######## prio_enc_disp_flat ########
Figure 1. Supply network (prio_enc_disp_flat).
Scale bar: 20 um. Pins as bars on the die edge. Tap cells in gray.
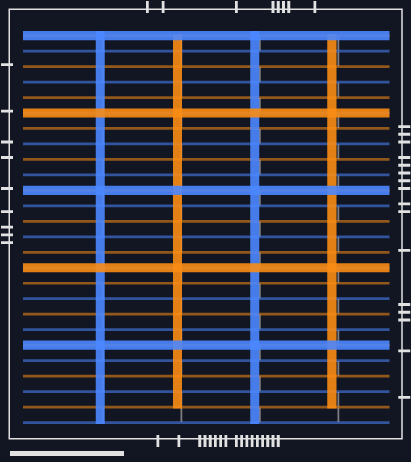

`src/rtl/seg7_pkg.sv`:
```
// Shared 7-segment constants for the NVBoard display drivers.
// Patterns are active-low: bit7=a .. bit1=g, bit0=dp.
package seg7_pkg;

  localparam logic [7:0] SEG_HEX [16] = '{
    8'h03, 8'h9F, 8'h25, 8'h0D, 8'h99, 8'h49, 8'h41, 8'h1F,
    8'h01, 8'h09, 8'h11, 8'hC1, 8'h63, 8'h85, 8'h61, 8'h71
  };

  localparam logic [7:0] SEG_DASH  = 8'hFD;
  localparam logic [7:0] SEG_BLANK = 8'hFF;
  localparam int         DP_BIT    = 0;

endpackage

```
`src/rtl/prio_enc_disp_if.sv`:
```
// Request/response bundle of the priority encoder with display.
// The master side drives the requests and controls; the slave side returns the encoder results.
interface prio_enc_disp_if #(
  parameter int N_IN  = 8,
  parameter int CNT_W = 8
);

  localparam int IDX_W   = $clog2(N_IN);
  localparam int IDX_DIG = (IDX_W + 3) / 4;
  localparam int CNT_DIG = CNT_W / 4;
  localparam int SEG_W   = (IDX_DIG + CNT_DIG) * 8;

  logic [N_IN-1:0]  a;
  logic             en;
  logic             freeze;
  logic             clr_cnt;
  logic [IDX_W-1:0] idx;
  logic             valid;
  logic [CNT_W-1:0] cnt;
  logic             ovf;
  logic [SEG_W-1:0] seg;

  modport master (
    output a, en, freeze, clr_cnt,
    input  idx, valid, cnt, ovf, seg
  );

  modport slave (
    input  a, en, freeze, clr_cnt,
    output idx, valid, cnt, ovf, seg
  );

endinterface

```
`src/rtl/seg7_hex_dec.sv`:
```
// Combinational hex nibble to active-low 7-segment pattern, with optional decimal point.
module seg7_hex_dec
  import seg7_pkg::*;
(
  input  logic [3:0] nibble,
  input  logic       dp_on,
  output logic [7:0] pattern
);

  always_comb begin
    pattern         = SEG_HEX[nibble];
    pattern[DP_BIT] = ~dp_on;
  end

endmodule

```
`src/rtl/prio_enc_disp.sv`:
```
// Registered priority encoder that counts new-winner events and shows the index and the count
// on active-low hex digits (index in the low digits, count in the high digits).
module prio_enc_disp
  import seg7_pkg::*;
#(
  parameter int N_IN  = 8,
  parameter int CNT_W = 8
) (
  input logic            clk,
  input logic            rst_n,
  prio_enc_disp_if.slave bus
);

  localparam int IDX_W   = $clog2(N_IN);
  localparam int IDX_DIG = (IDX_W + 3) / 4;
  localparam int CNT_DIG = CNT_W / 4;
  localparam int N_DIG   = IDX_DIG + CNT_DIG;
  localparam int SEG_W   = N_DIG * 8;

  logic [IDX_W-1:0]     idx_q;
  logic                 valid_q;
  logic [CNT_W-1:0]     cnt_q;
  logic                 ovf_q;
  logic [SEG_W-1:0]     seg_q;
  logic [IDX_W-1:0]     idx_n;
  logic                 valid_n;
  logic                 win_event;
  logic [IDX_DIG*4-1:0] idx_pad;
  logic [7:0]           dec_pat [N_DIG];
  logic [SEG_W-1:0]     seg_n;

  // Ascending scan so the highest set bit is the last one to overwrite the result
  function automatic logic [IDX_W-1:0] encode(input logic [N_IN-1:0] req);
    encode = '0;
    for (int i = 0; i < N_IN; i++) begin
      if (req[i]) encode = IDX_W'(i);
    end
  endfunction

  always_comb begin
    valid_n   = bus.en && (bus.a != '0);
    idx_n     = valid_n ? encode(bus.a) : '0;
    win_event = valid_n && (!valid_q || (idx_n != idx_q));
  end

  always_ff @(posedge clk or negedge rst_n) begin
    if (!rst_n) begin
      idx_q   <= '0;
      valid_q <= 1'b0;
    end else if (!bus.freeze) begin
      idx_q   <= idx_n;
      valid_q <= valid_n;
    end
  end

  // A clear on the same cycle as an event wins; the event is simply lost
  always_ff @(posedge clk or negedge rst_n) begin
    if (!rst_n) begin
      cnt_q <= '0;
      ovf_q <= 1'b0;
    end else if (!bus.freeze) begin
      if (bus.clr_cnt) begin
        cnt_q <= '0;
        ovf_q <= 1'b0;
      end else if (win_event) begin
        cnt_q <= cnt_q + 1'b1;
        if (cnt_q == '1) ovf_q <= 1'b1;
      end
    end
  end

  always_comb begin
    idx_pad              = '0;
    idx_pad[IDX_W-1:0]   = idx_q;
  end

  for (genvar d = 0; d < IDX_DIG; d++) begin : g_idx_dig
    seg7_hex_dec u_dec (
      .nibble  (idx_pad[4*d +: 4]),
      .dp_on   (1'b0),
      .pattern (dec_pat[d])
    );
  end

  // Only the most significant count digit carries the overflow point
  for (genvar j = 0; j < CNT_DIG; j++) begin : g_cnt_dig
    seg7_hex_dec u_dec (
      .nibble  (cnt_q[4*j +: 4]),
      .dp_on   ((j == CNT_DIG - 1) && ovf_q),
      .pattern (dec_pat[IDX_DIG + j])
    );
  end

  always_comb begin
    seg_n = '0;
    for (int d = 0; d < N_DIG; d++) begin
      if ((d < IDX_DIG) && !valid_q) seg_n[8*d +: 8] = SEG_DASH;
      else                           seg_n[8*d +: 8] = dec_pat[d];
    end
  end

  always_ff @(posedge clk or negedge rst_n) begin
    if (!rst_n)           seg_q <= {N_DIG{SEG_BLANK}};
    else if (!bus.freeze) seg_q <= seg_n;
  end

  assign bus.idx   = idx_q;
  assign bus.valid = valid_q;
  assign bus.cnt   = cnt_q;
  assign bus.ovf   = ovf_q;
  assign bus.seg   = seg_q;

endmodule

```
`src/flat_wrapper.sv`:
```
// flat-port wrapper written by rule: the top's interface ports become plain ports
module prio_enc_disp_flat import seg7_pkg::*;
#(
  parameter int N_IN  = 8,
  parameter int CNT_W = 8
)
  (clk, rst_n, bus_a, bus_en, bus_freeze, bus_clr_cnt, bus_idx, bus_valid, bus_cnt, bus_ovf, bus_seg);
  prio_enc_disp_if #(.N_IN(N_IN), .CNT_W(CNT_W)) bus_i ();
  input logic clk;
  input logic rst_n;
  input wire logic [$bits(bus_i.a)-1:0] bus_a;
  input wire logic [$bits(bus_i.en)-1:0] bus_en;
  input wire logic [$bits(bus_i.freeze)-1:0] bus_freeze;
  input wire logic [$bits(bus_i.clr_cnt)-1:0] bus_clr_cnt;
  output wire logic [$bits(bus_i.idx)-1:0] bus_idx;
  output wire logic [$bits(bus_i.valid)-1:0] bus_valid;
  output wire logic [$bits(bus_i.cnt)-1:0] bus_cnt;
  output wire logic [$bits(bus_i.ovf)-1:0] bus_ovf;
  output wire logic [$bits(bus_i.seg)-1:0] bus_seg;
  assign bus_i.a = bus_a;
  assign bus_i.en = bus_en;
  assign bus_i.freeze = bus_freeze;
  assign bus_i.clr_cnt = bus_clr_cnt;
  assign bus_idx = bus_i.idx;
  assign bus_valid = bus_i.valid;
  assign bus_cnt = bus_i.cnt;
  assign bus_ovf = bus_i.ovf;
  assign bus_seg = bus_i.seg;
  prio_enc_disp #(.N_IN(N_IN), .CNT_W(CNT_W)) u_core (.clk(clk), .rst_n(rst_n), .bus(bus_i));
endmodule
```
`config.mk`:
```
export PLATFORM = sky130hd
export DESIGN_NAME = prio_enc_disp_flat
export DESIGN_NICKNAME = d
export VERILOG_FILES = /design/src/rtl/seg7_pkg.sv /design/src/rtl/prio_enc_disp_if.sv /design/src/rtl/seg7_hex_dec.sv /design/src/rtl/prio_enc_disp.sv /design/src/flat_wrapper.sv
export SDC_FILE = /design/constraint.sdc
export NUM_CORES = 1
export LEC_CHECK = 0
export ABC_AREA = 1
export CAP_MARGIN = 15
export CORE_ASPECT_RATIO = 1.1
export CORE_MARGIN = 2
export CORE_UTILIZATION = 57
export DETAILED_ROUTE_END_ITERATION = 10
export PLACE_DENSITY = 0.85
export SLEW_MARGIN = 30
export SYNTH_ARGS = -nofsm -noshare
export SYNTH_HDL_FRONTEND = slang
export SYNTH_HIERARCHICAL = 1
export SYNTH_SLANG_ARGS = --single-unit
```
`constraint.sdc`:
```
create_clock -name clk -period 3.81 [get_ports clk]
set_input_delay 0.381 -clock clk [delete_from_list [all_inputs] [get_ports clk]]
set_output_delay 0.381 -clock clk [all_outputs]
set_load 0.05 [all_outputs]
```
######## light_phase_monitor ########
--- src/rtl/light_phase_monitor.sv ---
// Safety monitor for the traffic controller light bus: checks lamp encoding, colour
// order, concurrency and dwell times, latching the first fault and requesting a stop.
module light_phase_monitor #(
    parameter int CW         = 8,
    parameter int MIN_YELLOW = 3,
    parameter int MAX_GREEN  = 40,
    parameter int MAX_ACTIVE = 2
) (
    input  logic       clk,
    input  logic       reset,
    input  logic [2:0] T1,
    input  logic [2:0] T2,
    input  logic [2:0] T3,
    input  logic [2:0] T4,
    input  logic [2:0] T5,
    input  logic [2:0] T6,
    input  logic [2:0] T7,
    input  logic [2:0] T8,
    input  logic       clear,
    output logic       stop,
    output logic       fault,
    output logic [2:0] fault_code,
    output logic [2:0] fault_light,
    output logic       armed
);

    localparam logic [2:0] RED = 3'b100;
    localparam logic [2:0] YEL = 3'b010;
    localparam logic [2:0] GRN = 3'b001;

    typedef enum logic [1:0] {
        ST_ARM     = 2'd0,
        ST_MONITOR = 2'd1,
        ST_FAULT   = 2'd2
    } state_t;

    state_t state, state_nxt;

    logic [7:0][2:0]    lamp_p0;
    logic [7:0][2:0]    prev_p1;
    logic [7:0][CW-1:0] cnt_p1;

    logic [7:0] e_enc, e_trn, e_yel, e_grn;
    logic [3:0] nact;
    logic       all_legal;
    logic       viol;
    logic [2:0] vcode, vlight;

    function automatic logic legal(input logic [2:0] v);
        legal = (v == RED) || (v == YEL) || (v == GRN);
    endfunction

    function automatic logic legal_step(input logic [2:0] p, input logic [2:0] n);
        legal_step = ((p == RED) && (n == GRN)) ||
                     ((p == GRN) && (n == YEL)) ||
                     ((p == YEL) && (n == RED));
    endfunction

    function automatic logic [CW-1:0] sat_inc(input logic [CW-1:0] c);
        sat_inc = (c == {CW{1'b1}}) ? c : c + CW'(1);
    endfunction

    function automatic logic [2:0] first_idx(input logic [7:0] v);
        first_idx = 3'd0;
        for (int i = 7; i >= 0; i--)
            if (v[i]) first_idx = 3'(i);
    endfunction

    assign lamp_p0 = {T8, T7, T6, T5, T4, T3, T2, T1};

    // Stage p0: classify the current sample against the registered history
    always_comb begin
        e_enc     = '0;
        e_trn     = '0;
        e_yel     = '0;
        e_grn     = '0;
        nact      = '0;
        all_legal = 1'b1;
        for (int i = 0; i < 8; i++) begin
            if (!legal(lamp_p0[i])) begin
                e_enc[i]  = 1'b1;
                all_legal = 1'b0;
            end else begin
                if (lamp_p0[i] != RED) nact = nact + 4'd1;
                if ((lamp_p0[i] != prev_p1[i]) && !legal_step(prev_p1[i], lamp_p0[i]))
                    e_trn[i] = 1'b1;
                if ((prev_p1[i] == YEL) && (lamp_p0[i] == RED) && (cnt_p1[i] < CW'(MIN_YELLOW)))
                    e_yel[i] = 1'b1;
                if ((prev_p1[i] == GRN) && (lamp_p0[i] == GRN) &&
                    (sat_inc(cnt_p1[i]) >= CW'(MAX_GREEN)))
                    e_grn[i] = 1'b1;
            end
        end

        viol   = 1'b1;
        vcode  = 3'd0;
        vlight = 3'd0;
        if (|e_enc) begin
            vcode  = 3'd1;
            vlight = first_idx(e_enc);
        end else if (|e_trn) begin
            vcode  = 3'd2;
            vlight = first_idx(e_trn);
        end else if (nact > 4'(MAX_ACTIVE)) begin
            vcode  = 3'd3;
        end else if (|e_yel) begin
            vcode  = 3'd4;
            vlight = first_idx(e_yel);
        end else if (|e_grn) begin
            vcode  = 3'd5;
            vlight = first_idx(e_grn);
        end else begin
            viol   = 1'b0;
        end
    end

    always_ff @(posedge clk) begin
        if (reset) state <= ST_ARM;
        else       state <= state_nxt;
    end

    always_comb begin
        state_nxt = state;
        stop      = 1'b0;
        fault     = 1'b0;
        armed     = 1'b0;
        case (state)
            ST_ARM: begin
                if (all_legal) state_nxt = ST_MONITOR;
            end
            ST_MONITOR: begin
                armed = 1'b1;
                if (viol) state_nxt = ST_FAULT;
            end
            ST_FAULT: begin
                stop  = 1'b1;
                fault = 1'b1;
                if (clear) state_nxt = ST_ARM;
            end
            default: state_nxt = ST_ARM;
        endcase
    end

    // Stage p1: lamp history, dwell counters and the latched fault record
    always_ff @(posedge clk) begin
        if (reset) begin
            prev_p1     <= {8{RED}};
            cnt_p1      <= '0;
            fault_code  <= 3'd0;
            fault_light <= 3'd0;
        end else begin
            case (state)
                ST_ARM: begin
                    if (all_legal) begin
                        prev_p1 <= lamp_p0;
                        for (int i = 0; i < 8; i++) cnt_p1[i] <= CW'(1);
                    end
                end
                ST_MONITOR: begin
                    if (viol) begin
                        fault_code  <= vcode;
                        fault_light <= vlight;
                    end else begin
                        prev_p1 <= lamp_p0;
                        for (int i = 0; i < 8; i++)
                            cnt_p1[i] <= (lamp_p0[i] == prev_p1[i]) ? sat_inc(cnt_p1[i]) : CW'(1);
                    end
                end
                ST_FAULT: begin
                    if (clear) begin
                        fault_code  <= 3'd0;
                        fault_light <= 3'd0;
                    end
                end
                default: ;
            endcase
        end
    end

endmodule

--- config.mk ---
export PLATFORM = sky130hd
export DESIGN_NAME = light_phase_monitor
export DESIGN_NICKNAME = d
export VERILOG_FILES = /design/src/rtl/light_phase_monitor.sv
export SDC_FILE = /design/constraint.sdc
export NUM_CORES = 1
export LEC_CHECK = 0
export CAP_MARGIN = 10
export CORE_UTILIZATION = 60
export DETAILED_ROUTE_END_ITERATION = 10
export PLACE_DENSITY = 0.76
export SLEW_MARGIN = 30
export SYNTH_ARGS = -nofsm -noshare
export SYNTH_HDL_FRONTEND = slang
export SYNTH_SLANG_ARGS = --single-unit
--- constraint.sdc ---
create_clock -name clk -period 10.05 [get_ports clk]
set_clock_uncertainty 0.05 [all_clocks]
set_input_delay 3.015 -clock clk [delete_from_list [all_inputs] [get_ports clk]]
set_output_delay 3.015 -clock clk [all_outputs]
set_load 0.05 [all_outputs]
######## fetch_unit ########
### config.mk
export PLATFORM = sky130hd
export DESIGN_NAME = fetch_unit
export DESIGN_NICKNAME = d
export VERILOG_FILES = /design/src/rtl/fetch_unit.sv
export SDC_FILE = /design/constraint.sdc
export NUM_CORES = 1
export LEC_CHECK = 0
export ABC_CLOCK_PERIOD_IN_PS = 6600
export CORE_MARGIN = 2
export CORE_UTILIZATION = 45
export CTS_BUF_LIST = sky130_fd_sc_hd__clkbuf_16
export DETAILED_ROUTE_END_ITERATION = 10
export PLACE_DENSITY = 0.86
export REMOVE_ABC_BUFFERS = 1
export SYNTH_ARGS = -nofsm -noshare
export SYNTH_HDL_FRONTEND = slang
export SYNTH_SLANG_ARGS = --single-unit
export TNS_END_PERCENT = 20
### constraint.sdc
create_clock -name clk -period 6.6 [get_ports clk]
set_input_delay 0.99 -clock clk [delete_from_list [all_inputs] [get_ports clk]]
set_output_delay 0.99 -clock clk [all_outputs]
set_load 0.02 [all_outputs]
### src/rtl/fetch_unit.sv
// ----------------------------------------------------------------------------
// fetch_unit
//
// Purpose:
//   Consumer side of the program counter. Reads the current PC and fetches
//   the instruction word from instruction memory over a req/ack handshake.
//   Holds the word in a one-entry buffer and offers it to decode with a
//   valid/ready handshake. Drives the PC write port, either to advance the PC
//   sequentially or to redirect it on a branch/jump.
//
// Ports:
//   clk            - clock, all state updates on the rising edge
//   rst            - synchronous reset, active-high
//   fetch_en       - 1 allows fetching; 0 parks in IDLE once the current fetch drains
//   pc_value       - current PC register output
//   pc_next        - value to write into the PC
//   pc_enable      - PC write strobe (combinational, one cycle)
//   redirect_valid - branch/jump redirect request (single cycle)
//   redirect_addr  - redirect target
//   imem_req       - memory read request
//   imem_addr      - memory read address, stable while imem_req=1
//   imem_ack       - memory read done, imem_rdata valid this cycle
//   imem_rdata     - instruction word read from memory
//   instr_valid    - buffered instruction available to decode
//   instr_ready    - decode accepts the buffered instruction
//   instr_data     - buffered instruction word
//   instr_pc       - address of the buffered instruction
// ----------------------------------------------------------------------------
module fetch_unit #(
  parameter int WIDTH       = 32,
  parameter int INSTR_BYTES = 4
) (
  input  logic             clk,
  input  logic             rst,
  input  logic             fetch_en,
  input  logic [WIDTH-1:0] pc_value,
  output logic [WIDTH-1:0] pc_next,
  output logic             pc_enable,
  input  logic             redirect_valid,
  input  logic [WIDTH-1:0] redirect_addr,
  output logic             imem_req,
  output logic [WIDTH-1:0] imem_addr,
  input  logic             imem_ack,
  input  logic [WIDTH-1:0] imem_rdata,
  output logic             instr_valid,
  input  logic             instr_ready,
  output logic [WIDTH-1:0] instr_data,
  output logic [WIDTH-1:0] instr_pc
);

  typedef enum logic [1:0] {
    IDLE = 2'd0,
    REQ  = 2'd1,
    HOLD = 2'd2
  } state_t;

  state_t           state;
  state_t           state_nxt;
  logic [WIDTH-1:0] fetch_addr;
  logic             squash;

  logic             load_fetch;
  logic             capture;
  logic             set_squash;
  logic             clr_squash;

  // Next-state and output decode. A redirect overrides the PC write port in
  // every state, after the per-state sequential update has been decided.
  // A redirect while a memory read is outstanding cannot cancel the bus
  // transaction, so it only marks the in-flight word for discard (squash).
  always_comb begin
    state_nxt   = state;
    pc_enable   = 1'b0;
    pc_next     = instr_pc + WIDTH'(INSTR_BYTES);
    imem_req    = 1'b0;
    imem_addr   = fetch_addr;
    instr_valid = 1'b0;
    load_fetch  = 1'b0;
    capture     = 1'b0;
    set_squash  = 1'b0;
    clr_squash  = 1'b0;

    case (state)
      IDLE: begin
        if (fetch_en) begin
          state_nxt  = REQ;
          load_fetch = 1'b1;
        end
      end

      REQ: begin
        imem_req = 1'b1;
        if (imem_ack) begin
          if (squash || redirect_valid) begin
            clr_squash = 1'b1;
            state_nxt  = REQ;
            load_fetch = 1'b1;
          end else begin
            capture   = 1'b1;
            state_nxt = HOLD;
          end
        end else if (redirect_valid) begin
          set_squash = 1'b1;
        end
      end

      HOLD: begin
        instr_valid = 1'b1;
        if (redirect_valid) begin
          state_nxt  = REQ;
          load_fetch = 1'b1;
        end else if (instr_ready) begin
          pc_enable  = 1'b1;
          state_nxt  = fetch_en ? REQ : IDLE;
          load_fetch = fetch_en;
        end
      end

      default: begin
        state_nxt = IDLE;
      end
    endcase

    if (redirect_valid) begin
      pc_enable = 1'b1;
      pc_next   = redirect_addr;
    end
  end

  // State, fetch address, squash flag and instruction buffer. On entry to REQ
  // the fetch address takes the value being written into the PC this cycle,
  // if any, so memory sees the new PC without waiting for the PC register.
  always_ff @(posedge clk) begin
    if (rst) begin
      state      <= IDLE;
      fetch_addr <= '0;
      squash     <= 1'b0;
      instr_data <= '0;
      instr_pc   <= '0;
    end else begin
      state <= state_nxt;
      if (load_fetch) begin
        fetch_addr <= pc_enable ? pc_next : pc_value;
      end
      if (set_squash) begin
        squash <= 1'b1;
      end else if (clr_squash) begin
        squash <= 1'b0;
      end
      if (capture) begin
        instr_data <= imem_rdata;
        instr_pc   <= fetch_addr;
      end
    end
  end

endmodule
######## mix_col_iter ########
[config.mk]
export PLATFORM = sky130hd
export DESIGN_NAME = mix_col_iter
export DESIGN_NICKNAME = d
export VERILOG_FILES = /design/src/rtl/mix_col_iter.sv
export SDC_FILE = /design/constraint.sdc
export NUM_CORES = 1
export LEC_CHECK = 0
export CORE_AREA = 2 2 102 104
export DETAILED_ROUTE_END_ITERATION = 10
export DIE_AREA = 0 0 104 106
export HOLD_SLACK_MARGIN = 0.06
export PLACE_DENSITY = 0.6
export SLEW_MARGIN = 20
export SYNTH_ARGS = -nofsm -noshare
export SYNTH_HDL_FRONTEND = slang
export SYNTH_SLANG_ARGS = --single-unit
[constraint.sdc]
create_clock -name clk -period 2 [get_ports clk]
set_clock_uncertainty 0.1 [all_clocks]
set_input_delay 0.4 -clock clk [delete_from_list [all_inputs] [get_ports clk]]
set_output_delay 0.4 -clock clk [all_outputs]
set_load 0.02 [all_outputs]
[src/rtl/mix_col_iter.sv]
// Iterative AES MixColumns engine, COLS_PER_CYCLE columns per clock, valid/ready on both sides.
// Define MIX_COL_INV_EN to build InvMixColumns, selected per block by in_inv.
module mix_col_iter #(
    parameter int unsigned COLS_PER_CYCLE = 1
) (
    input  logic         clk,
    input  logic         rst,
    input  logic         in_valid,
    output logic         in_ready,
    input  logic [0:127] in_state,
    input  logic         in_inv,
    output logic         out_valid,
    input  logic         out_ready,
    output logic [0:127] out_state,
    output logic         busy
);

    localparam int unsigned GW = 32 * COLS_PER_CYCLE;

    if (COLS_PER_CYCLE != 1 && COLS_PER_CYCLE != 2 && COLS_PER_CYCLE != 4) begin : g_bad_cols
        $error("mix_col_iter: COLS_PER_CYCLE must be 1, 2 or 4");
    end

    typedef enum logic [1:0] {IDLE, BUSY, DONE} state_t;

    state_t       state;
    logic [1:0]   cnt;
    logic [0:127] src;
    logic [0:GW-1] grp_src;
    logic [0:GW-1] grp_c;

    function automatic logic [7:0] xtime(input logic [7:0] x);
        return {x[6:0], 1'b0} ^ (x[7] ? 8'h1b : 8'h00);
    endfunction

    // Row i: 2*a[i] ^ 3*a[i+1] ^ a[i+2] ^ a[i+3], indices mod 4
    function automatic logic [0:31] fwd_col(input logic [0:31] c);
        logic [7:0] a  [4];
        logic [7:0] m2 [4];
        logic [0:31] r;
        for (int i = 0; i < 4; i++) begin
            a[i]  = c[8*i +: 8];
            m2[i] = xtime(a[i]);
        end
        for (int i = 0; i < 4; i++) begin
            r[8*i +: 8] = m2[i] ^ m2[2'(i+1)] ^ a[2'(i+1)] ^ a[2'(i+2)] ^ a[2'(i+3)];
        end
        return r;
    endfunction

`ifdef MIX_COL_INV_EN
    logic inv_q;

    // Row i: 0e*a[i] ^ 0b*a[i+1] ^ 0d*a[i+2] ^ 09*a[i+3]
    function automatic logic [0:31] inv_col(input logic [0:31] c);
        logic [7:0] a  [4];
        logic [7:0] m2 [4];
        logic [7:0] m4 [4];
        logic [7:0] m8 [4];
        logic [0:31] r;
        for (int i = 0; i < 4; i++) begin
            a[i]  = c[8*i +: 8];
            m2[i] = xtime(a[i]);
            m4[i] = xtime(m2[i]);
            m8[i] = xtime(m4[i]);
        end
        for (int i = 0; i < 4; i++) begin
            r[8*i +: 8] = (m8[i] ^ m4[i] ^ m2[i])
                        ^ (m8[2'(i+1)] ^ m2[2'(i+1)] ^ a[2'(i+1)])
                        ^ (m8[2'(i+2)] ^ m4[2'(i+2)] ^ a[2'(i+2)])
                        ^ (m8[2'(i+3)] ^ a[2'(i+3)]);
        end
        return r;
    endfunction
`else
    logic unused_inv;
    assign unused_inv = in_inv;
`endif

    // Transform the column group selected by the counter
    always_comb begin
        grp_c   = '0;
        grp_src = src[{cnt, 5'b0} +: GW];
        for (int j = 0; j < COLS_PER_CYCLE; j++) begin
`ifdef MIX_COL_INV_EN
            grp_c[32*j +: 32] = inv_q ? inv_col(grp_src[32*j +: 32])
                                      : fwd_col(grp_src[32*j +: 32]);
`else
            grp_c[32*j +: 32] = fwd_col(grp_src[32*j +: 32]);
`endif
        end
    end

    always_ff @(posedge clk) begin
        if (rst) begin
            state     <= IDLE;
            in_ready  <= 1'b1;
            out_valid <= 1'b0;
            busy      <= 1'b0;
            out_state <= '0;
            cnt       <= '0;
            src       <= '0;
`ifdef MIX_COL_INV_EN
            inv_q     <= 1'b0;
`endif
        end else begin
            case (state)
                IDLE: begin
                    if (in_valid) begin
                        src      <= in_state;
`ifdef MIX_COL_INV_EN
                        inv_q    <= in_inv;
`endif
                        cnt      <= '0;
                        in_ready <= 1'b0;
                        busy     <= 1'b1;
                        state    <= BUSY;
                    end
                end
                BUSY: begin
                    out_state[{cnt, 5'b0} +: GW] <= grp_c;
                    cnt <= cnt + 2'(COLS_PER_CYCLE);
                    if (cnt == 2'(4 - COLS_PER_CYCLE)) begin
                        busy      <= 1'b0;
                        out_valid <= 1'b1;
                        state     <= DONE;
                    end
                end
                DONE: begin
                    if (out_ready) begin
                        out_valid <= 1'b0;
                        in_ready  <= 1'b1;
                        state     <= IDLE;
                    end
                end
                default: state <= IDLE;
            endcase
        end
    end

endmodule

######## display_scan ########
`config.mk`:
```
export PLATFORM = sky130hd
export DESIGN_NAME = display_scan
export DESIGN_NICKNAME = d
export VERILOG_FILES = /design/src/rtl/display_scan.sv
export SDC_FILE = /design/constraint.sdc
export NUM_CORES = 1
export LEC_CHECK = 0
export CAP_MARGIN = 10
export CORE_ASPECT_RATIO = 1.4
export CORE_MARGIN = 2
export CORE_UTILIZATION = 49
export CTS_BUF_LIST = sky130_fd_sc_hd__clkbuf_4
export CTS_CLUSTER_SIZE = 8
export DETAILED_ROUTE_END_ITERATION = 10
export PLACE_DENSITY = 0.76
export SYNTH_ARGS = -nofsm -noshare
export SYNTH_HDL_FRONTEND = slang
export SYNTH_SLANG_ARGS = --single-unit
```
`constraint.sdc`:
```
create_clock -name clk -period 2.4 [get_ports clk]
set_clock_uncertainty 0.15 [all_clocks]
set_input_delay 0.72 -clock clk [delete_from_list [all_inputs] [get_ports clk]]
set_output_delay 0.72 -clock clk [all_outputs]
set_load 0.01 [all_outputs]
```
`src/rtl/display_scan.sv`:
```
// Four-digit multiplexed HH:MM display scanner: slot prescaler, digit index,
// frame-synchronous shadow update, leading-zero and per-digit blink blanking.
module display_scan #(
    parameter int DIV          = 50000,
    parameter int BLINK_FRAMES = 125,
    parameter bit BLANK_LZ     = 1'b1
) (
    input  logic       clk,
    input  logic       rst_n,
    input  logic       en,
    input  logic [7:0] hh,
    input  logic [7:0] mm,
    input  logic       load,
    input  logic [3:0] blink_mask,
    output logic [1:0] inrg,
    output logic [3:0] digit,
    output logic       blank,
    output logic       frame
);

    localparam logic [19:0] CNT_LAST  = 20'(DIV - 1);
    localparam logic [9:0]  FCNT_LAST = 10'(BLINK_FRAMES - 1);

    logic [19:0] cnt_q, cnt_d;
    logic [1:0]  inrg_q, inrg_d;
    logic        frame_q, frame_d;
    logic        pend_flag_q, pend_flag_d;
    logic [15:0] pend_q, pend_d;
    logic [15:0] shadow_q, shadow_d;
    logic [9:0]  fcnt_q, fcnt_d;
    logic        phase_q, phase_d;
    logic        tick, wrap;
    logic [3:0]  nib;

    always_comb begin
        cnt_d       = cnt_q;
        inrg_d      = inrg_q;
        pend_flag_d = pend_flag_q;
        pend_d      = pend_q;
        shadow_d    = shadow_q;
        fcnt_d      = fcnt_q;
        phase_d     = phase_q;

        tick    = (cnt_q == CNT_LAST) && en;
        wrap    = tick && (inrg_q == 2'd3);
        frame_d = wrap;

        if (en) begin
            cnt_d = tick ? 20'd0 : cnt_q + 20'd1;
        end
        if (tick) begin
            inrg_d = inrg_q + 2'd1;
        end

        // A load in the wrap cycle stays pending and is shown one frame later.
        if (wrap) begin
            if (pend_flag_q) begin
                shadow_d = pend_q;
            end
            pend_flag_d = 1'b0;
            if (fcnt_q == FCNT_LAST) begin
                fcnt_d  = 10'd0;
                phase_d = ~phase_q;
            end else begin
                fcnt_d = fcnt_q + 10'd1;
            end
        end
        if (load) begin
            pend_d      = {hh, mm};
            pend_flag_d = 1'b1;
        end
    end

    always_comb begin
        case (inrg_q)
            2'd0:    nib = shadow_q[15:12];
            2'd1:    nib = shadow_q[11:8];
            2'd2:    nib = shadow_q[7:4];
            default: nib = shadow_q[3:0];
        endcase
        blank = (nib > 4'd9)
              || (BLANK_LZ && (inrg_q == 2'd0) && (shadow_q[15:12] == 4'd0))
              || (phase_q && blink_mask[inrg_q]);
    end

    always_ff @(posedge clk) begin
        if (!rst_n) begin
            cnt_q       <= 20'd0;
            inrg_q      <= 2'd0;
            frame_q     <= 1'b0;
            pend_flag_q <= 1'b0;
            pend_q      <= 16'd0;
            shadow_q    <= 16'd0;
            fcnt_q      <= 10'd0;
            phase_q     <= 1'b0;
        end else begin
            cnt_q       <= cnt_d;
            inrg_q      <= inrg_d;
            frame_q     <= frame_d;
            pend_flag_q <= pend_flag_d;
            pend_q      <= pend_d;
            shadow_q    <= shadow_d;
            fcnt_q      <= fcnt_d;
            phase_q     <= phase_d;
        end
    end

    assign inrg  = inrg_q;
    assign digit = nib;
    assign frame = frame_q;

endmodule

```
Figure 2. Cell outlines without signal wires (light_phase_monitor).
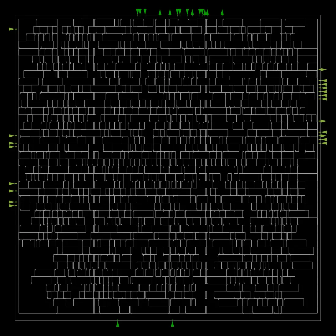
fillcell total: 1059
register share of the cell area: 24.0%

==> impl_metrics.ini, light_phase_monitor <==
; yosys + openroad results
[route]
vias_per_cell = 6.41
drt_iter0_drc = 689
topRoutingLayerUsed = met4
post_drt_wl_per_cell_um = 16.3

[final_timing]
fmax_mhz = 108
min_period_ns = 9.26
fin_hold_ws_ns = 0.435
fin_crit_sh_pct = 92.1

[synth]
synth_cell_types = 77
ff_type = dfxtp_1
syn_avg_cell_area_sq_um = 7.46
largest_area_cell = dfxtp_1

[placed_design]
hpwl_um = 13100
pre_cts_ws_ns = 0.512

[cells_and_area]
layout.nets = 1025
diodes = 0
largest_register = cnt_p1

[setup_path]
worstSetupEndpoint = cnt_p1[41]$_SDFFE_PP0P_
reg2reg_from = cnt_p1[32]$_SDFFE_PP0P_
reg2reg_setup_slack_ns = 5.90

[cts]
cts-buffers-inserted = 9
clk-insertion-delay-late_ns = 0.36

[worst_hold_path]
hold-path-endpoint = fault_light[0]$_SDFFE_PP0P_
hold_path_class = reg -> reg

[floorplanning]
io_pins = 36

[run_status]
status = complete, no violations

[global_route]
grt_pass1_vias = 6104

[power]
power_density_nw_per_um2 = 107
power_frac_seq_pct = 44.2
power_leader = registers
light_phase_monitor: critical path: cells and delay by family:
kind / cells / cell delay, ns
xor+xnor: 4 / 0.74
mux: 1 / 0.18
compound gates: 8 / 1.48
buf+inv: 5 / 1.27
fa+ha+maj: 5 / 1.44
simple gates: 6 / 1.27
light_phase_monitor: per-layer routing:
metal | up-vias | global-route usage (%)
li1 | 3665 | -
met1 | 3374 | 39.9
met2 | 193 | 46.3
met3 | 26 | 6.53
met4 | 0 | 9.30
met5 | - | 0
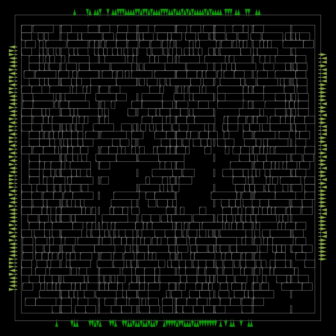
Figure 3: fetch_unit, cell outlines without signal wires.
# rows: 38
registers: 99

Figure 4. Routed metal, one color a layer (fetch_unit).
Scale bar: 20 um. Only two layers are drawn.
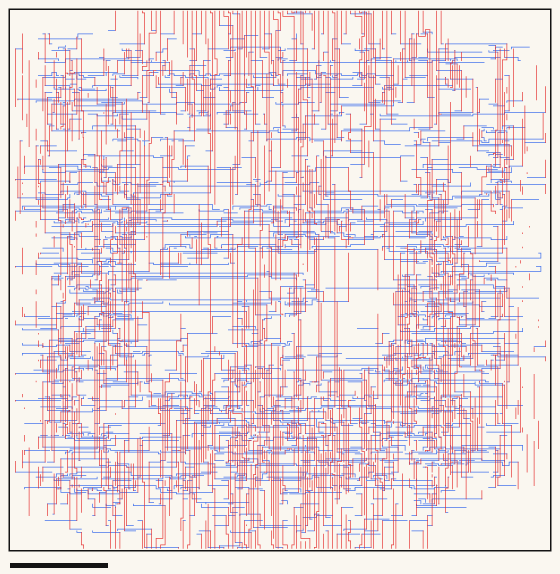
legend:
  red:
    layer: metal 2
    wire_length: 8440 um
  blue:
    layer: metal 1
    wire_length: 6780 um

==> impl_metrics.ini, fetch_unit <==
; yosys + openroad results
[final_timing]
min_period_ns = 4.16
finalClockSkew_ns = 0.0109
hold_viol = 0

[power]
comb_cell_power_w = 0.000344
power_leader = registers
comb_power_share_pct = 23.3
pg_seq_w = 0.000655
swShare_pct = 29.0
p_clk_w = 0.000481
power_density_nw_per_um2 = 194

[cells_and_area]
clock_area_share_pct = 3.55
final_cells = 1008
fin_area_sq_um = 7610

[setup_path]
worstSetupEndpoint = pc_next[30]
cp-startpoint = instr_pc[3]$_SDFFE_PP0P_
path_class = reg -> out
worst_setup_path_end_kind = primary output
crit_chain = ha_1 -> nand4_4 -> nor4_2 -> nand2_1 -> xnor2_1 -> mux2_2 -> clkdlybuf4s50_1
critPathMaxFanout = 9
slowest_delay_ns = 0.66
reg2reg_setup_slack_ns = 3.96

[global_route]
grt_max_degree = 104
grt_busiest_layer = met2

[floorplanning]
core_sq_um = 10900

[synth]
synthMuxAreaShare_pct = 2.88

[worst_hold_path]
hp-start = instr_data[2]$_SDFFE_PP0P_

[run_status]
status = complete, no violations

[placed_design]
dp_cells = 992
## fetch_unit: state kept, by name, indices dropped and copies added (netlist names)
name	flops
squash	1
state	2
instr_data	32
imem_addr	32
instr_pc	32
## fetch_unit: through the flow
step	utilization (%)	worst slack [ns]
finish	69.9	2.44
global route	69.9	2.20
CTS	69.9	2.41
detailed placement	67.4	2.54
global placement	67.4	2.55
floorplan	-	0.330
Figure 5. Clock network drawn from the DEF (prio_enc_disp_flat).
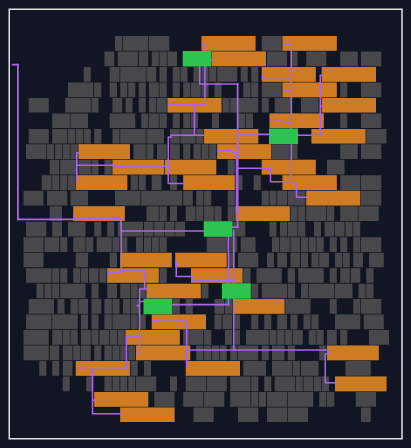
legend:
  green:
    item: clock drivers
    count: 5
  orange:
    item: flip-flops
    count: 37
  purple:
    item: clock wires
    length: 449 um
routed clock nets: 6
clk_skew: 0.00431 ns
Clock Power Share: 23.4%
clk latency late pin: 0.28 ns

Figure 6. Placement by cell class (prio_enc_disp_flat).
Scale bar: 20 um.
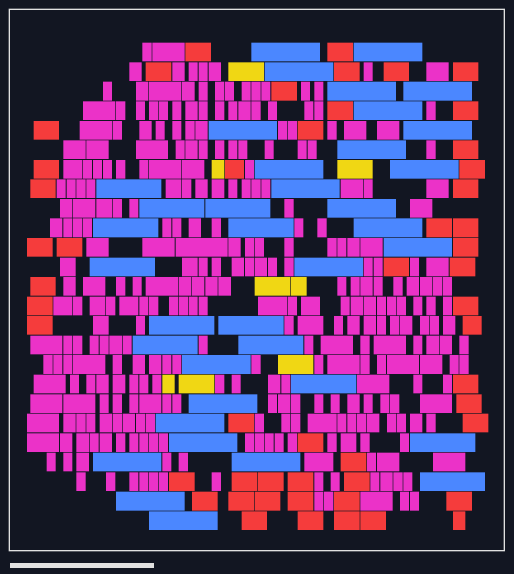
legend:
  red:
    class: other buffers and delay cells
    cells: 51
    share_of_their_area: 16%
  blue:
    class: flops
    cells: 37
    share_of_their_area: 30%
  magenta:
    class: combinational and other logic
    cells: 315
    share_of_their_area: 51%
  yellow:
    class: clock drivers and dummy loads
    cells: 8
    share_of_their_area: 2.7%

About Figure 1:
legend:
  orange:
    net: VDD
  blue:
    net: VSS
met5 straps: 5
met4 straps: 4
tap cells: 54
signal pins: 50
rows: 25
Die X: 68.8 um
maximum vdd drop: 0.170 mV
Die Y: 75.2 um

==> impl_metrics.ini, prio_enc_disp_flat <==
; yosys + openroad results
[global_route]
grt_pass1_wl_um = 9490

[cts]
cts.htree.levels = 2
cts_tree = done

[cells_and_area]
final_core_util_pct = 73.6
layout_top_cell = nand2_1
largest_class = combinational gates
logic_area_sq_um = 1450
clkbuf_count = 5

[final_timing]
tightest_slew_ns = 0.530
min_period_ns = 2.25
fin_hold_ws_ns = 0.0439
slew_headroom_pct = 64.7

[synth]
synth_stat.cells = 361
edf_count = 0
synthTopCellsByCount = nand2_1, nand3_1, inv_1
logic_family = simple AND/OR/NAND/NOR gates

[setup_path]
path_buffers = 1
slowest_delay_ns = 0.90

[power]
p_leak_nw = 1.59

[run_status]
status = complete, no violations

[route]
wirelength_um = 5700
post_drt_wl_per_cell_um = 12.3
prio_enc_disp_flat: routing by layer:
metal | track usage (%) | share of wire (%) | vias to the layer above
met5 | 0 | 0 | -
met4 | 7.41 | 1.1 | 0
met3 | 4.04 | 4.4 | 7
met2 | 43.2 | 50 | 58
met1 | 29.3 | 44 | 1086
li1 | - | - | 1220
prio_enc_disp_flat: power by group:
part	internal, W	switching (W)	leakage (nW)	total, W
Clock	0.000127	0.000140	0.0482	0.000266
Sequential	0.000448	0.0000383	0.423	0.000486
Combinational	0.000130	0.000255	1.12	0.000384
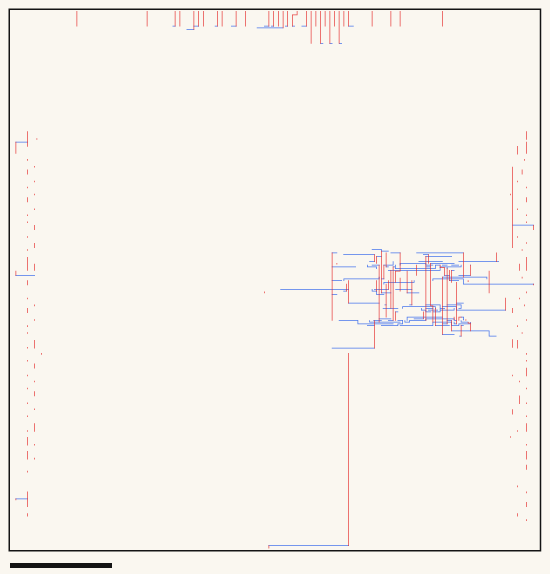
Figure 7: mix_col_iter, routed metal, one color a layer.
Scale bar: 20 um. Only two layers are drawn.
legend:
  blue:
    layer: metal 1
    wire_length: 364 um
  red:
    layer: metal 2
    wire_length: 415 um

==> impl_metrics.ini, mix_col_iter <==
; yosys + openroad results
[placed_design]
gp_congestion = 0.674
port_buffers = 6

[synth]
top_cell_area_share_pct = 75.5
synth_stat.cells = 163
synthArstFlopShare_pct = 0

[setup_path]
worst_setup_path_end_kind = primary output
cp_slowest_cell = clkdlybuf4s50_1
critPathMaxFanout = 3

[cells_and_area]
regArea_sq_um = 140
inverters = 1
clkbuf_count = 4
seq_area_share_pct = 13.4
clock_area_share_pct = 4.30

[global_route]
gr-total-overflow = 0
grt_pass1_wl_um = 1350
grtUsageTotal_pct = 1.88

[floorplanning]
die_width_um = 104
io_pins = 264
num_rows = 37

[power]
power_density_nw_per_um2 = 584
power_frac_seq_pct = 25.8

[final_timing]
hold_viol = 0
fin_hold_ws_ns = 0.382
worst_slack_ns = 0.296

[cts]
cts.htree.levels = 1
cts.hold.buffers_added = 0

[run_status]
status = complete, no violations
-- mix_col_iter: registers in the layout (all words and copies together) (netlist names) --
signal / flops
cnt: 2
busy: 1
state: 2
in_ready: 1
out_valid: 1
-- mix_col_iter: kinds of logic after synthesis --
group / share of synthesized area (%)
adders and majority gates: 0.983
AOI/OAI and AO/OA: 4.52
buffers and inverters: 77.0
other: 0.295
DFF: 11.0
and+or+nand+nor: 6.19
-- mix_col_iter: routing by layer --
metal	GRT usage (%)	wire, um
met1	1.52	364
met2	2.26	414
met3	3.25	485
met4	0.290	0
met5	0	0
Figure 8. Cell outlines without signal wires (display_scan).
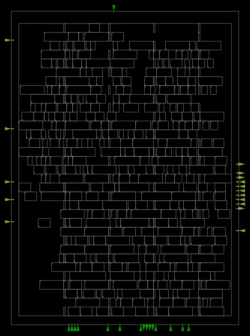
fin util: 64.3%
register share of the cell area: 35.7%
fin cells: 457
Core Area: 5860 sq um
n_taps: 70

==> impl_metrics.ini, display_scan <==
; yosys + openroad results
[cells_and_area]
seq_cells = 67

[final_timing]
hold_viol = 0
setup_viol = 5
worst_slack_ns = -0.392
fin_crit_sh_pct = 116
final_max_slew_viol_count = 0

[route]
routed-wl-met3_um = 179
drc = 0

[setup_path]
worst_setup_path_end_kind = primary output
startpoint_type = flip-flop
cp_slowest_cell = mux4_2

[global_route]
grt_max_degree = 36

[run_status]
status = finished with violations
failed_checks = setup timing

[floorplanning]
fp.dieArea_sq_um = 6730

[cts]
path_clk_slew_ns = 0.11
## display_scan: metrics by stage
stage | cell area, sq um | util (%) | hold slack, ns | setup slack (ns) | total power, W
finish | 3770 | 64.3 | 0.345 | -0.392 | 0.00197
global route | 3770 | 64.3 | 0.368 | -0.443 | 0.00205
CTS | 3760 | 64.1 | 0.348 | -0.400 | 0.00199
detailed placement | 3580 | 61.0 | 0.332 | -0.890 | 0.00128
global placement | 3580 | 61.0 | 0.314 | -0.876 | 0.00128
floorplan | 2980 | - | 0.304 | 0.00393 | 0.00122

######## run_ctrl ########
### config.mk
export PLATFORM = sky130hd
export DESIGN_NAME = run_ctrl
export DESIGN_NICKNAME = d
export VERILOG_FILES = /design/src/rtl/run_ctrl.sv
export SDC_FILE = /design/constraint.sdc
export NUM_CORES = 1
export LEC_CHECK = 0
export CAP_MARGIN = 30
export CORE_UTILIZATION = 55
export DETAILED_ROUTE_END_ITERATION = 8
export GPL_ROUTABILITY_DRIVEN = 0
export PLACE_DENSITY = 0.81
export SYNTH_ARGS = -nofsm -noshare
export SYNTH_HDL_FRONTEND = slang
export SYNTH_SLANG_ARGS = --single-unit
### constraint.sdc
create_clock -name i_clk -period 3.1 [get_ports i_clk]
set_input_delay 0.62 -clock i_clk [delete_from_list [all_inputs] [get_ports i_clk]]
set_output_delay 0.62 -clock i_clk [all_outputs]
set_load 0.02 [all_outputs]
### src/rtl/run_ctrl.sv
// run_ctrl: run/step/halt sequencer for a multicycle core.
// It holds the core in reset for RST_CYCLES, then runs it until halted or
// until MAX_CYCLES enabled cycles have elapsed, and optionally single-steps it.
//
// Ports:
//   i_clk          system clock, all state updates on its rising edge
//   i_rst_n        asynchronous active-low reset
//   i_start        level; leaves HOLD once the reset window is over, and leaves DONE
//   i_halt_req     level; stops the current run (the requesting cycle still counts)
//   i_step_mode    level; selects single-step operation
//   i_step         level; each 0->1 transition grants one core cycle in STEP
//   o_core_reset   active-high reset to the core (high in HOLD)
//   o_core_en      clock enable to the core
//   o_running      high in RUN or STEP
//   o_done         high in DONE
//   o_cycle_count  core-enabled cycles in the current run, saturating
//   o_state        HOLD=0, RUN=1, STEP=2, DONE=3
//
// Optional feature: define RUN_CTRL_STEP_EN to build the STEP state and the
// step_mode/step handling. Without it those inputs are ignored and STEP is unreachable.
module run_ctrl #(
    parameter int RST_CYCLES = 2,
    parameter int MAX_CYCLES = 12,
    parameter int CYC_W      = 32
) (
    input  logic             i_clk,
    input  logic             i_rst_n,
    input  logic             i_start,
    input  logic             i_halt_req,
    input  logic             i_step_mode,
    input  logic             i_step,
    output logic             o_core_reset,
    output logic             o_core_en,
    output logic             o_running,
    output logic             o_done,
    output logic [CYC_W-1:0] o_cycle_count,
    output logic [1:0]       o_state
);
    typedef enum logic [1:0] {HOLD = 2'd0, RUN = 2'd1, STEP = 2'd2, DONE = 2'd3} state_t;
    localparam logic [7:0] HOLD_LAST = 8'(RST_CYCLES - 1);
    state_t           r_state, w_next;
    logic [7:0]       r_hold_cnt;
    logic [CYC_W-1:0] r_cycle_count, w_cnt_inc;
    logic             w_hold_last, w_limit, w_step_grant, w_step_mode, w_restart;
`ifdef RUN_CTRL_STEP_EN
    logic r_step_d, r_step_edge;
    // The detected edge is registered so the granted cycle comes from a flop, not from the pin.
    always_ff @(posedge i_clk or negedge i_rst_n)
        if (!i_rst_n) begin
            r_step_d    <= 1'b0;
            r_step_edge <= 1'b0;
        end else begin
            r_step_d    <= i_step;
            r_step_edge <= i_step & ~r_step_d;
        end
    assign w_step_grant = r_step_edge;
    assign w_step_mode  = i_step_mode;
`else
    logic w_unused_step;
    assign w_unused_step = i_step_mode ^ i_step;
    assign w_step_grant  = 1'b0;
    assign w_step_mode   = 1'b0;
`endif
    assign w_hold_last = r_hold_cnt == HOLD_LAST;
    assign w_restart   = (r_state == DONE) && i_start;
    assign w_cnt_inc   = &r_cycle_count ? r_cycle_count : r_cycle_count + CYC_W'(1);
    // The limit is judged on the value this enabled cycle produces.
    assign w_limit     = (MAX_CYCLES != 0) && o_core_en && (w_cnt_inc == CYC_W'(MAX_CYCLES));
    always_ff @(posedge i_clk or negedge i_rst_n)
        if (!i_rst_n) r_state <= HOLD;
        else          r_state <= w_next;
    always_comb begin
        w_next = r_state;
        case (r_state)
            HOLD:      w_next = (w_hold_last && i_start) ? RUN : HOLD;
            RUN, STEP: w_next = (i_halt_req || w_limit) ? DONE : (w_step_mode ? STEP : RUN);
            DONE:      w_next = i_start ? HOLD : DONE;
        endcase
    end
    always_comb begin
        o_core_reset  = r_state == HOLD;
        o_core_en     = (r_state == RUN) || ((r_state == STEP) && w_step_grant);
        o_running     = (r_state == RUN) || (r_state == STEP);
        o_done        = r_state == DONE;
        o_state       = r_state;
        o_cycle_count = r_cycle_count;
    end
    always_ff @(posedge i_clk or negedge i_rst_n)
        if (!i_rst_n)                            r_hold_cnt <= 8'd0;
        else if (w_restart)                      r_hold_cnt <= 8'd0;
        else if (r_state == HOLD && !w_hold_last) r_hold_cnt <= r_hold_cnt + 8'd1;
    always_ff @(posedge i_clk or negedge i_rst_n)
        if (!i_rst_n)       r_cycle_count <= '0;
        else if (w_restart) r_cycle_count <= '0;
        else if (o_core_en) r_cycle_count <= w_cnt_inc;
endmodule

######## parking_gate_ctrl_flat ########
===== src/rtl/parking_gate_ctrl_if.sv =====
// rtl/parking_gate_ctrl_if.sv - sensor, code and status bundle for the car-park gate controller
interface parking_gate_ctrl_if #(
    parameter int PW_W  = 2,
    parameter int CNT_W = 4
);
    logic             sensor_entrance;
    logic             sensor_exit;
    logic             car_leave;
    logic             pw_valid;
    logic [PW_W-1:0]  password_1;
    logic [PW_W-1:0]  password_2;
    logic             GREEN_LED;
    logic             RED_LED;
    logic             gate_open;
    logic             lockout;
    logic             full;
    logic [CNT_W-1:0] occupancy;
    logic [2:0]       state_o;

    modport master (
        output sensor_entrance, sensor_exit, car_leave, pw_valid, password_1, password_2,
        input  GREEN_LED, RED_LED, gate_open, lockout, full, occupancy, state_o
    );

    modport slave (
        input  sensor_entrance, sensor_exit, car_leave, pw_valid, password_1, password_2,
        output GREEN_LED, RED_LED, gate_open, lockout, full, occupancy, state_o
    );
endinterface


===== src/rtl/parking_gate_ctrl.sv =====
// rtl/parking_gate_ctrl.sv - single-gate car-park controller with code check, retry lockout and occupancy
module parking_gate_ctrl #(
    parameter int PW_W        = 2,
    parameter int PASS_1      = 1,
    parameter int PASS_2      = 2,
    parameter int CAPACITY    = 8,
    parameter int MAX_TRIES   = 3,
    parameter int WAIT_CYCLES = 64,
    parameter int LOCK_CYCLES = 128,
    localparam int CNT_W      = $clog2(CAPACITY + 1)
) (
    input  logic                 clk,
    input  logic                 reset,
    parking_gate_ctrl_if.slave   bus
);
    localparam int TMR_MAX = (WAIT_CYCLES > LOCK_CYCLES) ? WAIT_CYCLES : LOCK_CYCLES;
    localparam int TMR_W   = $clog2(TMR_MAX + 1);
    localparam int TRY_W   = $clog2(MAX_TRIES + 1);

    typedef enum logic [2:0] {
        IDLE       = 3'd0,
        WAIT_PASS  = 3'd1,
        WRONG_PASS = 3'd2,
        GRANT      = 3'd3,
        PASSED     = 3'd4,
        LOCKED     = 3'd5
    } state_t;

    state_t             state, state_n;
    logic [TRY_W-1:0]   tries, tries_n;
    logic [TMR_W-1:0]   timer, timer_n;
    logic [CNT_W-1:0]   occ, occ_n;
    logic               full_q, full_n;
    logic               green_q, green_n;
    logic               red_q, red_n;
    logic               gate_q, gate_n;
    logic               lock_q, lock_n;
    logic               code_ok;
    logic               car_in;

    assign code_ok = (bus.password_1 == PW_W'(PASS_1)) && (bus.password_2 == PW_W'(PASS_2));
    assign car_in  = (state == GRANT) && bus.sensor_exit;

    always_comb begin
        state_n = state;
        tries_n = tries;
        timer_n = timer;
        case (state)
            IDLE: begin
                if (bus.sensor_entrance && !full_q) begin
                    state_n = WAIT_PASS;
                    timer_n = '0;
                end
            end
            WAIT_PASS, WRONG_PASS: begin
                if (bus.pw_valid) begin
                    timer_n = '0;
                    if (code_ok) begin
                        state_n = GRANT;
                        tries_n = '0;
                    end else begin
                        tries_n = tries + TRY_W'(1);
                        state_n = (tries == TRY_W'(MAX_TRIES - 1)) ? LOCKED : WRONG_PASS;
                    end
                end else if (timer == TMR_W'(WAIT_CYCLES - 1)) begin
                    // timeout keeps the retry count so a driver cannot reset it by waiting
                    state_n = IDLE;
                    timer_n = '0;
                end else begin
                    timer_n = timer + TMR_W'(1);
                end
            end
            GRANT: begin
                if (bus.sensor_exit) state_n = PASSED;
            end
            PASSED: begin
                if (!bus.sensor_exit) state_n = IDLE;
            end
            LOCKED: begin
                if (timer == TMR_W'(LOCK_CYCLES - 1)) begin
                    state_n = IDLE;
                    tries_n = '0;
                    timer_n = '0;
                end else begin
                    timer_n = timer + TMR_W'(1);
                end
            end
            default: begin
                state_n = IDLE;
                tries_n = '0;
                timer_n = '0;
            end
        endcase
    end

    always_comb begin
        occ_n = occ;
        if (car_in && !bus.car_leave && occ != CNT_W'(CAPACITY))
            occ_n = occ + CNT_W'(1);
        else if (!car_in && bus.car_leave && occ != '0)
            occ_n = occ - CNT_W'(1);
        full_n = (occ_n == CNT_W'(CAPACITY));
    end

    // outputs are registered from the next state so they line up with state_o
    always_comb begin
        green_n = (state_n == GRANT) || (state_n == PASSED);
        gate_n  = (state_n == GRANT);
        lock_n  = (state_n == LOCKED);
        red_n   = (state_n == WAIT_PASS) || (state_n == WRONG_PASS) || (state_n == LOCKED) ||
                  ((state == IDLE) && (state_n == IDLE) && bus.sensor_entrance && full_q);
    end

    always_ff @(posedge clk or posedge reset) begin
        if (reset) begin
            state   <= IDLE;
            tries   <= '0;
            timer   <= '0;
            occ     <= '0;
            full_q  <= 1'b0;
            green_q <= 1'b0;
            red_q   <= 1'b0;
            gate_q  <= 1'b0;
            lock_q  <= 1'b0;
        end else begin
            state   <= state_n;
            tries   <= tries_n;
            timer   <= timer_n;
            occ     <= occ_n;
            full_q  <= full_n;
            green_q <= green_n;
            red_q   <= red_n;
            gate_q  <= gate_n;
            lock_q  <= lock_n;
        end
    end

    assign bus.GREEN_LED = green_q;
    assign bus.RED_LED   = red_q;
    assign bus.gate_open = gate_q;
    assign bus.lockout   = lock_q;
    assign bus.full      = full_q;
    assign bus.occupancy = occ;
    assign bus.state_o   = state;
endmodule

===== src/flat_wrapper.sv =====
// flat-port wrapper written by rule: the top's interface ports become plain ports
module parking_gate_ctrl_flat 
#(
    parameter int PW_W        = 2,
    parameter int PASS_1      = 1,
    parameter int PASS_2      = 2,
    parameter int CAPACITY    = 8,
    parameter int MAX_TRIES   = 3,
    parameter int WAIT_CYCLES = 64,
    parameter int LOCK_CYCLES = 128,
    localparam int CNT_W      = $clog2(CAPACITY + 1)
)
  (clk, reset, bus_sensor_entrance, bus_sensor_exit, bus_car_leave, bus_pw_valid, bus_password_1, bus_password_2, bus_GREEN_LED, bus_RED_LED, bus_gate_open, bus_lockout, bus_full, bus_occupancy, bus_state_o);
  parking_gate_ctrl_if #(.PW_W(PW_W)) bus_i ();
  input  logic clk;
  input  logic reset;
  input wire logic [$bits(bus_i.sensor_entrance)-1:0] bus_sensor_entrance;
  input wire logic [$bits(bus_i.sensor_exit)-1:0] bus_sensor_exit;
  input wire logic [$bits(bus_i.car_leave)-1:0] bus_car_leave;
  input wire logic [$bits(bus_i.pw_valid)-1:0] bus_pw_valid;
  input wire logic [$bits(bus_i.password_1)-1:0] bus_password_1;
  input wire logic [$bits(bus_i.password_2)-1:0] bus_password_2;
  output wire logic [$bits(bus_i.GREEN_LED)-1:0] bus_GREEN_LED;
  output wire logic [$bits(bus_i.RED_LED)-1:0] bus_RED_LED;
  output wire logic [$bits(bus_i.gate_open)-1:0] bus_gate_open;
  output wire logic [$bits(bus_i.lockout)-1:0] bus_lockout;
  output wire logic [$bits(bus_i.full)-1:0] bus_full;
  output wire logic [$bits(bus_i.occupancy)-1:0] bus_occupancy;
  output wire logic [$bits(bus_i.state_o)-1:0] bus_state_o;
  assign bus_i.sensor_entrance = bus_sensor_entrance;
  assign bus_i.sensor_exit = bus_sensor_exit;
  assign bus_i.car_leave = bus_car_leave;
  assign bus_i.pw_valid = bus_pw_valid;
  assign bus_i.password_1 = bus_password_1;
  assign bus_i.password_2 = bus_password_2;
  assign bus_GREEN_LED = bus_i.GREEN_LED;
  assign bus_RED_LED = bus_i.RED_LED;
  assign bus_gate_open = bus_i.gate_open;
  assign bus_lockout = bus_i.lockout;
  assign bus_full = bus_i.full;
  assign bus_occupancy = bus_i.occupancy;
  assign bus_state_o = bus_i.state_o;
  parking_gate_ctrl #(.PW_W(PW_W), .PASS_1(PASS_1), .PASS_2(PASS_2), .CAPACITY(CAPACITY), .MAX_TRIES(MAX_TRIES), .WAIT_CYCLES(WAIT_CYCLES), .LOCK_CYCLES(LOCK_CYCLES)) u_core (.clk(clk), .reset(reset), .bus(bus_i));
endmodule

===== config.mk =====
export PLATFORM = sky130hd
export DESIGN_NAME = parking_gate_ctrl_flat
export DESIGN_NICKNAME = d
export VERILOG_FILES = /design/src/rtl/parking_gate_ctrl_if.sv /design/src/rtl/parking_gate_ctrl.sv /design/src/flat_wrapper.sv
export SDC_FILE = /design/constraint.sdc
export NUM_CORES = 1
export LEC_CHECK = 0
export CAP_MARGIN = 20
export CORE_MARGIN = 1.5
export CORE_UTILIZATION = 25
export DETAILED_ROUTE_END_ITERATION = 8
export PLACE_DENSITY_LB_ADDON = 0.1
export SLEW_MARGIN = 20
export SYNTH_ARGS = -nofsm -noshare
export SYNTH_HDL_FRONTEND = slang
export SYNTH_SLANG_ARGS = --single-unit

===== constraint.sdc =====
create_clock -name clk -period 1.8 [get_ports clk]
set_input_delay 0.18 -clock clk [delete_from_list [all_inputs] [get_ports clk]]
set_output_delay 0.18 -clock clk [all_outputs]
set_load 0.01 [all_outputs]

######## sdram_arbiter ########
$ cat config.mk
export PLATFORM = sky130hd
export DESIGN_NAME = sdram_arbiter
export DESIGN_NICKNAME = d
export VERILOG_FILES = /design/src/rtl/sdram_arbiter.sv
export SDC_FILE = /design/constraint.sdc
export NUM_CORES = 1
export LEC_CHECK = 0
export ABC_AREA = 1
export CAP_MARGIN = 20
export CELL_PAD_IN_SITES_DETAIL_PLACEMENT = 1
export CELL_PAD_IN_SITES_GLOBAL_PLACEMENT = 2
export CORE_MARGIN = 2
export CORE_UTILIZATION = 20
export DETAILED_ROUTE_END_ITERATION = 12
export PLACE_DENSITY_LB_ADDON = 0.1
export REMOVE_ABC_BUFFERS = 1
export SLEW_MARGIN = 20
export SYNTH_ARGS = -nofsm -noshare
export SYNTH_HDL_FRONTEND = slang
export SYNTH_SLANG_ARGS = --single-unit
$ cat constraint.sdc
create_clock -name clk_clk -period 2.75 [get_ports clk_clk]
set_input_delay 0.275 -clock clk_clk [delete_from_list [all_inputs] [get_ports clk_clk]]
set_output_delay 0.275 -clock clk_clk [all_outputs]
set_load 0.05 [all_outputs]
$ cat src/rtl/sdram_arbiter.sv
// sdram_arbiter: two-requester round-robin arbiter in front of an SDRAM
// controller slave (Avalon-MM style).
//   clk_clk / reset_reset_n : clock, async active-low reset
//   mN_*                    : requester N command in, waitrequest and
//                             read return out (N = 0, 1)
//   s_*                     : command out to the controller, waitrequest and
//                             in-order read return in
//   err                     : sticky, set by a read return with no tag pending
// A tag FIFO records which requester owns each outstanding read so that the
// in-order returns can be routed back with one registered cycle of latency.
module sdram_arbiter #(
  parameter int ADDR_W   = 24,
  parameter int DATA_W   = 16,
  parameter int MAX_PEND = 8
) (
  input  logic                clk_clk,
  input  logic                reset_reset_n,
  input  logic [ADDR_W-1:0]   m0_address,
  input  logic                m0_read,
  input  logic                m0_write,
  input  logic [DATA_W-1:0]   m0_writedata,
  input  logic [DATA_W/8-1:0] m0_byteenable,
  output logic                m0_waitrequest,
  output logic [DATA_W-1:0]   m0_readdata,
  output logic                m0_readdatavalid,
  input  logic [ADDR_W-1:0]   m1_address,
  input  logic                m1_read,
  input  logic                m1_write,
  input  logic [DATA_W-1:0]   m1_writedata,
  input  logic [DATA_W/8-1:0] m1_byteenable,
  output logic                m1_waitrequest,
  output logic [DATA_W-1:0]   m1_readdata,
  output logic                m1_readdatavalid,
  output logic [ADDR_W-1:0]   s_address,
  output logic                s_read,
  output logic                s_write,
  output logic [DATA_W-1:0]   s_writedata,
  output logic [DATA_W/8-1:0] s_byteenable,
  input  logic                s_waitrequest,
  input  logic [DATA_W-1:0]   s_readdata,
  input  logic                s_readdatavalid,
  output logic                err
);
  localparam int PW = (MAX_PEND > 1) ? $clog2(MAX_PEND) : 1;
  localparam int CW = $clog2(MAX_PEND + 1);

  typedef enum logic [1:0] {IDLE, GNT0, GNT1} state_t;

  state_t              r_state;
  logic                r_rr;
  logic [MAX_PEND-1:0] r_tag;
  logic [PW-1:0]       r_wptr, r_rptr;
  logic [CW-1:0]       r_count;

  logic w_full, w_elig0, w_elig1, w_g0, w_g1, w_gelig, w_acc;
  logic w_rd0, w_rd1, w_push, w_pop;

  // write wins when both strobes are set
  assign w_rd0   = m0_read & ~m0_write;
  assign w_rd1   = m1_read & ~m1_write;
  assign w_full  = (r_count == CW'(MAX_PEND));
  assign w_elig0 = m0_write | (m0_read & ~w_full);
  assign w_elig1 = m1_write | (m1_read & ~w_full);
  assign w_g0    = (r_state == GNT0);
  assign w_g1    = (r_state == GNT1);
  // a grant only drives the slave while its command is still eligible
  assign w_gelig = reset_reset_n & ((w_g0 & w_elig0) | (w_g1 & w_elig1));
  assign w_acc   = w_gelig & ~s_waitrequest;
  assign w_push  = w_acc & (w_g1 ? w_rd1 : w_rd0);
  assign w_pop   = s_readdatavalid & (r_count != '0);

  always_comb begin
    s_address      = w_g1 ? m1_address    : m0_address;
    s_writedata    = w_g1 ? m1_writedata  : m0_writedata;
    s_byteenable   = w_g1 ? m1_byteenable : m0_byteenable;
    s_read         = w_gelig & (w_g1 ? w_rd1 : w_rd0);
    s_write        = w_gelig & (w_g1 ? m1_write : m0_write);
    m0_waitrequest = ~(w_acc & w_g0);
    m1_waitrequest = ~(w_acc & w_g1);
  end

  always_ff @(posedge clk_clk or negedge reset_reset_n) begin
    if (!reset_reset_n) begin
      r_state <= IDLE;
      r_rr    <= 1'b0;
    end else begin
      case (r_state)
        IDLE: begin
          if (w_elig0 && w_elig1) r_state <= r_rr ? GNT1 : GNT0;
          else if (w_elig0)       r_state <= GNT0;
          else if (w_elig1)       r_state <= GNT1;
        end
        GNT0: begin
          if (!w_elig0) r_state <= IDLE;
          else if (!s_waitrequest) begin
            r_rr    <= 1'b1;
            r_state <= w_elig1 ? GNT1 : GNT0;
          end
        end
        GNT1: begin
          if (!w_elig1) r_state <= IDLE;
          else if (!s_waitrequest) begin
            r_rr    <= 1'b0;
            r_state <= w_elig0 ? GNT0 : GNT1;
          end
        end
        default: r_state <= IDLE;
      endcase
    end
  end

  // tag FIFO and registered read return
  always_ff @(posedge clk_clk or negedge reset_reset_n) begin
    if (!reset_reset_n) begin
      r_tag            <= '0;
      r_wptr           <= '0;
      r_rptr           <= '0;
      r_count          <= '0;
      err              <= 1'b0;
      m0_readdata      <= '0;
      m1_readdata      <= '0;
      m0_readdatavalid <= 1'b0;
      m1_readdatavalid <= 1'b0;
    end else begin
      m0_readdatavalid <= 1'b0;
      m1_readdatavalid <= 1'b0;
      if (w_push) begin
        r_tag[r_wptr] <= w_g1;
        r_wptr        <= (r_wptr == PW'(MAX_PEND-1)) ? '0 : r_wptr + PW'(1);
      end
      if (w_pop) begin
        r_rptr <= (r_rptr == PW'(MAX_PEND-1)) ? '0 : r_rptr + PW'(1);
        if (r_tag[r_rptr]) begin
          m1_readdata      <= s_readdata;
          m1_readdatavalid <= 1'b1;
        end else begin
          m0_readdata      <= s_readdata;
          m0_readdatavalid <= 1'b1;
        end
      end
      if (w_push && !w_pop)      r_count <= r_count + CW'(1);
      else if (!w_push && w_pop) r_count <= r_count - CW'(1);
      // stray return: data dropped, flag held until reset
      if (s_readdatavalid && r_count == '0) err <= 1'b1;
    end
  end
endmodule

######## fft2d_out_collector ########
File: src/rtl/fft2d_out_collector_pkg.sv
// Shared constants and state encoding for the FFT2D output collector slice.
`timescale 1ns/1ps
package fft2d_out_collector_pkg;

    localparam int unsigned FFT_DATA_WIDTH = 16;
    localparam int unsigned FFT_ROW_LEN    = 32;

    typedef enum logic [1:0] {
        FFT_OUT_IDLE    = 2'd0,
        FFT_OUT_COLLECT = 2'd1,
        FFT_OUT_DRAIN   = 2'd2
    } fft_out_state_e;

endpackage

File: src/rtl/fft2d_out_fifo.sv
// Dual-pointer row FIFO with full/empty flags and a registered read port.
`timescale 1ns/1ps
module fft2d_out_fifo #(
    parameter int unsigned DATA_W = 16,
    parameter int unsigned DEPTH  = 32
) (
    input  logic              clk,
    input  logic              rst_n,
    input  logic              wr_en_i,
    input  logic [DATA_W-1:0] wr_data_i,
    input  logic              rd_en_i,
    output logic [DATA_W-1:0] rd_data_o,
    output logic              empty_o,
    output logic              full_o,
    output logic              last_o
);

    localparam int unsigned AW = $clog2(DEPTH);
    localparam logic [AW:0] PTR_ONE = (AW+1)'(1);

    logic [DATA_W-1:0] mem_q [DEPTH];
    logic [AW:0]       wr_ptr_q;
    logic [AW:0]       rd_ptr_q;
    logic [DATA_W-1:0] rd_data_q;

    // Storage is not reset; contents are don't-care until written.
    always_ff @(posedge clk) begin
        if (wr_en_i) begin
            mem_q[wr_ptr_q[AW-1:0]] <= wr_data_i;
        end
    end

    always_ff @(posedge clk or negedge rst_n) begin
        if (!rst_n) begin
            wr_ptr_q  <= '0;
            rd_ptr_q  <= '0;
            rd_data_q <= '0;
        end else begin
            if (wr_en_i) begin
                wr_ptr_q <= wr_ptr_q + PTR_ONE;
            end
            if (rd_en_i) begin
                rd_data_q <= mem_q[rd_ptr_q[AW-1:0]];
                rd_ptr_q  <= rd_ptr_q + PTR_ONE;
            end
        end
    end

    assign rd_data_o = rd_data_q;
    assign empty_o   = (wr_ptr_q == rd_ptr_q);
    assign full_o    = (wr_ptr_q[AW] != rd_ptr_q[AW]) &&
                       (wr_ptr_q[AW-1:0] == rd_ptr_q[AW-1:0]);
    // One word left: the next read empties the FIFO.
    assign last_o    = ((wr_ptr_q - rd_ptr_q) == PTR_ONE);

endmodule

File: src/rtl/fft2d_out_collector.sv
// Collects one row of unit results, then drains it to the host bus on read strobes.
`timescale 1ns/1ps
module fft2d_out_collector
    import fft2d_out_collector_pkg::*;
#(
    parameter int unsigned DATA_W  = FFT_DATA_WIDTH,
    parameter int unsigned DEPTH   = 32,
    parameter int unsigned ROW_LEN = FFT_ROW_LEN
) (
    input  logic              clk,
    input  logic              reset,
    input  logic              start,
    input  logic [DATA_W-1:0] unit_data,
    input  logic              unit_valid,
    output logic              unit_ready,
    input  logic              ext_cs,
    input  logic              ext_rd_en,
    output logic [DATA_W-1:0] ext_data,
    output logic              ext_valid,
    output logic              ext_oe,
    output logic              empty,
    output logic              full,
    output logic              row_done,
    output logic              drain_done,
    output logic              rd_err
);

    localparam int unsigned   CW        = (ROW_LEN > 1) ? $clog2(ROW_LEN) : 1;
    localparam logic [CW-1:0] WCNT_LAST = CW'(ROW_LEN - 1);
    localparam logic [CW-1:0] WCNT_ONE  = CW'(1);

    fft_out_state_e state_q;
    logic [CW-1:0]  wcnt_q;
    logic           ext_valid_q;
    logic           row_done_q;
    logic           drain_done_q;
    logic           rd_err_q;

    logic wr_en;
    logic rd_req;
    logic rd_en;
    logic fifo_last;

    assign wr_en  = (state_q == FFT_OUT_COLLECT) && unit_valid && !full;
    assign rd_req = (state_q == FFT_OUT_DRAIN) && ext_cs && ext_rd_en;
    assign rd_en  = rd_req && !empty;

    fft2d_out_fifo #(
        .DATA_W (DATA_W),
        .DEPTH  (DEPTH)
    ) u_fifo (
        .clk       (clk),
        .rst_n     (reset),
        .wr_en_i   (wr_en),
        .wr_data_i (unit_data),
        .rd_en_i   (rd_en),
        .rd_data_o (ext_data),
        .empty_o   (empty),
        .full_o    (full),
        .last_o    (fifo_last)
    );

    always_ff @(posedge clk or negedge reset) begin
        if (!reset) begin
            state_q      <= FFT_OUT_IDLE;
            wcnt_q       <= '0;
            ext_valid_q  <= 1'b0;
            row_done_q   <= 1'b0;
            drain_done_q <= 1'b0;
            rd_err_q     <= 1'b0;
        end else begin
            ext_valid_q  <= rd_en;
            rd_err_q     <= rd_req && empty;
            row_done_q   <= 1'b0;
            drain_done_q <= 1'b0;
            case (state_q)
                FFT_OUT_IDLE: begin
                    if (start) begin
                        state_q <= FFT_OUT_COLLECT;
                    end
                end
                FFT_OUT_COLLECT: begin
                    if (wr_en) begin
                        if (wcnt_q == WCNT_LAST) begin
                            state_q    <= FFT_OUT_DRAIN;
                            wcnt_q     <= '0;
                            row_done_q <= 1'b1;
                        end else begin
                            wcnt_q <= wcnt_q + WCNT_ONE;
                        end
                    end
                end
                FFT_OUT_DRAIN: begin
                    if (rd_en && fifo_last) begin
                        state_q      <= FFT_OUT_IDLE;
                        drain_done_q <= 1'b1;
                    end
                end
                default: state_q <= FFT_OUT_IDLE;
            endcase
        end
    end

    assign unit_ready = (state_q == FFT_OUT_COLLECT) && !full;
    assign ext_oe     = (state_q == FFT_OUT_DRAIN) && ext_cs;
    assign ext_valid  = ext_valid_q;
    assign row_done   = row_done_q;
    assign drain_done = drain_done_q;
    assign rd_err     = rd_err_q;

endmodule

File: config.mk
export PLATFORM = sky130hd
export DESIGN_NAME = fft2d_out_collector
export DESIGN_NICKNAME = d
export VERILOG_FILES = /design/src/rtl/fft2d_out_collector_pkg.sv /design/src/rtl/fft2d_out_fifo.sv /design/src/rtl/fft2d_out_collector.sv
export SDC_FILE = /design/constraint.sdc
export NUM_CORES = 1
export LEC_CHECK = 0
export CAP_MARGIN = 40
export CORE_ASPECT_RATIO = 0.7
export CORE_MARGIN = 3
export CORE_UTILIZATION = 24
export CTS_CLUSTER_SIZE = 14
export DETAILED_ROUTE_END_ITERATION = 7
export GPL_ROUTABILITY_DRIVEN = 0
export PLACE_DENSITY = 0.47
export SLEW_MARGIN = 25
export SYNTH_ARGS = -nofsm -noshare
export SYNTH_HDL_FRONTEND = slang
export SYNTH_SLANG_ARGS = --single-unit
File: constraint.sdc
create_clock -name clk -period 7.25 [get_ports clk]
set_clock_uncertainty 0.1 [all_clocks]
set_input_delay 1.45 -clock clk [delete_from_list [all_inputs] [get_ports clk]]
set_output_delay 1.45 -clock clk [all_outputs]
set_load 0.05 [all_outputs]
Figure 9. Supply network (run_ctrl).
Scale bar: 20 um. Pins as bars on the die edge. Tap cells in gray.
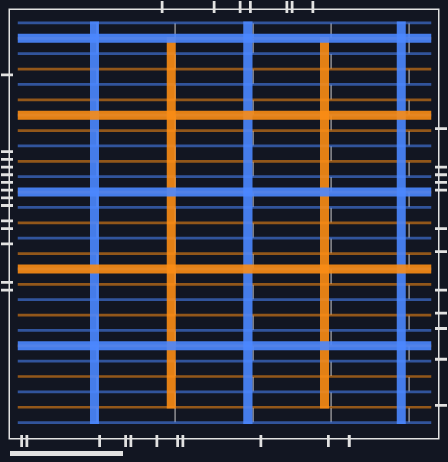
legend:
  blue:
    net: VSS
  orange:
    net: VDD
rows: 26
signal pins: 44
met1 rails: 27
tap cells: 70
met4 straps: 5

Figure 10. Clock network drawn from the DEF (run_ctrl).
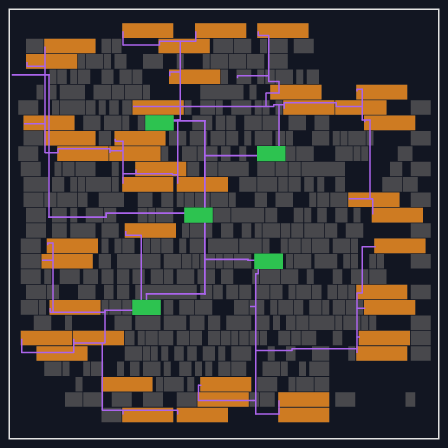
legend:
  purple:
    item: clock wires
    length: 546 um
  green:
    item: clock drivers
    count: 5
  orange:
    item: flip-flops
    count: 42
flops lie: all over the die

==> impl_metrics.ini, run_ctrl <==
; yosys + openroad results
[cts]
cts.htree.levels = 2
cts_tree = done
cts_root_buf = clkbuf_8

[cells_and_area]
regArea_sq_um = 1050
logic_area_sq_um = 1790
clkbuf_count = 5
final_cells = 469

[setup_path]
ff2ff_path_depth = 8
path_class = reg -> reg

[power]
p_clk_w = 0.000446
p_int_w = 0.00127
switchingPower_w = 0.000826
swShare_pct = 39.4
p_clk_share_pct = 21.3

[final_timing]
fin_hold_ws_ns = 0.435
final_max_slew_viol_count = 0

[placed_design]
dp_cells = 461

[floorplanning]
io_pins = 44
fp.dieArea_sq_um = 5740

[synth]
ys_sh_aoi_pct = 10.0
synthMuxAreaShare_pct = 1.38

[run_status]
status = complete, no violations

[flow_run]
warnings = 31

[global_route]
grtUsageTotal_pct = 27.8
antenna_found_initial = 0
[run_ctrl: critical path, stage by stage, from the launching register on]
cell and delay, ns:
dfrtp_1 0.47, ha_1 0.35, nand4_2 0.18, or4_1 0.61, nor3_1 0.34, mux2_1 0.36
nor2_1 0.09, a21oi_1 0.06, o41ai_2 0.36
[run_ctrl: routing by layer]
layer | vias up | wire length (um) | share of wire, % | GRT usage (%)
li1 | 1343 | - | - | -
met1 | 1364 | 3260 | 43 | 37.0
met2 | 144 | 3580 | 48 | 45.4
met3 | 17 | 566 | 7.5 | 4.63
met4 | 0 | 118 | 1.6 | 10.5
met5 | - | 0 | 0 | 0
Figure 11. Clock network drawn from the DEF (sdram_arbiter).
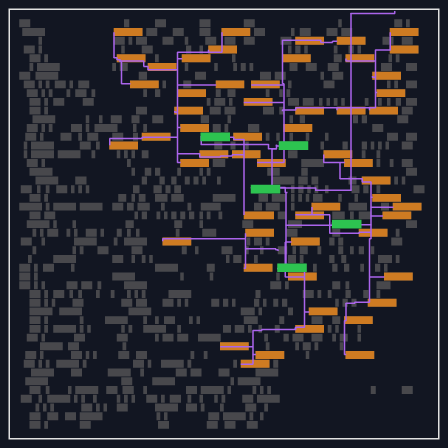
legend:
  orange:
    item: flip-flops
    count: 56
  green:
    item: clock drivers
    count: 5
  purple:
    item: clock wires
    length: 810 um
routed clock nets: 6
clk_skew: 0.00872 ns
Power Clock: 0.000649 W
Clock Power Share: 8.5%

Figure 12. Supply network (sdram_arbiter).
Scale bar: 50 um. Pins as bars on the die edge. Tap cells in gray.
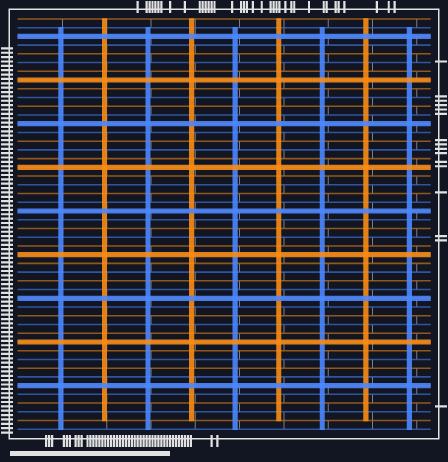
legend:
  blue:
    net: VSS
  orange:
    net: VDD
rows: 47
tap cells: 220
met4 straps: 9
met5 straps: 9
signal pins: 189

==> impl_metrics.ini, sdram_arbiter <==
; yosys + openroad results
[global_route]
met2_usage_pct = 25.6

[synth]
seq_area_frac_synth_pct = 41.9
ys_sh_aoi_pct = 11.1
yosysWarnings = 0
top_cell_area_share_pct = 41.9
synthTopCellsByCount = nand2_1, dfrtp_1, inv_1
synthMuxAreaShare_pct = 0.337
syn_avg_cell_area_sq_um = 7.47

[final_timing]
setup_viol = 0
tightest_slew_ns = 0.729

[cells_and_area]
fin_area_sq_um = 6060
diodes = 0

[setup_path]
reg2reg_setup_slack_ns = 0.25
critPathMaxFanout = 5

[run_status]
status = complete, no violations

[cts]
cts_root_buf = clkbuf_16
clk-insertion-delay-late_ns = 0.30

[route]
routed-wl-met3_um = 1460
drt-met1-wl_um = 4990

[power]
switchingPower_w = 0.00398

[floorplanning]
io_pins = 189
core_sq_um = 16500
die-height_um = 133
==> sdram_arbiter: registers in the layout, indices dropped and copies added (netlist names), 2 cells and up <==
register,cells
m1_readdata,16
r_state,2
m0_readdata,16
r_tag,8
r_wptr,3
r_count,4
r_rptr,3
==> sdram_arbiter: area by class of cell <==
type                       count  area [sq um]  area share, %
multi-input combinational    333          1690           27.9
clock inverter                 3          21.3          0.351
tap                          220           275           4.54
inverter                      44           165           2.73
sequential                    56          1400           23.1
clock buffer                   5           125           2.06
timing repair buffer         197          2380           39.3
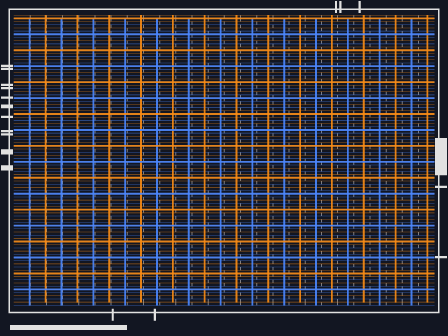
Figure 13: fft2d_out_collector, supply network.
Scale bar: 100 um. Pins as bars on the die edge. Tap cells in gray.
legend:
  orange:
    net: VDD
  blue:
    net: VSS
tap cells: 1162
signal pins: 46
met1 rails: 92
met5 straps: 18
met4 straps: 26

==> impl_metrics.ini, fft2d_out_collector <==
; yosys + openroad results
[route]
first_pass_iters = 5
wirelength_um = 55500
drt_iter0_drc = 1013

[final_timing]
fin_hold_ws_ns = 0.406

[run_status]
status = complete, no violations

[synth]
synth_cell_types = 49
ff_type = edfxtp_1
synth-simple-area-share_pct = 2.76
syn_nets = 1073

[setup_path]
reg2reg_setup_slack_ns = 3.67
cp-startpoint = u_fifo.rd_ptr_q[3]$_DFFE_PN0P_
cp.depth = 9

[power]
comb_power_share_pct = 9.4
total_power_w = 0.00690
p_leak_nw = 7.93

[global_route]
antenna_found_initial = 5

[placed_design]
pre_cts_ws_ns = 2.82
hpwl_um = 33800

[cells_and_area]
layout.nets = 1176
## fft2d_out_collector: per-layer routing
metal	track usage, %	share of wire [%]
met1	18.7	50
met2	15.5	40
met3	3.26	8.1
met4	2.47	1.7
met5	0	0
## fft2d_out_collector: final cells by class
class / count / area (sq um) / area share (%)
diodes: 6 / 15.0 / 0.0595
clock buffers: 70 / 1330 / 5.25
clock inverters: 20 / 165 / 0.654
inverters: 11 / 41.3 / 0.164
multi-input cells: 422 / 4890 / 19.4
flip-flops and latches: 551 / 16400 / 64.8
well taps: 1162 / 1450 / 5.76
repair buffers: 106 / 990 / 3.92
Figure 14. Cell outlines without signal wires (parking_gate_ctrl_flat).
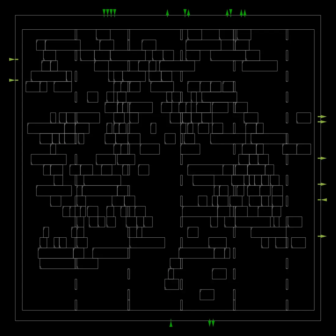
fin cells: 279
registers: 22

==> impl_metrics.ini, parking_gate_ctrl_flat <==
; yosys + openroad results
[synth]
most_common_cell = dfrtp_1
synthTopCellsByCount = dfrtp_1, nand2_1, o21ai_0
ys_sh_aoi_pct = 22.6
yosys-stat-area_sq_um = 1480
numSynthFlops = 22

[final_timing]
finalSetupTns_ns = 0
hold_viol = 0
fin_crit_sh_pct = 96.7
min_period_ns = 1.74

[floorplanning]
core_sq_um = 5610
nWellTaps = 72

[setup_path]
crit_family = AND-OR/OR-AND gates
path_class = reg -> reg
path_buffers = 2
cp-startpoint = u_core.timer[0]$_DFFE_PP0P_
reg2reg_from = u_core.timer[0]$_DFFE_PP0P_

[run_status]
status = complete, no violations

[cts]
path_clk_slew_ns = 0.08
cts_resized = 0

[route]
wirelength_um = 3880

[cells_and_area]
n_all_buffers = 51
-- parking_gate_ctrl_flat: per-layer routing --
metal	GRT usage, %	wire, um
met5	0	0
met1	16.4	1880
met4	1.55	19
met2	21.6	1870
met3	2.51	110
-- parking_gate_ctrl_flat: state kept, by name, summed over array words and instances (netlist names) --
name	flops
u_core.bus.lockout	1
u_core.bus.state_o	3
u_core.bus.GREEN_LED	1
u_core.tries	2
u_core.bus.full	1
u_core.bus.gate_open	1
u_core.bus.RED_LED	1
u_core.timer	8
u_core.bus.occupancy	4

==> gallery <==
Placement by cell class.
picture 1
Scale bar: 100 um.
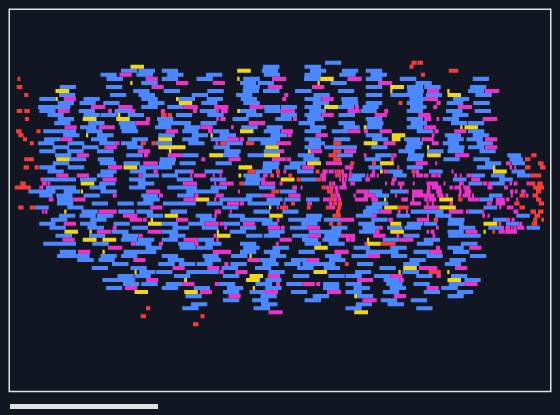
picture 2
Scale bar: 50 um.
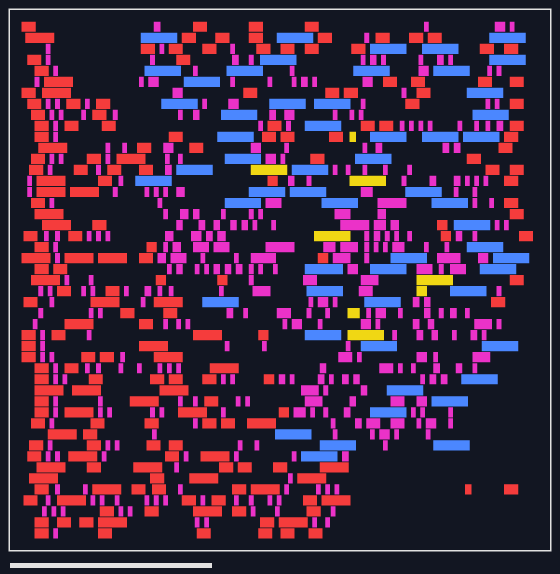
picture 3
Scale bar: 20 um.
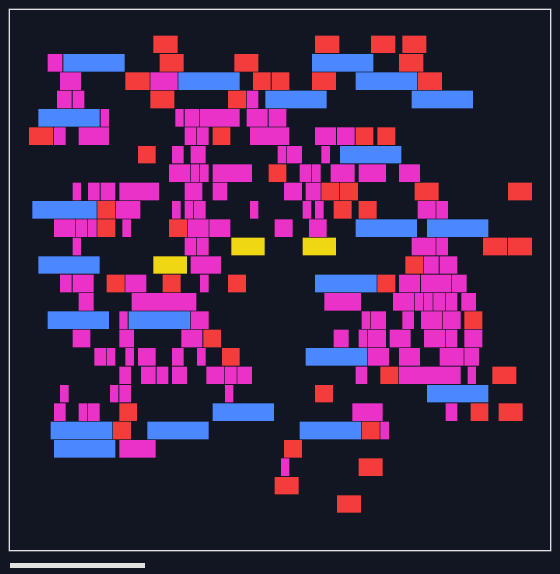
picture 4
Scale bar: 20 um.
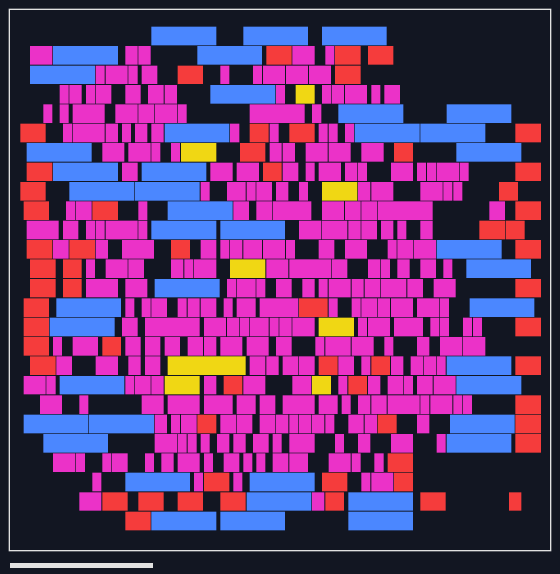
Of these, highest utilization: picture 4
Of these, lowest utilization: picture 1
picture 3 -> parking_gate_ctrl_flat
picture 2 -> sdram_arbiter
picture 1 -> fft2d_out_collector
picture 4 -> run_ctrl


######## ex_mem_reg_flat ########
Figure 15. Clock network drawn from the DEF (ex_mem_reg_flat).
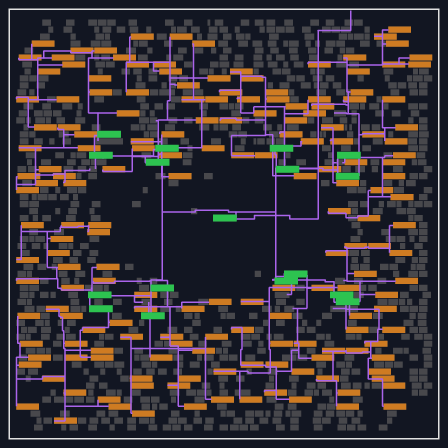

**config.mk**
```make
export PLATFORM = sky130hd
export DESIGN_NAME = ex_mem_reg_flat
export DESIGN_NICKNAME = d
export VERILOG_FILES = /design/src/rtl/ex_mem_if.sv /design/src/rtl/ex_mem_reg.sv /design/src/flat_wrapper.sv
export SDC_FILE = /design/constraint.sdc
export NUM_CORES = 1
export LEC_CHECK = 0
export CORE_MARGIN = 2
export CORE_UTILIZATION = 30
export CTS_CLUSTER_DIAMETER = 50
export DETAILED_ROUTE_END_ITERATION = 12
export HOLD_SLACK_MARGIN = 0.05
export SYNTH_ARGS = -nofsm -noshare
export SYNTH_HDL_FRONTEND = slang
export SYNTH_SLANG_ARGS = --single-unit
```
**constraint.sdc**
```tcl
create_clock -name CLK -period 8.45 [get_ports CLK]
set_input_delay 1.2675 -clock CLK [delete_from_list [all_inputs] [get_ports CLK]]
set_output_delay 1.2675 -clock CLK [all_outputs]
set_load 0.01 [all_outputs]
```
**src/rtl/ex_mem_if.sv**
```systemverilog
// Data-memory request/response bundle between the EX/MEM register (master)
// and the data cache (slave).
interface ex_mem_if;
    logic        memdREN;
    logic        memdWEN;
    logic [31:0] memdaddr;
    logic [31:0] memdstore;
    logic        dhit;
    logic [31:0] dload;

    modport master (
        output memdREN, memdWEN, memdaddr, memdstore,
        input  dhit, dload
    );

    modport slave (
        input  memdREN, memdWEN, memdaddr, memdstore,
        output dhit, dload
    );
endinterface

```
**src/rtl/ex_mem_reg.sv**
```systemverilog
// EX/MEM pipeline register with data-memory handshake, sticky halt and optional timeout.
// Define EX_MEM_FWD_EN to add the fwd_valid/fwd_sel/fwd_data forwarding outputs.
module ex_mem_reg #(
    parameter int TIMEOUT = 0
) (
    input  logic        CLK,
    input  logic        RST,
    input  logic        exW,
    input  logic        exFLUSH,
    input  logic        excuDRE,
    input  logic        excuDWE,
    input  logic        excuHALT,
    input  logic        exMemToReg,
    input  logic        exWEN,
    input  logic        exJALflag,
    input  logic        exLUIflag,
    input  logic [31:0] exALUout,
    input  logic [31:0] exrdat2,
    input  logic [4:0]  exwsel,
    input  logic [31:0] exiaddr,
    input  logic [31:0] exinstr,
    ex_mem_if.master    dmem,
    output logic        memMemToReg,
    output logic        memWEN,
    output logic        memJALflag,
    output logic        memLUIflag,
    output logic        memHALT,
    output logic [31:0] memALUout,
    output logic [31:0] memdload,
    output logic [31:0] memiaddr,
    output logic [31:0] meminstr,
    output logic [4:0]  memwsel,
    output logic        mem_stall,
    output logic        mem_err
`ifdef EX_MEM_FWD_EN
    ,
    output logic        fwd_valid,
    output logic [4:0]  fwd_sel,
    output logic [31:0] fwd_data
`endif
);

    typedef enum logic [1:0] {
        S_IDLE = 2'd0,
        S_REQ  = 2'd1,
        S_DONE = 2'd2
    } state_t;

    localparam logic [31:0] TO_LIM = 32'(TIMEOUT);

    state_t      state_q, state_d;
    logic [31:0] cnt_q, cnt_d;
    logic        err_q, err_d;

    logic        dre_q, dwe_q, halt_q, m2r_q, wen_q, jal_q, lui_q;
    logic [31:0] aluout_q, rdat2_q, iaddr_q, instr_q, dload_q;
    logic [4:0]  wsel_q;

    logic        advance_s;
    logic        stall_s;
    logic        load_hit_s;
    logic [31:0] cnt_inc_s;
    logic [31:0] memdload_s;

    assign advance_s = exW & ~stall_s & ~halt_q & ~err_q;
    assign cnt_inc_s = cnt_q + 32'd1;

    // State, wait counter and sticky error register.
    always_ff @(posedge CLK or posedge RST) begin
        if (RST) begin
            state_q <= S_IDLE;
            cnt_q   <= 32'd0;
            err_q   <= 1'b0;
        end else begin
            state_q <= state_d;
            cnt_q   <= cnt_d;
            err_q   <= err_d;
        end
    end

    // Next state: a new instruction overrides everything, else REQ waits on dhit or times out.
    always_comb begin
        state_d = state_q;
        cnt_d   = cnt_q;
        err_d   = err_q;
        if (advance_s) begin
            cnt_d = 32'd0;
            if (exFLUSH) begin
                state_d = S_IDLE;
            end else if (excuDRE | excuDWE) begin
                state_d = S_REQ;
            end else begin
                state_d = S_IDLE;
            end
        end else begin
            case (state_q)
                S_REQ: begin
                    if (dmem.dhit) begin
                        state_d = S_DONE;
                        cnt_d   = 32'd0;
                    end else if (TIMEOUT != 0) begin
                        if (cnt_inc_s == TO_LIM) begin
                            err_d   = 1'b1;
                            state_d = S_IDLE;
                            cnt_d   = 32'd0;
                        end else begin
                            cnt_d = cnt_inc_s;
                        end
                    end else begin
                        cnt_d = cnt_q;
                    end
                end
                S_IDLE:  state_d = S_IDLE;
                S_DONE:  state_d = S_DONE;
                default: state_d = S_IDLE;
            endcase
        end
    end

    // Request, stall and load-data bypass decoded from the current state.
    always_comb begin
        dmem.memdREN = 1'b0;
        dmem.memdWEN = 1'b0;
        stall_s      = 1'b0;
        load_hit_s   = 1'b0;
        case (state_q)
            S_REQ: begin
                dmem.memdREN = dre_q;
                dmem.memdWEN = dwe_q;
                stall_s      = ~dmem.dhit;
                load_hit_s   = dmem.dhit & dre_q;
            end
            S_IDLE:  stall_s = 1'b0;
            S_DONE:  stall_s = 1'b0;
            default: stall_s = 1'b0;
        endcase
        if (load_hit_s) begin
            memdload_s = dmem.dload;
        end else begin
            memdload_s = dload_q;
        end
    end

    // Pipeline payload: latched on advance (bubble on flush), load data captured on a read hit.
    always_ff @(posedge CLK or posedge RST) begin
        if (RST) begin
            dre_q    <= 1'b0;
            dwe_q    <= 1'b0;
            halt_q   <= 1'b0;
            m2r_q    <= 1'b0;
            wen_q    <= 1'b0;
            jal_q    <= 1'b0;
            lui_q    <= 1'b0;
            aluout_q <= 32'd0;
            rdat2_q  <= 32'd0;
            wsel_q   <= 5'd0;
            iaddr_q  <= 32'd0;
            instr_q  <= 32'd0;
            dload_q  <= 32'd0;
        end else if (advance_s) begin
            dre_q    <= exFLUSH ? 1'b0  : excuDRE;
            dwe_q    <= exFLUSH ? 1'b0  : excuDWE;
            halt_q   <= exFLUSH ? 1'b0  : excuHALT;
            m2r_q    <= exFLUSH ? 1'b0  : exMemToReg;
            wen_q    <= exFLUSH ? 1'b0  : exWEN;
            jal_q    <= exFLUSH ? 1'b0  : exJALflag;
            lui_q    <= exFLUSH ? 1'b0  : exLUIflag;
            aluout_q <= exFLUSH ? 32'd0 : exALUout;
            rdat2_q  <= exFLUSH ? 32'd0 : exrdat2;
            wsel_q   <= exFLUSH ? 5'd0  : exwsel;
            iaddr_q  <= exFLUSH ? 32'd0 : exiaddr;
            instr_q  <= exFLUSH ? 32'd0 : exinstr;
            dload_q  <= 32'd0;
        end else if (load_hit_s) begin
            dload_q  <= dmem.dload;
        end
    end

    assign dmem.memdaddr  = aluout_q;
    assign dmem.memdstore = rdat2_q;
    assign memMemToReg    = m2r_q;
    assign memWEN         = wen_q;
    assign memJALflag     = jal_q;
    assign memLUIflag     = lui_q;
    assign memHALT        = halt_q;
    assign memALUout      = aluout_q;
    assign memdload       = memdload_s;
    assign memiaddr       = iaddr_q;
    assign meminstr       = instr_q;
    assign memwsel        = wsel_q;
    assign mem_stall      = stall_s;
    assign mem_err        = err_q;

`ifdef EX_MEM_FWD_EN
    // A load result is only forwardable once its data has been captured.
    assign fwd_valid = wen_q & (wsel_q != 5'd0) & ~(m2r_q & (state_q != S_DONE));
    assign fwd_sel   = wsel_q;
    assign fwd_data  = m2r_q ? memdload_s : aluout_q;
`endif

endmodule

```
**src/flat_wrapper.sv**
```systemverilog
// flat-port wrapper written by rule: the top's interface ports become plain ports
module ex_mem_reg_flat 
#(
    parameter int TIMEOUT = 0
)
  (CLK, RST, exW, exFLUSH, excuDRE, excuDWE, excuHALT, exMemToReg, exWEN, exJALflag, exLUIflag, exALUout, exrdat2, exwsel, exiaddr, exinstr, memMemToReg, memWEN, memJALflag, memLUIflag, memHALT, memALUout, memdload, memiaddr, meminstr, memwsel, mem_stall, mem_err, dmem_memdREN, dmem_memdWEN, dmem_memdaddr, dmem_memdstore, dmem_dhit, dmem_dload);
  ex_mem_if dmem_i ();
  input  logic CLK;
  input  logic RST;
  input  logic exW;
  input  logic exFLUSH;
  input  logic excuDRE;
  input  logic excuDWE;
  input  logic excuHALT;
  input  logic exMemToReg;
  input  logic exWEN;
  input  logic exJALflag;
  input  logic exLUIflag;
  input  logic [31:0] exALUout;
  input  logic [31:0] exrdat2;
  input  logic [4:0] exwsel;
  input  logic [31:0] exiaddr;
  input  logic [31:0] exinstr;
  output logic memMemToReg;
  output logic memWEN;
  output logic memJALflag;
  output logic memLUIflag;
  output logic memHALT;
  output logic [31:0] memALUout;
  output logic [31:0] memdload;
  output logic [31:0] memiaddr;
  output logic [31:0] meminstr;
  output logic [4:0] memwsel;
  output logic mem_stall;
  output logic mem_err;
  output wire logic [$bits(dmem_i.memdREN)-1:0] dmem_memdREN;
  output wire logic [$bits(dmem_i.memdWEN)-1:0] dmem_memdWEN;
  output wire logic [$bits(dmem_i.memdaddr)-1:0] dmem_memdaddr;
  output wire logic [$bits(dmem_i.memdstore)-1:0] dmem_memdstore;
  input wire logic [$bits(dmem_i.dhit)-1:0] dmem_dhit;
  input wire logic [$bits(dmem_i.dload)-1:0] dmem_dload;
  assign dmem_memdREN = dmem_i.memdREN;
  assign dmem_memdWEN = dmem_i.memdWEN;
  assign dmem_memdaddr = dmem_i.memdaddr;
  assign dmem_memdstore = dmem_i.memdstore;
  assign dmem_i.dhit = dmem_dhit;
  assign dmem_i.dload = dmem_dload;
  ex_mem_reg #(.TIMEOUT(TIMEOUT)) u_core (.CLK(CLK), .RST(RST), .exW(exW), .exFLUSH(exFLUSH), .excuDRE(excuDRE), .excuDWE(excuDWE), .excuHALT(excuHALT), .exMemToReg(exMemToReg), .exWEN(exWEN), .exJALflag(exJALflag), .exLUIflag(exLUIflag), .exALUout(exALUout), .exrdat2(exrdat2), .exwsel(exwsel), .exiaddr(exiaddr), .exinstr(exinstr), .dmem(dmem_i), .memMemToReg(memMemToReg), .memWEN(memWEN), .memJALflag(memJALflag), .memLUIflag(memLUIflag), .memHALT(memHALT), .memALUout(memALUout), .memdload(memdload), .memiaddr(memiaddr), .meminstr(meminstr), .memwsel(memwsel), .mem_stall(mem_stall), .mem_err(mem_err));
endmodule
```
######## writeback_queue ########
--- config.mk ---
export PLATFORM = sky130hd
export DESIGN_NAME = writeback_queue
export DESIGN_NICKNAME = d
export VERILOG_FILES = /design/src/rtl/writeback_queue_pkg.sv /design/src/rtl/writeback_lookup.sv /design/src/rtl/writeback_queue.sv
export SDC_FILE = /design/constraint.sdc
export NUM_CORES = 1
export LEC_CHECK = 0
export CAP_MARGIN = 20
export CORE_UTILIZATION = 55
export DETAILED_ROUTE_END_ITERATION = 10
export MAX_ROUTING_LAYER = met4
export PLACE_DENSITY = 0.76
export RECOVER_POWER = 100
export SLEW_MARGIN = 0
export SYNTH_ARGS = -nofsm -noshare
export SYNTH_HDL_FRONTEND = slang
export SYNTH_SLANG_ARGS = --single-unit
--- constraint.sdc ---
create_clock -name clk -period 9.6 [get_ports clk]
set_clock_uncertainty 0.05 [all_clocks]
set_input_delay 0.96 -clock clk [delete_from_list [all_inputs] [get_ports clk]]
set_output_delay 0.96 -clock clk [all_outputs]
set_load 0.03 [all_outputs]
--- src/rtl/writeback_queue_pkg.sv ---
// Shared types and defaults for the writeback queue and its lookup matchers.
// The entry type is the reference layout {addr, data} at the default data width.
package writeback_queue_pkg;

  localparam int REG_ADDR_W  = 5;
  localparam int WBQ_DATA_W  = 32;
  localparam int WBQ_DEPTH   = 4;

  typedef struct packed {
    logic [REG_ADDR_W-1:0] addr;
    logic [WBQ_DATA_W-1:0] data;
  } wbq_entry_t;

  // Register 0 is hardwired to zero, so it is never queued and never matched.
  function automatic logic addr_live(input logic [REG_ADDR_W-1:0] a);
    return a != '0;
  endfunction

endpackage

--- src/rtl/writeback_lookup.sv ---
// Priority matcher: finds the youngest valid entry whose address equals i_lookup.
// Entries are scanned oldest-to-youngest from the tail so the last match wins.
module writeback_lookup
  import writeback_queue_pkg::*;
#(
  parameter int DEPTH  = WBQ_DEPTH,
  parameter int DATA_W = WBQ_DATA_W,
  parameter int PTR_W  = $clog2(DEPTH)
) (
  input  logic [DEPTH-1:0][REG_ADDR_W-1:0] i_addrs,
  input  logic [DEPTH-1:0][DATA_W-1:0]     i_datas,
  input  logic [DEPTH-1:0]                 i_valid,
  input  logic [PTR_W-1:0]                 i_tail,
  input  logic [REG_ADDR_W-1:0]            i_lookup,
  output logic                             o_hit,
  output logic [DATA_W-1:0]                o_data
);

  logic [PTR_W-1:0] w_idx;

  always_comb begin
    o_hit  = 1'b0;
    o_data = '0;
    w_idx  = '0;
    // k = DEPTH is the oldest slot when full; k = 1 is the most recent push.
    for (int k = DEPTH; k >= 1; k--) begin
      w_idx = i_tail - PTR_W'(k);
      if (i_valid[w_idx] && addr_live(i_lookup) && (i_addrs[w_idx] == i_lookup)) begin
        o_hit  = 1'b1;
        o_data = i_datas[w_idx];
      end
    end
  end

endmodule

--- src/rtl/writeback_queue.sv ---
// Pending register-file write queue with forwarding lookup for two read ports.
// Handshake: a result transfers on a rising edge where in_valid && in_ready.
module writeback_queue
  import writeback_queue_pkg::*;
#(
  parameter int DEPTH  = WBQ_DEPTH,
  parameter int DATA_W = WBQ_DATA_W
) (
  input  logic                        clk,
  input  logic                        reset_n,
  input  logic                        in_valid,
  input  logic [REG_ADDR_W-1:0]       in_reg,
  input  logic [DATA_W-1:0]           in_data,
  output logic                        in_ready,
  input  logic                        drain_enable,
  output logic [REG_ADDR_W-1:0]       reg_write,
  output logic [DATA_W-1:0]           data_write,
  output logic                        write_enable,
  input  logic [REG_ADDR_W-1:0]       lookup_reg1,
  input  logic [REG_ADDR_W-1:0]       lookup_reg2,
  output logic                        hit1,
  output logic                        hit2,
  output logic [DATA_W-1:0]           hit_data1,
  output logic [DATA_W-1:0]           hit_data2,
  output logic [$clog2(DEPTH):0]      pending
);

  localparam int PTR_W = $clog2(DEPTH);
  localparam int CNT_W = PTR_W + 1;

  logic [DEPTH-1:0][REG_ADDR_W-1:0] r_addr;
  logic [DEPTH-1:0][DATA_W-1:0]     r_data;
  logic [PTR_W-1:0]                 r_head;
  logic [PTR_W-1:0]                 r_tail;
  logic [CNT_W-1:0]                 r_count;

  logic             w_full;
  logic             w_empty;
  logic             w_accept;
  logic             w_push;
  logic             w_pop;
  logic [DEPTH-1:0] w_valid;
  logic [PTR_W-1:0] w_off;

  assign w_full   = (r_count == CNT_W'(DEPTH));
  assign w_empty  = (r_count == '0);
  // Full blocks acceptance even when a pop frees a slot on the same edge.
  assign in_ready = !w_full;
  assign w_accept = in_valid && in_ready;
  assign w_push   = w_accept && addr_live(in_reg);
  assign w_pop    = !w_empty && drain_enable;

  assign write_enable = w_pop;
  assign reg_write    = w_empty ? '0 : r_addr[r_head];
  assign data_write   = w_empty ? '0 : r_data[r_head];
  assign pending      = r_count;

  always_ff @(posedge clk or negedge reset_n) begin
    if (!reset_n) begin
      r_head  <= '0;
      r_tail  <= '0;
      r_count <= '0;
    end else begin
      if (w_push) r_tail <= r_tail + PTR_W'(1);
      if (w_pop)  r_head <= r_head + PTR_W'(1);
      case ({w_push, w_pop})
        2'b10:   r_count <= r_count + CNT_W'(1);
        2'b01:   r_count <= r_count - CNT_W'(1);
        default: r_count <= r_count;
      endcase
    end
  end

  // Storage carries no reset; validity comes solely from head/count.
  always_ff @(posedge clk) begin
    if (w_push) begin
      r_addr[r_tail] <= in_reg;
      r_data[r_tail] <= in_data;
    end
  end

  always_comb begin
    w_valid = '0;
    w_off   = '0;
    for (int i = 0; i < DEPTH; i++) begin
      w_off      = PTR_W'(i) - r_head;
      w_valid[i] = ({1'b0, w_off} < r_count);
    end
  end

  writeback_lookup #(.DEPTH(DEPTH), .DATA_W(DATA_W), .PTR_W(PTR_W)) u_lookup1 (
    .i_addrs  (r_addr),
    .i_datas  (r_data),
    .i_valid  (w_valid),
    .i_tail   (r_tail),
    .i_lookup (lookup_reg1),
    .o_hit    (hit1),
    .o_data   (hit_data1)
  );

  writeback_lookup #(.DEPTH(DEPTH), .DATA_W(DATA_W), .PTR_W(PTR_W)) u_lookup2 (
    .i_addrs  (r_addr),
    .i_datas  (r_data),
    .i_valid  (w_valid),
    .i_tail   (r_tail),
    .i_lookup (lookup_reg2),
    .o_hit    (hit2),
    .o_data   (hit_data2)
  );

endmodule

######## bus_cycle_scheduler ########
### src/rtl/bus_cycle_scheduler.sv
// bus_cycle_scheduler
// Sequences the 8088 bus T-states and chooses which requester owns each bus
// cycle: prefetch, EU indirect transfer (split into byte cycles), the
// interrupt-acknowledge pair, or HOLD.
// Optional feature macro: BUS_SCHED_HOLD_EN enables HOLD/HOLDA arbitration and
// the TH state. Without it HOLD is ignored and HOLDA stays 0.
module bus_cycle_scheduler (
    input  logic       CLK,
    input  logic       RESET,
    input  logic       READY,
    input  logic       HOLD,
    input  logic       prefetchFull,
    input  logic       flush,
    input  logic       suspend,
    input  logic       indirect,
    input  logic       ind_ioMreq,
    input  logic       ind_readWrite,
    input  logic       ind_byteWord,
    input  logic       irq,
    output logic [2:0] tState,
    output logic [1:0] cycleKind,
    output logic       cycleIoM,
    output logic       cycleWrite,
    output logic       byteIndex,
    output logic       cycleEnd,
    output logic       discardFetch,
    output logic       indirectBusOpInProgress,
    output logic       indDone,
    output logic       intaDone,
    output logic       suspending,
    output logic       HOLDA
);

    localparam logic [2:0] S_TI = 3'd0;
    localparam logic [2:0] S_T1 = 3'd1;
    localparam logic [2:0] S_T2 = 3'd2;
    localparam logic [2:0] S_T3 = 3'd3;
    localparam logic [2:0] S_TW = 3'd4;
    localparam logic [2:0] S_T4 = 3'd5;
    localparam logic [2:0] S_TH = 3'd6;

    localparam logic [1:0] K_PF   = 2'd0;
    localparam logic [1:0] K_IND  = 2'd1;
    localparam logic [1:0] K_INTA = 2'd2;

    // Bus state and attributes of the cycle currently owning the bus
    logic [2:0] tstate_q, tstate_d;
    logic [1:0] kind_q, kind_d;
    logic       iom_q, iom_d;
    logic       write_q, write_d;
    logic       word_q, word_d;
    logic       byte_q, byte_d;

    // Pending requests
    logic       ind_pend_q, ind_pend_d;
    logic       ind_iom_q, ind_iom_d;
    logic       ind_write_q, ind_write_d;
    logic       ind_word_q, ind_word_d;
    logic       inta_pend_q, inta_pend_d;

    // Registered status outputs
    logic       busy_q, busy_d;
    logic       discard_q, discard_d;
    logic       susp_q, susp_d;
    logic       holda_q, holda_d;

    // Decoded helpers
    logic       hold_req;
    logic       ind_take;
    logic       ind_avail;
    logic       inta_avail;
    logic       sel_iom, sel_write, sel_word;
    logic       locked;
    logic       start_ind, start_inta;
    logic       in_cycle;
    logic       cycle_end, ind_done, inta_done;

`ifdef BUS_SCHED_HOLD_EN
    assign hold_req = HOLD;
`else
    assign hold_req = HOLD & 1'b0;
`endif

    // A second indirect while one is outstanding is dropped.
    assign ind_take   = indirect && !busy_q;
    assign ind_avail  = ind_pend_q || ind_take;
    assign inta_avail = inta_pend_q || irq;
    // A request arriving this very clock bypasses the pending slot.
    assign sel_iom    = ind_take ? ind_ioMreq    : ind_iom_q;
    assign sel_write  = ind_take ? ind_readWrite : ind_write_q;
    assign sel_word   = ind_take ? ind_byteWord  : ind_word_q;
    // Second half of a word transfer or second INTA must follow immediately.
    assign locked     = (tstate_q == S_T4) && !byte_q &&
                        (((kind_q == K_IND) && word_q) || (kind_q == K_INTA));
    // T1..TW: cycle running and not in its last clock
    assign in_cycle   = (tstate_q == S_T1) || (tstate_q == S_T2) ||
                        (tstate_q == S_T3) || (tstate_q == S_TW);

    // State register: all state and registered outputs
    always_ff @(posedge CLK) begin
        if (RESET) begin
            tstate_q    <= S_TI;
            kind_q      <= K_PF;
            iom_q       <= 1'b0;
            write_q     <= 1'b0;
            word_q      <= 1'b0;
            byte_q      <= 1'b0;
            ind_pend_q  <= 1'b0;
            ind_iom_q   <= 1'b0;
            ind_write_q <= 1'b0;
            ind_word_q  <= 1'b0;
            inta_pend_q <= 1'b0;
            busy_q      <= 1'b0;
            discard_q   <= 1'b0;
            susp_q      <= 1'b0;
            holda_q     <= 1'b0;
        end else begin
            tstate_q    <= tstate_d;
            kind_q      <= kind_d;
            iom_q       <= iom_d;
            write_q     <= write_d;
            word_q      <= word_d;
            byte_q      <= byte_d;
            ind_pend_q  <= ind_pend_d;
            ind_iom_q   <= ind_iom_d;
            ind_write_q <= ind_write_d;
            ind_word_q  <= ind_word_d;
            inta_pend_q <= inta_pend_d;
            busy_q      <= busy_d;
            discard_q   <= discard_d;
            susp_q      <= susp_d;
            holda_q     <= holda_d;
        end
    end

    // Next-state: T-state progression and bus ownership at decision points
    always_comb begin
        tstate_d   = tstate_q;
        kind_d     = kind_q;
        iom_d      = iom_q;
        write_d    = write_q;
        word_d     = word_q;
        byte_d     = byte_q;
        start_ind  = 1'b0;
        start_inta = 1'b0;
        case (tstate_q)
            S_TI, S_T4: begin
                if (locked) begin
                    tstate_d = S_T1;
                    byte_d   = 1'b1;
                end else if (hold_req) begin
                    tstate_d = S_TH;
                end else if (ind_avail) begin
                    tstate_d  = S_T1;
                    kind_d    = K_IND;
                    iom_d     = sel_iom;
                    write_d   = sel_write;
                    word_d    = sel_word;
                    byte_d    = 1'b0;
                    start_ind = 1'b1;
                end else if (inta_avail) begin
                    tstate_d   = S_T1;
                    kind_d     = K_INTA;
                    iom_d      = 1'b1;
                    write_d    = 1'b0;
                    word_d     = 1'b0;
                    byte_d     = 1'b0;
                    start_inta = 1'b1;
                end else if (!prefetchFull && !suspend && !flush) begin
                    tstate_d = S_T1;
                    kind_d   = K_PF;
                    iom_d    = 1'b0;
                    write_d  = 1'b0;
                    word_d   = 1'b0;
                    byte_d   = 1'b0;
                end else begin
                    tstate_d = S_TI;
                end
            end
            S_T1:       tstate_d = S_T2;
            S_T2:       tstate_d = S_T3;
            S_T3, S_TW: tstate_d = READY ? S_T4 : S_TW;
            S_TH:       tstate_d = hold_req ? S_TH : S_TI;
            default:    tstate_d = S_TI;
        endcase
    end

    // Outputs: request bookkeeping, status flags and T4 pulses
    always_comb begin
        cycle_end   = (tstate_q == S_T4);
        ind_done    = cycle_end && (kind_q == K_IND) && (byte_q || !word_q);
        inta_done   = cycle_end && (kind_q == K_INTA) && byte_q;
        ind_pend_d  = ind_avail && !start_ind;
        ind_iom_d   = sel_iom;
        ind_write_d = sel_write;
        ind_word_d  = sel_word;
        inta_pend_d = inta_avail && !start_inta;
        busy_d      = busy_q;
        if (ind_take) begin
            busy_d = 1'b1;
        end else if (ind_done) begin
            busy_d = 1'b0;
        end
        // Both flags stick until the prefetch cycle leaves T4.
        discard_d = in_cycle && (kind_q == K_PF) && (discard_q || flush);
        susp_d    = in_cycle && (kind_q == K_PF) && (susp_q || suspend);
        holda_d   = (tstate_d == S_TH);
    end

    assign tState                  = tstate_q;
    assign cycleKind               = kind_q;
    assign cycleIoM                = iom_q;
    assign cycleWrite              = write_q;
    assign byteIndex               = byte_q;
    assign cycleEnd                = cycle_end;
    assign discardFetch            = discard_q;
    assign indirectBusOpInProgress = busy_q;
    assign indDone                 = ind_done;
    assign intaDone                = inta_done;
    assign suspending              = susp_q;
    assign HOLDA                   = holda_q;

endmodule

### config.mk
export PLATFORM = sky130hd
export DESIGN_NAME = bus_cycle_scheduler
export DESIGN_NICKNAME = d
export VERILOG_FILES = /design/src/rtl/bus_cycle_scheduler.sv
export SDC_FILE = /design/constraint.sdc
export NUM_CORES = 1
export LEC_CHECK = 0
export CAP_MARGIN = 20
export CORE_ASPECT_RATIO = 0.8
export CORE_UTILIZATION = 32
export CTS_BUF_LIST = sky130_fd_sc_hd__clkbuf_8
export DETAILED_ROUTE_END_ITERATION = 10
export GPL_TIMING_DRIVEN = 0
export SYNTH_ARGS = -nofsm -noshare
export SYNTH_HDL_FRONTEND = slang
export SYNTH_SLANG_ARGS = --single-unit
### constraint.sdc
create_clock -name CLK -period 1.9 [get_ports CLK]
set_input_delay 0.57 -clock CLK [delete_from_list [all_inputs] [get_ports CLK]]
set_output_delay 0.57 -clock CLK [all_outputs]
set_load 0.1 [all_outputs]
Figure 16. Supply network (writeback_queue).
Scale bar: 50 um. Pins as bars on the die edge. Tap cells in gray.
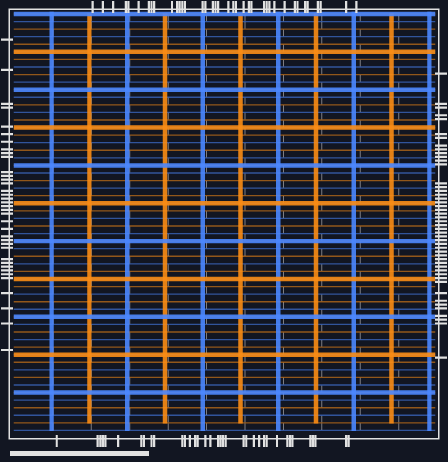
legend:
  blue:
    net: VSS
  orange:
    net: VDD
signal pins: 159
met4 straps: 11

==> impl_metrics.ini, writeback_queue <==
; yosys + openroad results
[synth]
synth-simple-area-share_pct = 11.1
synthArstFlopShare_pct = 4.52
syn_avg_cell_area_sq_um = 13.0
top_cell_area_share_pct = 35.1

[final_timing]
rsz0062_at_grt = false
fmax_mhz = 120
final_max_slew_viol_count = 179

[route]
drc = 2
wl_met2_um = 16500

[setup_path]
worstSetupEndpoint = hit_data1[1]
ff2ff_path_depth = 5
startpoint_type = flip-flop
arrival_ns = 7.30

[cts]
cts_resized = 0

[run_status]
status = finished with violations
failed_checks = DRC, capacitance limit, slew limit

[cells_and_area]
seq_area_share_pct = 31.2
layout_top_cell = mux4_2
diodes = 2

[flow_run]
max_cap_violations = 7
warnings = 30

[global_route]
met3_usage_pct = 4.31

[power]
switchingPower_w = 0.00278
## writeback_queue: power groups by stage
| stage | combinational, W | clock (W) | sequential (W) |
|---|---|---|---|
| 3_3_place_gp | 0.00406 | 0 | 0.00118 |
| 2_1_floorplan | 0.00312 | 0 | 0.00101 |
| 5_1_grt | 0.00430 | 0.000666 | 0.00120 |
| 4_1_cts | 0.00413 | 0.000639 | 0.00119 |
| 3_5_place_dp | 0.00410 | 0 | 0.00120 |
| 6_report | 0.00407 | 0.000633 | 0.00117 |
## writeback_queue: state kept, by name, indices dropped and copies added (netlist names)
register  flops
r_data      128
r_addr       20
r_tail        2
pending       3
r_head        2
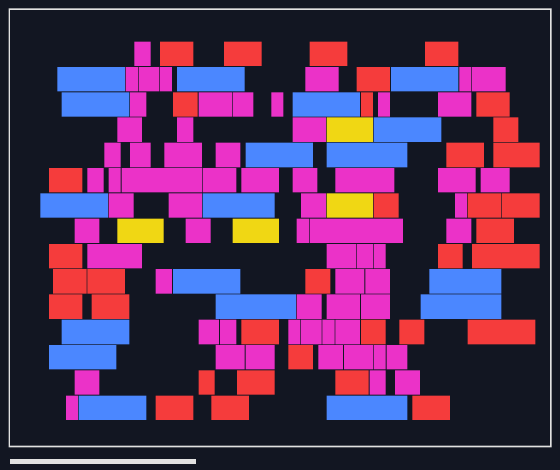
Figure 17: bus_cycle_scheduler, placement by cell class.
Scale bar: 20 um.
legend:
  magenta:
    class: combinational and other logic
    cells: 64
    share_of_their_area: 39%
  yellow:
    class: clock drivers and dummy loads
    cells: 4
    share_of_their_area: 4.3%
  blue:
    class: flops
    cells: 18
    share_of_their_area: 29%
  red:
    class: other buffers and delay cells
    cells: 35
    share_of_their_area: 28%
fin area: 1330 sq um
# rows: 15
fin util: 58.6%
register share of the cell area: 28.4%

Figure 18. Clock network drawn from the DEF (bus_cycle_scheduler).
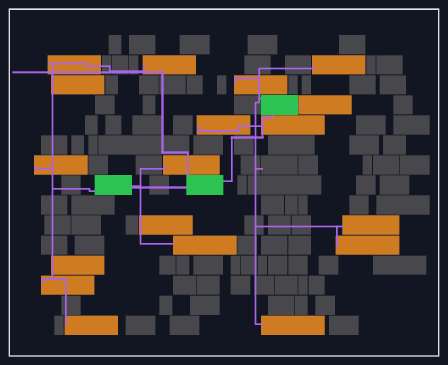
legend:
  orange:
    item: flip-flops
    count: 18
  green:
    item: clock drivers
    count: 3
  purple:
    item: clock wires
    length: 243 um
flops lie: all over the die

==> impl_metrics.ini, bus_cycle_scheduler <==
; yosys + openroad results
[cells_and_area]
layout.nets = 134

[final_timing]
setup_viol = 3
worst_slack_ns = -0.114
fmax_mhz = 497

[route]
vias_per_cell = 4.80
ant_nets = 0

[run_status]
status = finished with violations
failed_checks = setup timing

[setup_path]
worst_setup_path_end_kind = primary output
arrival_ns = 1.44
cp-startpoint = tState[1]$_SDFF_PP0_

[worst_hold_path]
holdPathStages = 1

[synth]
largest_area_cell = dfxtp_1
yosys-stat-area_sq_um = 806

[floorplanning]
fp.dieArea_sq_um = 2720

[global_route]
grt_max_degree = 11
bus_cycle_scheduler: final cells by class:
class | instances | area, sq um | share of cell area, %
Clock buffer | 4 | 55.1 | 4.14
Sequential cell | 18 | 378 | 28.4
Inverter | 4 | 18.8 | 1.41
Timing Repair Buffer | 33 | 340 | 25.6
Multi-Input combinational cell | 60 | 478 | 35.9
Tap cell | 34 | 42.5 | 3.20
Buffer | 2 | 17.5 | 1.32
Figure 19. Supply network (ex_mem_reg_flat).
Scale bar: 50 um. Pins as bars on the die edge. Tap cells in gray.
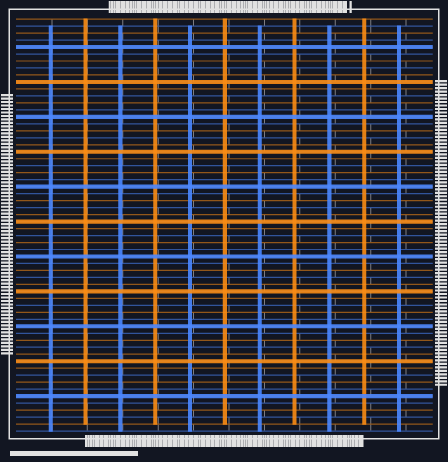
legend:
  blue:
    net: VSS
  orange:
    net: VDD
met1 rails: 60
tap cells: 335
maximum vdd drop: 0.141 mV
Die Y: 167 um
Die X: 167 um
Core Area: 26100 sq um

Figure 20. Placement by cell class (ex_mem_reg_flat).
Scale bar: 50 um.
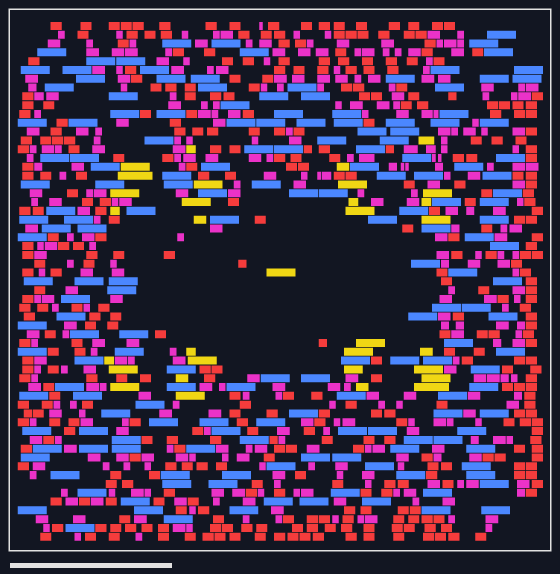
legend:
  red:
    class: other buffers and delay cells
    cells: 387
    share_of_their_area: 32%
  yellow:
    class: clock drivers and dummy loads
    cells: 32
    share_of_their_area: 5.2%
  magenta:
    class: combinational and other logic
    cells: 359
    share_of_their_area: 26%
  blue:
    class: flops
    cells: 174
    share_of_their_area: 36%

Notes on Figure 15 above:
legend:
  orange:
    item: flip-flops
    count: 174
  purple:
    item: clock wires
    length: 2510 um
  green:
    item: clock drivers
    count: 17
flops lie: all over the die
routed clock nets: 18
clk latency late pin: 0.42 ns
clk_skew: 0.0101 ns

==> impl_metrics.ini, ex_mem_reg_flat <==
; yosys + openroad results
[run_status]
status = complete, no violations

[setup_path]
worst_ep_required_time_ns = 7.18
ff2ff_path_depth = 5
rr_endpoint = u_core.dmem.memdstore[11]$_DFFE_PP0P_
startpoint_type = input pin
critPathMaxFanout = 26
crit_family = buffers and inverters
path_common_cell = clkdlybuf4s50_1

[synth]
synthMuxAreaShare_pct = 24.2
syn_avg_cell_area_sq_um = 13.2
logic_family = multiplexers
ys_sh_aoi_pct = 0.315

[placed_design]
hpwl_um = 16000

[floorplanning]
initial_utilization_pct = 30.5
nWellTaps = 335
io_pins = 383

[final_timing]
final_max_slew_viol_count = 0

[power]
comb_cell_power_w = 0.00150
power_density_nw_per_um2 = 297
total_power_w = 0.00368
comb_power_share_pct = 40.8
pg_seq_w = 0.00133

[cells_and_area]
n_all_buffers = 387
logic_gates = 356

[global_route]
use_met1_pct = 19.6
-- ex_mem_reg_flat: registers in the layout, indices dropped and copies added (netlist names) --
register	flops
u_core.dload_q	32
u_core.dmem.memdaddr	32
u_core.dmem.memdstore	32
u_core.dre_q	1
u_core.dwe_q	1
u_core.memHALT	1
u_core.memJALflag	1
u_core.memLUIflag	1
u_core.memMemToReg	1
u_core.memWEN	1
u_core.memiaddr	32
u_core.meminstr	32
u_core.memwsel	5
u_core.state_q	2

==> screenshots <==
Routed metal, one color a layer.
image #1
Scale bar: 50 um. Only two layers are drawn.
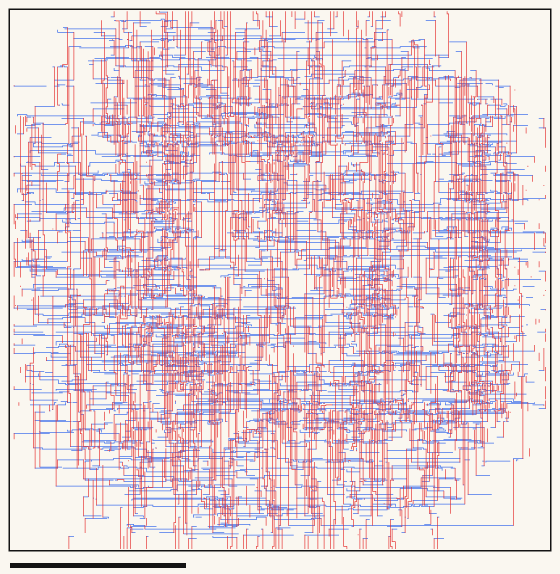
image #2
Scale bar: 20 um. Only two layers are drawn.
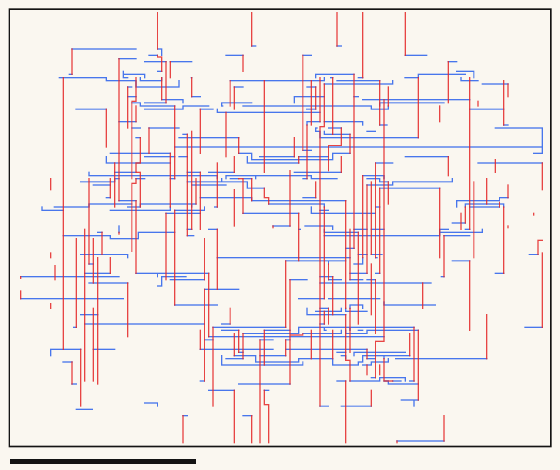
image #3
Scale bar: 50 um. Only two layers are drawn.
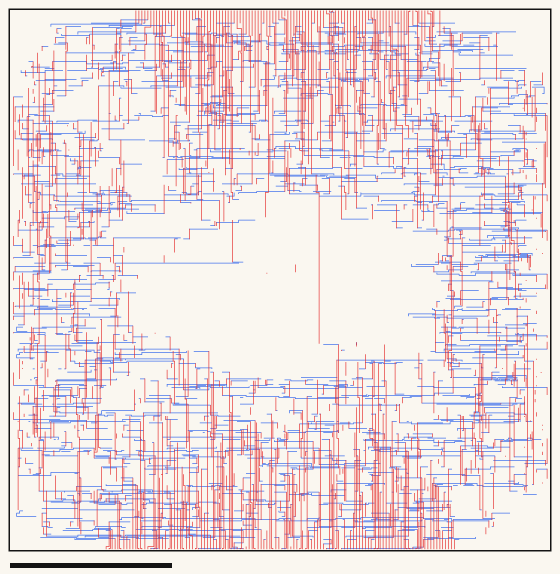
The one with the most wire is image #1.
The one with the largest die is image #3.
bus_cycle_scheduler is image #2.
ex_mem_reg_flat is image #3.
writeback_queue is image #1.

Key to image #3:
legend:
  blue:
    layer: metal 1
    wire_length: 9260 um
  red:
    layer: metal 2
    wire_length: 11000 um


######## rename_frat ########
Figure 21. Supply network (rename_frat).
Scale bar: 100 um. Pins as bars on the die edge. Tap cells in gray.
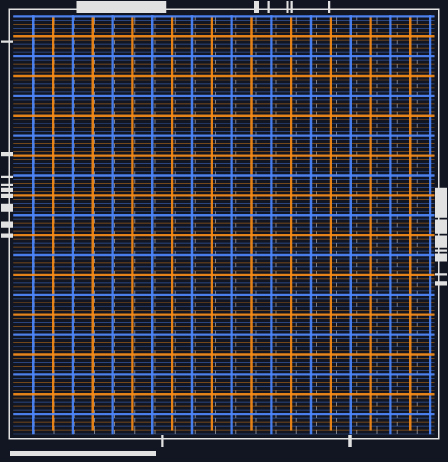

### src/rtl/rename_frat.sv
// Register rename: FRAT lookup, free-list allocation, RRAT update at commit, flush to committed state.
// One-cycle rename latency; output register holds while IQ stalls, RQ is stalled on flush/IQ stall/empty free list.
module rename_frat #(
    parameter int ARCH_REGS = 32,
    parameter int PHYS_REGS = 64,
    parameter int PTAG_W    = 6,
    parameter int FL_DEPTH  = 32
) (
    input  logic              CLK,
    input  logic              RESET,
    input  logic              valid_IN,
    input  logic [31:0]       Instr_PC_IN,
    input  logic [4:0]        rs_IN,
    input  logic [4:0]        rt_IN,
    input  logic [4:0]        rd_IN,
    input  logic              writesRd_IN,
    input  logic              STALL_IN_IQ,
    input  logic              commit_valid_IN,
    input  logic [4:0]        commit_rd_IN,
    input  logic [PTAG_W-1:0] commit_prd_IN,
    input  logic [PTAG_W-1:0] commit_old_prd_IN,
    input  logic              flush_IN,
    output logic              STALL_OUT_RQ,
    output logic              valid_OUT,
    output logic [31:0]       Instr_PC_OUT,
    output logic [PTAG_W-1:0] prs_OUT,
    output logic [PTAG_W-1:0] prt_OUT,
    output logic [PTAG_W-1:0] prd_OUT,
    output logic [PTAG_W-1:0] old_prd_OUT,
    output logic              hasDest_OUT
);
    localparam int PTR_W = $clog2(PHYS_REGS - ARCH_REGS);
    localparam int CNT_W = PTR_W + 1;

    logic [PTAG_W-1:0] frat      [ARCH_REGS];
    logic [PTAG_W-1:0] rrat      [ARCH_REGS];
    logic [PTAG_W-1:0] free_list [FL_DEPTH];
    logic [PTR_W-1:0]  head, tail, retire_head;
    logic [CNT_W-1:0]  count;

    logic needs_dest, accept, alloc, out_hold;

    assign needs_dest   = writesRd_IN && (rd_IN != 5'd0);
    assign out_hold     = valid_OUT && STALL_IN_IQ;
    // No commit bypass on the empty check keeps this a short path to RQ.
    assign STALL_OUT_RQ = flush_IN || out_hold || (count == '0);
    assign accept       = valid_IN && !STALL_OUT_RQ;
    assign alloc        = accept && needs_dest;

    always_ff @(posedge CLK or posedge RESET) begin
        if (RESET) begin
            for (int i = 0; i < ARCH_REGS; i++) begin
                frat[i] <= PTAG_W'(i);
                rrat[i] <= PTAG_W'(i);
            end
            for (int k = 0; k < FL_DEPTH; k++)
                free_list[k] <= PTAG_W'(ARCH_REGS + k);
            head        <= '0;
            tail        <= '0;
            retire_head <= '0;
            count       <= CNT_W'(FL_DEPTH);
        end else begin
            if (commit_valid_IN) begin
                rrat[commit_rd_IN] <= commit_prd_IN;
                free_list[tail]    <= commit_old_prd_IN;
                tail               <= tail + 1'b1;
                retire_head        <= retire_head + 1'b1;
            end
            if (flush_IN) begin
                // The restored map must already reflect a commit retiring this same cycle.
                for (int i = 0; i < ARCH_REGS; i++)
                    frat[i] <= (commit_valid_IN && commit_rd_IN == 5'(i)) ? commit_prd_IN : rrat[i];
                head  <= retire_head + PTR_W'(commit_valid_IN);
                count <= CNT_W'(FL_DEPTH);
            end else begin
                if (alloc) begin
                    frat[rd_IN] <= free_list[head];
                    head        <= head + 1'b1;
                end
                count <= count + CNT_W'(commit_valid_IN) - CNT_W'(alloc);
            end
        end
    end

    always_ff @(posedge CLK or posedge RESET) begin
        if (RESET) begin
            valid_OUT    <= 1'b0;
            Instr_PC_OUT <= '0;
            prs_OUT      <= '0;
            prt_OUT      <= '0;
            prd_OUT      <= '0;
            old_prd_OUT  <= '0;
            hasDest_OUT  <= 1'b0;
        end else if (flush_IN) begin
            valid_OUT <= 1'b0;
        end else if (out_hold) begin
            valid_OUT <= 1'b1;
        end else if (accept) begin
            valid_OUT    <= 1'b1;
            Instr_PC_OUT <= Instr_PC_IN;
            prs_OUT      <= frat[rs_IN];
            prt_OUT      <= frat[rt_IN];
            prd_OUT      <= needs_dest ? free_list[head] : '0;
            old_prd_OUT  <= needs_dest ? frat[rd_IN] : '0;
            hasDest_OUT  <= needs_dest;
        end else begin
            valid_OUT <= 1'b0;
        end
    end

    // A commit that would push the free list past its depth is illegal stimulus.
    always_ff @(posedge CLK) begin
        if (!RESET && !flush_IN)
            assert (!(commit_valid_IN && !alloc && count == CNT_W'(FL_DEPTH)));
    end
endmodule

### config.mk
export PLATFORM = sky130hd
export DESIGN_NAME = rename_frat
export DESIGN_NICKNAME = d
export VERILOG_FILES = /design/src/rtl/rename_frat.sv
export SDC_FILE = /design/constraint.sdc
export NUM_CORES = 1
export LEC_CHECK = 0
export CORE_MARGIN = 2
export CORE_UTILIZATION = 40
export DETAILED_ROUTE_END_ITERATION = 10
export PLACE_DENSITY = 0.61
export SKIP_CTS_REPAIR_TIMING = 1
export SLEW_MARGIN = 20
export SYNTH_ARGS = -nofsm -noshare
export SYNTH_HDL_FRONTEND = slang
export SYNTH_SLANG_ARGS = --single-unit
### constraint.sdc
create_clock -name CLK -period 24.6 [get_ports CLK]
set_input_delay 2.46 -clock CLK [delete_from_list [all_inputs] [get_ports CLK]]
set_output_delay 2.46 -clock CLK [all_outputs]
set_load 0.1 [all_outputs]
######## grf_wport_arb ########
[config.mk]
export PLATFORM = sky130hd
export DESIGN_NAME = grf_wport_arb
export DESIGN_NICKNAME = d
export VERILOG_FILES = /design/src/rtl/grf_wport_arb.sv
export SDC_FILE = /design/constraint.sdc
export NUM_CORES = 1
export LEC_CHECK = 0
export ABC_CLOCK_PERIOD_IN_PS = 4950
export CAP_MARGIN = 5
export CORE_MARGIN = 4
export CORE_UTILIZATION = 60
export CTS_CLUSTER_SIZE = 14
export DETAILED_ROUTE_END_ITERATION = 8
export DONT_BUFFER_PORTS = 1
export PLACE_DENSITY_LB_ADDON = 0.05
export SETUP_SLACK_MARGIN = 0.15
export SLEW_MARGIN = 30
export SYNTH_ARGS = -nofsm -noshare
export SYNTH_HDL_FRONTEND = slang
export SYNTH_SLANG_ARGS = --single-unit
[constraint.sdc]
create_clock -name clk -period 4.95 [get_ports clk]
set_input_delay 0.495 -clock clk [delete_from_list [all_inputs] [get_ports clk]]
set_output_delay 0.495 -clock clk [all_outputs]
set_load 0.02 [all_outputs]
[src/rtl/grf_wport_arb.sv]
// grf_wport_arb: grf write-port arbiter; the W stage always wins, secondary writes
// wait in a small FIFO and drain into free cycles, with kill, pending mask and starvation stall.
module grf_wport_arb #(
    parameter int DEPTH      = 2,
    parameter int STARVE_MAX = 4
) (
    input  logic        clk,
    input  logic        rst,
    input  logic        w_we,
    input  logic [4:0]  w_wa,
    input  logic [31:0] w_wd,
    input  logic        s_valid,
    output logic        s_ready,
    input  logic [4:0]  s_wa,
    input  logic [31:0] s_wd,
    output logic        regwrite,
    output logic [4:0]  wa,
    output logic [31:0] wd,
    output logic [31:0] pend_mask,
    output logic        stall_req
);
    localparam int AW = (DEPTH > 1) ? $clog2(DEPTH) : 1;
    localparam int CW = AW + 1;

    logic [AW-1:0]    head_q, head_d, tail_q, tail_d;
    logic [CW-1:0]    count_q, count_d;
    logic [DEPTH-1:0] live_q, live_d;
    logic [4:0]       e_wa_q [DEPTH];
    logic [4:0]       e_wa_d [DEPTH];
    logic [31:0]      e_wd_q [DEPTH];
    logic [31:0]      e_wd_d [DEPTH];
    logic [31:0]      pend_q, pend_d;
    logic [3:0]       starve_q, starve_d;
    logic             stall_q, stall_d;
    logic             head_valid, head_live, pop, live_pop, enq, w_kill;

    always_comb begin
        head_valid = count_q != '0;
        head_live  = head_valid && live_q[head_q];
        // a dead head is discarded even while the W stage owns the port
        pop        = head_valid && (!head_live || !w_we);
        live_pop   = head_live && !w_we;
        s_ready    = count_q < CW'(DEPTH);
        enq        = s_valid && s_ready && s_wa != 5'd0 && !(w_we && s_wa == w_wa);
        w_kill     = w_we && w_wa != 5'd0;
        regwrite   = !rst && (w_we || head_live);
        wa         = rst ? 5'd0 : w_we ? w_wa : head_live ? e_wa_q[head_q] : 5'd0;
        wd         = rst ? 32'd0 : w_we ? w_wd : head_live ? e_wd_q[head_q] : 32'd0;
        head_d     = pop ? head_q + AW'(1) : head_q;
        tail_d     = enq ? tail_q + AW'(1) : tail_q;
        count_d    = count_q + CW'(enq) - CW'(pop);
        e_wa_d     = e_wa_q;
        e_wd_d     = e_wd_q;
        for (int i = 0; i < DEPTH; i++)
            live_d[i] = live_q[i] && !(w_kill && e_wa_q[i] == w_wa) && !(pop && AW'(i) == head_q);
        if (enq) begin
            live_d[tail_q] = 1'b1;
            e_wa_d[tail_q] = s_wa;
            e_wd_d[tail_q] = s_wd;
        end
        pend_d = '0;
        for (int i = 0; i < DEPTH; i++)
            if (live_d[i]) pend_d[e_wa_d[i]] = 1'b1;
        // pend_q doubles as the "any live entry" flag since live entries never target r0
        starve_d = (live_pop || pend_q == '0) ? 4'd0 :
                   (head_live && w_we && starve_q != 4'(STARVE_MAX)) ? starve_q + 4'd1 : starve_q;
        stall_d  = !live_pop && (stall_q || starve_d == 4'(STARVE_MAX));
    end

    always_ff @(posedge clk or posedge rst) begin
        if (rst) begin
            head_q   <= '0;
            tail_q   <= '0;
            count_q  <= '0;
            live_q   <= '0;
            pend_q   <= '0;
            starve_q <= '0;
            stall_q  <= 1'b0;
            for (int i = 0; i < DEPTH; i++) begin
                e_wa_q[i] <= '0;
                e_wd_q[i] <= '0;
            end
        end else begin
            head_q   <= head_d;
            tail_q   <= tail_d;
            count_q  <= count_d;
            live_q   <= live_d;
            pend_q   <= pend_d;
            starve_q <= starve_d;
            stall_q  <= stall_d;
            e_wa_q   <= e_wa_d;
            e_wd_q   <= e_wd_d;
        end
    end

    assign pend_mask = pend_q;
    assign stall_req = stall_q;
endmodule

######## hazard_sched_ctrl ########
### src/rtl/hazard_sched_ctrl.sv
// hazard_sched_ctrl -- pipeline scheduler for the 5-stage ARM core.
//
// Keeps a 16-entry register scoreboard (one bit per register with an
// in-flight writer), raises `hazard` into ID on RAW/WAW conflicts,
// sequences the branch flush and the multi-cycle data-memory stall.
//
// Ports:
//   clk, rst            clock, asynchronous active-low reset
//   id_*                decoded fields of the instruction sitting in ID
//   exe_branch          taken branch resolved in EXE
//   mem_req, mem_ready  MEM-stage data access handshake
//   wb_en, wb_dest      write-back retire
//   hazard              squash ID control, hold IF/ID
//   issue               instruction leaves ID this cycle
//   flush               clear IF/ID and ID/EXE
//   freeze              hold all pipe registers and PC
//   pending             scoreboard view
//   mem_err             sticky memory-timeout flag
//   stall_cycles        saturating count of hazard|freeze cycles
//
// Optional feature: define HAZARD_SCHED_STATS_EN to build the stall
// counter; otherwise stall_cycles is tied to zero.
module hazard_sched_ctrl #(
  parameter int unsigned FLUSH_CYCLES = 1,
  parameter int unsigned MEM_TIMEOUT  = 255
) (
  input  logic        clk,
  input  logic        rst,
  input  logic        id_valid,
  input  logic [3:0]  id_src1,
  input  logic [3:0]  id_src2,
  input  logic        id_two_src,
  input  logic        id_wb_en,
  input  logic [3:0]  id_dest,
  input  logic        exe_branch,
  input  logic        mem_req,
  input  logic        mem_ready,
  input  logic        wb_en,
  input  logic [3:0]  wb_dest,
  output logic        hazard,
  output logic        issue,
  output logic        flush,
  output logic        freeze,
  output logic [15:0] pending,
  output logic        mem_err,
  output logic [31:0] stall_cycles
);

  typedef enum logic {F_IDLE, F_FLUSH} flushState_t;
  typedef enum logic {M_IDLE, M_WAIT}  memState_t;

  flushState_t flushState;
  logic [3:0]  flushCnt;
  memState_t   memState;
  logic [15:0] memCnt;
  logic [15:0] pendNext;
  logic        memTimeout;

  // Timeout is reached in WAIT when the counter hits the limit while the
  // access is still outstanding; freeze is released in that same cycle.
  assign memTimeout = (memState == M_WAIT) && (memCnt == 16'(MEM_TIMEOUT))
                      && mem_req && !mem_ready;

  // Combinational outputs are qualified with rst so they read 0 the moment
  // reset asserts, even while MEM still requests or ID still holds an op.
  always_comb begin
    hazard = rst && id_valid &&
             (pending[id_src1] ||
              (id_two_src && pending[id_src2]) ||
              (id_wb_en && pending[id_dest]));
    freeze = rst && mem_req && !mem_ready && !memTimeout;
    flush  = rst && ((exe_branch && !freeze) || (flushState == F_FLUSH));
    issue  = rst && id_valid && !hazard && !freeze && !flush;
  end

  // Retire first, then set, so a same-cycle set/clear on one register
  // leaves it pending. Retire is not gated by freeze; set is via issue.
  always_comb begin
    pendNext = pending;
    if (wb_en)
      pendNext[wb_dest] = 1'b0;
    if (issue && id_wb_en)
      pendNext[id_dest] = 1'b1;
  end

  always_ff @(posedge clk or negedge rst) begin
    if (!rst)
      pending <= '0;
    else
      pending <= pendNext;
  end

  // Flush FSM: holds entirely while frozen, so a branch held in a frozen
  // EXE is taken once the freeze lifts.
  always_ff @(posedge clk or negedge rst) begin
    if (!rst) begin
      flushState <= F_IDLE;
      flushCnt   <= '0;
    end else if (!freeze) begin
      case (flushState)
        F_IDLE: begin
          if (exe_branch && (FLUSH_CYCLES > 1)) begin
            flushState <= F_FLUSH;
            flushCnt   <= 4'(FLUSH_CYCLES - 1);
          end
        end
        F_FLUSH: begin
          if (exe_branch) begin
            flushCnt <= 4'(FLUSH_CYCLES - 1);
          end else if (flushCnt == 4'd1) begin
            flushState <= F_IDLE;
            flushCnt   <= '0;
          end else begin
            flushCnt <= flushCnt - 4'd1;
          end
        end
        default: begin
          flushState <= F_IDLE;
          flushCnt   <= '0;
        end
      endcase
    end
  end

  // Mem FSM: counts consecutive wait cycles of one outstanding access.
  always_ff @(posedge clk or negedge rst) begin
    if (!rst) begin
      memState <= M_IDLE;
      memCnt   <= '0;
      mem_err  <= 1'b0;
    end else begin
      case (memState)
        M_IDLE: begin
          if (mem_req && !mem_ready) begin
            memState <= M_WAIT;
            memCnt   <= 16'd1;
          end
        end
        M_WAIT: begin
          if (!mem_req || mem_ready) begin
            memState <= M_IDLE;
            memCnt   <= '0;
          end else if (memTimeout) begin
            memState <= M_IDLE;
            memCnt   <= '0;
            mem_err  <= 1'b1;
          end else begin
            memCnt <= memCnt + 16'd1;
          end
        end
        default: begin
          memState <= M_IDLE;
          memCnt   <= '0;
        end
      endcase
    end
  end

`ifdef HAZARD_SCHED_STATS_EN
  logic [31:0] stallCnt;

  always_ff @(posedge clk or negedge rst) begin
    if (!rst)
      stallCnt <= '0;
    else if ((hazard || freeze) && (stallCnt != '1))
      stallCnt <= stallCnt + 32'd1;
  end

  assign stall_cycles = stallCnt;
`else
  assign stall_cycles = '0;
`endif

endmodule
### config.mk
export PLATFORM = sky130hd
export DESIGN_NAME = hazard_sched_ctrl
export DESIGN_NICKNAME = d
export VERILOG_FILES = /design/src/rtl/hazard_sched_ctrl.sv
export SDC_FILE = /design/constraint.sdc
export NUM_CORES = 1
export LEC_CHECK = 0
export ABC_AREA = 1
export CAP_MARGIN = 20
export CORE_MARGIN = 2
export CORE_UTILIZATION = 40
export CTS_CLUSTER_SIZE = 10
export DETAILED_ROUTE_END_ITERATION = 6
export PLACE_DENSITY = 0.74
export SLEW_MARGIN = 10
export SYNTH_ARGS = -nofsm -noshare
export SYNTH_HDL_FRONTEND = slang
export SYNTH_SLANG_ARGS = --single-unit
### constraint.sdc
create_clock -name clk -period 1.65 [get_ports clk]
set_input_delay 0.33 -clock clk [delete_from_list [all_inputs] [get_ports clk]]
set_output_delay 0.33 -clock clk [all_outputs]
set_load 0.03 [all_outputs]

## Gallery

Routed metal, one color a layer.
shot_01.png
Scale bar: 20 um. Only two layers are drawn.
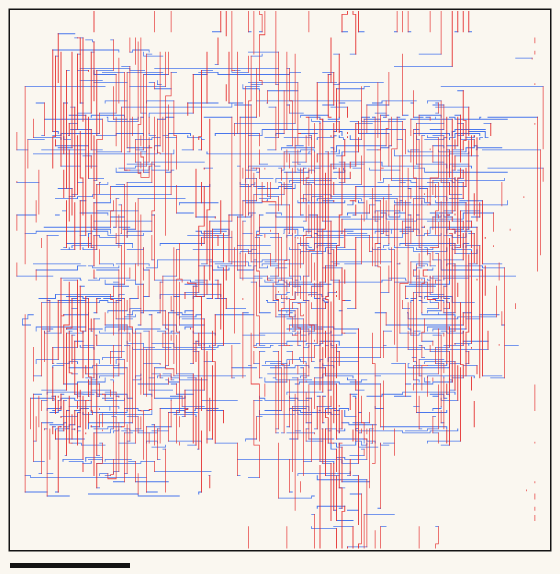
shot_02.png
Scale bar: 20 um. Only two layers are drawn.
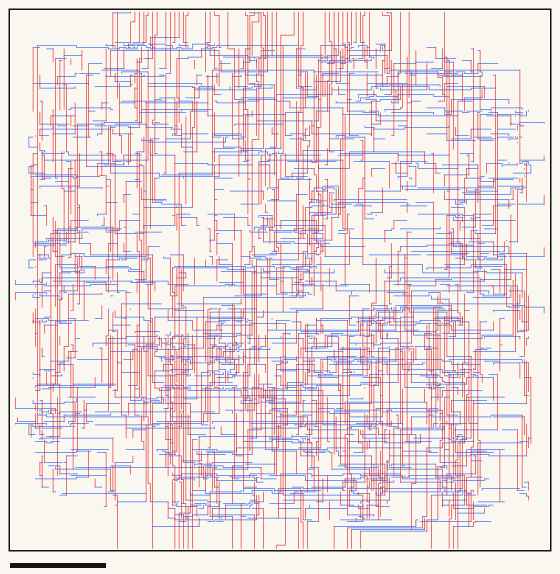
shot_03.png
Scale bar: 100 um. Only two layers are drawn.
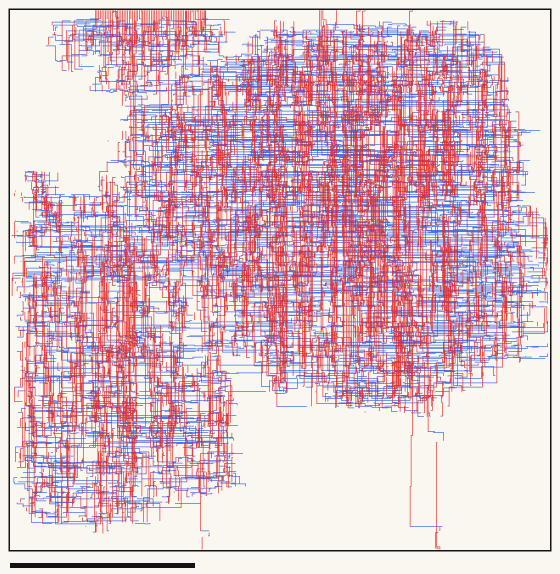
| picture | from |
|---|---|
| shot_03.png | rename_frat |
| shot_02.png | grf_wport_arb |
| shot_01.png | hazard_sched_ctrl |
The one with the most wire is shot_03.png.
The one with the smallest die is shot_01.png.

Figure 22. Cell outlines without signal wires (grf_wport_arb).
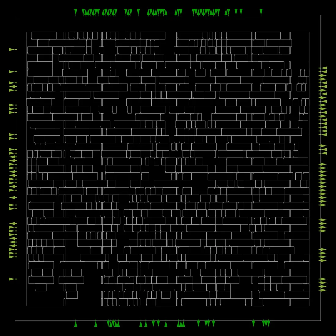
register share of the cell area: 41.4%
fin util: 67.7%
fillcell total: 801
Core Area: 10500 sq um
n_taps: 136

==> impl_metrics.ini, grf_wport_arb <==
; yosys + openroad results
[setup_path]
cp_slowest_cell = dfrtp_1
worstSetupEndpoint = wd[24]

[synth]
ff_type = dfrtp_1
synth_area_sq_um = 6530
top_cell_area_share_pct = 44.9
synth-simple-area-share_pct = 11.3
numSynthFlops = 117
logic_family = multiplexers

[route]
wl_met2_um = 7340
ant_nets = 0
drc = 0

[global_route]
met2_usage_pct = 39.8

[worst_hold_path]
hold_path_class = in -> reg

[cts]
cts.htree.levels = 4
clk-insertion-delay-late_ns = 0.52

[cells_and_area]
buffer_area_share_pct = 1.24

[final_timing]
finalSetupTns_ns = 0
slew_headroom_pct = 50.0
min_period_ns = 2.91

[floorplanning]
num_rows = 37

[power]
p_clk_share_pct = 25.0
total_power_w = 0.00478

[placed_design]
gp_congestion = 0.915

[run_status]
status = complete, no violations
-- grf_wport_arb: registers in the layout (all words and copies together), names as in the netlist, 2 cells and up --
name and flops:
count_q 2, e_wa_q 10, e_wd_q 64, live_q 2, pend_mask 32, starve_q 4
-- grf_wport_arb: power groups by stage --
stage | clock (W) | sequential (W) | combinational (W)
5_1_grt | 0.00127 | 0.00178 | 0.00204
3_5_place_dp | 0 | 0.00174 | 0.00185
4_1_cts | 0.00122 | 0.00173 | 0.00186
2_1_floorplan | 0 | 0.00158 | 0.00166
6_report | 0.00120 | 0.00173 | 0.00186
3_3_place_gp | 0 | 0.00172 | 0.00180
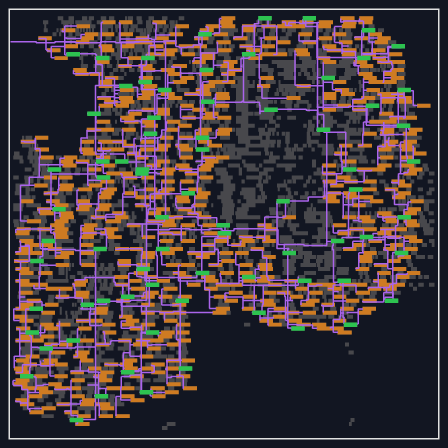
Figure 23: rename_frat, clock network drawn from the DEF.
legend:
  purple:
    item: clock wires
    length: 8450 um
  green:
    item: clock drivers
    count: 75
  orange:
    item: flip-flops
    count: 655
flops lie: all over the die
Clock Power Share: 26.6%
clk_skew: 0.0405 ns
clk latency late pin: 0.64 ns
Power Clock: 0.00113 W

## Picture notes: Figure 21
legend:
  orange:
    net: VDD
  blue:
    net: VSS
tap cells: 1070
met4 straps: 21
rows: 105
met1 rails: 106

==> impl_metrics.ini, rename_frat <==
; yosys + openroad results
[run_status]
status = complete, no violations

[cells_and_area]
fin_area_sq_um = 37600

[global_route]
grt_pass1_vias = 23300
grt_max_degree = 157
antenna_found_initial = 1
grt_pass1_wl_um = 154000
gr-total-overflow = 0

[floorplanning]
initial_utilization_pct = 40.5

[power]
p_int_w = 0.00266

[final_timing]
slew_headroom_pct = 18.2
setup_viol = 0

[setup_path]
rr_endpoint = count[4]$_DFF_PP0_

[synth]
yosysWarnings = 0
topCellsByArea = dfrtp_1, dfstp_2, mux2_2
synth-simple-area-share_pct = 6.64
-- rename_frat: metal layers --
layer  part of all wire, %  GRT usage (%)
met1                    43           33.7
met2                    46           37.0
met3                   7.4           4.05
met5                     0              0
met4                   3.6           8.39
-- rename_frat: area by class of cell --
cell class | count | area (sq um) | share of cell area (%)
sequential | 655 | 16700 | 44.5
multi-input combinational | 1595 | 15300 | 40.6
clock buffer | 124 | 2300 | 6.13
timing repair buffer | 176 | 1630 | 4.33
tap | 1070 | 1340 | 3.56
clock inverter | 15 | 238 | 0.633
inverter | 16 | 72.6 | 0.193
Figure 24. Clock network drawn from the DEF (hazard_sched_ctrl).
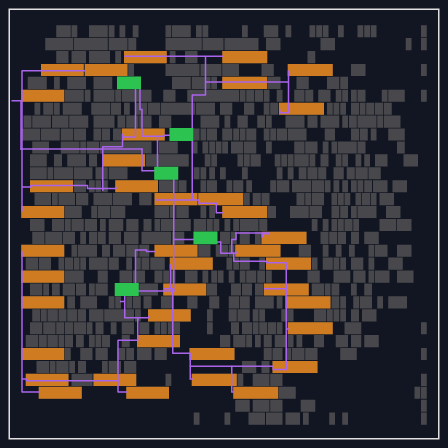
legend:
  green:
    item: clock drivers
    count: 5
  purple:
    item: clock wires
    length: 538 um
  orange:
    item: flip-flops
    count: 39
routed clock nets: 6
clk_skew: 0.00909 ns
clk latency late pin: 0.29 ns
Clock Power Share: 28.5%

Figure 25. Supply network (hazard_sched_ctrl).
Scale bar: 20 um. Pins as bars on the die edge. Tap cells in gray.
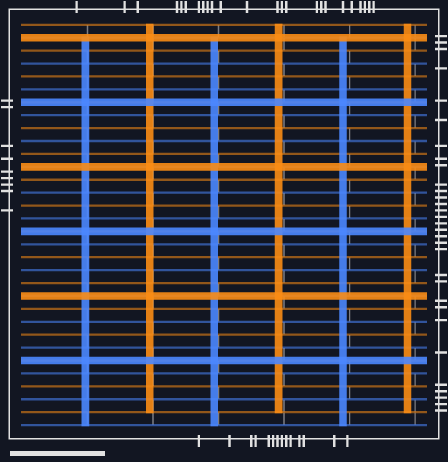
legend:
  blue:
    net: VSS
  orange:
    net: VDD
met5 straps: 6
met1 rails: 32
met4 straps: 6

==> impl_metrics.ini, hazard_sched_ctrl <==
; yosys + openroad results
[cells_and_area]
sh_comb_area_pct = 40.2
layout.nets = 596
final_cells = 668
fin_area_sq_um = 4570
logic_gates = 316
fillCellCount = 629

[power]
switchingPower_w = 0.00119
ir_drop_mv = 0.740
p_leak_nw = 2.38
power_frac_seq_pct = 34.0

[floorplanning]
fp.dieArea_sq_um = 8130

[setup_path]
reg2reg_setup_slack_ns = -0.17
worst_ep_required_time_ns = 1.32
arrival_ns = 1.91

[synth]
largest_area_cell = dfrtp_1
synthArstFlopShare_pct = 100
synthTopCellsByCount = nand2_1, inv_1, nand3_1
seq_area_frac_synth_pct = 32.9

[final_timing]
setup_viol = 24
worst_slack_ns = -0.587
hold_viol = 0

[global_route]
antenna_found_initial = 0
grt_max_degree = 27

[run_status]
failed_checks = setup timing
status = finished with violations

[route]
drt_iter0_drc = 266
drt-met1-wl_um = 3500

[placed_design]
dp_cells = 643
[hazard_sched_ctrl: power by group through the flow]
stage / combinational (W) / clock, W / sequential (W)
after global placement: 0.000956 / 0 / 0.00112
after floorplan: 0.000612 / 0 / 0.00117
after CTS: 0.00107 / 0.000976 / 0.00111
after detailed placement: 0.000983 / 0 / 0.00112
after global routing: 0.00135 / 0.00100 / 0.00115
final: 0.00125 / 0.000950 / 0.00114
[hazard_sched_ctrl: state kept, by name, indices dropped and copies added (netlist names)]
signal	flops
memCnt	16
memState	1
pending	16
mem_err	1
flushState	1
flushCnt	4

######## muldiv_ctrl_flat ########
Figure 26. Clock network drawn from the DEF (muldiv_ctrl_flat).
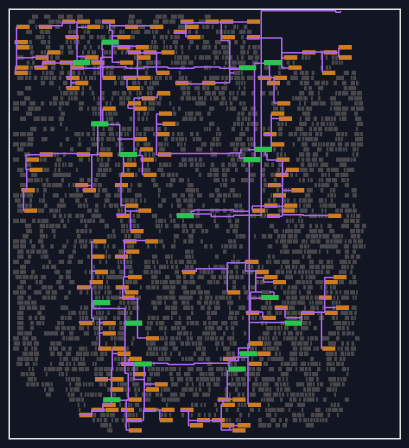

==> config.mk <==
export PLATFORM = sky130hd
export DESIGN_NAME = muldiv_ctrl_flat
export DESIGN_NICKNAME = d
export VERILOG_FILES = /design/src/rtl/muldiv_pkg.sv /design/src/rtl/muldiv_ctrl_if.sv /design/src/rtl/muldiv_iter.sv /design/src/rtl/muldiv_ctrl.sv /design/src/flat_wrapper.sv
export SDC_FILE = /design/constraint.sdc
export NUM_CORES = 1
export LEC_CHECK = 0
export CORE_ASPECT_RATIO = 1.1
export CORE_UTILIZATION = 39
export DETAILED_ROUTE_END_ITERATION = 8
export HOLD_SLACK_MARGIN = 0.06
export PLACE_DENSITY = 0.62
export SLEW_MARGIN = 40
export SYNTH_ARGS = -nofsm -noshare
export SYNTH_HDL_FRONTEND = slang
export SYNTH_HIERARCHICAL = 1
export SYNTH_SLANG_ARGS = --single-unit
export TNS_END_PERCENT = 100
==> constraint.sdc <==
create_clock -name clk -period 6.9 [get_ports clk]
set_clock_uncertainty 0.15 [all_clocks]
set_input_delay 0.69 -clock clk [delete_from_list [all_inputs] [get_ports clk]]
set_output_delay 0.69 -clock clk [all_outputs]
set_load 0.02 [all_outputs]
==> src/rtl/muldiv_pkg.sv <==
// Shared definitions for the RV32M multiply/divide sequencer.
// Contents: default XLEN, decoder op-code constants, FSM state type, op-code helpers.
package muldiv_pkg;

   localparam int XLEN_DEFAULT = 32;

   localparam logic [3:0] OP_NONE   = 4'b0000;
   localparam logic [3:0] OP_MUL    = 4'b0011;
   localparam logic [3:0] OP_MULH   = 4'b0101;
   localparam logic [3:0] OP_MULHSU = 4'b0110;
   localparam logic [3:0] OP_MULHU  = 4'b0111;
   localparam logic [3:0] OP_DIV    = 4'b1001;
   localparam logic [3:0] OP_DIVU   = 4'b1011;
   localparam logic [3:0] OP_REM    = 4'b1101;
   localparam logic [3:0] OP_REMU   = 4'b1111;

   typedef enum logic [1:0] {
      ST_IDLE,
      ST_BUSY,
      ST_DONE
   } state_t;

   function automatic logic op_legal(input logic [3:0] op);
      case (op)
         OP_MUL, OP_MULH, OP_MULHSU, OP_MULHU,
         OP_DIV, OP_DIVU, OP_REM, OP_REMU: return 1'b1;
         default:                          return 1'b0;
      endcase
   endfunction

   // All legal divide/remainder codes have bit 3 set, all multiply codes clear it.
   function automatic logic op_is_div(input logic [3:0] op);
      return op[3];
   endfunction

   // REM/REMU are the divide codes with bit 2 set.
   function automatic logic op_is_rem(input logic [3:0] op);
      return op[3] & op[2];
   endfunction

endpackage

==> src/rtl/muldiv_ctrl_if.sv <==
// EX-stage handshake between the pipeline and the MUL/DIV sequencer.
// master (pipeline): drives mulDiv_op, start, flush, rs1_val, rs2_val;
//                    observes stall, done, result, busy.
// slave (sequencer): the reverse.
interface muldiv_ctrl_if #(
   parameter int XLEN = muldiv_pkg::XLEN_DEFAULT
);
   logic [3:0]      mulDiv_op;
   logic            start;
   logic            flush;
   logic [XLEN-1:0] rs1_val;
   logic [XLEN-1:0] rs2_val;
   logic            stall;
   logic            done;
   logic [XLEN-1:0] result;
   logic            busy;

   modport master (
      output mulDiv_op, start, flush, rs1_val, rs2_val,
      input  stall, done, result, busy
   );

   modport slave (
      input  mulDiv_op, start, flush, rs1_val, rs2_val,
      output stall, done, result, busy
   );
endinterface

==> src/rtl/muldiv_iter.sv <==
// One iteration of the unsigned magnitude datapath, purely combinational.
// Multiply: shift-add on {acc, lo}, lo holds the multiplier, opnd the multiplicand.
// Divide:   restoring step on {acc, lo}, lo holds dividend/quotient, opnd the divisor.
// Ports: is_div selects the step; acc/lo current state; acc_next/lo_next next state.
module muldiv_iter
   import muldiv_pkg::*;
#(
   parameter int XLEN = XLEN_DEFAULT
) (
   input  logic            is_div,
   input  logic [XLEN-1:0] acc,
   input  logic [XLEN-1:0] lo,
   input  logic [XLEN-1:0] opnd,
   output logic [XLEN-1:0] acc_next,
   output logic [XLEN-1:0] lo_next
);

   logic [XLEN:0] sum;
   logic [XLEN:0] shifted;
   logic [XLEN:0] trial;

   always_comb begin
      sum      = {1'b0, acc} + (lo[0] ? {1'b0, opnd} : '0);
      shifted  = {acc, lo[XLEN-1]};
      trial    = shifted - {1'b0, opnd};
      acc_next = '0;
      lo_next  = '0;
      if (is_div) begin
         // Remainder stays below the divisor, so a set top bit means the trial went negative.
         if (!trial[XLEN]) begin
            acc_next = trial[XLEN-1:0];
            lo_next  = {lo[XLEN-2:0], 1'b1};
         end else begin
            acc_next = shifted[XLEN-1:0];
            lo_next  = {lo[XLEN-2:0], 1'b0};
         end
      end else begin
         acc_next = sum[XLEN:1];
         lo_next  = {sum[0], lo[XLEN-1:1]};
      end
   end

endmodule

==> src/rtl/muldiv_ctrl.sv <==
// Multi-cycle RV32M MUL/DIV sequencer sitting beside the ALU in EX.
// Latches op and operand magnitudes on acceptance, iterates XLEN cycles through
// muldiv_iter, applies the sign fixup and pulses done for one cycle.
// Divide-by-zero and signed overflow can complete in one cycle (FAST_SPEC).
// Ports: clk, rst (sync, active high); bus = slave side of muldiv_ctrl_if.
module muldiv_ctrl
   import muldiv_pkg::*;
#(
   parameter int XLEN      = XLEN_DEFAULT,
   parameter bit FAST_SPEC = 1'b1
) (
   input  logic         clk,
   input  logic         rst,
   muldiv_ctrl_if.slave bus
);

   localparam int              CW      = $clog2(XLEN);
   localparam logic [CW-1:0]   LAST    = CW'(XLEN - 1);
   localparam logic [XLEN-1:0] MIN_NEG = {1'b1, {(XLEN-1){1'b0}}};

   state_t            state;
   logic [CW-1:0]     count;
   logic [3:0]        op_r;
   logic [XLEN-1:0]   acc, lo, opnd;
   logic              neg_r, spec_r;
   logic [XLEN-1:0]   spec_val_r;
   logic              done_r;
   logic [XLEN-1:0]   result_r;

   logic              req, is_div, a_signed, b_signed, sa, sb, neg_in, special;
   logic [XLEN-1:0]   a, b, mag_a, mag_b, spec_val;
   logic [XLEN-1:0]   acc_n, lo_n, div_val, div_s, fin;
   logic [2*XLEN-1:0] prod, prod_s;

   muldiv_iter #(.XLEN(XLEN)) u_iter (
      .is_div   (op_is_div(op_r)),
      .acc      (acc),
      .lo       (lo),
      .opnd     (opnd),
      .acc_next (acc_n),
      .lo_next  (lo_n)
   );

   always_comb begin
      a        = bus.rs1_val;
      b        = bus.rs2_val;
      req      = bus.start & op_legal(bus.mulDiv_op) & ~bus.flush;
      is_div   = op_is_div(bus.mulDiv_op);
      a_signed = (bus.mulDiv_op == OP_MULH) || (bus.mulDiv_op == OP_MULHSU) ||
                 (bus.mulDiv_op == OP_DIV)  || (bus.mulDiv_op == OP_REM);
      b_signed = (bus.mulDiv_op == OP_MULH) || (bus.mulDiv_op == OP_DIV) ||
                 (bus.mulDiv_op == OP_REM);
      sa       = a_signed & a[XLEN-1];
      sb       = b_signed & b[XLEN-1];
      mag_a    = sa ? -a : a;
      mag_b    = sb ? -b : b;
      neg_in   = op_is_rem(bus.mulDiv_op) ? sa : (sa ^ sb);
      special  = 1'b0;
      spec_val = '0;
      if (is_div && (b == '0)) begin
         special  = 1'b1;
         spec_val = op_is_rem(bus.mulDiv_op) ? a : '1;
      end else if (a_signed && is_div && (a == MIN_NEG) && (b == '1)) begin
         special  = 1'b1;
         spec_val = op_is_rem(bus.mulDiv_op) ? '0 : a;
      end

      // Final-step result taken from the iterator's outputs so it lands with the last step.
      prod    = {acc_n, lo_n};
      prod_s  = neg_r ? -prod : prod;
      div_val = op_is_rem(op_r) ? acc_n : lo_n;
      div_s   = neg_r ? -div_val : div_val;
      if (spec_r)
         fin = spec_val_r;
      else if (op_is_div(op_r))
         fin = div_s;
      else if (op_r == OP_MUL)
         fin = prod_s[XLEN-1:0];
      else
         fin = prod_s[2*XLEN-1:XLEN];
   end

   always_ff @(posedge clk) begin
      if (rst) begin
         state      <= ST_IDLE;
         count      <= '0;
         op_r       <= OP_NONE;
         acc        <= '0;
         lo         <= '0;
         opnd       <= '0;
         neg_r      <= 1'b0;
         spec_r     <= 1'b0;
         spec_val_r <= '0;
         done_r     <= 1'b0;
         result_r   <= '0;
      end else begin
         done_r <= 1'b0;
         if (bus.flush) begin
            state <= ST_IDLE;
         end else begin
            case (state)
               ST_IDLE: if (req) begin
                  op_r       <= bus.mulDiv_op;
                  acc        <= '0;
                  lo         <= is_div ? mag_a : mag_b;
                  opnd       <= is_div ? mag_b : mag_a;
                  neg_r      <= neg_in;
                  spec_r     <= special;
                  spec_val_r <= spec_val;
                  count      <= '0;
                  if (FAST_SPEC && special) begin
                     result_r <= spec_val;
                     done_r   <= 1'b1;
                     state    <= ST_DONE;
                  end else begin
                     state <= ST_BUSY;
                  end
               end
               ST_BUSY: begin
                  acc   <= acc_n;
                  lo    <= lo_n;
                  count <= count + 1'b1;
                  if (count == LAST) begin
                     result_r <= fin;
                     done_r   <= 1'b1;
                     state    <= ST_DONE;
                  end
               end
               ST_DONE: state <= ST_IDLE;
               default: state <= ST_IDLE;
            endcase
         end
      end
   end

   assign bus.stall  = ((state == ST_IDLE) & req) | (state == ST_BUSY);
   assign bus.busy   = (state != ST_IDLE);
   assign bus.done   = done_r;
   assign bus.result = result_r;

endmodule

==> src/flat_wrapper.sv <==
// flat-port wrapper written by rule: the top's interface ports become plain ports
module muldiv_ctrl_flat import muldiv_pkg::*;
#(
   parameter int XLEN      = XLEN_DEFAULT,
   parameter bit FAST_SPEC = 1'b1
)
  (clk, rst, bus_mulDiv_op, bus_start, bus_flush, bus_rs1_val, bus_rs2_val, bus_stall, bus_done, bus_result, bus_busy);
  muldiv_ctrl_if #(.XLEN(XLEN)) bus_i ();
  input  logic clk;
  input  logic rst;
  input wire logic [$bits(bus_i.mulDiv_op)-1:0] bus_mulDiv_op;
  input wire logic [$bits(bus_i.start)-1:0] bus_start;
  input wire logic [$bits(bus_i.flush)-1:0] bus_flush;
  input wire logic [$bits(bus_i.rs1_val)-1:0] bus_rs1_val;
  input wire logic [$bits(bus_i.rs2_val)-1:0] bus_rs2_val;
  output wire logic [$bits(bus_i.stall)-1:0] bus_stall;
  output wire logic [$bits(bus_i.done)-1:0] bus_done;
  output wire logic [$bits(bus_i.result)-1:0] bus_result;
  output wire logic [$bits(bus_i.busy)-1:0] bus_busy;
  assign bus_i.mulDiv_op = bus_mulDiv_op;
  assign bus_i.start = bus_start;
  assign bus_i.flush = bus_flush;
  assign bus_i.rs1_val = bus_rs1_val;
  assign bus_i.rs2_val = bus_rs2_val;
  assign bus_stall = bus_i.stall;
  assign bus_done = bus_i.done;
  assign bus_result = bus_i.result;
  assign bus_busy = bus_i.busy;
  muldiv_ctrl #(.XLEN(XLEN), .FAST_SPEC(FAST_SPEC)) u_core (.clk(clk), .rst(rst), .bus(bus_i));
endmodule
######## sar_search ########
<file path="src/rtl/sar_search_pkg.sv">
// Shared definitions for the successive-approximation search controller:
// state encoding and the comparator flag sanity check.
package sar_search_pkg;

  typedef enum logic {
    S_IDLE  = 1'b0,
    S_TRIAL = 1'b1
  } state_t;

  // The comparator must report exactly one relation; anything else means the
  // flags are broken and the search cannot be trusted.
  function automatic logic flags_legal(input logic gt, input logic lt, input logic eq);
    return ({gt, lt, eq} == 3'b100) || ({gt, lt, eq} == 3'b010) || ({gt, lt, eq} == 3'b001);
  endfunction

endpackage

</file>
<file path="src/rtl/sar_search.sv">
// MSB-first binary search around a magnitude comparator. Each trial value is
// held for SETTLE cycles, the flags are sampled once at the end of that window,
// and the recovered value is reported with a one-cycle done pulse.
//
//  state   | meaning
//  S_IDLE  | waiting for start; result/trials/err hold the last search
//  S_TRIAL | y_out driven with the current candidate, settling then sampling
module sar_search
  import sar_search_pkg::*;
#(
  parameter int WIDTH  = 4,
  parameter int SETTLE = 1
) (
  input  logic                       clk,
  input  logic                       rst,
  input  logic                       start,
  input  logic                       xgy,
  input  logic                       xsy,
  input  logic                       xey,
  output logic [WIDTH-1:0]           y_out,
  output logic                       busy,
  output logic                       done,
  output logic [WIDTH-1:0]           result,
  output logic [$clog2(WIDTH+1)-1:0] trials,
  output logic                       err
);

  localparam int TW  = $clog2(WIDTH + 1);
  localparam int KW  = $clog2(WIDTH);
  localparam int SCW = 4;

  state_t           state, state_nxt;
  logic [WIDTH-1:0] y, y_nxt;
  logic [KW-1:0]    k, k_nxt;
  logic [SCW-1:0]   sc, sc_nxt;
  logic [WIDTH-1:0] res, res_nxt;
  logic [TW-1:0]    tr, tr_nxt;
  logic             err_q, err_nxt;
  logic             busy_q, busy_nxt;
  logic             done_q, done_nxt;
  logic [WIDTH-1:0] cand;
  logic             sample;

  assign sample = (sc == SCW'(SETTLE - 1));

  // Next-state and datapath decisions; everything holds unless a branch says otherwise.
  always_comb begin
    state_nxt = state;
    y_nxt     = y;
    k_nxt     = k;
    sc_nxt    = sc;
    res_nxt   = res;
    tr_nxt    = tr;
    err_nxt   = err_q;
    busy_nxt  = busy_q;
    done_nxt  = 1'b0;
    cand      = y;
    case (state)
      S_IDLE: begin
        if (start) begin
          y_nxt     = WIDTH'(1) << (WIDTH - 1);
          k_nxt     = KW'(WIDTH - 1);
          sc_nxt    = '0;
          tr_nxt    = '0;
          err_nxt   = 1'b0;
          busy_nxt  = 1'b1;
          state_nxt = S_TRIAL;
        end
      end
      S_TRIAL: begin
        if (!sample) begin
          sc_nxt = sc + SCW'(1);
        end else begin
          tr_nxt = tr + TW'(1);
          if (!flags_legal(xgy, xsy, xey)) begin
            err_nxt   = 1'b1;
            res_nxt   = '0;
            y_nxt     = '0;
            done_nxt  = 1'b1;
            busy_nxt  = 1'b0;
            state_nxt = S_IDLE;
          end else if (xey) begin
            res_nxt   = y;
            done_nxt  = 1'b1;
            busy_nxt  = 1'b0;
            state_nxt = S_IDLE;
          end else begin
            // x below the trial: this bit overshoots, drop it; x above: keep it.
            if (xsy) cand[k] = 1'b0;
            if (k == '0) begin
              res_nxt   = cand;
              y_nxt     = cand;
              done_nxt  = 1'b1;
              busy_nxt  = 1'b0;
              state_nxt = S_IDLE;
            end else begin
              cand[k - KW'(1)] = 1'b1;
              y_nxt  = cand;
              k_nxt  = k - KW'(1);
              sc_nxt = '0;
            end
          end
        end
      end
      default: state_nxt = S_IDLE;
    endcase
  end

  // Register all controller state; reset wins over any search in progress.
  always_ff @(posedge clk) begin
    if (rst) begin
      state  <= S_IDLE;
      y      <= '0;
      k      <= '0;
      sc     <= '0;
      res    <= '0;
      tr     <= '0;
      err_q  <= 1'b0;
      busy_q <= 1'b0;
      done_q <= 1'b0;
    end else begin
      state  <= state_nxt;
      y      <= y_nxt;
      k      <= k_nxt;
      sc     <= sc_nxt;
      res    <= res_nxt;
      tr     <= tr_nxt;
      err_q  <= err_nxt;
      busy_q <= busy_nxt;
      done_q <= done_nxt;
    end
  end

  assign y_out  = y;
  assign busy   = busy_q;
  assign done   = done_q;
  assign result = res;
  assign trials = tr;
  assign err    = err_q;

endmodule

</file>
<file path="config.mk">
export PLATFORM = sky130hd
export DESIGN_NAME = sar_search
export DESIGN_NICKNAME = d
export VERILOG_FILES = /design/src/rtl/sar_search_pkg.sv /design/src/rtl/sar_search.sv
export SDC_FILE = /design/constraint.sdc
export NUM_CORES = 1
export LEC_CHECK = 0
export CORE_UTILIZATION = 40
export CTS_BUF_LIST = sky130_fd_sc_hd__clkbuf_8
export DETAILED_ROUTE_END_ITERATION = 10
export PLACE_DENSITY = 0.7
export RECOVER_POWER = 100
export SLEW_MARGIN = 15
export SYNTH_ARGS = -nofsm -noshare
export SYNTH_HDL_FRONTEND = slang
export SYNTH_SLANG_ARGS = --single-unit
</file>
<file path="constraint.sdc">
create_clock -name clk -period 1.8 [get_ports clk]
set_clock_uncertainty 0.15 [all_clocks]
set_input_delay 0.36 -clock clk [delete_from_list [all_inputs] [get_ports clk]]
set_output_delay 0.36 -clock clk [all_outputs]
set_load 0.005 [all_outputs]
</file>

==> screenshots <==
Routed metal, one color a layer.
(a)
Scale bar: 20 um. Only two layers are drawn.
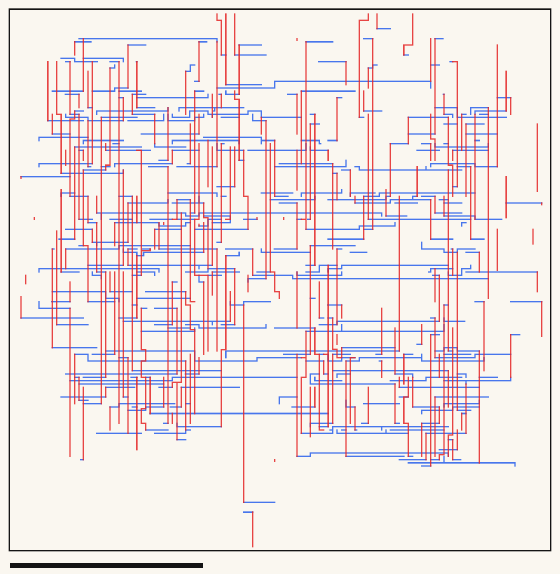
(b)
Scale bar: 50 um. Only two layers are drawn.
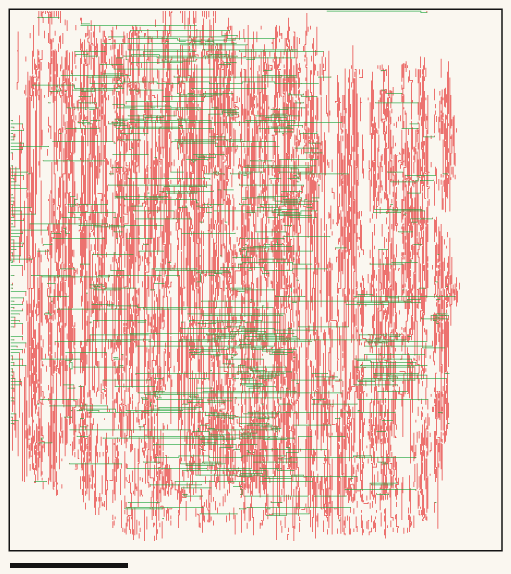
sar_search -> (a)
muldiv_ctrl_flat -> (b)
Of these, most wire: (b)

Figure 27. Clock network drawn from the DEF (sar_search).
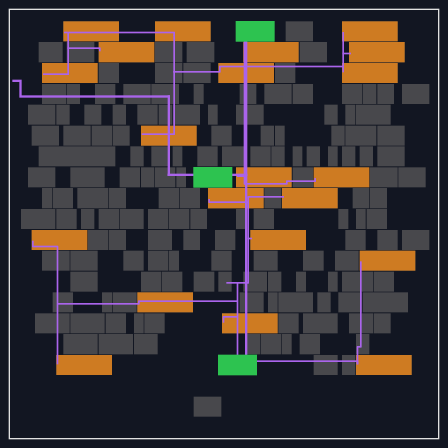
legend:
  purple:
    item: clock wires
    length: 307 um
  green:
    item: clock drivers
    count: 3
  orange:
    item: flip-flops
    count: 21
routed clock nets: 4

==> impl_metrics.ini, sar_search <==
; yosys + openroad results
[cells_and_area]
clkbuf_count = 3
diodes = 0
layout.nets = 185
layout_top_cell = buf_4
final_core_util_pct = 59.2
area_growth_syn_to_layout_pct = 40.8

[global_route]
met3_usage_pct = 2.79

[synth]
top_cell_area_share_pct = 36.3
ff_type = dfxtp_1
synth_stat.cells = 124
synth_cell_types = 45
syn_avg_cell_area_sq_um = 9.34

[floorplanning]
die-height_um = 55.8
num_rows = 19

[final_timing]
rsz0062_at_grt = false
fmax_mhz = 578

[setup_path]
cp_slowest_cell = clkdlybuf4s50_1
crit_chain = clkdlybuf4s50_1 -> clkbuf_4 -> nor2_1 -> a221o_1 -> a32o_1

[run_status]
status = complete, no violations

[route]
post_drt_wl_per_cell_um = 13.9
vias_per_cell = 5.40

[cts]
path_clk_slew_ns = 0.08
cts_root_buf = clkbuf_8
cts_resized = 0
cts_sinks = 21

[power]
p_clk_share_pct = 29.4
ir_drop_mv = 0.532

[flow_run]
max_cap_violations = 0
sar_search: registers in the layout, summed over array words and instances (netlist names):
register,cells
k,2
busy,1
sc,4
y_out,4
result,4
done,1
trials,3
err,1
state,1
sar_search: worst paths after layout:
check                                         endpoint  slack [ns]  cells past startpoint
worst max-delay path            result[3]$_SDFFE_PP0P_        0.07                      5
worst min-delay path                  err$_SDFFE_PP0P_        0.31                      2
worst max register to register       k[1]$_SDFFE_PP0P_        0.11                      7
worst min register to register        err$_SDFFE_PP0P_        0.31                      2
Figure 28. Placement by cell class (muldiv_ctrl_flat).
Scale bar: 50 um.
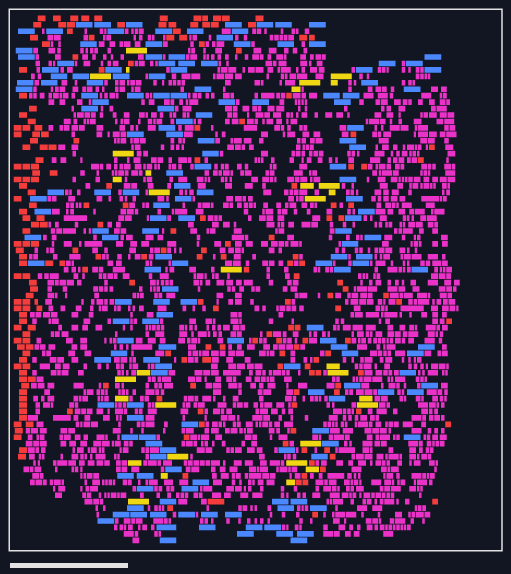
legend:
  yellow:
    class: clock drivers and dummy loads
    cells: 32
    share_of_their_area: 3.1%
  magenta:
    class: combinational and other logic
    cells: 2137
    share_of_their_area: 70%
  red:
    class: other buffers and delay cells
    cells: 212
    share_of_their_area: 9.4%
  blue:
    class: flops
    cells: 174
    share_of_their_area: 18%
fin area: 20500 sq um
# rows: 82
fin util: 44.9%
Core Area: 45700 sq um
register share of the cell area: 17.0%

Notes on Figure 26 above:
legend:
  purple:
    item: clock wires
    length: 2590 um
  green:
    item: clock drivers
    count: 17
  orange:
    item: flip-flops
    count: 174
routed clock nets: 18
Clock Power Share: 32.9%
Power Clock: 0.00101 W

==> impl_metrics.ini, muldiv_ctrl_flat <==
; yosys + openroad results
[cts]
cts-buffers-inserted = 17

[cells_and_area]
seq_cells = 174
buffer_area_share_pct = 9.10

[floorplanning]
initial_utilization_pct = 39.6

[power]
comb_power_share_pct = 33.3
p_int_w = 0.00188
p_leak_nw = 7.64
swShare_pct = 39.0
power_density_nw_per_um2 = 150
ir_drop_mv = 0.198

[final_timing]
setup_viol = 0

[worst_hold_path]
hp-start = u_core/spec_val_r[27]$_SDFFE_PP0P_

[global_route]
use_met1_pct = 42.9
gr-total-overflow = 0
met2_usage_pct = 53.7

[synth]
synthArstFlopShare_pct = 0
synth-simple-area-share_pct = 23.4
top_cell_area_share_pct = 19.2

[run_status]
status = complete, no violations

[setup_path]
crit_chain = inv_1 -> ha_1 -> fa_1 -> nand2b_1 -> a211oi_2 -> o211ai_2 -> a211o_1 -> a21oi_2 -> a41o_2 -> nor2_4 -> mux2_2 -> inv_1 -> ha_1 -> or3b_1 -> nor4_1 -> nand4_1 -> o31ai_1 -> xnor2_1 -> nand2_1 -> a21oi_1 -> a311o_1
-- muldiv_ctrl_flat: logic make-up after synthesis --
| kind of cell | after synthesis |
|---|---|
| AND-OR/OR-AND | 857 |
| AND/OR/NAND/NOR | 847 |
| buffers and inverters | 279 |
| flip-flops | 174 |
| XOR/XNOR | 163 |
| multiplexers | 130 |
| adder cells (fa/ha/maj) | 73 |
-- muldiv_ctrl_flat: per-stage QoR --
step / cell area (sq um) / total power (W)
floorplan: 18100 / 0.00170
global placement: 19800 / 0.00205
detailed placement: 19800 / 0.00205
CTS: 20500 / 0.00306
global route: 20500 / 0.00319
finish: 20500 / 0.00308

######## wb_master_port ########
Figure 29. Clock network drawn from the DEF (wb_master_port).
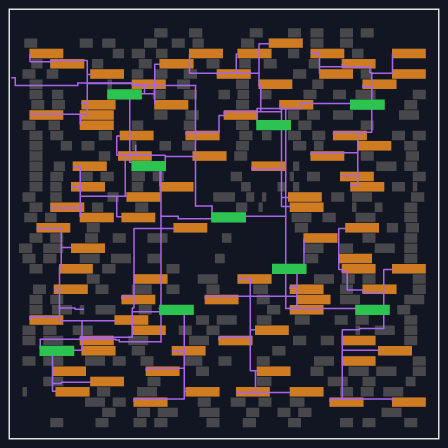

==> src/rtl/wb_master_pkg.sv <==
// Shared types and constants for the single-outstanding Wishbone classic initiator.
package wb_master_pkg;

  localparam int unsigned WB_DW     = 32;
  localparam int unsigned WB_SELW   = 4;
  localparam int unsigned WB_AW_MAX = 32;

  typedef enum logic [1:0] {
    StIdle,
    StBus,
    StRsp
  } wb_state_e;

  // Address is stored at the widest supported size; the top truncates to AW.
  typedef struct packed {
    logic                 we;
    logic [WB_AW_MAX-1:0] adr;
    logic [WB_DW-1:0]     dat;
    logic [WB_SELW-1:0]   sel;
  } wb_req_t;

endpackage

==> src/rtl/wb_master_port.sv <==
// Single-outstanding Wishbone classic-cycle initiator with valid/ready request and response.
// Optional bus timeout is compiled in with WB_MASTER_PORT_TIMEOUT_EN.
module wb_master_port
  import wb_master_pkg::*;
#(
  parameter int unsigned AW             = 8,
  parameter int unsigned DW             = 32,
  parameter int unsigned TIMEOUT_CYCLES = 16
) (
  input  logic          wb_clk_i,
  input  logic          wb_rst_ni,
  input  logic          req_valid_i,
  output logic          req_ready_o,
  input  logic          req_we_i,
  input  logic [AW-1:0] req_adr_i,
  input  logic [DW-1:0] req_dat_i,
  input  logic [3:0]    req_sel_i,
  output logic          rsp_valid_o,
  input  logic          rsp_ready_i,
  output logic [DW-1:0] rsp_dat_o,
  output logic          rsp_err_o,
  output logic          rsp_timeout_o,
  output logic          wb_cyc_o,
  output logic          wb_stb_o,
  output logic          wb_we_o,
  output logic [AW-1:0] wb_adr_o,
  output logic [DW-1:0] wb_dat_o,
  output logic [3:0]    wb_sel_o,
  input  logic [DW-1:0] wb_dat_i,
  input  logic          wb_ack_i,
  input  logic          wb_err_i,
  output logic          busy_o
);

  if (DW != WB_DW) begin : g_bad_dw
    $error("wb_master_port: DW must be 32");
  end
  if (AW < 1 || AW > WB_AW_MAX) begin : g_bad_aw
    $error("wb_master_port: AW must be 1..32");
  end
  if (TIMEOUT_CYCLES < 2 || TIMEOUT_CYCLES > 255) begin : g_bad_timeout
    $error("wb_master_port: TIMEOUT_CYCLES must be 2..255");
  end

  wb_state_e     state_q, state_d;
  wb_req_t       req_q, req_d;
  logic          cyc_q, cyc_d;
  logic          rsp_valid_q, rsp_valid_d;
  logic [DW-1:0] rsp_dat_q, rsp_dat_d;
  logic          rsp_err_q, rsp_err_d;
  logic          term;
  logic          timeout_hit;

  assign term = wb_ack_i | wb_err_i;

`ifdef WB_MASTER_PORT_TIMEOUT_EN
  // Fires on the edge that would complete the TIMEOUT_CYCLES-th unterminated BUS cycle.
  localparam logic [7:0] TimeoutLast = 8'(TIMEOUT_CYCLES - 1);

  logic [7:0] cnt_q, cnt_d;
  logic       rsp_timeout_q, rsp_timeout_d;

  assign timeout_hit = (state_q == StBus) && !term && (cnt_q == TimeoutLast);

  always_comb begin
    cnt_d         = cnt_q;
    rsp_timeout_d = rsp_timeout_q;
    unique case (state_q)
      StIdle: if (req_valid_i) cnt_d = '0;
      StBus: begin
        if (!term) cnt_d = cnt_q + 8'd1;
        rsp_timeout_d = timeout_hit;
      end
      default: ;
    endcase
  end

  always_ff @(posedge wb_clk_i or negedge wb_rst_ni) begin
    if (!wb_rst_ni) begin
      cnt_q         <= '0;
      rsp_timeout_q <= 1'b0;
    end else begin
      cnt_q         <= cnt_d;
      rsp_timeout_q <= rsp_timeout_d;
    end
  end

  assign rsp_timeout_o = rsp_timeout_q;
`else
  assign timeout_hit   = 1'b0;
  assign rsp_timeout_o = 1'b0;
`endif

  always_ff @(posedge wb_clk_i or negedge wb_rst_ni) begin
    if (!wb_rst_ni) begin
      state_q <= StIdle;
    end else begin
      state_q <= state_d;
    end
  end

  always_comb begin
    state_d = state_q;
    unique case (state_q)
      StIdle:  if (req_valid_i) state_d = StBus;
      StBus:   if (term || timeout_hit) state_d = StRsp;
      StRsp:   if (rsp_ready_i) state_d = StIdle;
      default: state_d = StIdle;
    endcase
  end

  always_comb begin
    req_d       = req_q;
    cyc_d       = cyc_q;
    rsp_valid_d = rsp_valid_q;
    rsp_dat_d   = rsp_dat_q;
    rsp_err_d   = rsp_err_q;
    req_ready_o = (state_q == StIdle);
    busy_o      = (state_q != StIdle);
    unique case (state_q)
      StIdle: begin
        if (req_valid_i) begin
          req_d.we  = req_we_i;
          req_d.adr = WB_AW_MAX'(req_adr_i);
          req_d.dat = req_dat_i;
          req_d.sel = req_sel_i;
          cyc_d     = 1'b1;
        end
      end
      StBus: begin
        if (term) begin
          cyc_d       = 1'b0;
          rsp_valid_d = 1'b1;
          rsp_err_d   = wb_err_i;
          // err dominates a simultaneous ack, so data only passes on a clean read ack
          rsp_dat_d   = (!req_q.we && wb_ack_i && !wb_err_i) ? wb_dat_i : '0;
        end else if (timeout_hit) begin
          cyc_d       = 1'b0;
          rsp_valid_d = 1'b1;
          rsp_err_d   = 1'b1;
          rsp_dat_d   = '0;
        end
      end
      StRsp: begin
        if (rsp_ready_i) rsp_valid_d = 1'b0;
      end
      default: ;
    endcase
  end

  always_ff @(posedge wb_clk_i or negedge wb_rst_ni) begin
    if (!wb_rst_ni) begin
      req_q       <= '0;
      cyc_q       <= 1'b0;
      rsp_valid_q <= 1'b0;
      rsp_dat_q   <= '0;
      rsp_err_q   <= 1'b0;
    end else begin
      req_q       <= req_d;
      cyc_q       <= cyc_d;
      rsp_valid_q <= rsp_valid_d;
      rsp_dat_q   <= rsp_dat_d;
      rsp_err_q   <= rsp_err_d;
    end
  end

  if (AW < WB_AW_MAX) begin : g_adr_hi
    logic unused_adr_hi;
    assign unused_adr_hi = ^req_q.adr[WB_AW_MAX-1:AW];
  end

  assign wb_cyc_o    = cyc_q;
  assign wb_stb_o    = cyc_q;
  assign wb_we_o     = req_q.we;
  assign wb_adr_o    = req_q.adr[AW-1:0];
  assign wb_dat_o    = req_q.dat;
  assign wb_sel_o    = req_q.sel;
  assign rsp_valid_o = rsp_valid_q;
  assign rsp_dat_o   = rsp_dat_q;
  assign rsp_err_o   = rsp_err_q;

endmodule

==> config.mk <==
export PLATFORM = sky130hd
export DESIGN_NAME = wb_master_port
export DESIGN_NICKNAME = d
export VERILOG_FILES = /design/src/rtl/wb_master_pkg.sv /design/src/rtl/wb_master_port.sv
export SDC_FILE = /design/constraint.sdc
export NUM_CORES = 1
export LEC_CHECK = 0
export CELL_PAD_IN_SITES_DETAIL_PLACEMENT = 2
export CELL_PAD_IN_SITES_GLOBAL_PLACEMENT = 2
export CORE_MARGIN = 2
export CORE_UTILIZATION = 27
export DETAILED_ROUTE_END_ITERATION = 6
export PLACE_DENSITY_LB_ADDON = 0.1
export SKIP_CTS_REPAIR_TIMING = 1
export SYNTH_ARGS = -nofsm -noshare
export SYNTH_HDL_FRONTEND = slang
export SYNTH_SLANG_ARGS = --single-unit
==> constraint.sdc <==
create_clock -name wb_clk_i -period 4.3 [get_ports wb_clk_i]
set_input_delay 0.86 -clock wb_clk_i [delete_from_list [all_inputs] [get_ports wb_clk_i]]
set_output_delay 0.86 -clock wb_clk_i [all_outputs]
set_load 0.02 [all_outputs]
######## mul_div_unit_flat ########
==> src/rtl/mdu_pkg.sv <==
// Shared types and constants for the iterative RV32M multiply/divide unit.
// Optional build macro MDU_FAST_MUL_EN (single-cycle multiply) is consumed in mul_div_unit.sv.
package mdu_pkg;

    localparam int unsigned XLEN_DEFAULT = 32;
    localparam int unsigned ITER_LAST    = 31;
    localparam int unsigned CNT_W        = 5;
    localparam logic [31:0] DIV0_QUOT    = 32'hFFFF_FFFF;
    localparam logic [31:0] INT_MIN      = 32'h8000_0000;

    typedef enum logic [2:0] {
        OP_MUL    = 3'b000,
        OP_MULH   = 3'b001,
        OP_MULHSU = 3'b010,
        OP_MULHU  = 3'b011,
        OP_DIV    = 3'b100,
        OP_DIVU   = 3'b101,
        OP_REM    = 3'b110,
        OP_REMU   = 3'b111
    } mdu_op_t;

    typedef enum logic [1:0] {
        IDLE = 2'd0,
        CALC = 2'd1,
        DONE = 2'd2
    } mdu_state_t;

endpackage

==> src/rtl/mul_div_unit_if.sv <==
// Request/response signals between the execute-stage control and the multiply/divide unit.
interface mul_div_unit_if
    import mdu_pkg::*;
#(
    parameter int unsigned XLEN = XLEN_DEFAULT
);
    logic            start;
    logic [2:0]      funct3;
    logic [XLEN-1:0] op_a;
    logic [XLEN-1:0] op_b;
    logic            busy;
    logic            done;
    logic [XLEN-1:0] result;

    modport master (output start, funct3, op_a, op_b, input busy, done, result);
    modport slave  (input start, funct3, op_a, op_b, output busy, done, result);
endinterface

==> src/rtl/mdu_cond_neg.sv <==
// Conditional two's-complement: y_c = neg ? -a : a.
module mdu_cond_neg
    import mdu_pkg::*;
#(
    parameter int unsigned W = XLEN_DEFAULT
) (
    input  logic [W-1:0] a,
    input  logic         neg,
    output logic [W-1:0] y_c
);
    assign y_c = neg ? (~a + W'(1)) : a;
endmodule

==> src/rtl/mul_div_unit.sv <==
// Iterative RV32M multiply/divide unit: shift-add multiply, restoring divide, 32 iterations.
// Build macro MDU_FAST_MUL_EN: multiplies complete combinationally in one cycle.
module mul_div_unit
    import mdu_pkg::*;
#(
    parameter int unsigned XLEN = XLEN_DEFAULT
) (
    input logic           clk,
    input logic           rst,
    mul_div_unit_if.slave bus
);
    localparam int unsigned MW = XLEN + 1;
    localparam int unsigned PW = 2 * XLEN;

    mdu_state_t      state, state_nx;
    mdu_op_t         op_in_c, op_q;
    logic            neg_q, neg_r;
    logic [MW-1:0]   opnd;
    logic [XLEN-1:0] hi, lo;
    logic [CNT_W-1:0] count;
    logic [XLEN-1:0] result_q;
    logic            busy_q, done_q;

    logic            sa_c, sb_c, is_div_c, div0_c, ovf_c, special_c;
    logic [XLEN-1:0] special_res_c;
    logic [MW-1:0]   mag_a_c, mag_b_c, mul_sum_c, shift_c;
    logic [MW:0]     diff_c;
    logic [XLEN-1:0] hi_nx_c, lo_nx_c, q_fix_c, r_fix_c;
    logic [PW-1:0]   prod_mag_c, p_fix_c;
    logic            prod_neg_c;
    logic            load_c, iter_c, res_ld_c;
    logic [XLEN-1:0] res_nx_c;

    function automatic logic [XLEN-1:0] pick(input mdu_op_t op, input logic [PW-1:0] p,
                                             input logic [XLEN-1:0] q, input logic [XLEN-1:0] r);
        case (op)
            OP_MUL:                       pick = p[XLEN-1:0];
            OP_MULH, OP_MULHSU, OP_MULHU: pick = p[PW-1:XLEN];
            OP_DIV, OP_DIVU:              pick = q;
            default:                      pick = r;
        endcase
    endfunction

    // Operand decode, sign flags and special-case detection on the incoming request
    always_comb begin
        op_in_c  = mdu_op_t'(bus.funct3);
        sa_c     = bus.op_a[XLEN-1] & (op_in_c inside {OP_MUL, OP_MULH, OP_MULHSU, OP_DIV, OP_REM});
        sb_c     = bus.op_b[XLEN-1] & (op_in_c inside {OP_MUL, OP_MULH, OP_DIV, OP_REM});
        is_div_c = bus.funct3[2];
        div0_c   = is_div_c && (bus.op_b == '0);
        ovf_c    = (op_in_c inside {OP_DIV, OP_REM}) && (bus.op_a == XLEN'(INT_MIN)) && (bus.op_b == '1);
        special_c = div0_c || ovf_c;
        if (div0_c) special_res_c = bus.funct3[1] ? bus.op_a : XLEN'(DIV0_QUOT);
        else        special_res_c = bus.funct3[1] ? '0 : XLEN'(INT_MIN);
    end

    // Sign-extending into 33 bits keeps |INT_MIN| representable
    mdu_cond_neg #(.W(MW)) u_neg_a (.a({sa_c, bus.op_a}), .neg(sa_c), .y_c(mag_a_c));
    mdu_cond_neg #(.W(MW)) u_neg_b (.a({sb_c, bus.op_b}), .neg(sb_c), .y_c(mag_b_c));

    // One iteration: hi/lo hold product halves for multiply, remainder/quotient for divide
    always_comb begin
        mul_sum_c = {1'b0, hi} + (lo[0] ? opnd : MW'(0));
        shift_c   = {hi, lo[XLEN-1]};
        diff_c    = {1'b0, shift_c} - {1'b0, opnd};
        if (op_q[2]) begin
            hi_nx_c = diff_c[MW] ? XLEN'(shift_c) : XLEN'(diff_c);
            lo_nx_c = {lo[XLEN-2:0], ~diff_c[MW]};
        end else begin
            hi_nx_c = mul_sum_c[MW-1:1];
            lo_nx_c = {mul_sum_c[0], lo[XLEN-1:1]};
        end
    end

`ifdef MDU_FAST_MUL_EN
    assign prod_mag_c = PW'(mag_a_c) * PW'(mag_b_c);
    assign prod_neg_c = sa_c ^ sb_c;
`else
    assign prod_mag_c = {hi_nx_c, lo_nx_c};
    assign prod_neg_c = neg_q;
`endif

    mdu_cond_neg #(.W(PW))   u_neg_p (.a(prod_mag_c), .neg(prod_neg_c), .y_c(p_fix_c));
    mdu_cond_neg #(.W(XLEN)) u_neg_q (.a(lo_nx_c),    .neg(neg_q),      .y_c(q_fix_c));
    mdu_cond_neg #(.W(XLEN)) u_neg_r (.a(hi_nx_c),    .neg(neg_r),      .y_c(r_fix_c));

    always_ff @(posedge clk or posedge rst) begin
        if (rst) state <= IDLE;
        else     state <= state_nx;
    end

    // Next state; DONE accepts a new request exactly like IDLE
    always_comb begin
        state_nx = state;
        load_c   = 1'b0;
        iter_c   = 1'b0;
        res_ld_c = 1'b0;
        res_nx_c = result_q;
        case (state)
            CALC: begin
                iter_c = 1'b1;
                if (count == CNT_W'(ITER_LAST)) begin
                    state_nx = DONE;
                    res_ld_c = 1'b1;
                    res_nx_c = pick(op_q, p_fix_c, q_fix_c, r_fix_c);
                end
            end
            default: begin
                state_nx = IDLE;
                if (bus.start) begin
                    if (special_c) begin
                        state_nx = DONE;
                        res_ld_c = 1'b1;
                        res_nx_c = special_res_c;
                    end
`ifdef MDU_FAST_MUL_EN
                    else if (!is_div_c) begin
                        state_nx = DONE;
                        res_ld_c = 1'b1;
                        res_nx_c = pick(op_in_c, p_fix_c, q_fix_c, r_fix_c);
                    end
`endif
                    else begin
                        state_nx = CALC;
                        load_c   = 1'b1;
                    end
                end
            end
        endcase
    end

    always_ff @(posedge clk or posedge rst) begin
        if (rst) begin
            op_q     <= OP_MUL;
            neg_q    <= 1'b0;
            neg_r    <= 1'b0;
            opnd     <= '0;
            hi       <= '0;
            lo       <= '0;
            count    <= '0;
            result_q <= '0;
            busy_q   <= 1'b0;
            done_q   <= 1'b0;
        end else begin
            busy_q <= (state_nx == CALC);
            done_q <= (state_nx == DONE);
            if (res_ld_c) result_q <= res_nx_c;
            if (load_c) begin
                op_q  <= op_in_c;
                neg_q <= sa_c ^ sb_c;
                neg_r <= sa_c;
                opnd  <= is_div_c ? mag_b_c : mag_a_c;
                hi    <= '0;
                lo    <= is_div_c ? XLEN'(mag_a_c) : XLEN'(mag_b_c);
                count <= '0;
            end else if (iter_c) begin
                hi    <= hi_nx_c;
                lo    <= lo_nx_c;
                count <= count + CNT_W'(1);
            end
        end
    end

    assign bus.busy   = busy_q;
    assign bus.done   = done_q;
    assign bus.result = result_q;

endmodule

==> src/flat_wrapper.sv <==
// flat-port wrapper written by rule: the top's interface ports become plain ports
module mul_div_unit_flat import mdu_pkg::*;
#(
    parameter int unsigned XLEN = XLEN_DEFAULT
)
  (clk, rst, bus_start, bus_funct3, bus_op_a, bus_op_b, bus_busy, bus_done, bus_result);
  mul_div_unit_if #(.XLEN(XLEN)) bus_i ();
  input logic clk;
  input logic rst;
  input wire logic [$bits(bus_i.start)-1:0] bus_start;
  input wire logic [$bits(bus_i.funct3)-1:0] bus_funct3;
  input wire logic [$bits(bus_i.op_a)-1:0] bus_op_a;
  input wire logic [$bits(bus_i.op_b)-1:0] bus_op_b;
  output wire logic [$bits(bus_i.busy)-1:0] bus_busy;
  output wire logic [$bits(bus_i.done)-1:0] bus_done;
  output wire logic [$bits(bus_i.result)-1:0] bus_result;
  assign bus_i.start = bus_start;
  assign bus_i.funct3 = bus_funct3;
  assign bus_i.op_a = bus_op_a;
  assign bus_i.op_b = bus_op_b;
  assign bus_busy = bus_i.busy;
  assign bus_done = bus_i.done;
  assign bus_result = bus_i.result;
  mul_div_unit #(.XLEN(XLEN)) u_core (.clk(clk), .rst(rst), .bus(bus_i));
endmodule
==> config.mk <==
export PLATFORM = sky130hd
export DESIGN_NAME = mul_div_unit_flat
export DESIGN_NICKNAME = d
export VERILOG_FILES = /design/src/rtl/mdu_pkg.sv /design/src/rtl/mul_div_unit_if.sv /design/src/rtl/mdu_cond_neg.sv /design/src/rtl/mul_div_unit.sv /design/src/flat_wrapper.sv
export SDC_FILE = /design/constraint.sdc
export NUM_CORES = 1
export LEC_CHECK = 0
export CAP_MARGIN = 0
export CORE_MARGIN = 10
export CORE_UTILIZATION = 67
export DETAILED_ROUTE_END_ITERATION = 10
export PLACE_DENSITY = 0.95
export SYNTH_ARGS = -nofsm -noshare
export SYNTH_HDL_FRONTEND = slang
export SYNTH_SLANG_ARGS = --single-unit
export TNS_END_PERCENT = 5
==> constraint.sdc <==
create_clock -name clk -period 11.7 [get_ports clk]
set_input_delay 2.34 -clock clk [delete_from_list [all_inputs] [get_ports clk]]
set_output_delay 2.34 -clock clk [all_outputs]
set_load 0.02 [all_outputs]

==> gallery <==
Routed metal, one color a layer.
panel A
Scale bar: 20 um. Only two layers are drawn.
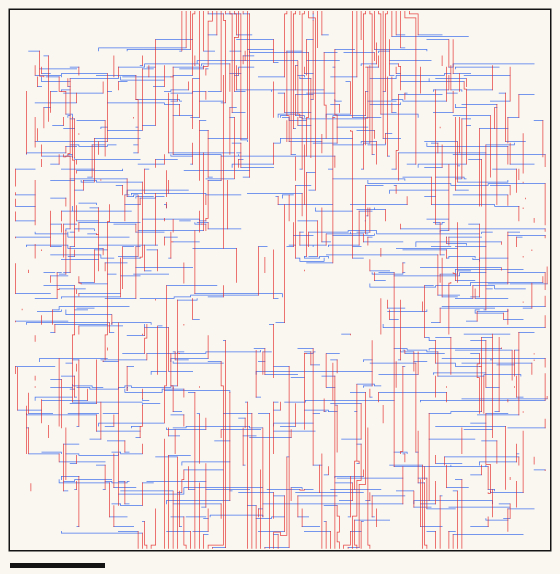
panel B
Scale bar: 50 um. Only two layers are drawn.
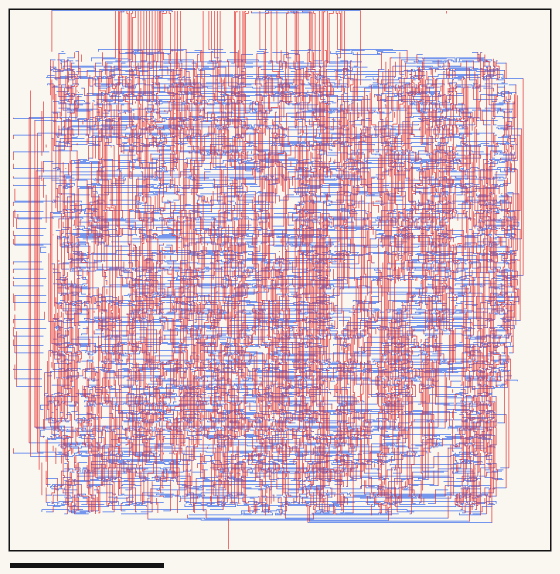
Panel A is wb_master_port.
Panel B is mul_div_unit_flat.

Figure 30. Cell outlines without signal wires (wb_master_port).
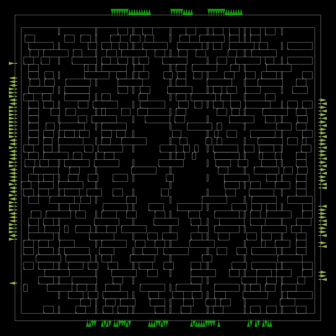
register share of the cell area: 39.4%
fillcell total: 1152
n_taps: 143
fin util: 45.0%

Figure 31. Placement by cell class (wb_master_port).
Scale bar: 20 um.
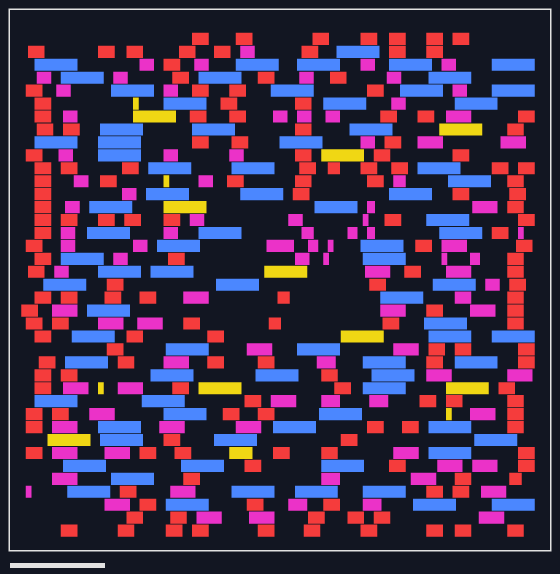
legend:
  yellow:
    class: clock drivers and dummy loads
    cells: 14
    share_of_their_area: 5.0%
  red:
    class: other buffers and delay cells
    cells: 168
    share_of_their_area: 33%
  blue:
    class: flops
    cells: 82
    share_of_their_area: 41%
  magenta:
    class: combinational and other logic
    cells: 95
    share_of_their_area: 21%

## Picture notes: Figure 29
legend:
  green:
    item: clock drivers
    count: 9
  orange:
    item: flip-flops
    count: 82
  purple:
    item: clock wires
    length: 1180 um
routed clock nets: 10
flops lie: all over the die
clk latency late pin: 0.34 ns

==> impl_metrics.ini, wb_master_port <==
; yosys + openroad results
[cts]
cts-buffers-inserted = 9

[route]
vias_per_cell = 4.50

[synth]
seq_area_frac_synth_pct = 63.4
synthMuxAreaShare_pct = 20.5
syn_avg_cell_area_sq_um = 17.0
yosysWarnings = 0
synth_stat.cells = 190
yosys-stat-area_sq_um = 3240

[run_status]
status = complete, no violations

[global_route]
grt_pass1_vias = 2593
use_met1_pct = 19.5

[cells_and_area]
regArea_sq_um = 2050
sh_comb_area_pct = 20.1
drive_gt1_share_pct = 17.5

[final_timing]
tightest_slew_ns = 0.859
finalClockSkew_ns = 0.00556
hold_viol = 0
fmax_mhz = 410

[setup_path]
crit_chain = nor2_2 -> clkdlybuf4s50_1
cp.depth = 2
rr_endpoint = wb_dat_o[8]$_DFFE_PN0P_
reg2reg_setup_slack_ns = 2.40

[floorplanning]
io_pins = 167
core_sq_um = 11600

[worst_hold_path]
holdPathStages = 1
[wb_master_port: cell usage after synthesis, drive strengths merged]
library cell   n
dfrtp         82
mux2          45
a22o          33
buf           13
nor2           3
o21ai          3
inv            2
a21o           1
and2           1
conb           1
mux2i          1
nand2          1
nand2b         1
nand3b         1
nor2b          1
nor3           1
[wb_master_port: cell usage in the layout, fill, tap and decap left out, types with 2 or more instances in the layout]
cell / instances
dfrtp_1: 82
nor2_1: 2
clkbuf_1: 4
buf_4: 4
mux2_2: 6
mux2_4: 39
a22o_1: 33
clkdlybuf4s50_1: 164
o21ai_0: 2
clkbuf_16: 9
inv_1: 2
Figure 32. Cell outlines without signal wires (mul_div_unit_flat).
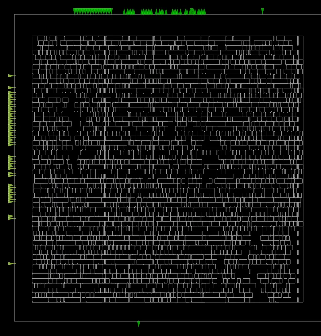
# rows: 56
fin util: 75.0%
fillcell total: 1847

==> impl_metrics.ini, mul_div_unit_flat <==
; yosys + openroad results
[global_route]
grt_pass1_wl_um = 95100
met2_usage_pct = 60.4
gr-total-overflow = 0

[floorplanning]
fp.dieArea_sq_um = 30800
nWellTaps = 319
die_width_um = 176

[cells_and_area]
seq_area_share_pct = 20.2
logic_area_sq_um = 11700
sh_comb_area_pct = 66.1

[synth]
ff_type = dfrtp_1
most_common_cell = nand2_1
synth_area_sq_um = 16200
seq_area_frac_synth_pct = 22.1
largest_area_cell = dfrtp_1

[final_timing]
worst_slack_ns = 5.17
fin_hold_ws_ns = 0.486
final_max_slew_viol_count = 0
fin_crit_sh_pct = 55.8
min_period_ns = 6.53
finalSetupTns_ns = 0

[cts]
cts_root_buf = clkbuf_16
cts_sinks = 143
path_clk_slew_ns = 0.07

[placed_design]
dpl_cell_area_sq_um = 17100

[run_status]
status = complete, no violations

[route]
drc = 0

[setup_path]
cp.depth = 16
worstSetupEndpoint = u_core.bus.result[25]$_DFFE_PP0P_
[mul_div_unit_flat: logic make-up after synthesis]
logic type / count (synthesis) / share of synthesized area (%)
buf+inv: 205 / 5.90
fa+ha+maj: 74 / 5.81
mux: 46 / 3.03
flops: 143 / 22.1
compound gates: 761 / 30.7
simple gates: 762 / 22.8
xor+xnor: 179 / 9.68
[mul_div_unit_flat: flip-flops by register name (all words and copies together), names as in the netlist]
register and count:
u_core.hi 32, u_core.op_q 3, u_core.bus.done 1, u_core.neg_r 1, u_core.state 2, u_core.bus.busy 1, u_core.opnd 33, u_core.lo 32
u_core.count 5, u_core.bus.result 32, u_core.neg_q 1

######## fp_normalize_round_pipe_flat ########
[config.mk]
export PLATFORM = sky130hd
export DESIGN_NAME = fp_normalize_round_pipe_flat
export DESIGN_NICKNAME = d
export VERILOG_FILES = /design/src/rtl/fp_pkg.sv /design/src/rtl/fp_normalize_round_pipe_if.sv /design/src/rtl/fp_lzc.sv /design/src/rtl/fp_normalize_round_pipe.sv /design/src/flat_wrapper.sv
export SDC_FILE = /design/constraint.sdc
export NUM_CORES = 1
export LEC_CHECK = 0
export ABC_AREA = 1
export CORE_ASPECT_RATIO = 1.4
export CORE_UTILIZATION = 52
export CTS_BUF_LIST = sky130_fd_sc_hd__clkbuf_8
export DETAILED_ROUTE_END_ITERATION = 7
export PLACE_DENSITY = 0.88
export SLEW_MARGIN = 20
export SYNTH_ARGS = -nofsm -noshare
export SYNTH_HDL_FRONTEND = slang
export SYNTH_SLANG_ARGS = --single-unit
[constraint.sdc]
create_clock -name clk -period 4.9 [get_ports clk]
set_clock_uncertainty 0.05 [all_clocks]
set_input_delay 1.47 -clock clk [delete_from_list [all_inputs] [get_ports clk]]
set_output_delay 1.47 -clock clk [all_outputs]
set_load 0.03 [all_outputs]
[src/rtl/fp_pkg.sv]
// Shared definitions for the FP normalise/round datapath.
package fp_pkg;

  typedef enum logic [1:0] {
    RNE = 2'b00,
    RTZ = 2'b01,
    RUP = 2'b10,
    RDN = 2'b11
  } rnd_mode_e;

  localparam int FLG_OVF  = 3;
  localparam int FLG_UNF  = 2;
  localparam int FLG_INX  = 1;
  localparam int FLG_ZERO = 0;

  localparam int GRS_W = 3;

endpackage

[src/rtl/fp_normalize_round_pipe_if.sv]
// Upstream/downstream handshake bundle of the normalise/round pipe.
// slave: view of the pipe itself; master: view of the surrounding datapath.
interface fp_normalize_round_pipe_if #(
  parameter int EXP_W = 8,
  parameter int MAN_W = 23
) ();
  import fp_pkg::*;

  logic             in_valid;
  logic             in_ready;
  logic             in_sign;
  logic [EXP_W-1:0] in_exp;
  logic [MAN_W+1:0] in_man;
  logic [GRS_W-1:0] in_grs;
  rnd_mode_e        rnd_mode;

  logic             out_valid;
  logic             out_ready;
  logic             out_sign;
  logic [EXP_W-1:0] out_exp;
  logic [MAN_W-1:0] out_man;
  logic [3:0]       out_flags;

  modport slave (
    input  in_valid, in_sign, in_exp, in_man, in_grs, rnd_mode, out_ready,
    output in_ready, out_valid, out_sign, out_exp, out_man, out_flags
  );

  modport master (
    output in_valid, in_sign, in_exp, in_man, in_grs, rnd_mode, out_ready,
    input  in_ready, out_valid, out_sign, out_exp, out_man, out_flags
  );

endinterface

[src/rtl/fp_lzc.sv]
// Combinational leading-zero counter; o_count = W and o_zero = 1 for an all-zero input.
module fp_lzc #(
  parameter int W = 25
) (
  input  logic [W-1:0]           i_data,
  output logic [$clog2(W+1)-1:0] o_count,
  output logic                   o_zero
);

  // Scan upward so the most significant set bit determines the count.
  always_comb begin
    o_count = ($clog2(W+1))'(W);
    o_zero  = 1'b1;
    for (int unsigned i = 0; i < W; i++) begin
      if (i_data[i]) begin
        o_count = ($clog2(W+1))'(W - 1 - i);
        o_zero  = 1'b0;
      end
    end
  end

endmodule

[src/rtl/fp_normalize_round_pipe.sv]
// Two-stage normalise (stage 1) and round (stage 2) pipe with valid/ready.
// Optional macro FPNORM_SUBNORMAL_EN: keep subnormal results instead of flushing to zero.
module fp_normalize_round_pipe
  import fp_pkg::*;
#(
  parameter int EXP_W = 8,
  parameter int MAN_W = 23
) (
  input logic                     clk,
  input logic                     reset,
  fp_normalize_round_pipe_if.slave bus
);

  localparam int LZ_W = $clog2(MAN_W + 3);
  localparam int SE_W = EXP_W + 2;
  localparam int V_W  = MAN_W + 3;
  localparam logic [EXP_W:0]   EXP_INF = {1'b0, {EXP_W{1'b1}}};
  localparam logic [EXP_W-1:0] EXP_MXF = {{(EXP_W-1){1'b1}}, 1'b0};

  logic             r1_valid, r1_sign, r1_zero, r1_flush, r1_g, r1_r, r1_s;
  logic [EXP_W:0]   r1_exp;
  logic [MAN_W:0]   r1_man;
  rnd_mode_e        r1_rnd;

  logic             r2_valid, r2_sign;
  logic [EXP_W-1:0] r2_exp;
  logic [MAN_W-1:0] r2_man;
  logic [3:0]       r2_flags;

  logic w_s2_ready, w_in_ready;
  assign w_s2_ready   = !r2_valid || bus.out_ready;
  assign w_in_ready   = !r1_valid || w_s2_ready;
  assign bus.in_ready = w_in_ready;

  logic [LZ_W-1:0] w_lz;
  logic            w_lz_zero;

  fp_lzc #(.W(MAN_W + 2)) u_lzc (
    .i_data  ({bus.in_man[MAN_W:0], bus.in_grs[2]}),
    .o_count (w_lz),
    .o_zero  (w_lz_zero)
  );

  logic                   w_carry, w_zero, w_short;
  logic signed [SE_W-1:0] w_exp_l;
  logic [SE_W-1:0]        w_sh;
  logic [V_W-1:0]         w_v;
  logic [EXP_W:0]         w_n_exp;
  logic [MAN_W:0]         w_n_man;
  logic                   w_n_g, w_n_r, w_n_s;

  // Stage 1: right-normalise on carry, otherwise left-normalise by the leading-zero count.
  // Guard and round travel with the fraction as one vector so they shift in behind it.
  always_comb begin
    w_carry = bus.in_man[MAN_W+1];
    w_zero  = (bus.in_man == '0) && (bus.in_grs == '0);
    w_exp_l = $signed({2'b00, bus.in_exp}) - $signed(SE_W'(w_lz));
    // Too small to normalise: exponent would drop below 1, or only sticky is left.
    w_short = w_exp_l[SE_W-1] || (w_exp_l == '0) || (w_lz_zero && !bus.in_grs[1]);
`ifdef FPNORM_SUBNORMAL_EN
    w_sh = w_short ? (SE_W'(bus.in_exp) - SE_W'(1)) : SE_W'(w_lz);
`else
    w_sh = SE_W'(w_lz);
`endif
    w_v = {bus.in_man[MAN_W:0], bus.in_grs[2:1]} << w_sh;
    if (w_carry) begin
      w_n_man = bus.in_man[MAN_W+1:1];
      w_n_g   = bus.in_man[0];
      w_n_r   = bus.in_grs[2];
      w_n_s   = |bus.in_grs[1:0];
      w_n_exp = {1'b0, bus.in_exp} + (EXP_W+1)'(1);
    end else begin
      w_n_man = w_v[V_W-1:2];
      w_n_g   = w_v[1];
      w_n_r   = w_v[0];
      w_n_s   = bus.in_grs[0];
      w_n_exp = w_short ? '0 : w_exp_l[EXP_W:0];
    end
  end

  // Stage 1 register: loads whenever the stage is empty or stage 2 takes its beat.
  always_ff @(posedge clk or posedge reset) begin
    if (reset) begin
      r1_valid <= 1'b0;
      r1_sign  <= 1'b0;
      r1_zero  <= 1'b0;
      r1_flush <= 1'b0;
      r1_g     <= 1'b0;
      r1_r     <= 1'b0;
      r1_s     <= 1'b0;
      r1_exp   <= '0;
      r1_man   <= '0;
      r1_rnd   <= RNE;
    end else if (w_in_ready) begin
      r1_valid <= bus.in_valid;
      if (bus.in_valid) begin
        r1_sign  <= bus.in_sign;
        r1_zero  <= w_zero;
`ifdef FPNORM_SUBNORMAL_EN
        r1_flush <= 1'b0;
`else
        r1_flush <= !w_carry && w_short;
`endif
        r1_g     <= w_n_g;
        r1_r     <= w_n_r;
        r1_s     <= w_n_s;
        r1_exp   <= w_n_exp;
        r1_man   <= w_n_man;
        r1_rnd   <= bus.rnd_mode;
      end
    end
  end

  logic             w_inc, w_inx, w_ovf, w_to_inf;
  logic [MAN_W+1:0] w_sum;
  logic [EXP_W:0]   w_r_exp;
  logic             w_o_sign;
  logic [EXP_W-1:0] w_o_exp;
  logic [MAN_W-1:0] w_o_man;
  logic [3:0]       w_o_flags;

  // Stage 2: round, then resolve zero / flush / overflow special results.
  always_comb begin
    w_inx = r1_g | r1_r | r1_s;
    case (r1_rnd)
      RNE:     w_inc = r1_g & (r1_r | r1_s | r1_man[0]);
      RUP:     w_inc = !r1_sign & w_inx;
      RDN:     w_inc = r1_sign & w_inx;
      default: w_inc = 1'b0;
    endcase
    w_sum = {1'b0, r1_man} + (MAN_W+2)'(w_inc);
    // A subnormal rounding up into the hidden bit becomes the smallest normal.
    if ((r1_exp == '0) && w_sum[MAN_W]) w_r_exp = (EXP_W+1)'(1);
    else                                w_r_exp = r1_exp + (EXP_W+1)'(w_sum[MAN_W+1]);
    w_ovf    = w_r_exp >= EXP_INF;
    w_to_inf = (r1_rnd == RNE) || ((r1_rnd == RUP) && !r1_sign) || ((r1_rnd == RDN) && r1_sign);

    w_o_sign  = r1_sign;
    w_o_exp   = w_r_exp[EXP_W-1:0];
    w_o_man   = w_sum[MAN_W+1] ? '0 : w_sum[MAN_W-1:0];
    w_o_flags = '0;
    w_o_flags[FLG_INX] = w_inx;

    if (r1_zero) begin
      w_o_sign  = (r1_rnd == RDN);
      w_o_exp   = '0;
      w_o_man   = '0;
      w_o_flags = '0;
      w_o_flags[FLG_ZERO] = 1'b1;
    end else if (r1_flush) begin
      w_o_exp   = '0;
      w_o_man   = '0;
      w_o_flags[FLG_UNF]  = 1'b1;
      w_o_flags[FLG_INX]  = 1'b1;
      w_o_flags[FLG_ZERO] = 1'b1;
    end else if (w_ovf) begin
      w_o_exp = w_to_inf ? '1 : EXP_MXF;
      w_o_man = w_to_inf ? '0 : '1;
      w_o_flags[FLG_OVF] = 1'b1;
      w_o_flags[FLG_INX] = 1'b1;
    end else begin
`ifdef FPNORM_SUBNORMAL_EN
      w_o_flags[FLG_UNF]  = (w_r_exp == '0) && w_inx;
      w_o_flags[FLG_ZERO] = (w_r_exp == '0) && (w_o_man == '0);
`endif
    end
  end

  // Stage 2 / output register: holds while downstream stalls.
  always_ff @(posedge clk or posedge reset) begin
    if (reset) begin
      r2_valid <= 1'b0;
      r2_sign  <= 1'b0;
      r2_exp   <= '0;
      r2_man   <= '0;
      r2_flags <= '0;
    end else if (w_s2_ready) begin
      r2_valid <= r1_valid;
      if (r1_valid) begin
        r2_sign  <= w_o_sign;
        r2_exp   <= w_o_exp;
        r2_man   <= w_o_man;
        r2_flags <= w_o_flags;
      end
    end
  end

  assign bus.out_valid = r2_valid;
  assign bus.out_sign  = r2_sign;
  assign bus.out_exp   = r2_exp;
  assign bus.out_man   = r2_man;
  assign bus.out_flags = r2_flags;

endmodule
[src/flat_wrapper.sv]
// flat-port wrapper written by rule: the top's interface ports become plain ports
module fp_normalize_round_pipe_flat import fp_pkg::*;
#(
  parameter int EXP_W = 8,
  parameter int MAN_W = 23
)
  (clk, reset, bus_in_valid, bus_in_sign, bus_in_exp, bus_in_man, bus_in_grs, bus_rnd_mode, bus_out_ready, bus_in_ready, bus_out_valid, bus_out_sign, bus_out_exp, bus_out_man, bus_out_flags);
  fp_normalize_round_pipe_if #(.EXP_W(EXP_W), .MAN_W(MAN_W)) bus_i ();
  input logic clk;
  input logic reset;
  input wire logic [$bits(bus_i.in_valid)-1:0] bus_in_valid;
  input wire logic [$bits(bus_i.in_sign)-1:0] bus_in_sign;
  input wire logic [$bits(bus_i.in_exp)-1:0] bus_in_exp;
  input wire logic [$bits(bus_i.in_man)-1:0] bus_in_man;
  input wire logic [$bits(bus_i.in_grs)-1:0] bus_in_grs;
  input wire logic [$bits(bus_i.rnd_mode)-1:0] bus_rnd_mode;
  input wire logic [$bits(bus_i.out_ready)-1:0] bus_out_ready;
  output wire logic [$bits(bus_i.in_ready)-1:0] bus_in_ready;
  output wire logic [$bits(bus_i.out_valid)-1:0] bus_out_valid;
  output wire logic [$bits(bus_i.out_sign)-1:0] bus_out_sign;
  output wire logic [$bits(bus_i.out_exp)-1:0] bus_out_exp;
  output wire logic [$bits(bus_i.out_man)-1:0] bus_out_man;
  output wire logic [$bits(bus_i.out_flags)-1:0] bus_out_flags;
  assign bus_i.in_valid = bus_in_valid;
  assign bus_i.in_sign = bus_in_sign;
  assign bus_i.in_exp = bus_in_exp;
  assign bus_i.in_man = bus_in_man;
  assign bus_i.in_grs = bus_in_grs;
  assign bus_i.rnd_mode = bus_rnd_mode;
  assign bus_i.out_ready = bus_out_ready;
  assign bus_in_ready = bus_i.in_ready;
  assign bus_out_valid = bus_i.out_valid;
  assign bus_out_sign = bus_i.out_sign;
  assign bus_out_exp = bus_i.out_exp;
  assign bus_out_man = bus_i.out_man;
  assign bus_out_flags = bus_i.out_flags;
  fp_normalize_round_pipe #(.EXP_W(EXP_W), .MAN_W(MAN_W)) u_core (.clk(clk), .reset(reset), .bus(bus_i));
endmodule
######## uart_tx_fifo_flat ########
===== config.mk =====
export PLATFORM = sky130hd
export DESIGN_NAME = uart_tx_fifo_flat
export DESIGN_NICKNAME = d
export VERILOG_FILES = /design/src/rtl/uart_tx_fifo_if.sv /design/src/rtl/uart_tx_fifo.sv /design/src/flat_wrapper.sv
export SDC_FILE = /design/constraint.sdc
export NUM_CORES = 1
export LEC_CHECK = 0
export CORE_AREA = 2 2 114 116
export CTS_CLUSTER_DIAMETER = 80
export DETAILED_ROUTE_END_ITERATION = 6
export DIE_AREA = 0 0 116 118
export PLACE_DENSITY = 0.86
export SETUP_SLACK_MARGIN = 0.02
export SLEW_MARGIN = 20
export SYNTH_ARGS = -nofsm -noshare
export SYNTH_HDL_FRONTEND = slang
export SYNTH_SLANG_ARGS = --single-unit

===== constraint.sdc =====
create_clock -name clk_48mhz -period 3.76 [get_ports clk_48mhz]
set_input_delay 0.752 -clock clk_48mhz [delete_from_list [all_inputs] [get_ports clk_48mhz]]
set_output_delay 0.752 -clock clk_48mhz [all_outputs]
set_load 0.03 [all_outputs]

===== src/rtl/uart_tx_fifo_if.sv =====
// uart_tx_fifo_if: CPU-side write port of the buffered UART transmitter.
//   wr_data / wr_en : byte and write strobe (CPU -> transmitter)
//   full / level    : FIFO occupancy status (transmitter -> CPU)
//   busy            : transmitter activity (transmitter -> CPU)
// DEPTH must match the DEPTH of the uart_tx_fifo it connects to.
interface uart_tx_fifo_if #(
  parameter int DEPTH = 16
) ();
  logic [7:0]              wr_data;
  logic                    wr_en;
  logic                    full;
  logic [$clog2(DEPTH):0]  level;
  logic                    busy;

  modport master (
    output wr_data,
    output wr_en,
    input  full,
    input  level,
    input  busy
  );

  modport slave (
    input  wr_data,
    input  wr_en,
    output full,
    output level,
    output busy
  );
endinterface


===== src/rtl/uart_tx_fifo.sv =====
// uart_tx_fifo: buffered 8N1 UART transmitter.
// Bytes written through the bus interface are queued in a DEPTH-entry FIFO
// and serialized LSB first onto uart_tx_out at CLK_HZ/BAUD cycles per bit.
// Ports:
//   clk_48mhz   : the only clock, rising edge
//   reset       : synchronous, active-high; flushes FIFO and abandons frame
//   bus         : write port (wr_data, wr_en) and status (full, level, busy)
//   uart_tx_out : registered serial line, idles high
module uart_tx_fifo #(
  parameter int CLK_HZ = 48000000,
  parameter int BAUD   = 115200,
  parameter int DEPTH  = 16
) (
  input  logic            clk_48mhz,
  input  logic            reset,
  uart_tx_fifo_if.slave   bus,
  output logic            uart_tx_out
);

  localparam int DIV = CLK_HZ / BAUD;
  localparam int CW  = (DIV > 2) ? $clog2(DIV) : 1;
  localparam int AW  = $clog2(DEPTH);
  localparam logic [CW-1:0] DIV_M1 = CW'(DIV - 1);

  typedef enum logic [1:0] {
    IDLE,
    START,
    DATA,
    STOP
  } state_t;

  state_t        state, state_n;
  logic [CW-1:0] cnt, cnt_n;
  logic [2:0]    bit_idx, bit_n;
  logic [7:0]    shift, shift_n;
  logic          tx_d;

  logic [7:0]    mem [DEPTH];
  logic [AW-1:0] wr_ptr, rd_ptr;
  logic [AW:0]   level;
  logic          full;
  logic          wr_acc;
  logic          pop;

  assign full     = (level == (AW+1)'(DEPTH));
  assign wr_acc   = bus.wr_en && !full;
  assign bus.full  = full;
  assign bus.level = level;
  assign bus.busy  = (state != IDLE) || (level != '0);

  // FIFO storage; contents are not reset.
  always_ff @(posedge clk_48mhz) begin
    if (wr_acc) begin
      mem[wr_ptr] <= bus.wr_data;
    end
  end

  always_ff @(posedge clk_48mhz) begin
    if (reset) begin
      wr_ptr <= '0;
      rd_ptr <= '0;
      level  <= '0;
    end else begin
      if (wr_acc) begin
        wr_ptr <= wr_ptr + 1'b1;
      end
      if (pop) begin
        rd_ptr <= rd_ptr + 1'b1;
      end
      case ({wr_acc, pop})
        2'b10:   level <= level + 1'b1;
        2'b01:   level <= level - 1'b1;
        default: level <= level;
      endcase
    end
  end

  // Pop decisions use the registered level, so a write landing on the last
  // stop-bit cycle is only seen one cycle later from IDLE.
  always_comb begin
    state_n = state;
    cnt_n   = cnt;
    bit_n   = bit_idx;
    shift_n = shift;
    pop     = 1'b0;
    case (state)
      IDLE: begin
        if (level != '0) begin
          pop     = 1'b1;
          shift_n = mem[rd_ptr];
          cnt_n   = DIV_M1;
          state_n = START;
        end
      end
      START: begin
        if (cnt == '0) begin
          cnt_n   = DIV_M1;
          bit_n   = '0;
          state_n = DATA;
        end else begin
          cnt_n = cnt - 1'b1;
        end
      end
      DATA: begin
        if (cnt == '0) begin
          cnt_n   = DIV_M1;
          shift_n = {1'b0, shift[7:1]};
          if (bit_idx == 3'd7) begin
            state_n = STOP;
          end else begin
            bit_n = bit_idx + 1'b1;
          end
        end else begin
          cnt_n = cnt - 1'b1;
        end
      end
      STOP: begin
        if (cnt == '0) begin
          if (level != '0) begin
            pop     = 1'b1;
            shift_n = mem[rd_ptr];
            cnt_n   = DIV_M1;
            state_n = START;
          end else begin
            state_n = IDLE;
          end
        end else begin
          cnt_n = cnt - 1'b1;
        end
      end
      default: state_n = IDLE;
    endcase
  end

  // Line value is derived from the next state so the register changes on the
  // same edge as the state transition.
  always_comb begin
    tx_d = 1'b1;
    case (state_n)
      START:   tx_d = 1'b0;
      DATA:    tx_d = shift_n[0];
      default: tx_d = 1'b1;
    endcase
  end

  always_ff @(posedge clk_48mhz) begin
    if (reset) begin
      state       <= IDLE;
      cnt         <= '0;
      bit_idx     <= '0;
      shift       <= '0;
      uart_tx_out <= 1'b1;
    end else begin
      state       <= state_n;
      cnt         <= cnt_n;
      bit_idx     <= bit_n;
      shift       <= shift_n;
      uart_tx_out <= tx_d;
    end
  end

endmodule


===== src/flat_wrapper.sv =====
// flat-port wrapper written by rule: the top's interface ports become plain ports
module uart_tx_fifo_flat 
#(
  parameter int CLK_HZ = 48000000,
  parameter int BAUD   = 115200,
  parameter int DEPTH  = 16
)
  (clk_48mhz, reset, uart_tx_out, bus_wr_data, bus_wr_en, bus_full, bus_level, bus_busy);
  uart_tx_fifo_if #(.DEPTH(DEPTH)) bus_i ();
  input  logic clk_48mhz;
  input  logic reset;
  output logic uart_tx_out;
  input wire logic [$bits(bus_i.wr_data)-1:0] bus_wr_data;
  input wire logic [$bits(bus_i.wr_en)-1:0] bus_wr_en;
  output wire logic [$bits(bus_i.full)-1:0] bus_full;
  output wire logic [$bits(bus_i.level)-1:0] bus_level;
  output wire logic [$bits(bus_i.busy)-1:0] bus_busy;
  assign bus_i.wr_data = bus_wr_data;
  assign bus_i.wr_en = bus_wr_en;
  assign bus_full = bus_i.full;
  assign bus_level = bus_i.level;
  assign bus_busy = bus_i.busy;
  uart_tx_fifo #(.CLK_HZ(CLK_HZ), .BAUD(BAUD), .DEPTH(DEPTH)) u_core (.clk_48mhz(clk_48mhz), .reset(reset), .bus(bus_i), .uart_tx_out(uart_tx_out));
endmodule


==> screenshots <==
Supply network.
Scale bar: 20 um. Pins as bars on the die edge. Tap cells in gray.
Plate I
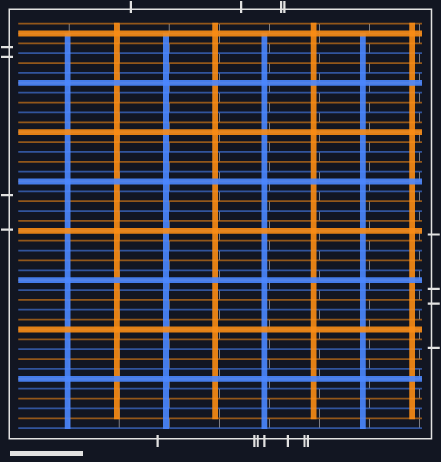
Plate II
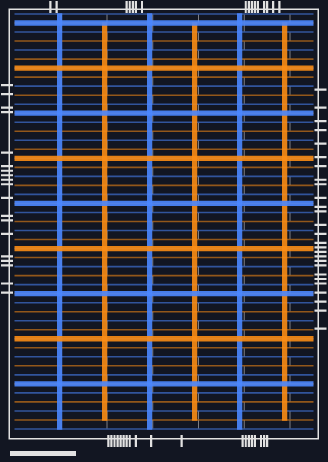
Plate II is fp_normalize_round_pipe_flat.
Plate I is uart_tx_fifo_flat.
The one with the most pins is Plate II.

Figure 33. Cell outlines without signal wires (fp_normalize_round_pipe_flat).
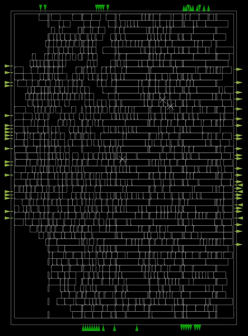
register share of the cell area: 22.9%
Core Area: 11300 sq um
registers: 79
fillcell total: 742
# rows: 46

Figure 34. Placement by cell class (fp_normalize_round_pipe_flat).
Scale bar: 20 um.
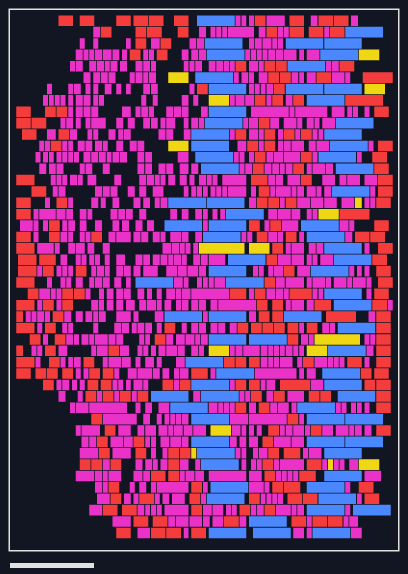
legend:
  blue:
    class: flops
    cells: 79
    share_of_their_area: 23%
  yellow:
    class: clock drivers and dummy loads
    cells: 16
    share_of_their_area: 2.6%
  red:
    class: other buffers and delay cells
    cells: 231
    share_of_their_area: 24%
  magenta:
    class: combinational and other logic
    cells: 790
    share_of_their_area: 50%
fin util: 76.6%
fin area: 8640 sq um

==> impl_metrics.ini, fp_normalize_round_pipe_flat <==
; yosys + openroad results
[synth]
largest_area_cell = dfrtp_1
synth_area_sq_um = 5990
syn_avg_cell_area_sq_um = 6.61
most_common_cell = nand2_1

[setup_path]
path_class = reg -> reg
worstSetupEndpoint = u_core.bus.out_exp[7]$_DFFE_PP0P_
cp-startpoint = u_core.r1_rnd[1]$_DFFE_PP0P_

[route]
routed-wl-met3_um = 2950
drc = 3
topRoutingLayerUsed = met5
vias = 8037

[final_timing]
setup_viol = 33
worst_slack_ns = -1.29

[cts]
cts.htree.levels = 3
clk-insertion-delay-late_ns = 0.40
clock_path_buffers = 2

[run_status]
status = finished with violations
failed_checks = DRC, setup timing

[power]
p_clk_w = 0.000565
switchingPower_w = 0.00124
p_int_w = 0.00166
power_leader = combinational logic
ir_drop_mv = 0.189

[global_route]
use_met1_pct = 45.7
grt_busiest_layer = met2

[cells_and_area]
drive_gt1_share_pct = 24.6

[flow_run]
warnings = 28

[floorplanning]
io_pins = 81
fp_normalize_round_pipe_flat: state kept, by name, summed over array words and instances, names as in the netlist, 2 cells and up:
name and flops:
u_core.r1_man 24, u_core.bus.out_man 23, u_core.r1_exp 9, u_core.bus.out_exp 8
u_core.bus.out_flags 4, u_core.r1_rnd 2
fp_normalize_round_pipe_flat: worst max-delay path: cells and delay by family (launching register included):
family | cells | cell delay [ns]
buffers and inverters | 8 | 0.69
DFF | 1 | 0.43
adders and majority gates | 5 | 0.92
AOI/OAI and AO/OA | 3 | 0.65
and+or+nand+nor | 22 | 3.30
Figure 35. Clock network drawn from the DEF (uart_tx_fifo_flat).
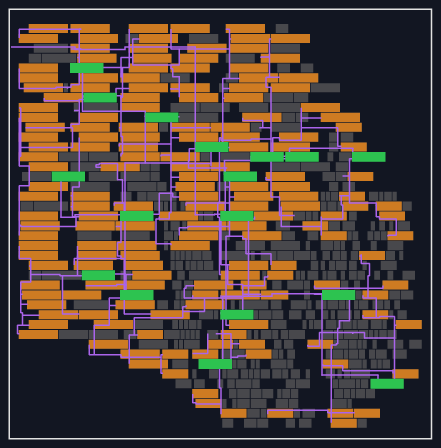
legend:
  orange:
    item: flip-flops
    count: 168
  purple:
    item: clock wires
    length: 1950 um
  green:
    item: clock drivers
    count: 17
routed clock nets: 18
clk latency late pin: 0.43 ns
clk_skew: 0.0116 ns
Clock Power Share: 30.5%

==> impl_metrics.ini, uart_tx_fifo_flat <==
; yosys + openroad results
[setup_path]
path_common_cell = ha_1
worst_setup_path_end_kind = flip-flop
worstSetupEndpoint = u_core.bus.level[4]$_SDFFE_PP0P_
cp-startpoint = u_core.cnt[0]$_SDFF_PP0_

[route]
topRoutingLayerUsed = met4
post_drt_wl_per_cell_um = 23.6

[global_route]
antenna_found_initial = 1
grt_pass1_vias = 4454

[cells_and_area]
diodes = 0
final_cell_mix = edfxtp_1, nor2_1, dfxtp_1, mux4_2, buf_4

[floorplanning]
die_width_um = 116

[synth]
synth_stat.cells = 483
synth_cells = 483
seq_area_frac_synth_pct = 63.9

[final_timing]
slew_headroom_pct = 37.8

[power]
pg_seq_w = 0.00236

[worst_hold_path]
holdPathStages = 2

[run_status]
status = complete, no violations
[uart_tx_fifo_flat: registers in the layout, indices dropped and copies added (netlist names), named ones only]
register	flops
u_core.wr_ptr	4
u_core.uart_tx_out	1
u_core.state	2
u_core.mem	128
u_core.shift	8
u_core.bit_idx	3
u_core.rd_ptr	4
u_core.cnt	9
u_core.bus.level	5
[uart_tx_fifo_flat: cell type report]
class                      count  area [sq um]
timing repair buffer          41           353
clock buffer                  18           429
sequential                   168          4650
multi-input combinational    272          2430
inverter                      16          60.1
fill                         839          4100
tap                          172           215
clock inverter                14           185

######## trap_ctrl ########
Figure 36. Routed metal, one color a layer (trap_ctrl).
Scale bar: 50 um. Only two layers are drawn.
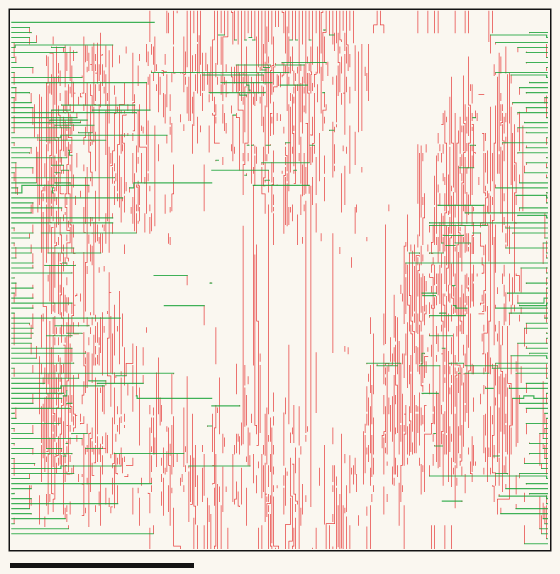

<file path="config.mk">
export PLATFORM = sky130hd
export DESIGN_NAME = trap_ctrl
export DESIGN_NICKNAME = d
export VERILOG_FILES = /design/src/rtl/trap_ctrl.sv
export SDC_FILE = /design/constraint.sdc
export NUM_CORES = 1
export LEC_CHECK = 0
export ABC_AREA = 1
export ABC_CLOCK_PERIOD_IN_PS = 2140
export CAP_MARGIN = 20
export CORE_MARGIN = 5
export CORE_UTILIZATION = 30
export CTS_CLUSTER_SIZE = 30
export DETAILED_ROUTE_END_ITERATION = 7
export PLACE_DENSITY = 0.73
export SYNTH_ARGS = -nofsm -noshare
export SYNTH_HDL_FRONTEND = slang
export SYNTH_SLANG_ARGS = --single-unit
</file>
<file path="constraint.sdc">
create_clock -name clk -period 2.14 [get_ports clk]
set_input_delay 0.214 -clock clk [delete_from_list [all_inputs] [get_ports clk]]
set_output_delay 0.214 -clock clk [all_outputs]
set_load 0.05 [all_outputs]
</file>
<file path="src/rtl/trap_ctrl.sv">
// Machine-mode trap sequencer: picks interrupt/exception/mret in MEM, kills the
// pipeline and plays a one-cycle CSR trap-write (TRAP) or return (RET).
module trap_ctrl #(
    parameter int SYNC_STAGES = 2
) (
    input  logic        clk,
    input  logic        rst,
    input  logic        mem_valid,
    input  logic [31:0] mem_pc,
    input  logic [31:0] mem_inst,
    input  logic [31:0] mem_addr,
    input  logic        exc_inst_misalign,
    input  logic        exc_illegal,
    input  logic        exc_ebreak,
    input  logic        exc_ecall,
    input  logic        exc_ld_misalign,
    input  logic        exc_ld_fault,
    input  logic        exc_st_misalign,
    input  logic        exc_st_fault,
    input  logic        mem_mret,
    input  logic        irq,
    input  logic [31:0] mstatus,
    input  logic [31:0] mtvec,
    input  logic [31:0] mepc_r,
    output logic        kill,
    output logic        redirect,
    output logic [31:0] redirect_pc,
    output logic        csr_w,
    output logic        exception_unit_flag,
    output logic        mret,
    output logic [31:0] mcause_w,
    output logic [31:0] mepc_w,
    output logic [31:0] mtval_w
);

    typedef enum logic [1:0] {IDLE, TRAP, RET} state_t;

    state_t                 state;
    logic [SYNC_STAGES-1:0] irq_sync;
    logic                   irq_s;
    logic                   irq_pend;
    logic                   exc_any;
    logic                   take_trap;
    logic                   take_ret;
    logic [31:0]            cause;
    logic [31:0]            tval;
    logic [31:0]            tvec_base;
    logic                   unused_bits;

    always_ff @(posedge clk or posedge rst) begin
        if (rst) irq_sync <= '0;
        else     irq_sync <= {irq_sync[SYNC_STAGES-2:0], irq};
    end
    assign irq_s = irq_sync[SYNC_STAGES-1];

    assign irq_pend = irq_s & mstatus[3] & mem_valid;
    assign exc_any  = mem_valid & (exc_inst_misalign | exc_illegal | exc_ebreak | exc_ecall |
                                   exc_ld_misalign | exc_ld_fault | exc_st_misalign | exc_st_fault);
    assign take_trap = (state == IDLE) & (irq_pend | exc_any);
    assign take_ret  = (state == IDLE) & ~take_trap & mem_valid & mem_mret;

    // Interrupt outranks every synchronous exception in the same cycle.
    always_comb begin
        cause = 32'd0;
        tval  = 32'd0;
        if (irq_pend) begin
            cause = 32'h8000_000B;
            tval  = 32'd0;
        end else if (exc_inst_misalign) begin
            cause = 32'd0;
            tval  = mem_addr;
        end else if (exc_illegal) begin
            cause = 32'd2;
            tval  = mem_inst;
        end else if (exc_ebreak) begin
            cause = 32'd3;
            tval  = mem_pc;
        end else if (exc_ecall) begin
            cause = 32'd11;
            tval  = 32'd0;
        end else if (exc_ld_misalign) begin
            cause = 32'd4;
            tval  = mem_addr;
        end else if (exc_ld_fault) begin
            cause = 32'd5;
            tval  = mem_addr;
        end else if (exc_st_misalign) begin
            cause = 32'd6;
            tval  = mem_addr;
        end else if (exc_st_fault) begin
            cause = 32'd7;
            tval  = mem_addr;
        end
    end

    always_ff @(posedge clk or posedge rst) begin
        if (rst) begin
            state               <= IDLE;
            csr_w               <= 1'b0;
            exception_unit_flag <= 1'b0;
            mret                <= 1'b0;
            redirect            <= 1'b0;
            mcause_w            <= '0;
            mepc_w              <= '0;
            mtval_w             <= '0;
        end else begin
            case (state)
                IDLE: begin
                    if (take_trap) begin
                        state               <= TRAP;
                        csr_w               <= 1'b1;
                        exception_unit_flag <= 1'b1;
                        redirect            <= 1'b1;
                        mcause_w            <= cause;
                        mepc_w              <= mem_pc;
                        mtval_w             <= tval;
                    end else if (take_ret) begin
                        state    <= RET;
                        csr_w    <= 1'b1;
                        mret     <= 1'b1;
                        redirect <= 1'b1;
                    end
                end
                default: begin
                    state               <= IDLE;
                    csr_w               <= 1'b0;
                    exception_unit_flag <= 1'b0;
                    mret                <= 1'b0;
                    redirect            <= 1'b0;
                    mcause_w            <= '0;
                    mepc_w              <= '0;
                    mtval_w             <= '0;
                end
            endcase
        end
    end

    assign kill = take_trap | take_ret | (state != IDLE);

    // Target uses the live mtvec/mepc_r so a CSR write landing just before is honoured.
    assign tvec_base = {mtvec[31:2], 2'b00};
    always_comb begin
        redirect_pc = 32'd0;
        if (state == TRAP) begin
            if (mtvec[1:0] == 2'b01 && mcause_w[31])
                redirect_pc = tvec_base + {25'd0, mcause_w[4:0], 2'b00};
            else
                redirect_pc = tvec_base;
        end else if (state == RET) begin
            redirect_pc = mepc_r;
        end
    end

    assign unused_bits = ^{mstatus[31:4], mstatus[2:0], mcause_w[30:5]};

endmodule

</file>
######## bytecode_fetch ########
===== config.mk =====
export PLATFORM = sky130hd
export DESIGN_NAME = bytecode_fetch
export DESIGN_NICKNAME = d
export VERILOG_FILES = /design/src/rtl/bytecode_fetch.sv
export SDC_FILE = /design/constraint.sdc
export NUM_CORES = 1
export LEC_CHECK = 0
export ABC_AREA = 1
export ABC_CLOCK_PERIOD_IN_PS = 2900
export CAP_MARGIN = 20
export CELL_PAD_IN_SITES_DETAIL_PLACEMENT = 1
export CELL_PAD_IN_SITES_GLOBAL_PLACEMENT = 2
export CORE_ASPECT_RATIO = 0.5
export CORE_MARGIN = 1.5
export CORE_UTILIZATION = 33
export DETAILED_ROUTE_END_ITERATION = 7
export HOLD_SLACK_MARGIN = 0.06
export PLACE_DENSITY_LB_ADDON = 0.1
export SLEW_MARGIN = 20
export SYNTH_ARGS = -nofsm -noshare
export SYNTH_HDL_FRONTEND = slang
export SYNTH_SLANG_ARGS = --single-unit

===== constraint.sdc =====
create_clock -name clk -period 2.9 [get_ports clk]
set_clock_uncertainty 0.15 [all_clocks]
set_input_delay 0.58 -clock clk [delete_from_list [all_inputs] [get_ports clk]]
set_output_delay 0.58 -clock clk [all_outputs]
set_load 0.05 [all_outputs]

===== src/rtl/bytecode_fetch.sv =====
// Bytecode fetch unit: serialises opcode/argument and data-word byte reads
// over a single program-memory port and presents them to the cpu.
module bytecode_fetch (
  input  logic        clk,
  input  logic        rst,
  input  logic [15:0] pc,
  input  logic [15:0] dataindex,
  output logic [15:0] mem_addr,
  output logic        mem_rd,
  input  logic [7:0]  mem_rdata,
  output logic [7:0]  op_code,
  output logic [7:0]  arg1,
  output logic [7:0]  arg2,
  output logic [31:0] dataparams,
  output logic        ins_valid,
  output logic        data_valid
);

  typedef enum logic [3:0] {
    IDLE, I0, I1, I2, IW,
    D0, D1, D2, D3, DW
  } state_t;

  state_t      state_q, state_d;
  logic [15:0] mem_addr_q, mem_addr_d;
  logic        mem_rd_q, mem_rd_d;
  logic [7:0]  op_code_q, op_code_d;
  logic [7:0]  arg1_q, arg1_d;
  logic [7:0]  arg2_q, arg2_d;
  logic [31:0] dataparams_q, dataparams_d;
  logic        ins_valid_q, ins_valid_d;
  logic        data_valid_q, data_valid_d;
  logic        ins_ok_q, ins_ok_d;
  logic        data_ok_q, data_ok_d;
  logic [15:0] fetched_pc_q, fetched_pc_d;
  logic [15:0] fetched_di_q, fetched_di_d;
  logic [15:0] pc_lat_q, pc_lat_d;
  logic [15:0] di_lat_q, di_lat_d;
  logic [7:0]  ibuf0_q, ibuf0_d;
  logic [7:0]  ibuf1_q, ibuf1_d;
  logic [23:0] dbuf_q, dbuf_d;

  logic ins_req;
  logic dat_req;
  logic i_abort;
  logic d_abort;

  always_comb begin
    ins_req = !ins_ok_q || (pc != fetched_pc_q);
    dat_req = !data_ok_q || (dataindex != fetched_di_q);
    i_abort = (pc != pc_lat_q);
    d_abort = ins_req || (dataindex != di_lat_q);

    state_d      = state_q;
    mem_addr_d   = mem_addr_q;
    mem_rd_d     = 1'b0;
    op_code_d    = op_code_q;
    arg1_d       = arg1_q;
    arg2_d       = arg2_q;
    dataparams_d = dataparams_q;
    ins_valid_d  = ins_valid_q;
    data_valid_d = data_valid_q;
    ins_ok_d     = ins_ok_q;
    data_ok_d    = data_ok_q;
    fetched_pc_d = fetched_pc_q;
    fetched_di_d = fetched_di_q;
    pc_lat_d     = pc_lat_q;
    di_lat_d     = di_lat_q;
    ibuf0_d      = ibuf0_q;
    ibuf1_d      = ibuf1_q;
    dbuf_d       = dbuf_q;

    // Stale outputs are withdrawn as soon as the inputs move on;
    // a commit below overrides this.
    if (ins_req) begin
      ins_valid_d = 1'b0;
      op_code_d   = 8'h00;
    end
    if (dat_req) begin
      data_valid_d = 1'b0;
    end

    unique case (state_q)
      IDLE: begin
        if (ins_req) begin
          pc_lat_d   = pc;
          mem_addr_d = pc;
          mem_rd_d   = 1'b1;
          ins_ok_d   = 1'b0;
          state_d    = I0;
        end else if (dat_req) begin
          di_lat_d   = dataindex;
          mem_addr_d = {dataindex[13:0], 2'b00};
          mem_rd_d   = 1'b1;
          data_ok_d  = 1'b0;
          state_d    = D0;
        end
      end
      I0: begin
        if (i_abort) begin
          state_d = IDLE;
        end else begin
          mem_addr_d = pc_lat_q + 16'd1;
          mem_rd_d   = 1'b1;
          state_d    = I1;
        end
      end
      I1: begin
        if (i_abort) begin
          state_d = IDLE;
        end else begin
          ibuf0_d    = mem_rdata;
          mem_addr_d = pc_lat_q + 16'd2;
          mem_rd_d   = 1'b1;
          state_d    = I2;
        end
      end
      I2: begin
        if (i_abort) begin
          state_d = IDLE;
        end else begin
          ibuf1_d = mem_rdata;
          state_d = IW;
        end
      end
      IW: begin
        if (!i_abort) begin
          op_code_d    = ibuf0_q;
          arg1_d       = ibuf1_q;
          arg2_d       = mem_rdata;
          fetched_pc_d = pc_lat_q;
          ins_ok_d     = 1'b1;
          ins_valid_d  = 1'b1;
        end
        state_d = IDLE;
      end
      // Word base is 4-aligned, so the byte offsets never carry.
      D0: begin
        if (d_abort) begin
          state_d = IDLE;
        end else begin
          mem_addr_d = {di_lat_q[13:0], 2'b01};
          mem_rd_d   = 1'b1;
          state_d    = D1;
        end
      end
      D1: begin
        if (d_abort) begin
          state_d = IDLE;
        end else begin
          dbuf_d[23:16] = mem_rdata;
          mem_addr_d    = {di_lat_q[13:0], 2'b10};
          mem_rd_d      = 1'b1;
          state_d       = D2;
        end
      end
      D2: begin
        if (d_abort) begin
          state_d = IDLE;
        end else begin
          dbuf_d[15:8] = mem_rdata;
          mem_addr_d   = {di_lat_q[13:0], 2'b11};
          mem_rd_d     = 1'b1;
          state_d      = D3;
        end
      end
      D3: begin
        if (d_abort) begin
          state_d = IDLE;
        end else begin
          dbuf_d[7:0] = mem_rdata;
          state_d     = DW;
        end
      end
      DW: begin
        if (!d_abort) begin
          dataparams_d = {dbuf_q, mem_rdata};
          fetched_di_d = di_lat_q;
          data_ok_d    = 1'b1;
          data_valid_d = 1'b1;
        end
        state_d = IDLE;
      end
      default: state_d = IDLE;
    endcase
  end

  always_ff @(posedge clk) begin
    if (rst) begin
      state_q      <= IDLE;
      mem_addr_q   <= '0;
      mem_rd_q     <= 1'b0;
      op_code_q    <= '0;
      arg1_q       <= '0;
      arg2_q       <= '0;
      dataparams_q <= '0;
      ins_valid_q  <= 1'b0;
      data_valid_q <= 1'b0;
      ins_ok_q     <= 1'b0;
      data_ok_q    <= 1'b0;
      fetched_pc_q <= '0;
      fetched_di_q <= '0;
      pc_lat_q     <= '0;
      di_lat_q     <= '0;
      ibuf0_q      <= '0;
      ibuf1_q      <= '0;
      dbuf_q       <= '0;
    end else begin
      state_q      <= state_d;
      mem_addr_q   <= mem_addr_d;
      mem_rd_q     <= mem_rd_d;
      op_code_q    <= op_code_d;
      arg1_q       <= arg1_d;
      arg2_q       <= arg2_d;
      dataparams_q <= dataparams_d;
      ins_valid_q  <= ins_valid_d;
      data_valid_q <= data_valid_d;
      ins_ok_q     <= ins_ok_d;
      data_ok_q    <= data_ok_d;
      fetched_pc_q <= fetched_pc_d;
      fetched_di_q <= fetched_di_d;
      pc_lat_q     <= pc_lat_d;
      di_lat_q     <= di_lat_d;
      ibuf0_q      <= ibuf0_d;
      ibuf1_q      <= ibuf1_d;
      dbuf_q       <= dbuf_d;
    end
  end

  assign mem_addr   = mem_addr_q;
  assign mem_rd     = mem_rd_q;
  assign op_code    = op_code_q;
  assign arg1       = arg1_q;
  assign arg2       = arg2_q;
  assign dataparams = dataparams_q;
  assign ins_valid  = ins_valid_q;
  assign data_valid = data_valid_q;

endmodule


Figure 37. Supply network (trap_ctrl).
Scale bar: 50 um. Pins as bars on the die edge. Tap cells in gray.
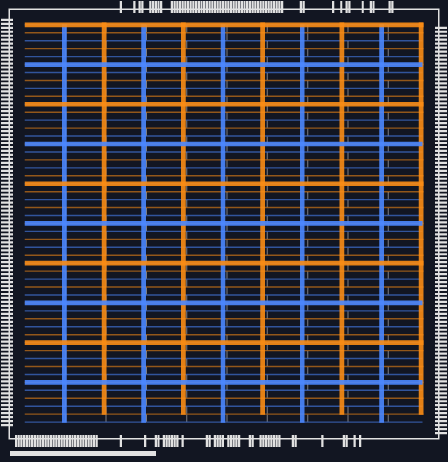
legend:
  orange:
    net: VDD
  blue:
    net: VSS
rows: 50
tap cells: 234
signal pins: 338
Die Y: 147 um
maximum vdd drop: 0.683 mV
Core Area: 18500 sq um
Die X: 147 um

## Picture notes: Figure 36
legend:
  green:
    layer: metal 3
    wire_length: 2490 um
  red:
    layer: metal 2
    wire_length: 11400 um

==> impl_metrics.ini, trap_ctrl <==
; yosys + openroad results
[synth]
logic_family = simple AND/OR/NAND/NOR gates
edf_count = 0
ff_type = dfrtp_1
ys_sh_aoi_pct = 13.9
synth-simple-area-share_pct = 37.4
synth_cells = 908

[cts]
cts-buffers-inserted = 9
clk-insertion-delay-late_ns = 0.34
cts_root_buf = clkbuf_16

[cells_and_area]
seq_area_share_pct = 18.9
largest_class = non-clock buffers
layout.nets = 1436

[run_status]
status = finished with violations
failed_checks = setup timing

[placed_design]
port_buffers = 279

[floorplanning]
nWellTaps = 234

[final_timing]
worst_slack_ns = -0.362
setup_viol = 27
trap_ctrl: flip-flops by register name, indices dropped and copies added, names as in the netlist:
name	flops
csr_w	1
mret	1
state	2
mcause_w	5
irq_sync	2
mtval_w	32
mepc_w	32
exception_unit_flag	1
trap_ctrl: power groups by stage:
stage               Combinational [W]  Clock (W)  Sequential [W]
floorplan                     0.00217          0         0.00372
global placement              0.00633          0         0.00217
detailed placement            0.00637          0         0.00218
CTS                           0.00652    0.00151         0.00218
global route                  0.00689    0.00159         0.00223
finish                        0.00658    0.00148         0.00218
Figure 38. Supply network (bytecode_fetch).
Scale bar: 50 um. Pins as bars on the die edge. Tap cells in gray.
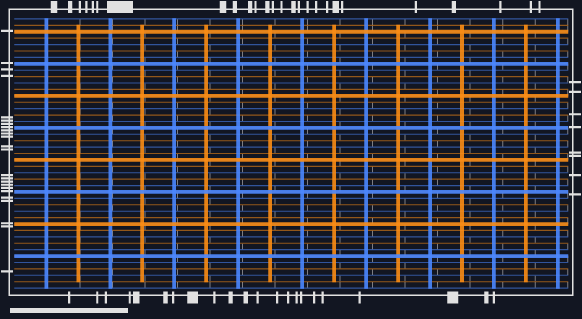
legend:
  blue:
    net: VSS
  orange:
    net: VDD
met5 straps: 8
rows: 42
Die Y: 121 um
maximum vdd drop: 0.404 mV
Core Area: 26900 sq um

==> impl_metrics.ini, bytecode_fetch <==
; yosys + openroad results
[run_status]
status = complete, no violations

[cts]
post-cts-setup-buffers = 0
cts-buffers-inserted = 17

[synth]
logic_family = simple AND/OR/NAND/NOR gates
synth_cells = 1384
synth_cell_types = 40

[cells_and_area]
seq_cells = 185
final_cell_mix = nand2_1, nor2_1, dfxtp_1, inv_1, o21ai_0
layout.nets = 1577

[final_timing]
fin_hold_ws_ns = 0.295

[power]
power_frac_seq_pct = 46.2
p_int_w = 0.00407
comb_cell_power_w = 0.000643

[floorplanning]
num_rows = 42

[route]
drc = 0
## bytecode_fetch: worst max-delay path, cell delays in order
cell	delay (ns)
clkdlybuf4s50_1	0.57
inv_2	0.08
nand2_1	0.06
nand2_1	0.05
nor2_1	0.19
nand2_1	0.12
nor2_4	0.16
nand3_4	0.17
nand2_1	0.27
inv_1	0.25
o21ai_0	0.24
a21oi_1	0.06


==> screenshots <==
Placement by cell class.
(a)
Scale bar: 50 um.
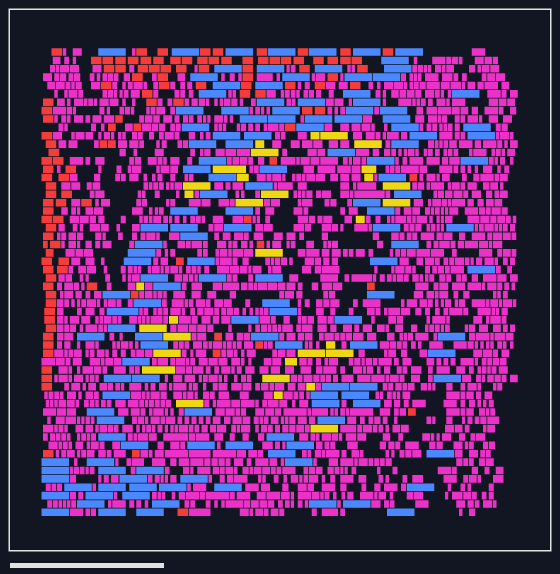
(b)
Scale bar: 20 um.
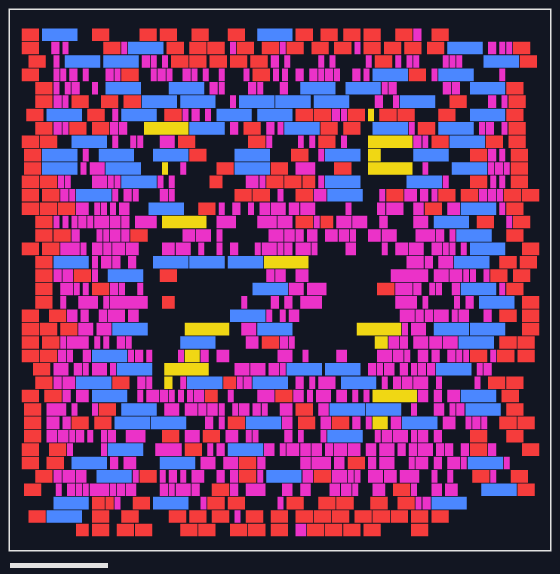
(c)
Scale bar: 20 um.
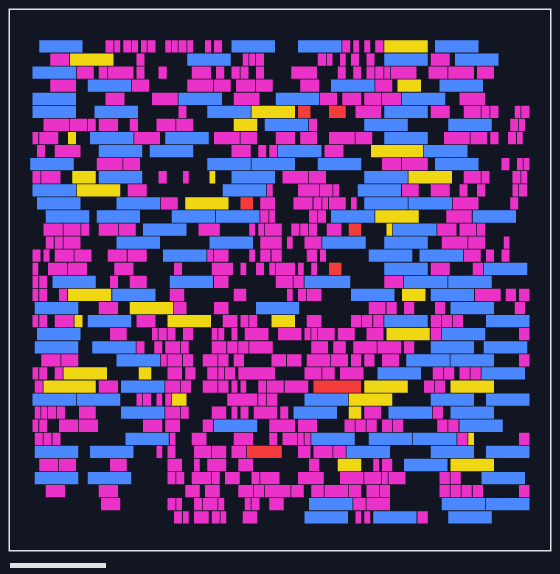
(d)
Scale bar: 50 um.
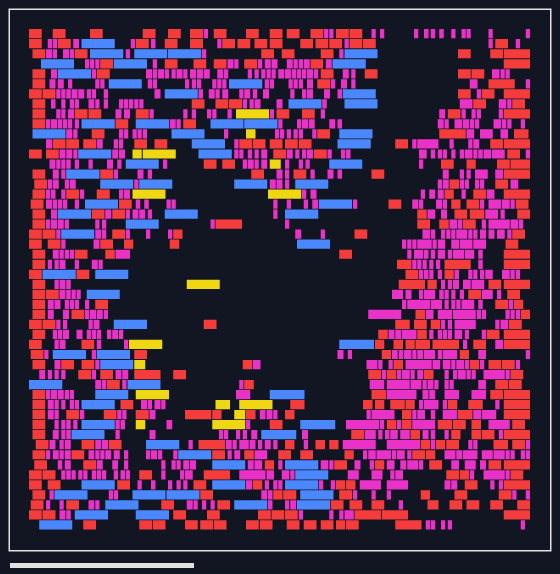
(e)
Scale bar: 20 um.
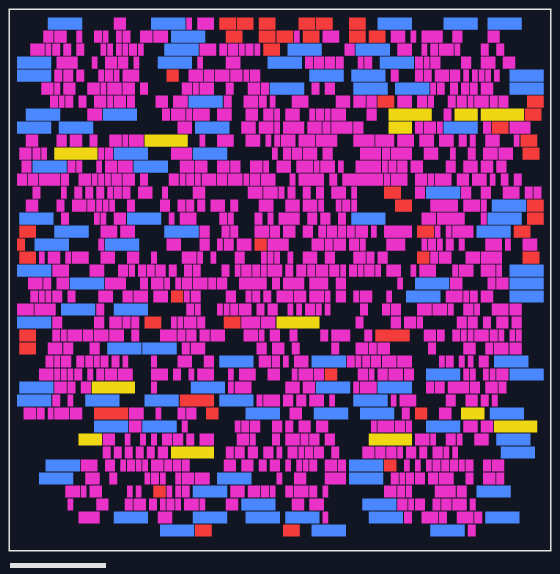
(f)
Scale bar: 50 um.
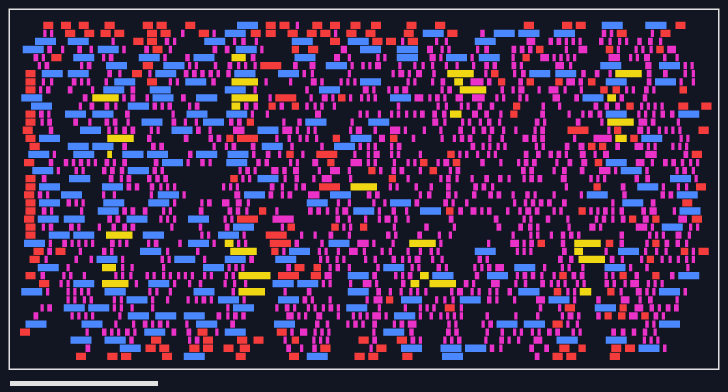
(e) is light_phase_monitor.
(d) is trap_ctrl.
(a) is mul_div_unit_flat.
(c) is grf_wport_arb.
(b) is fetch_unit.
(f) is bytecode_fetch.
Of these, fewest cells: (c)
Of these, fewest sequential cells: (d)

Key to (f):
legend:
  blue:
    class: flops
    cells: 185
    share_of_their_area: 33%
  yellow:
    class: clock drivers and dummy loads
    cells: 31
    share_of_their_area: 5.2%
  red:
    class: other buffers and delay cells
    cells: 191
    share_of_their_area: 16%
  magenta:
    class: combinational and other logic
    cells: 1138
    share_of_their_area: 45%


==> notes/layouts.md <==
Pictures saved along the way, in no particular order.

Clock network drawn from the DEF.
picture 1
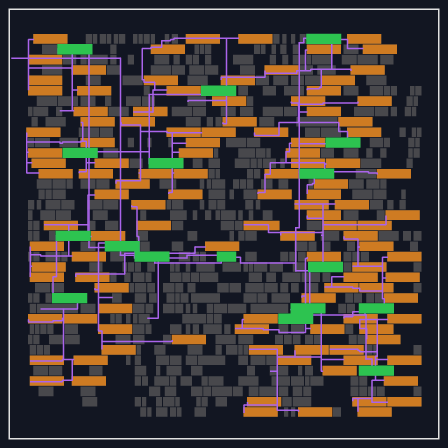
picture 2
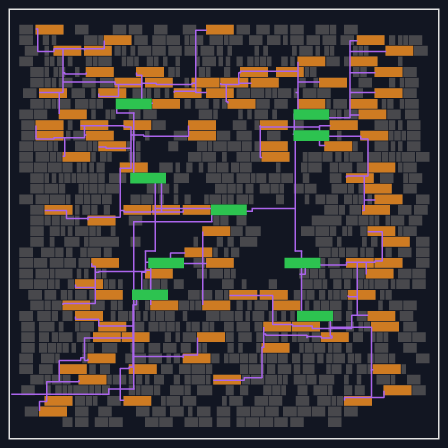
picture 3
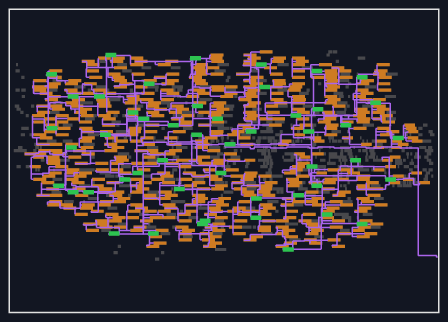
picture 4
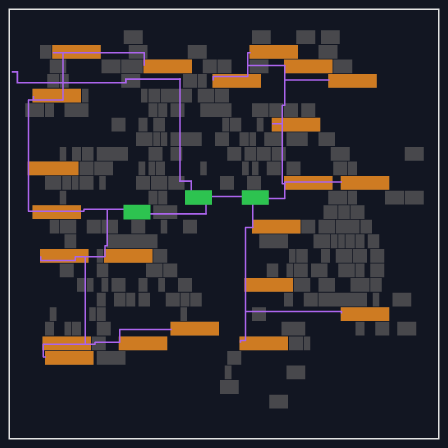
picture 5
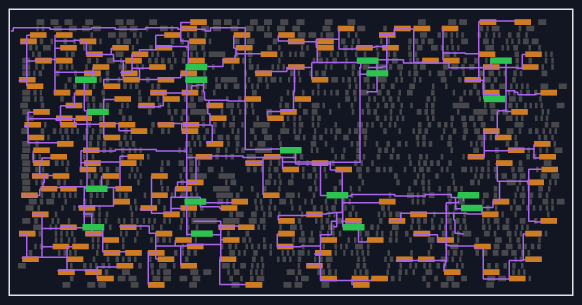
picture 6
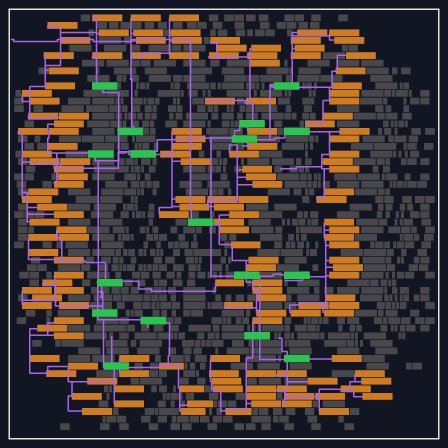
parking_gate_ctrl_flat is picture 4.
fetch_unit is picture 2.
grf_wport_arb is picture 1.
writeback_queue is picture 6.
fft2d_out_collector is picture 3.
bytecode_fetch is picture 5.
Of these, fewest sequential cells: picture 4
Of these, most sequential cells: picture 3

Key to picture 1:
legend:
  purple:
    item: clock wires
    length: 1490 um
  orange:
    item: flip-flops
    count: 117
  green:
    item: clock drivers
    count: 17
routed clock nets: 18

Power figures rest on the tool's default switching activity, not on a simulated workload.
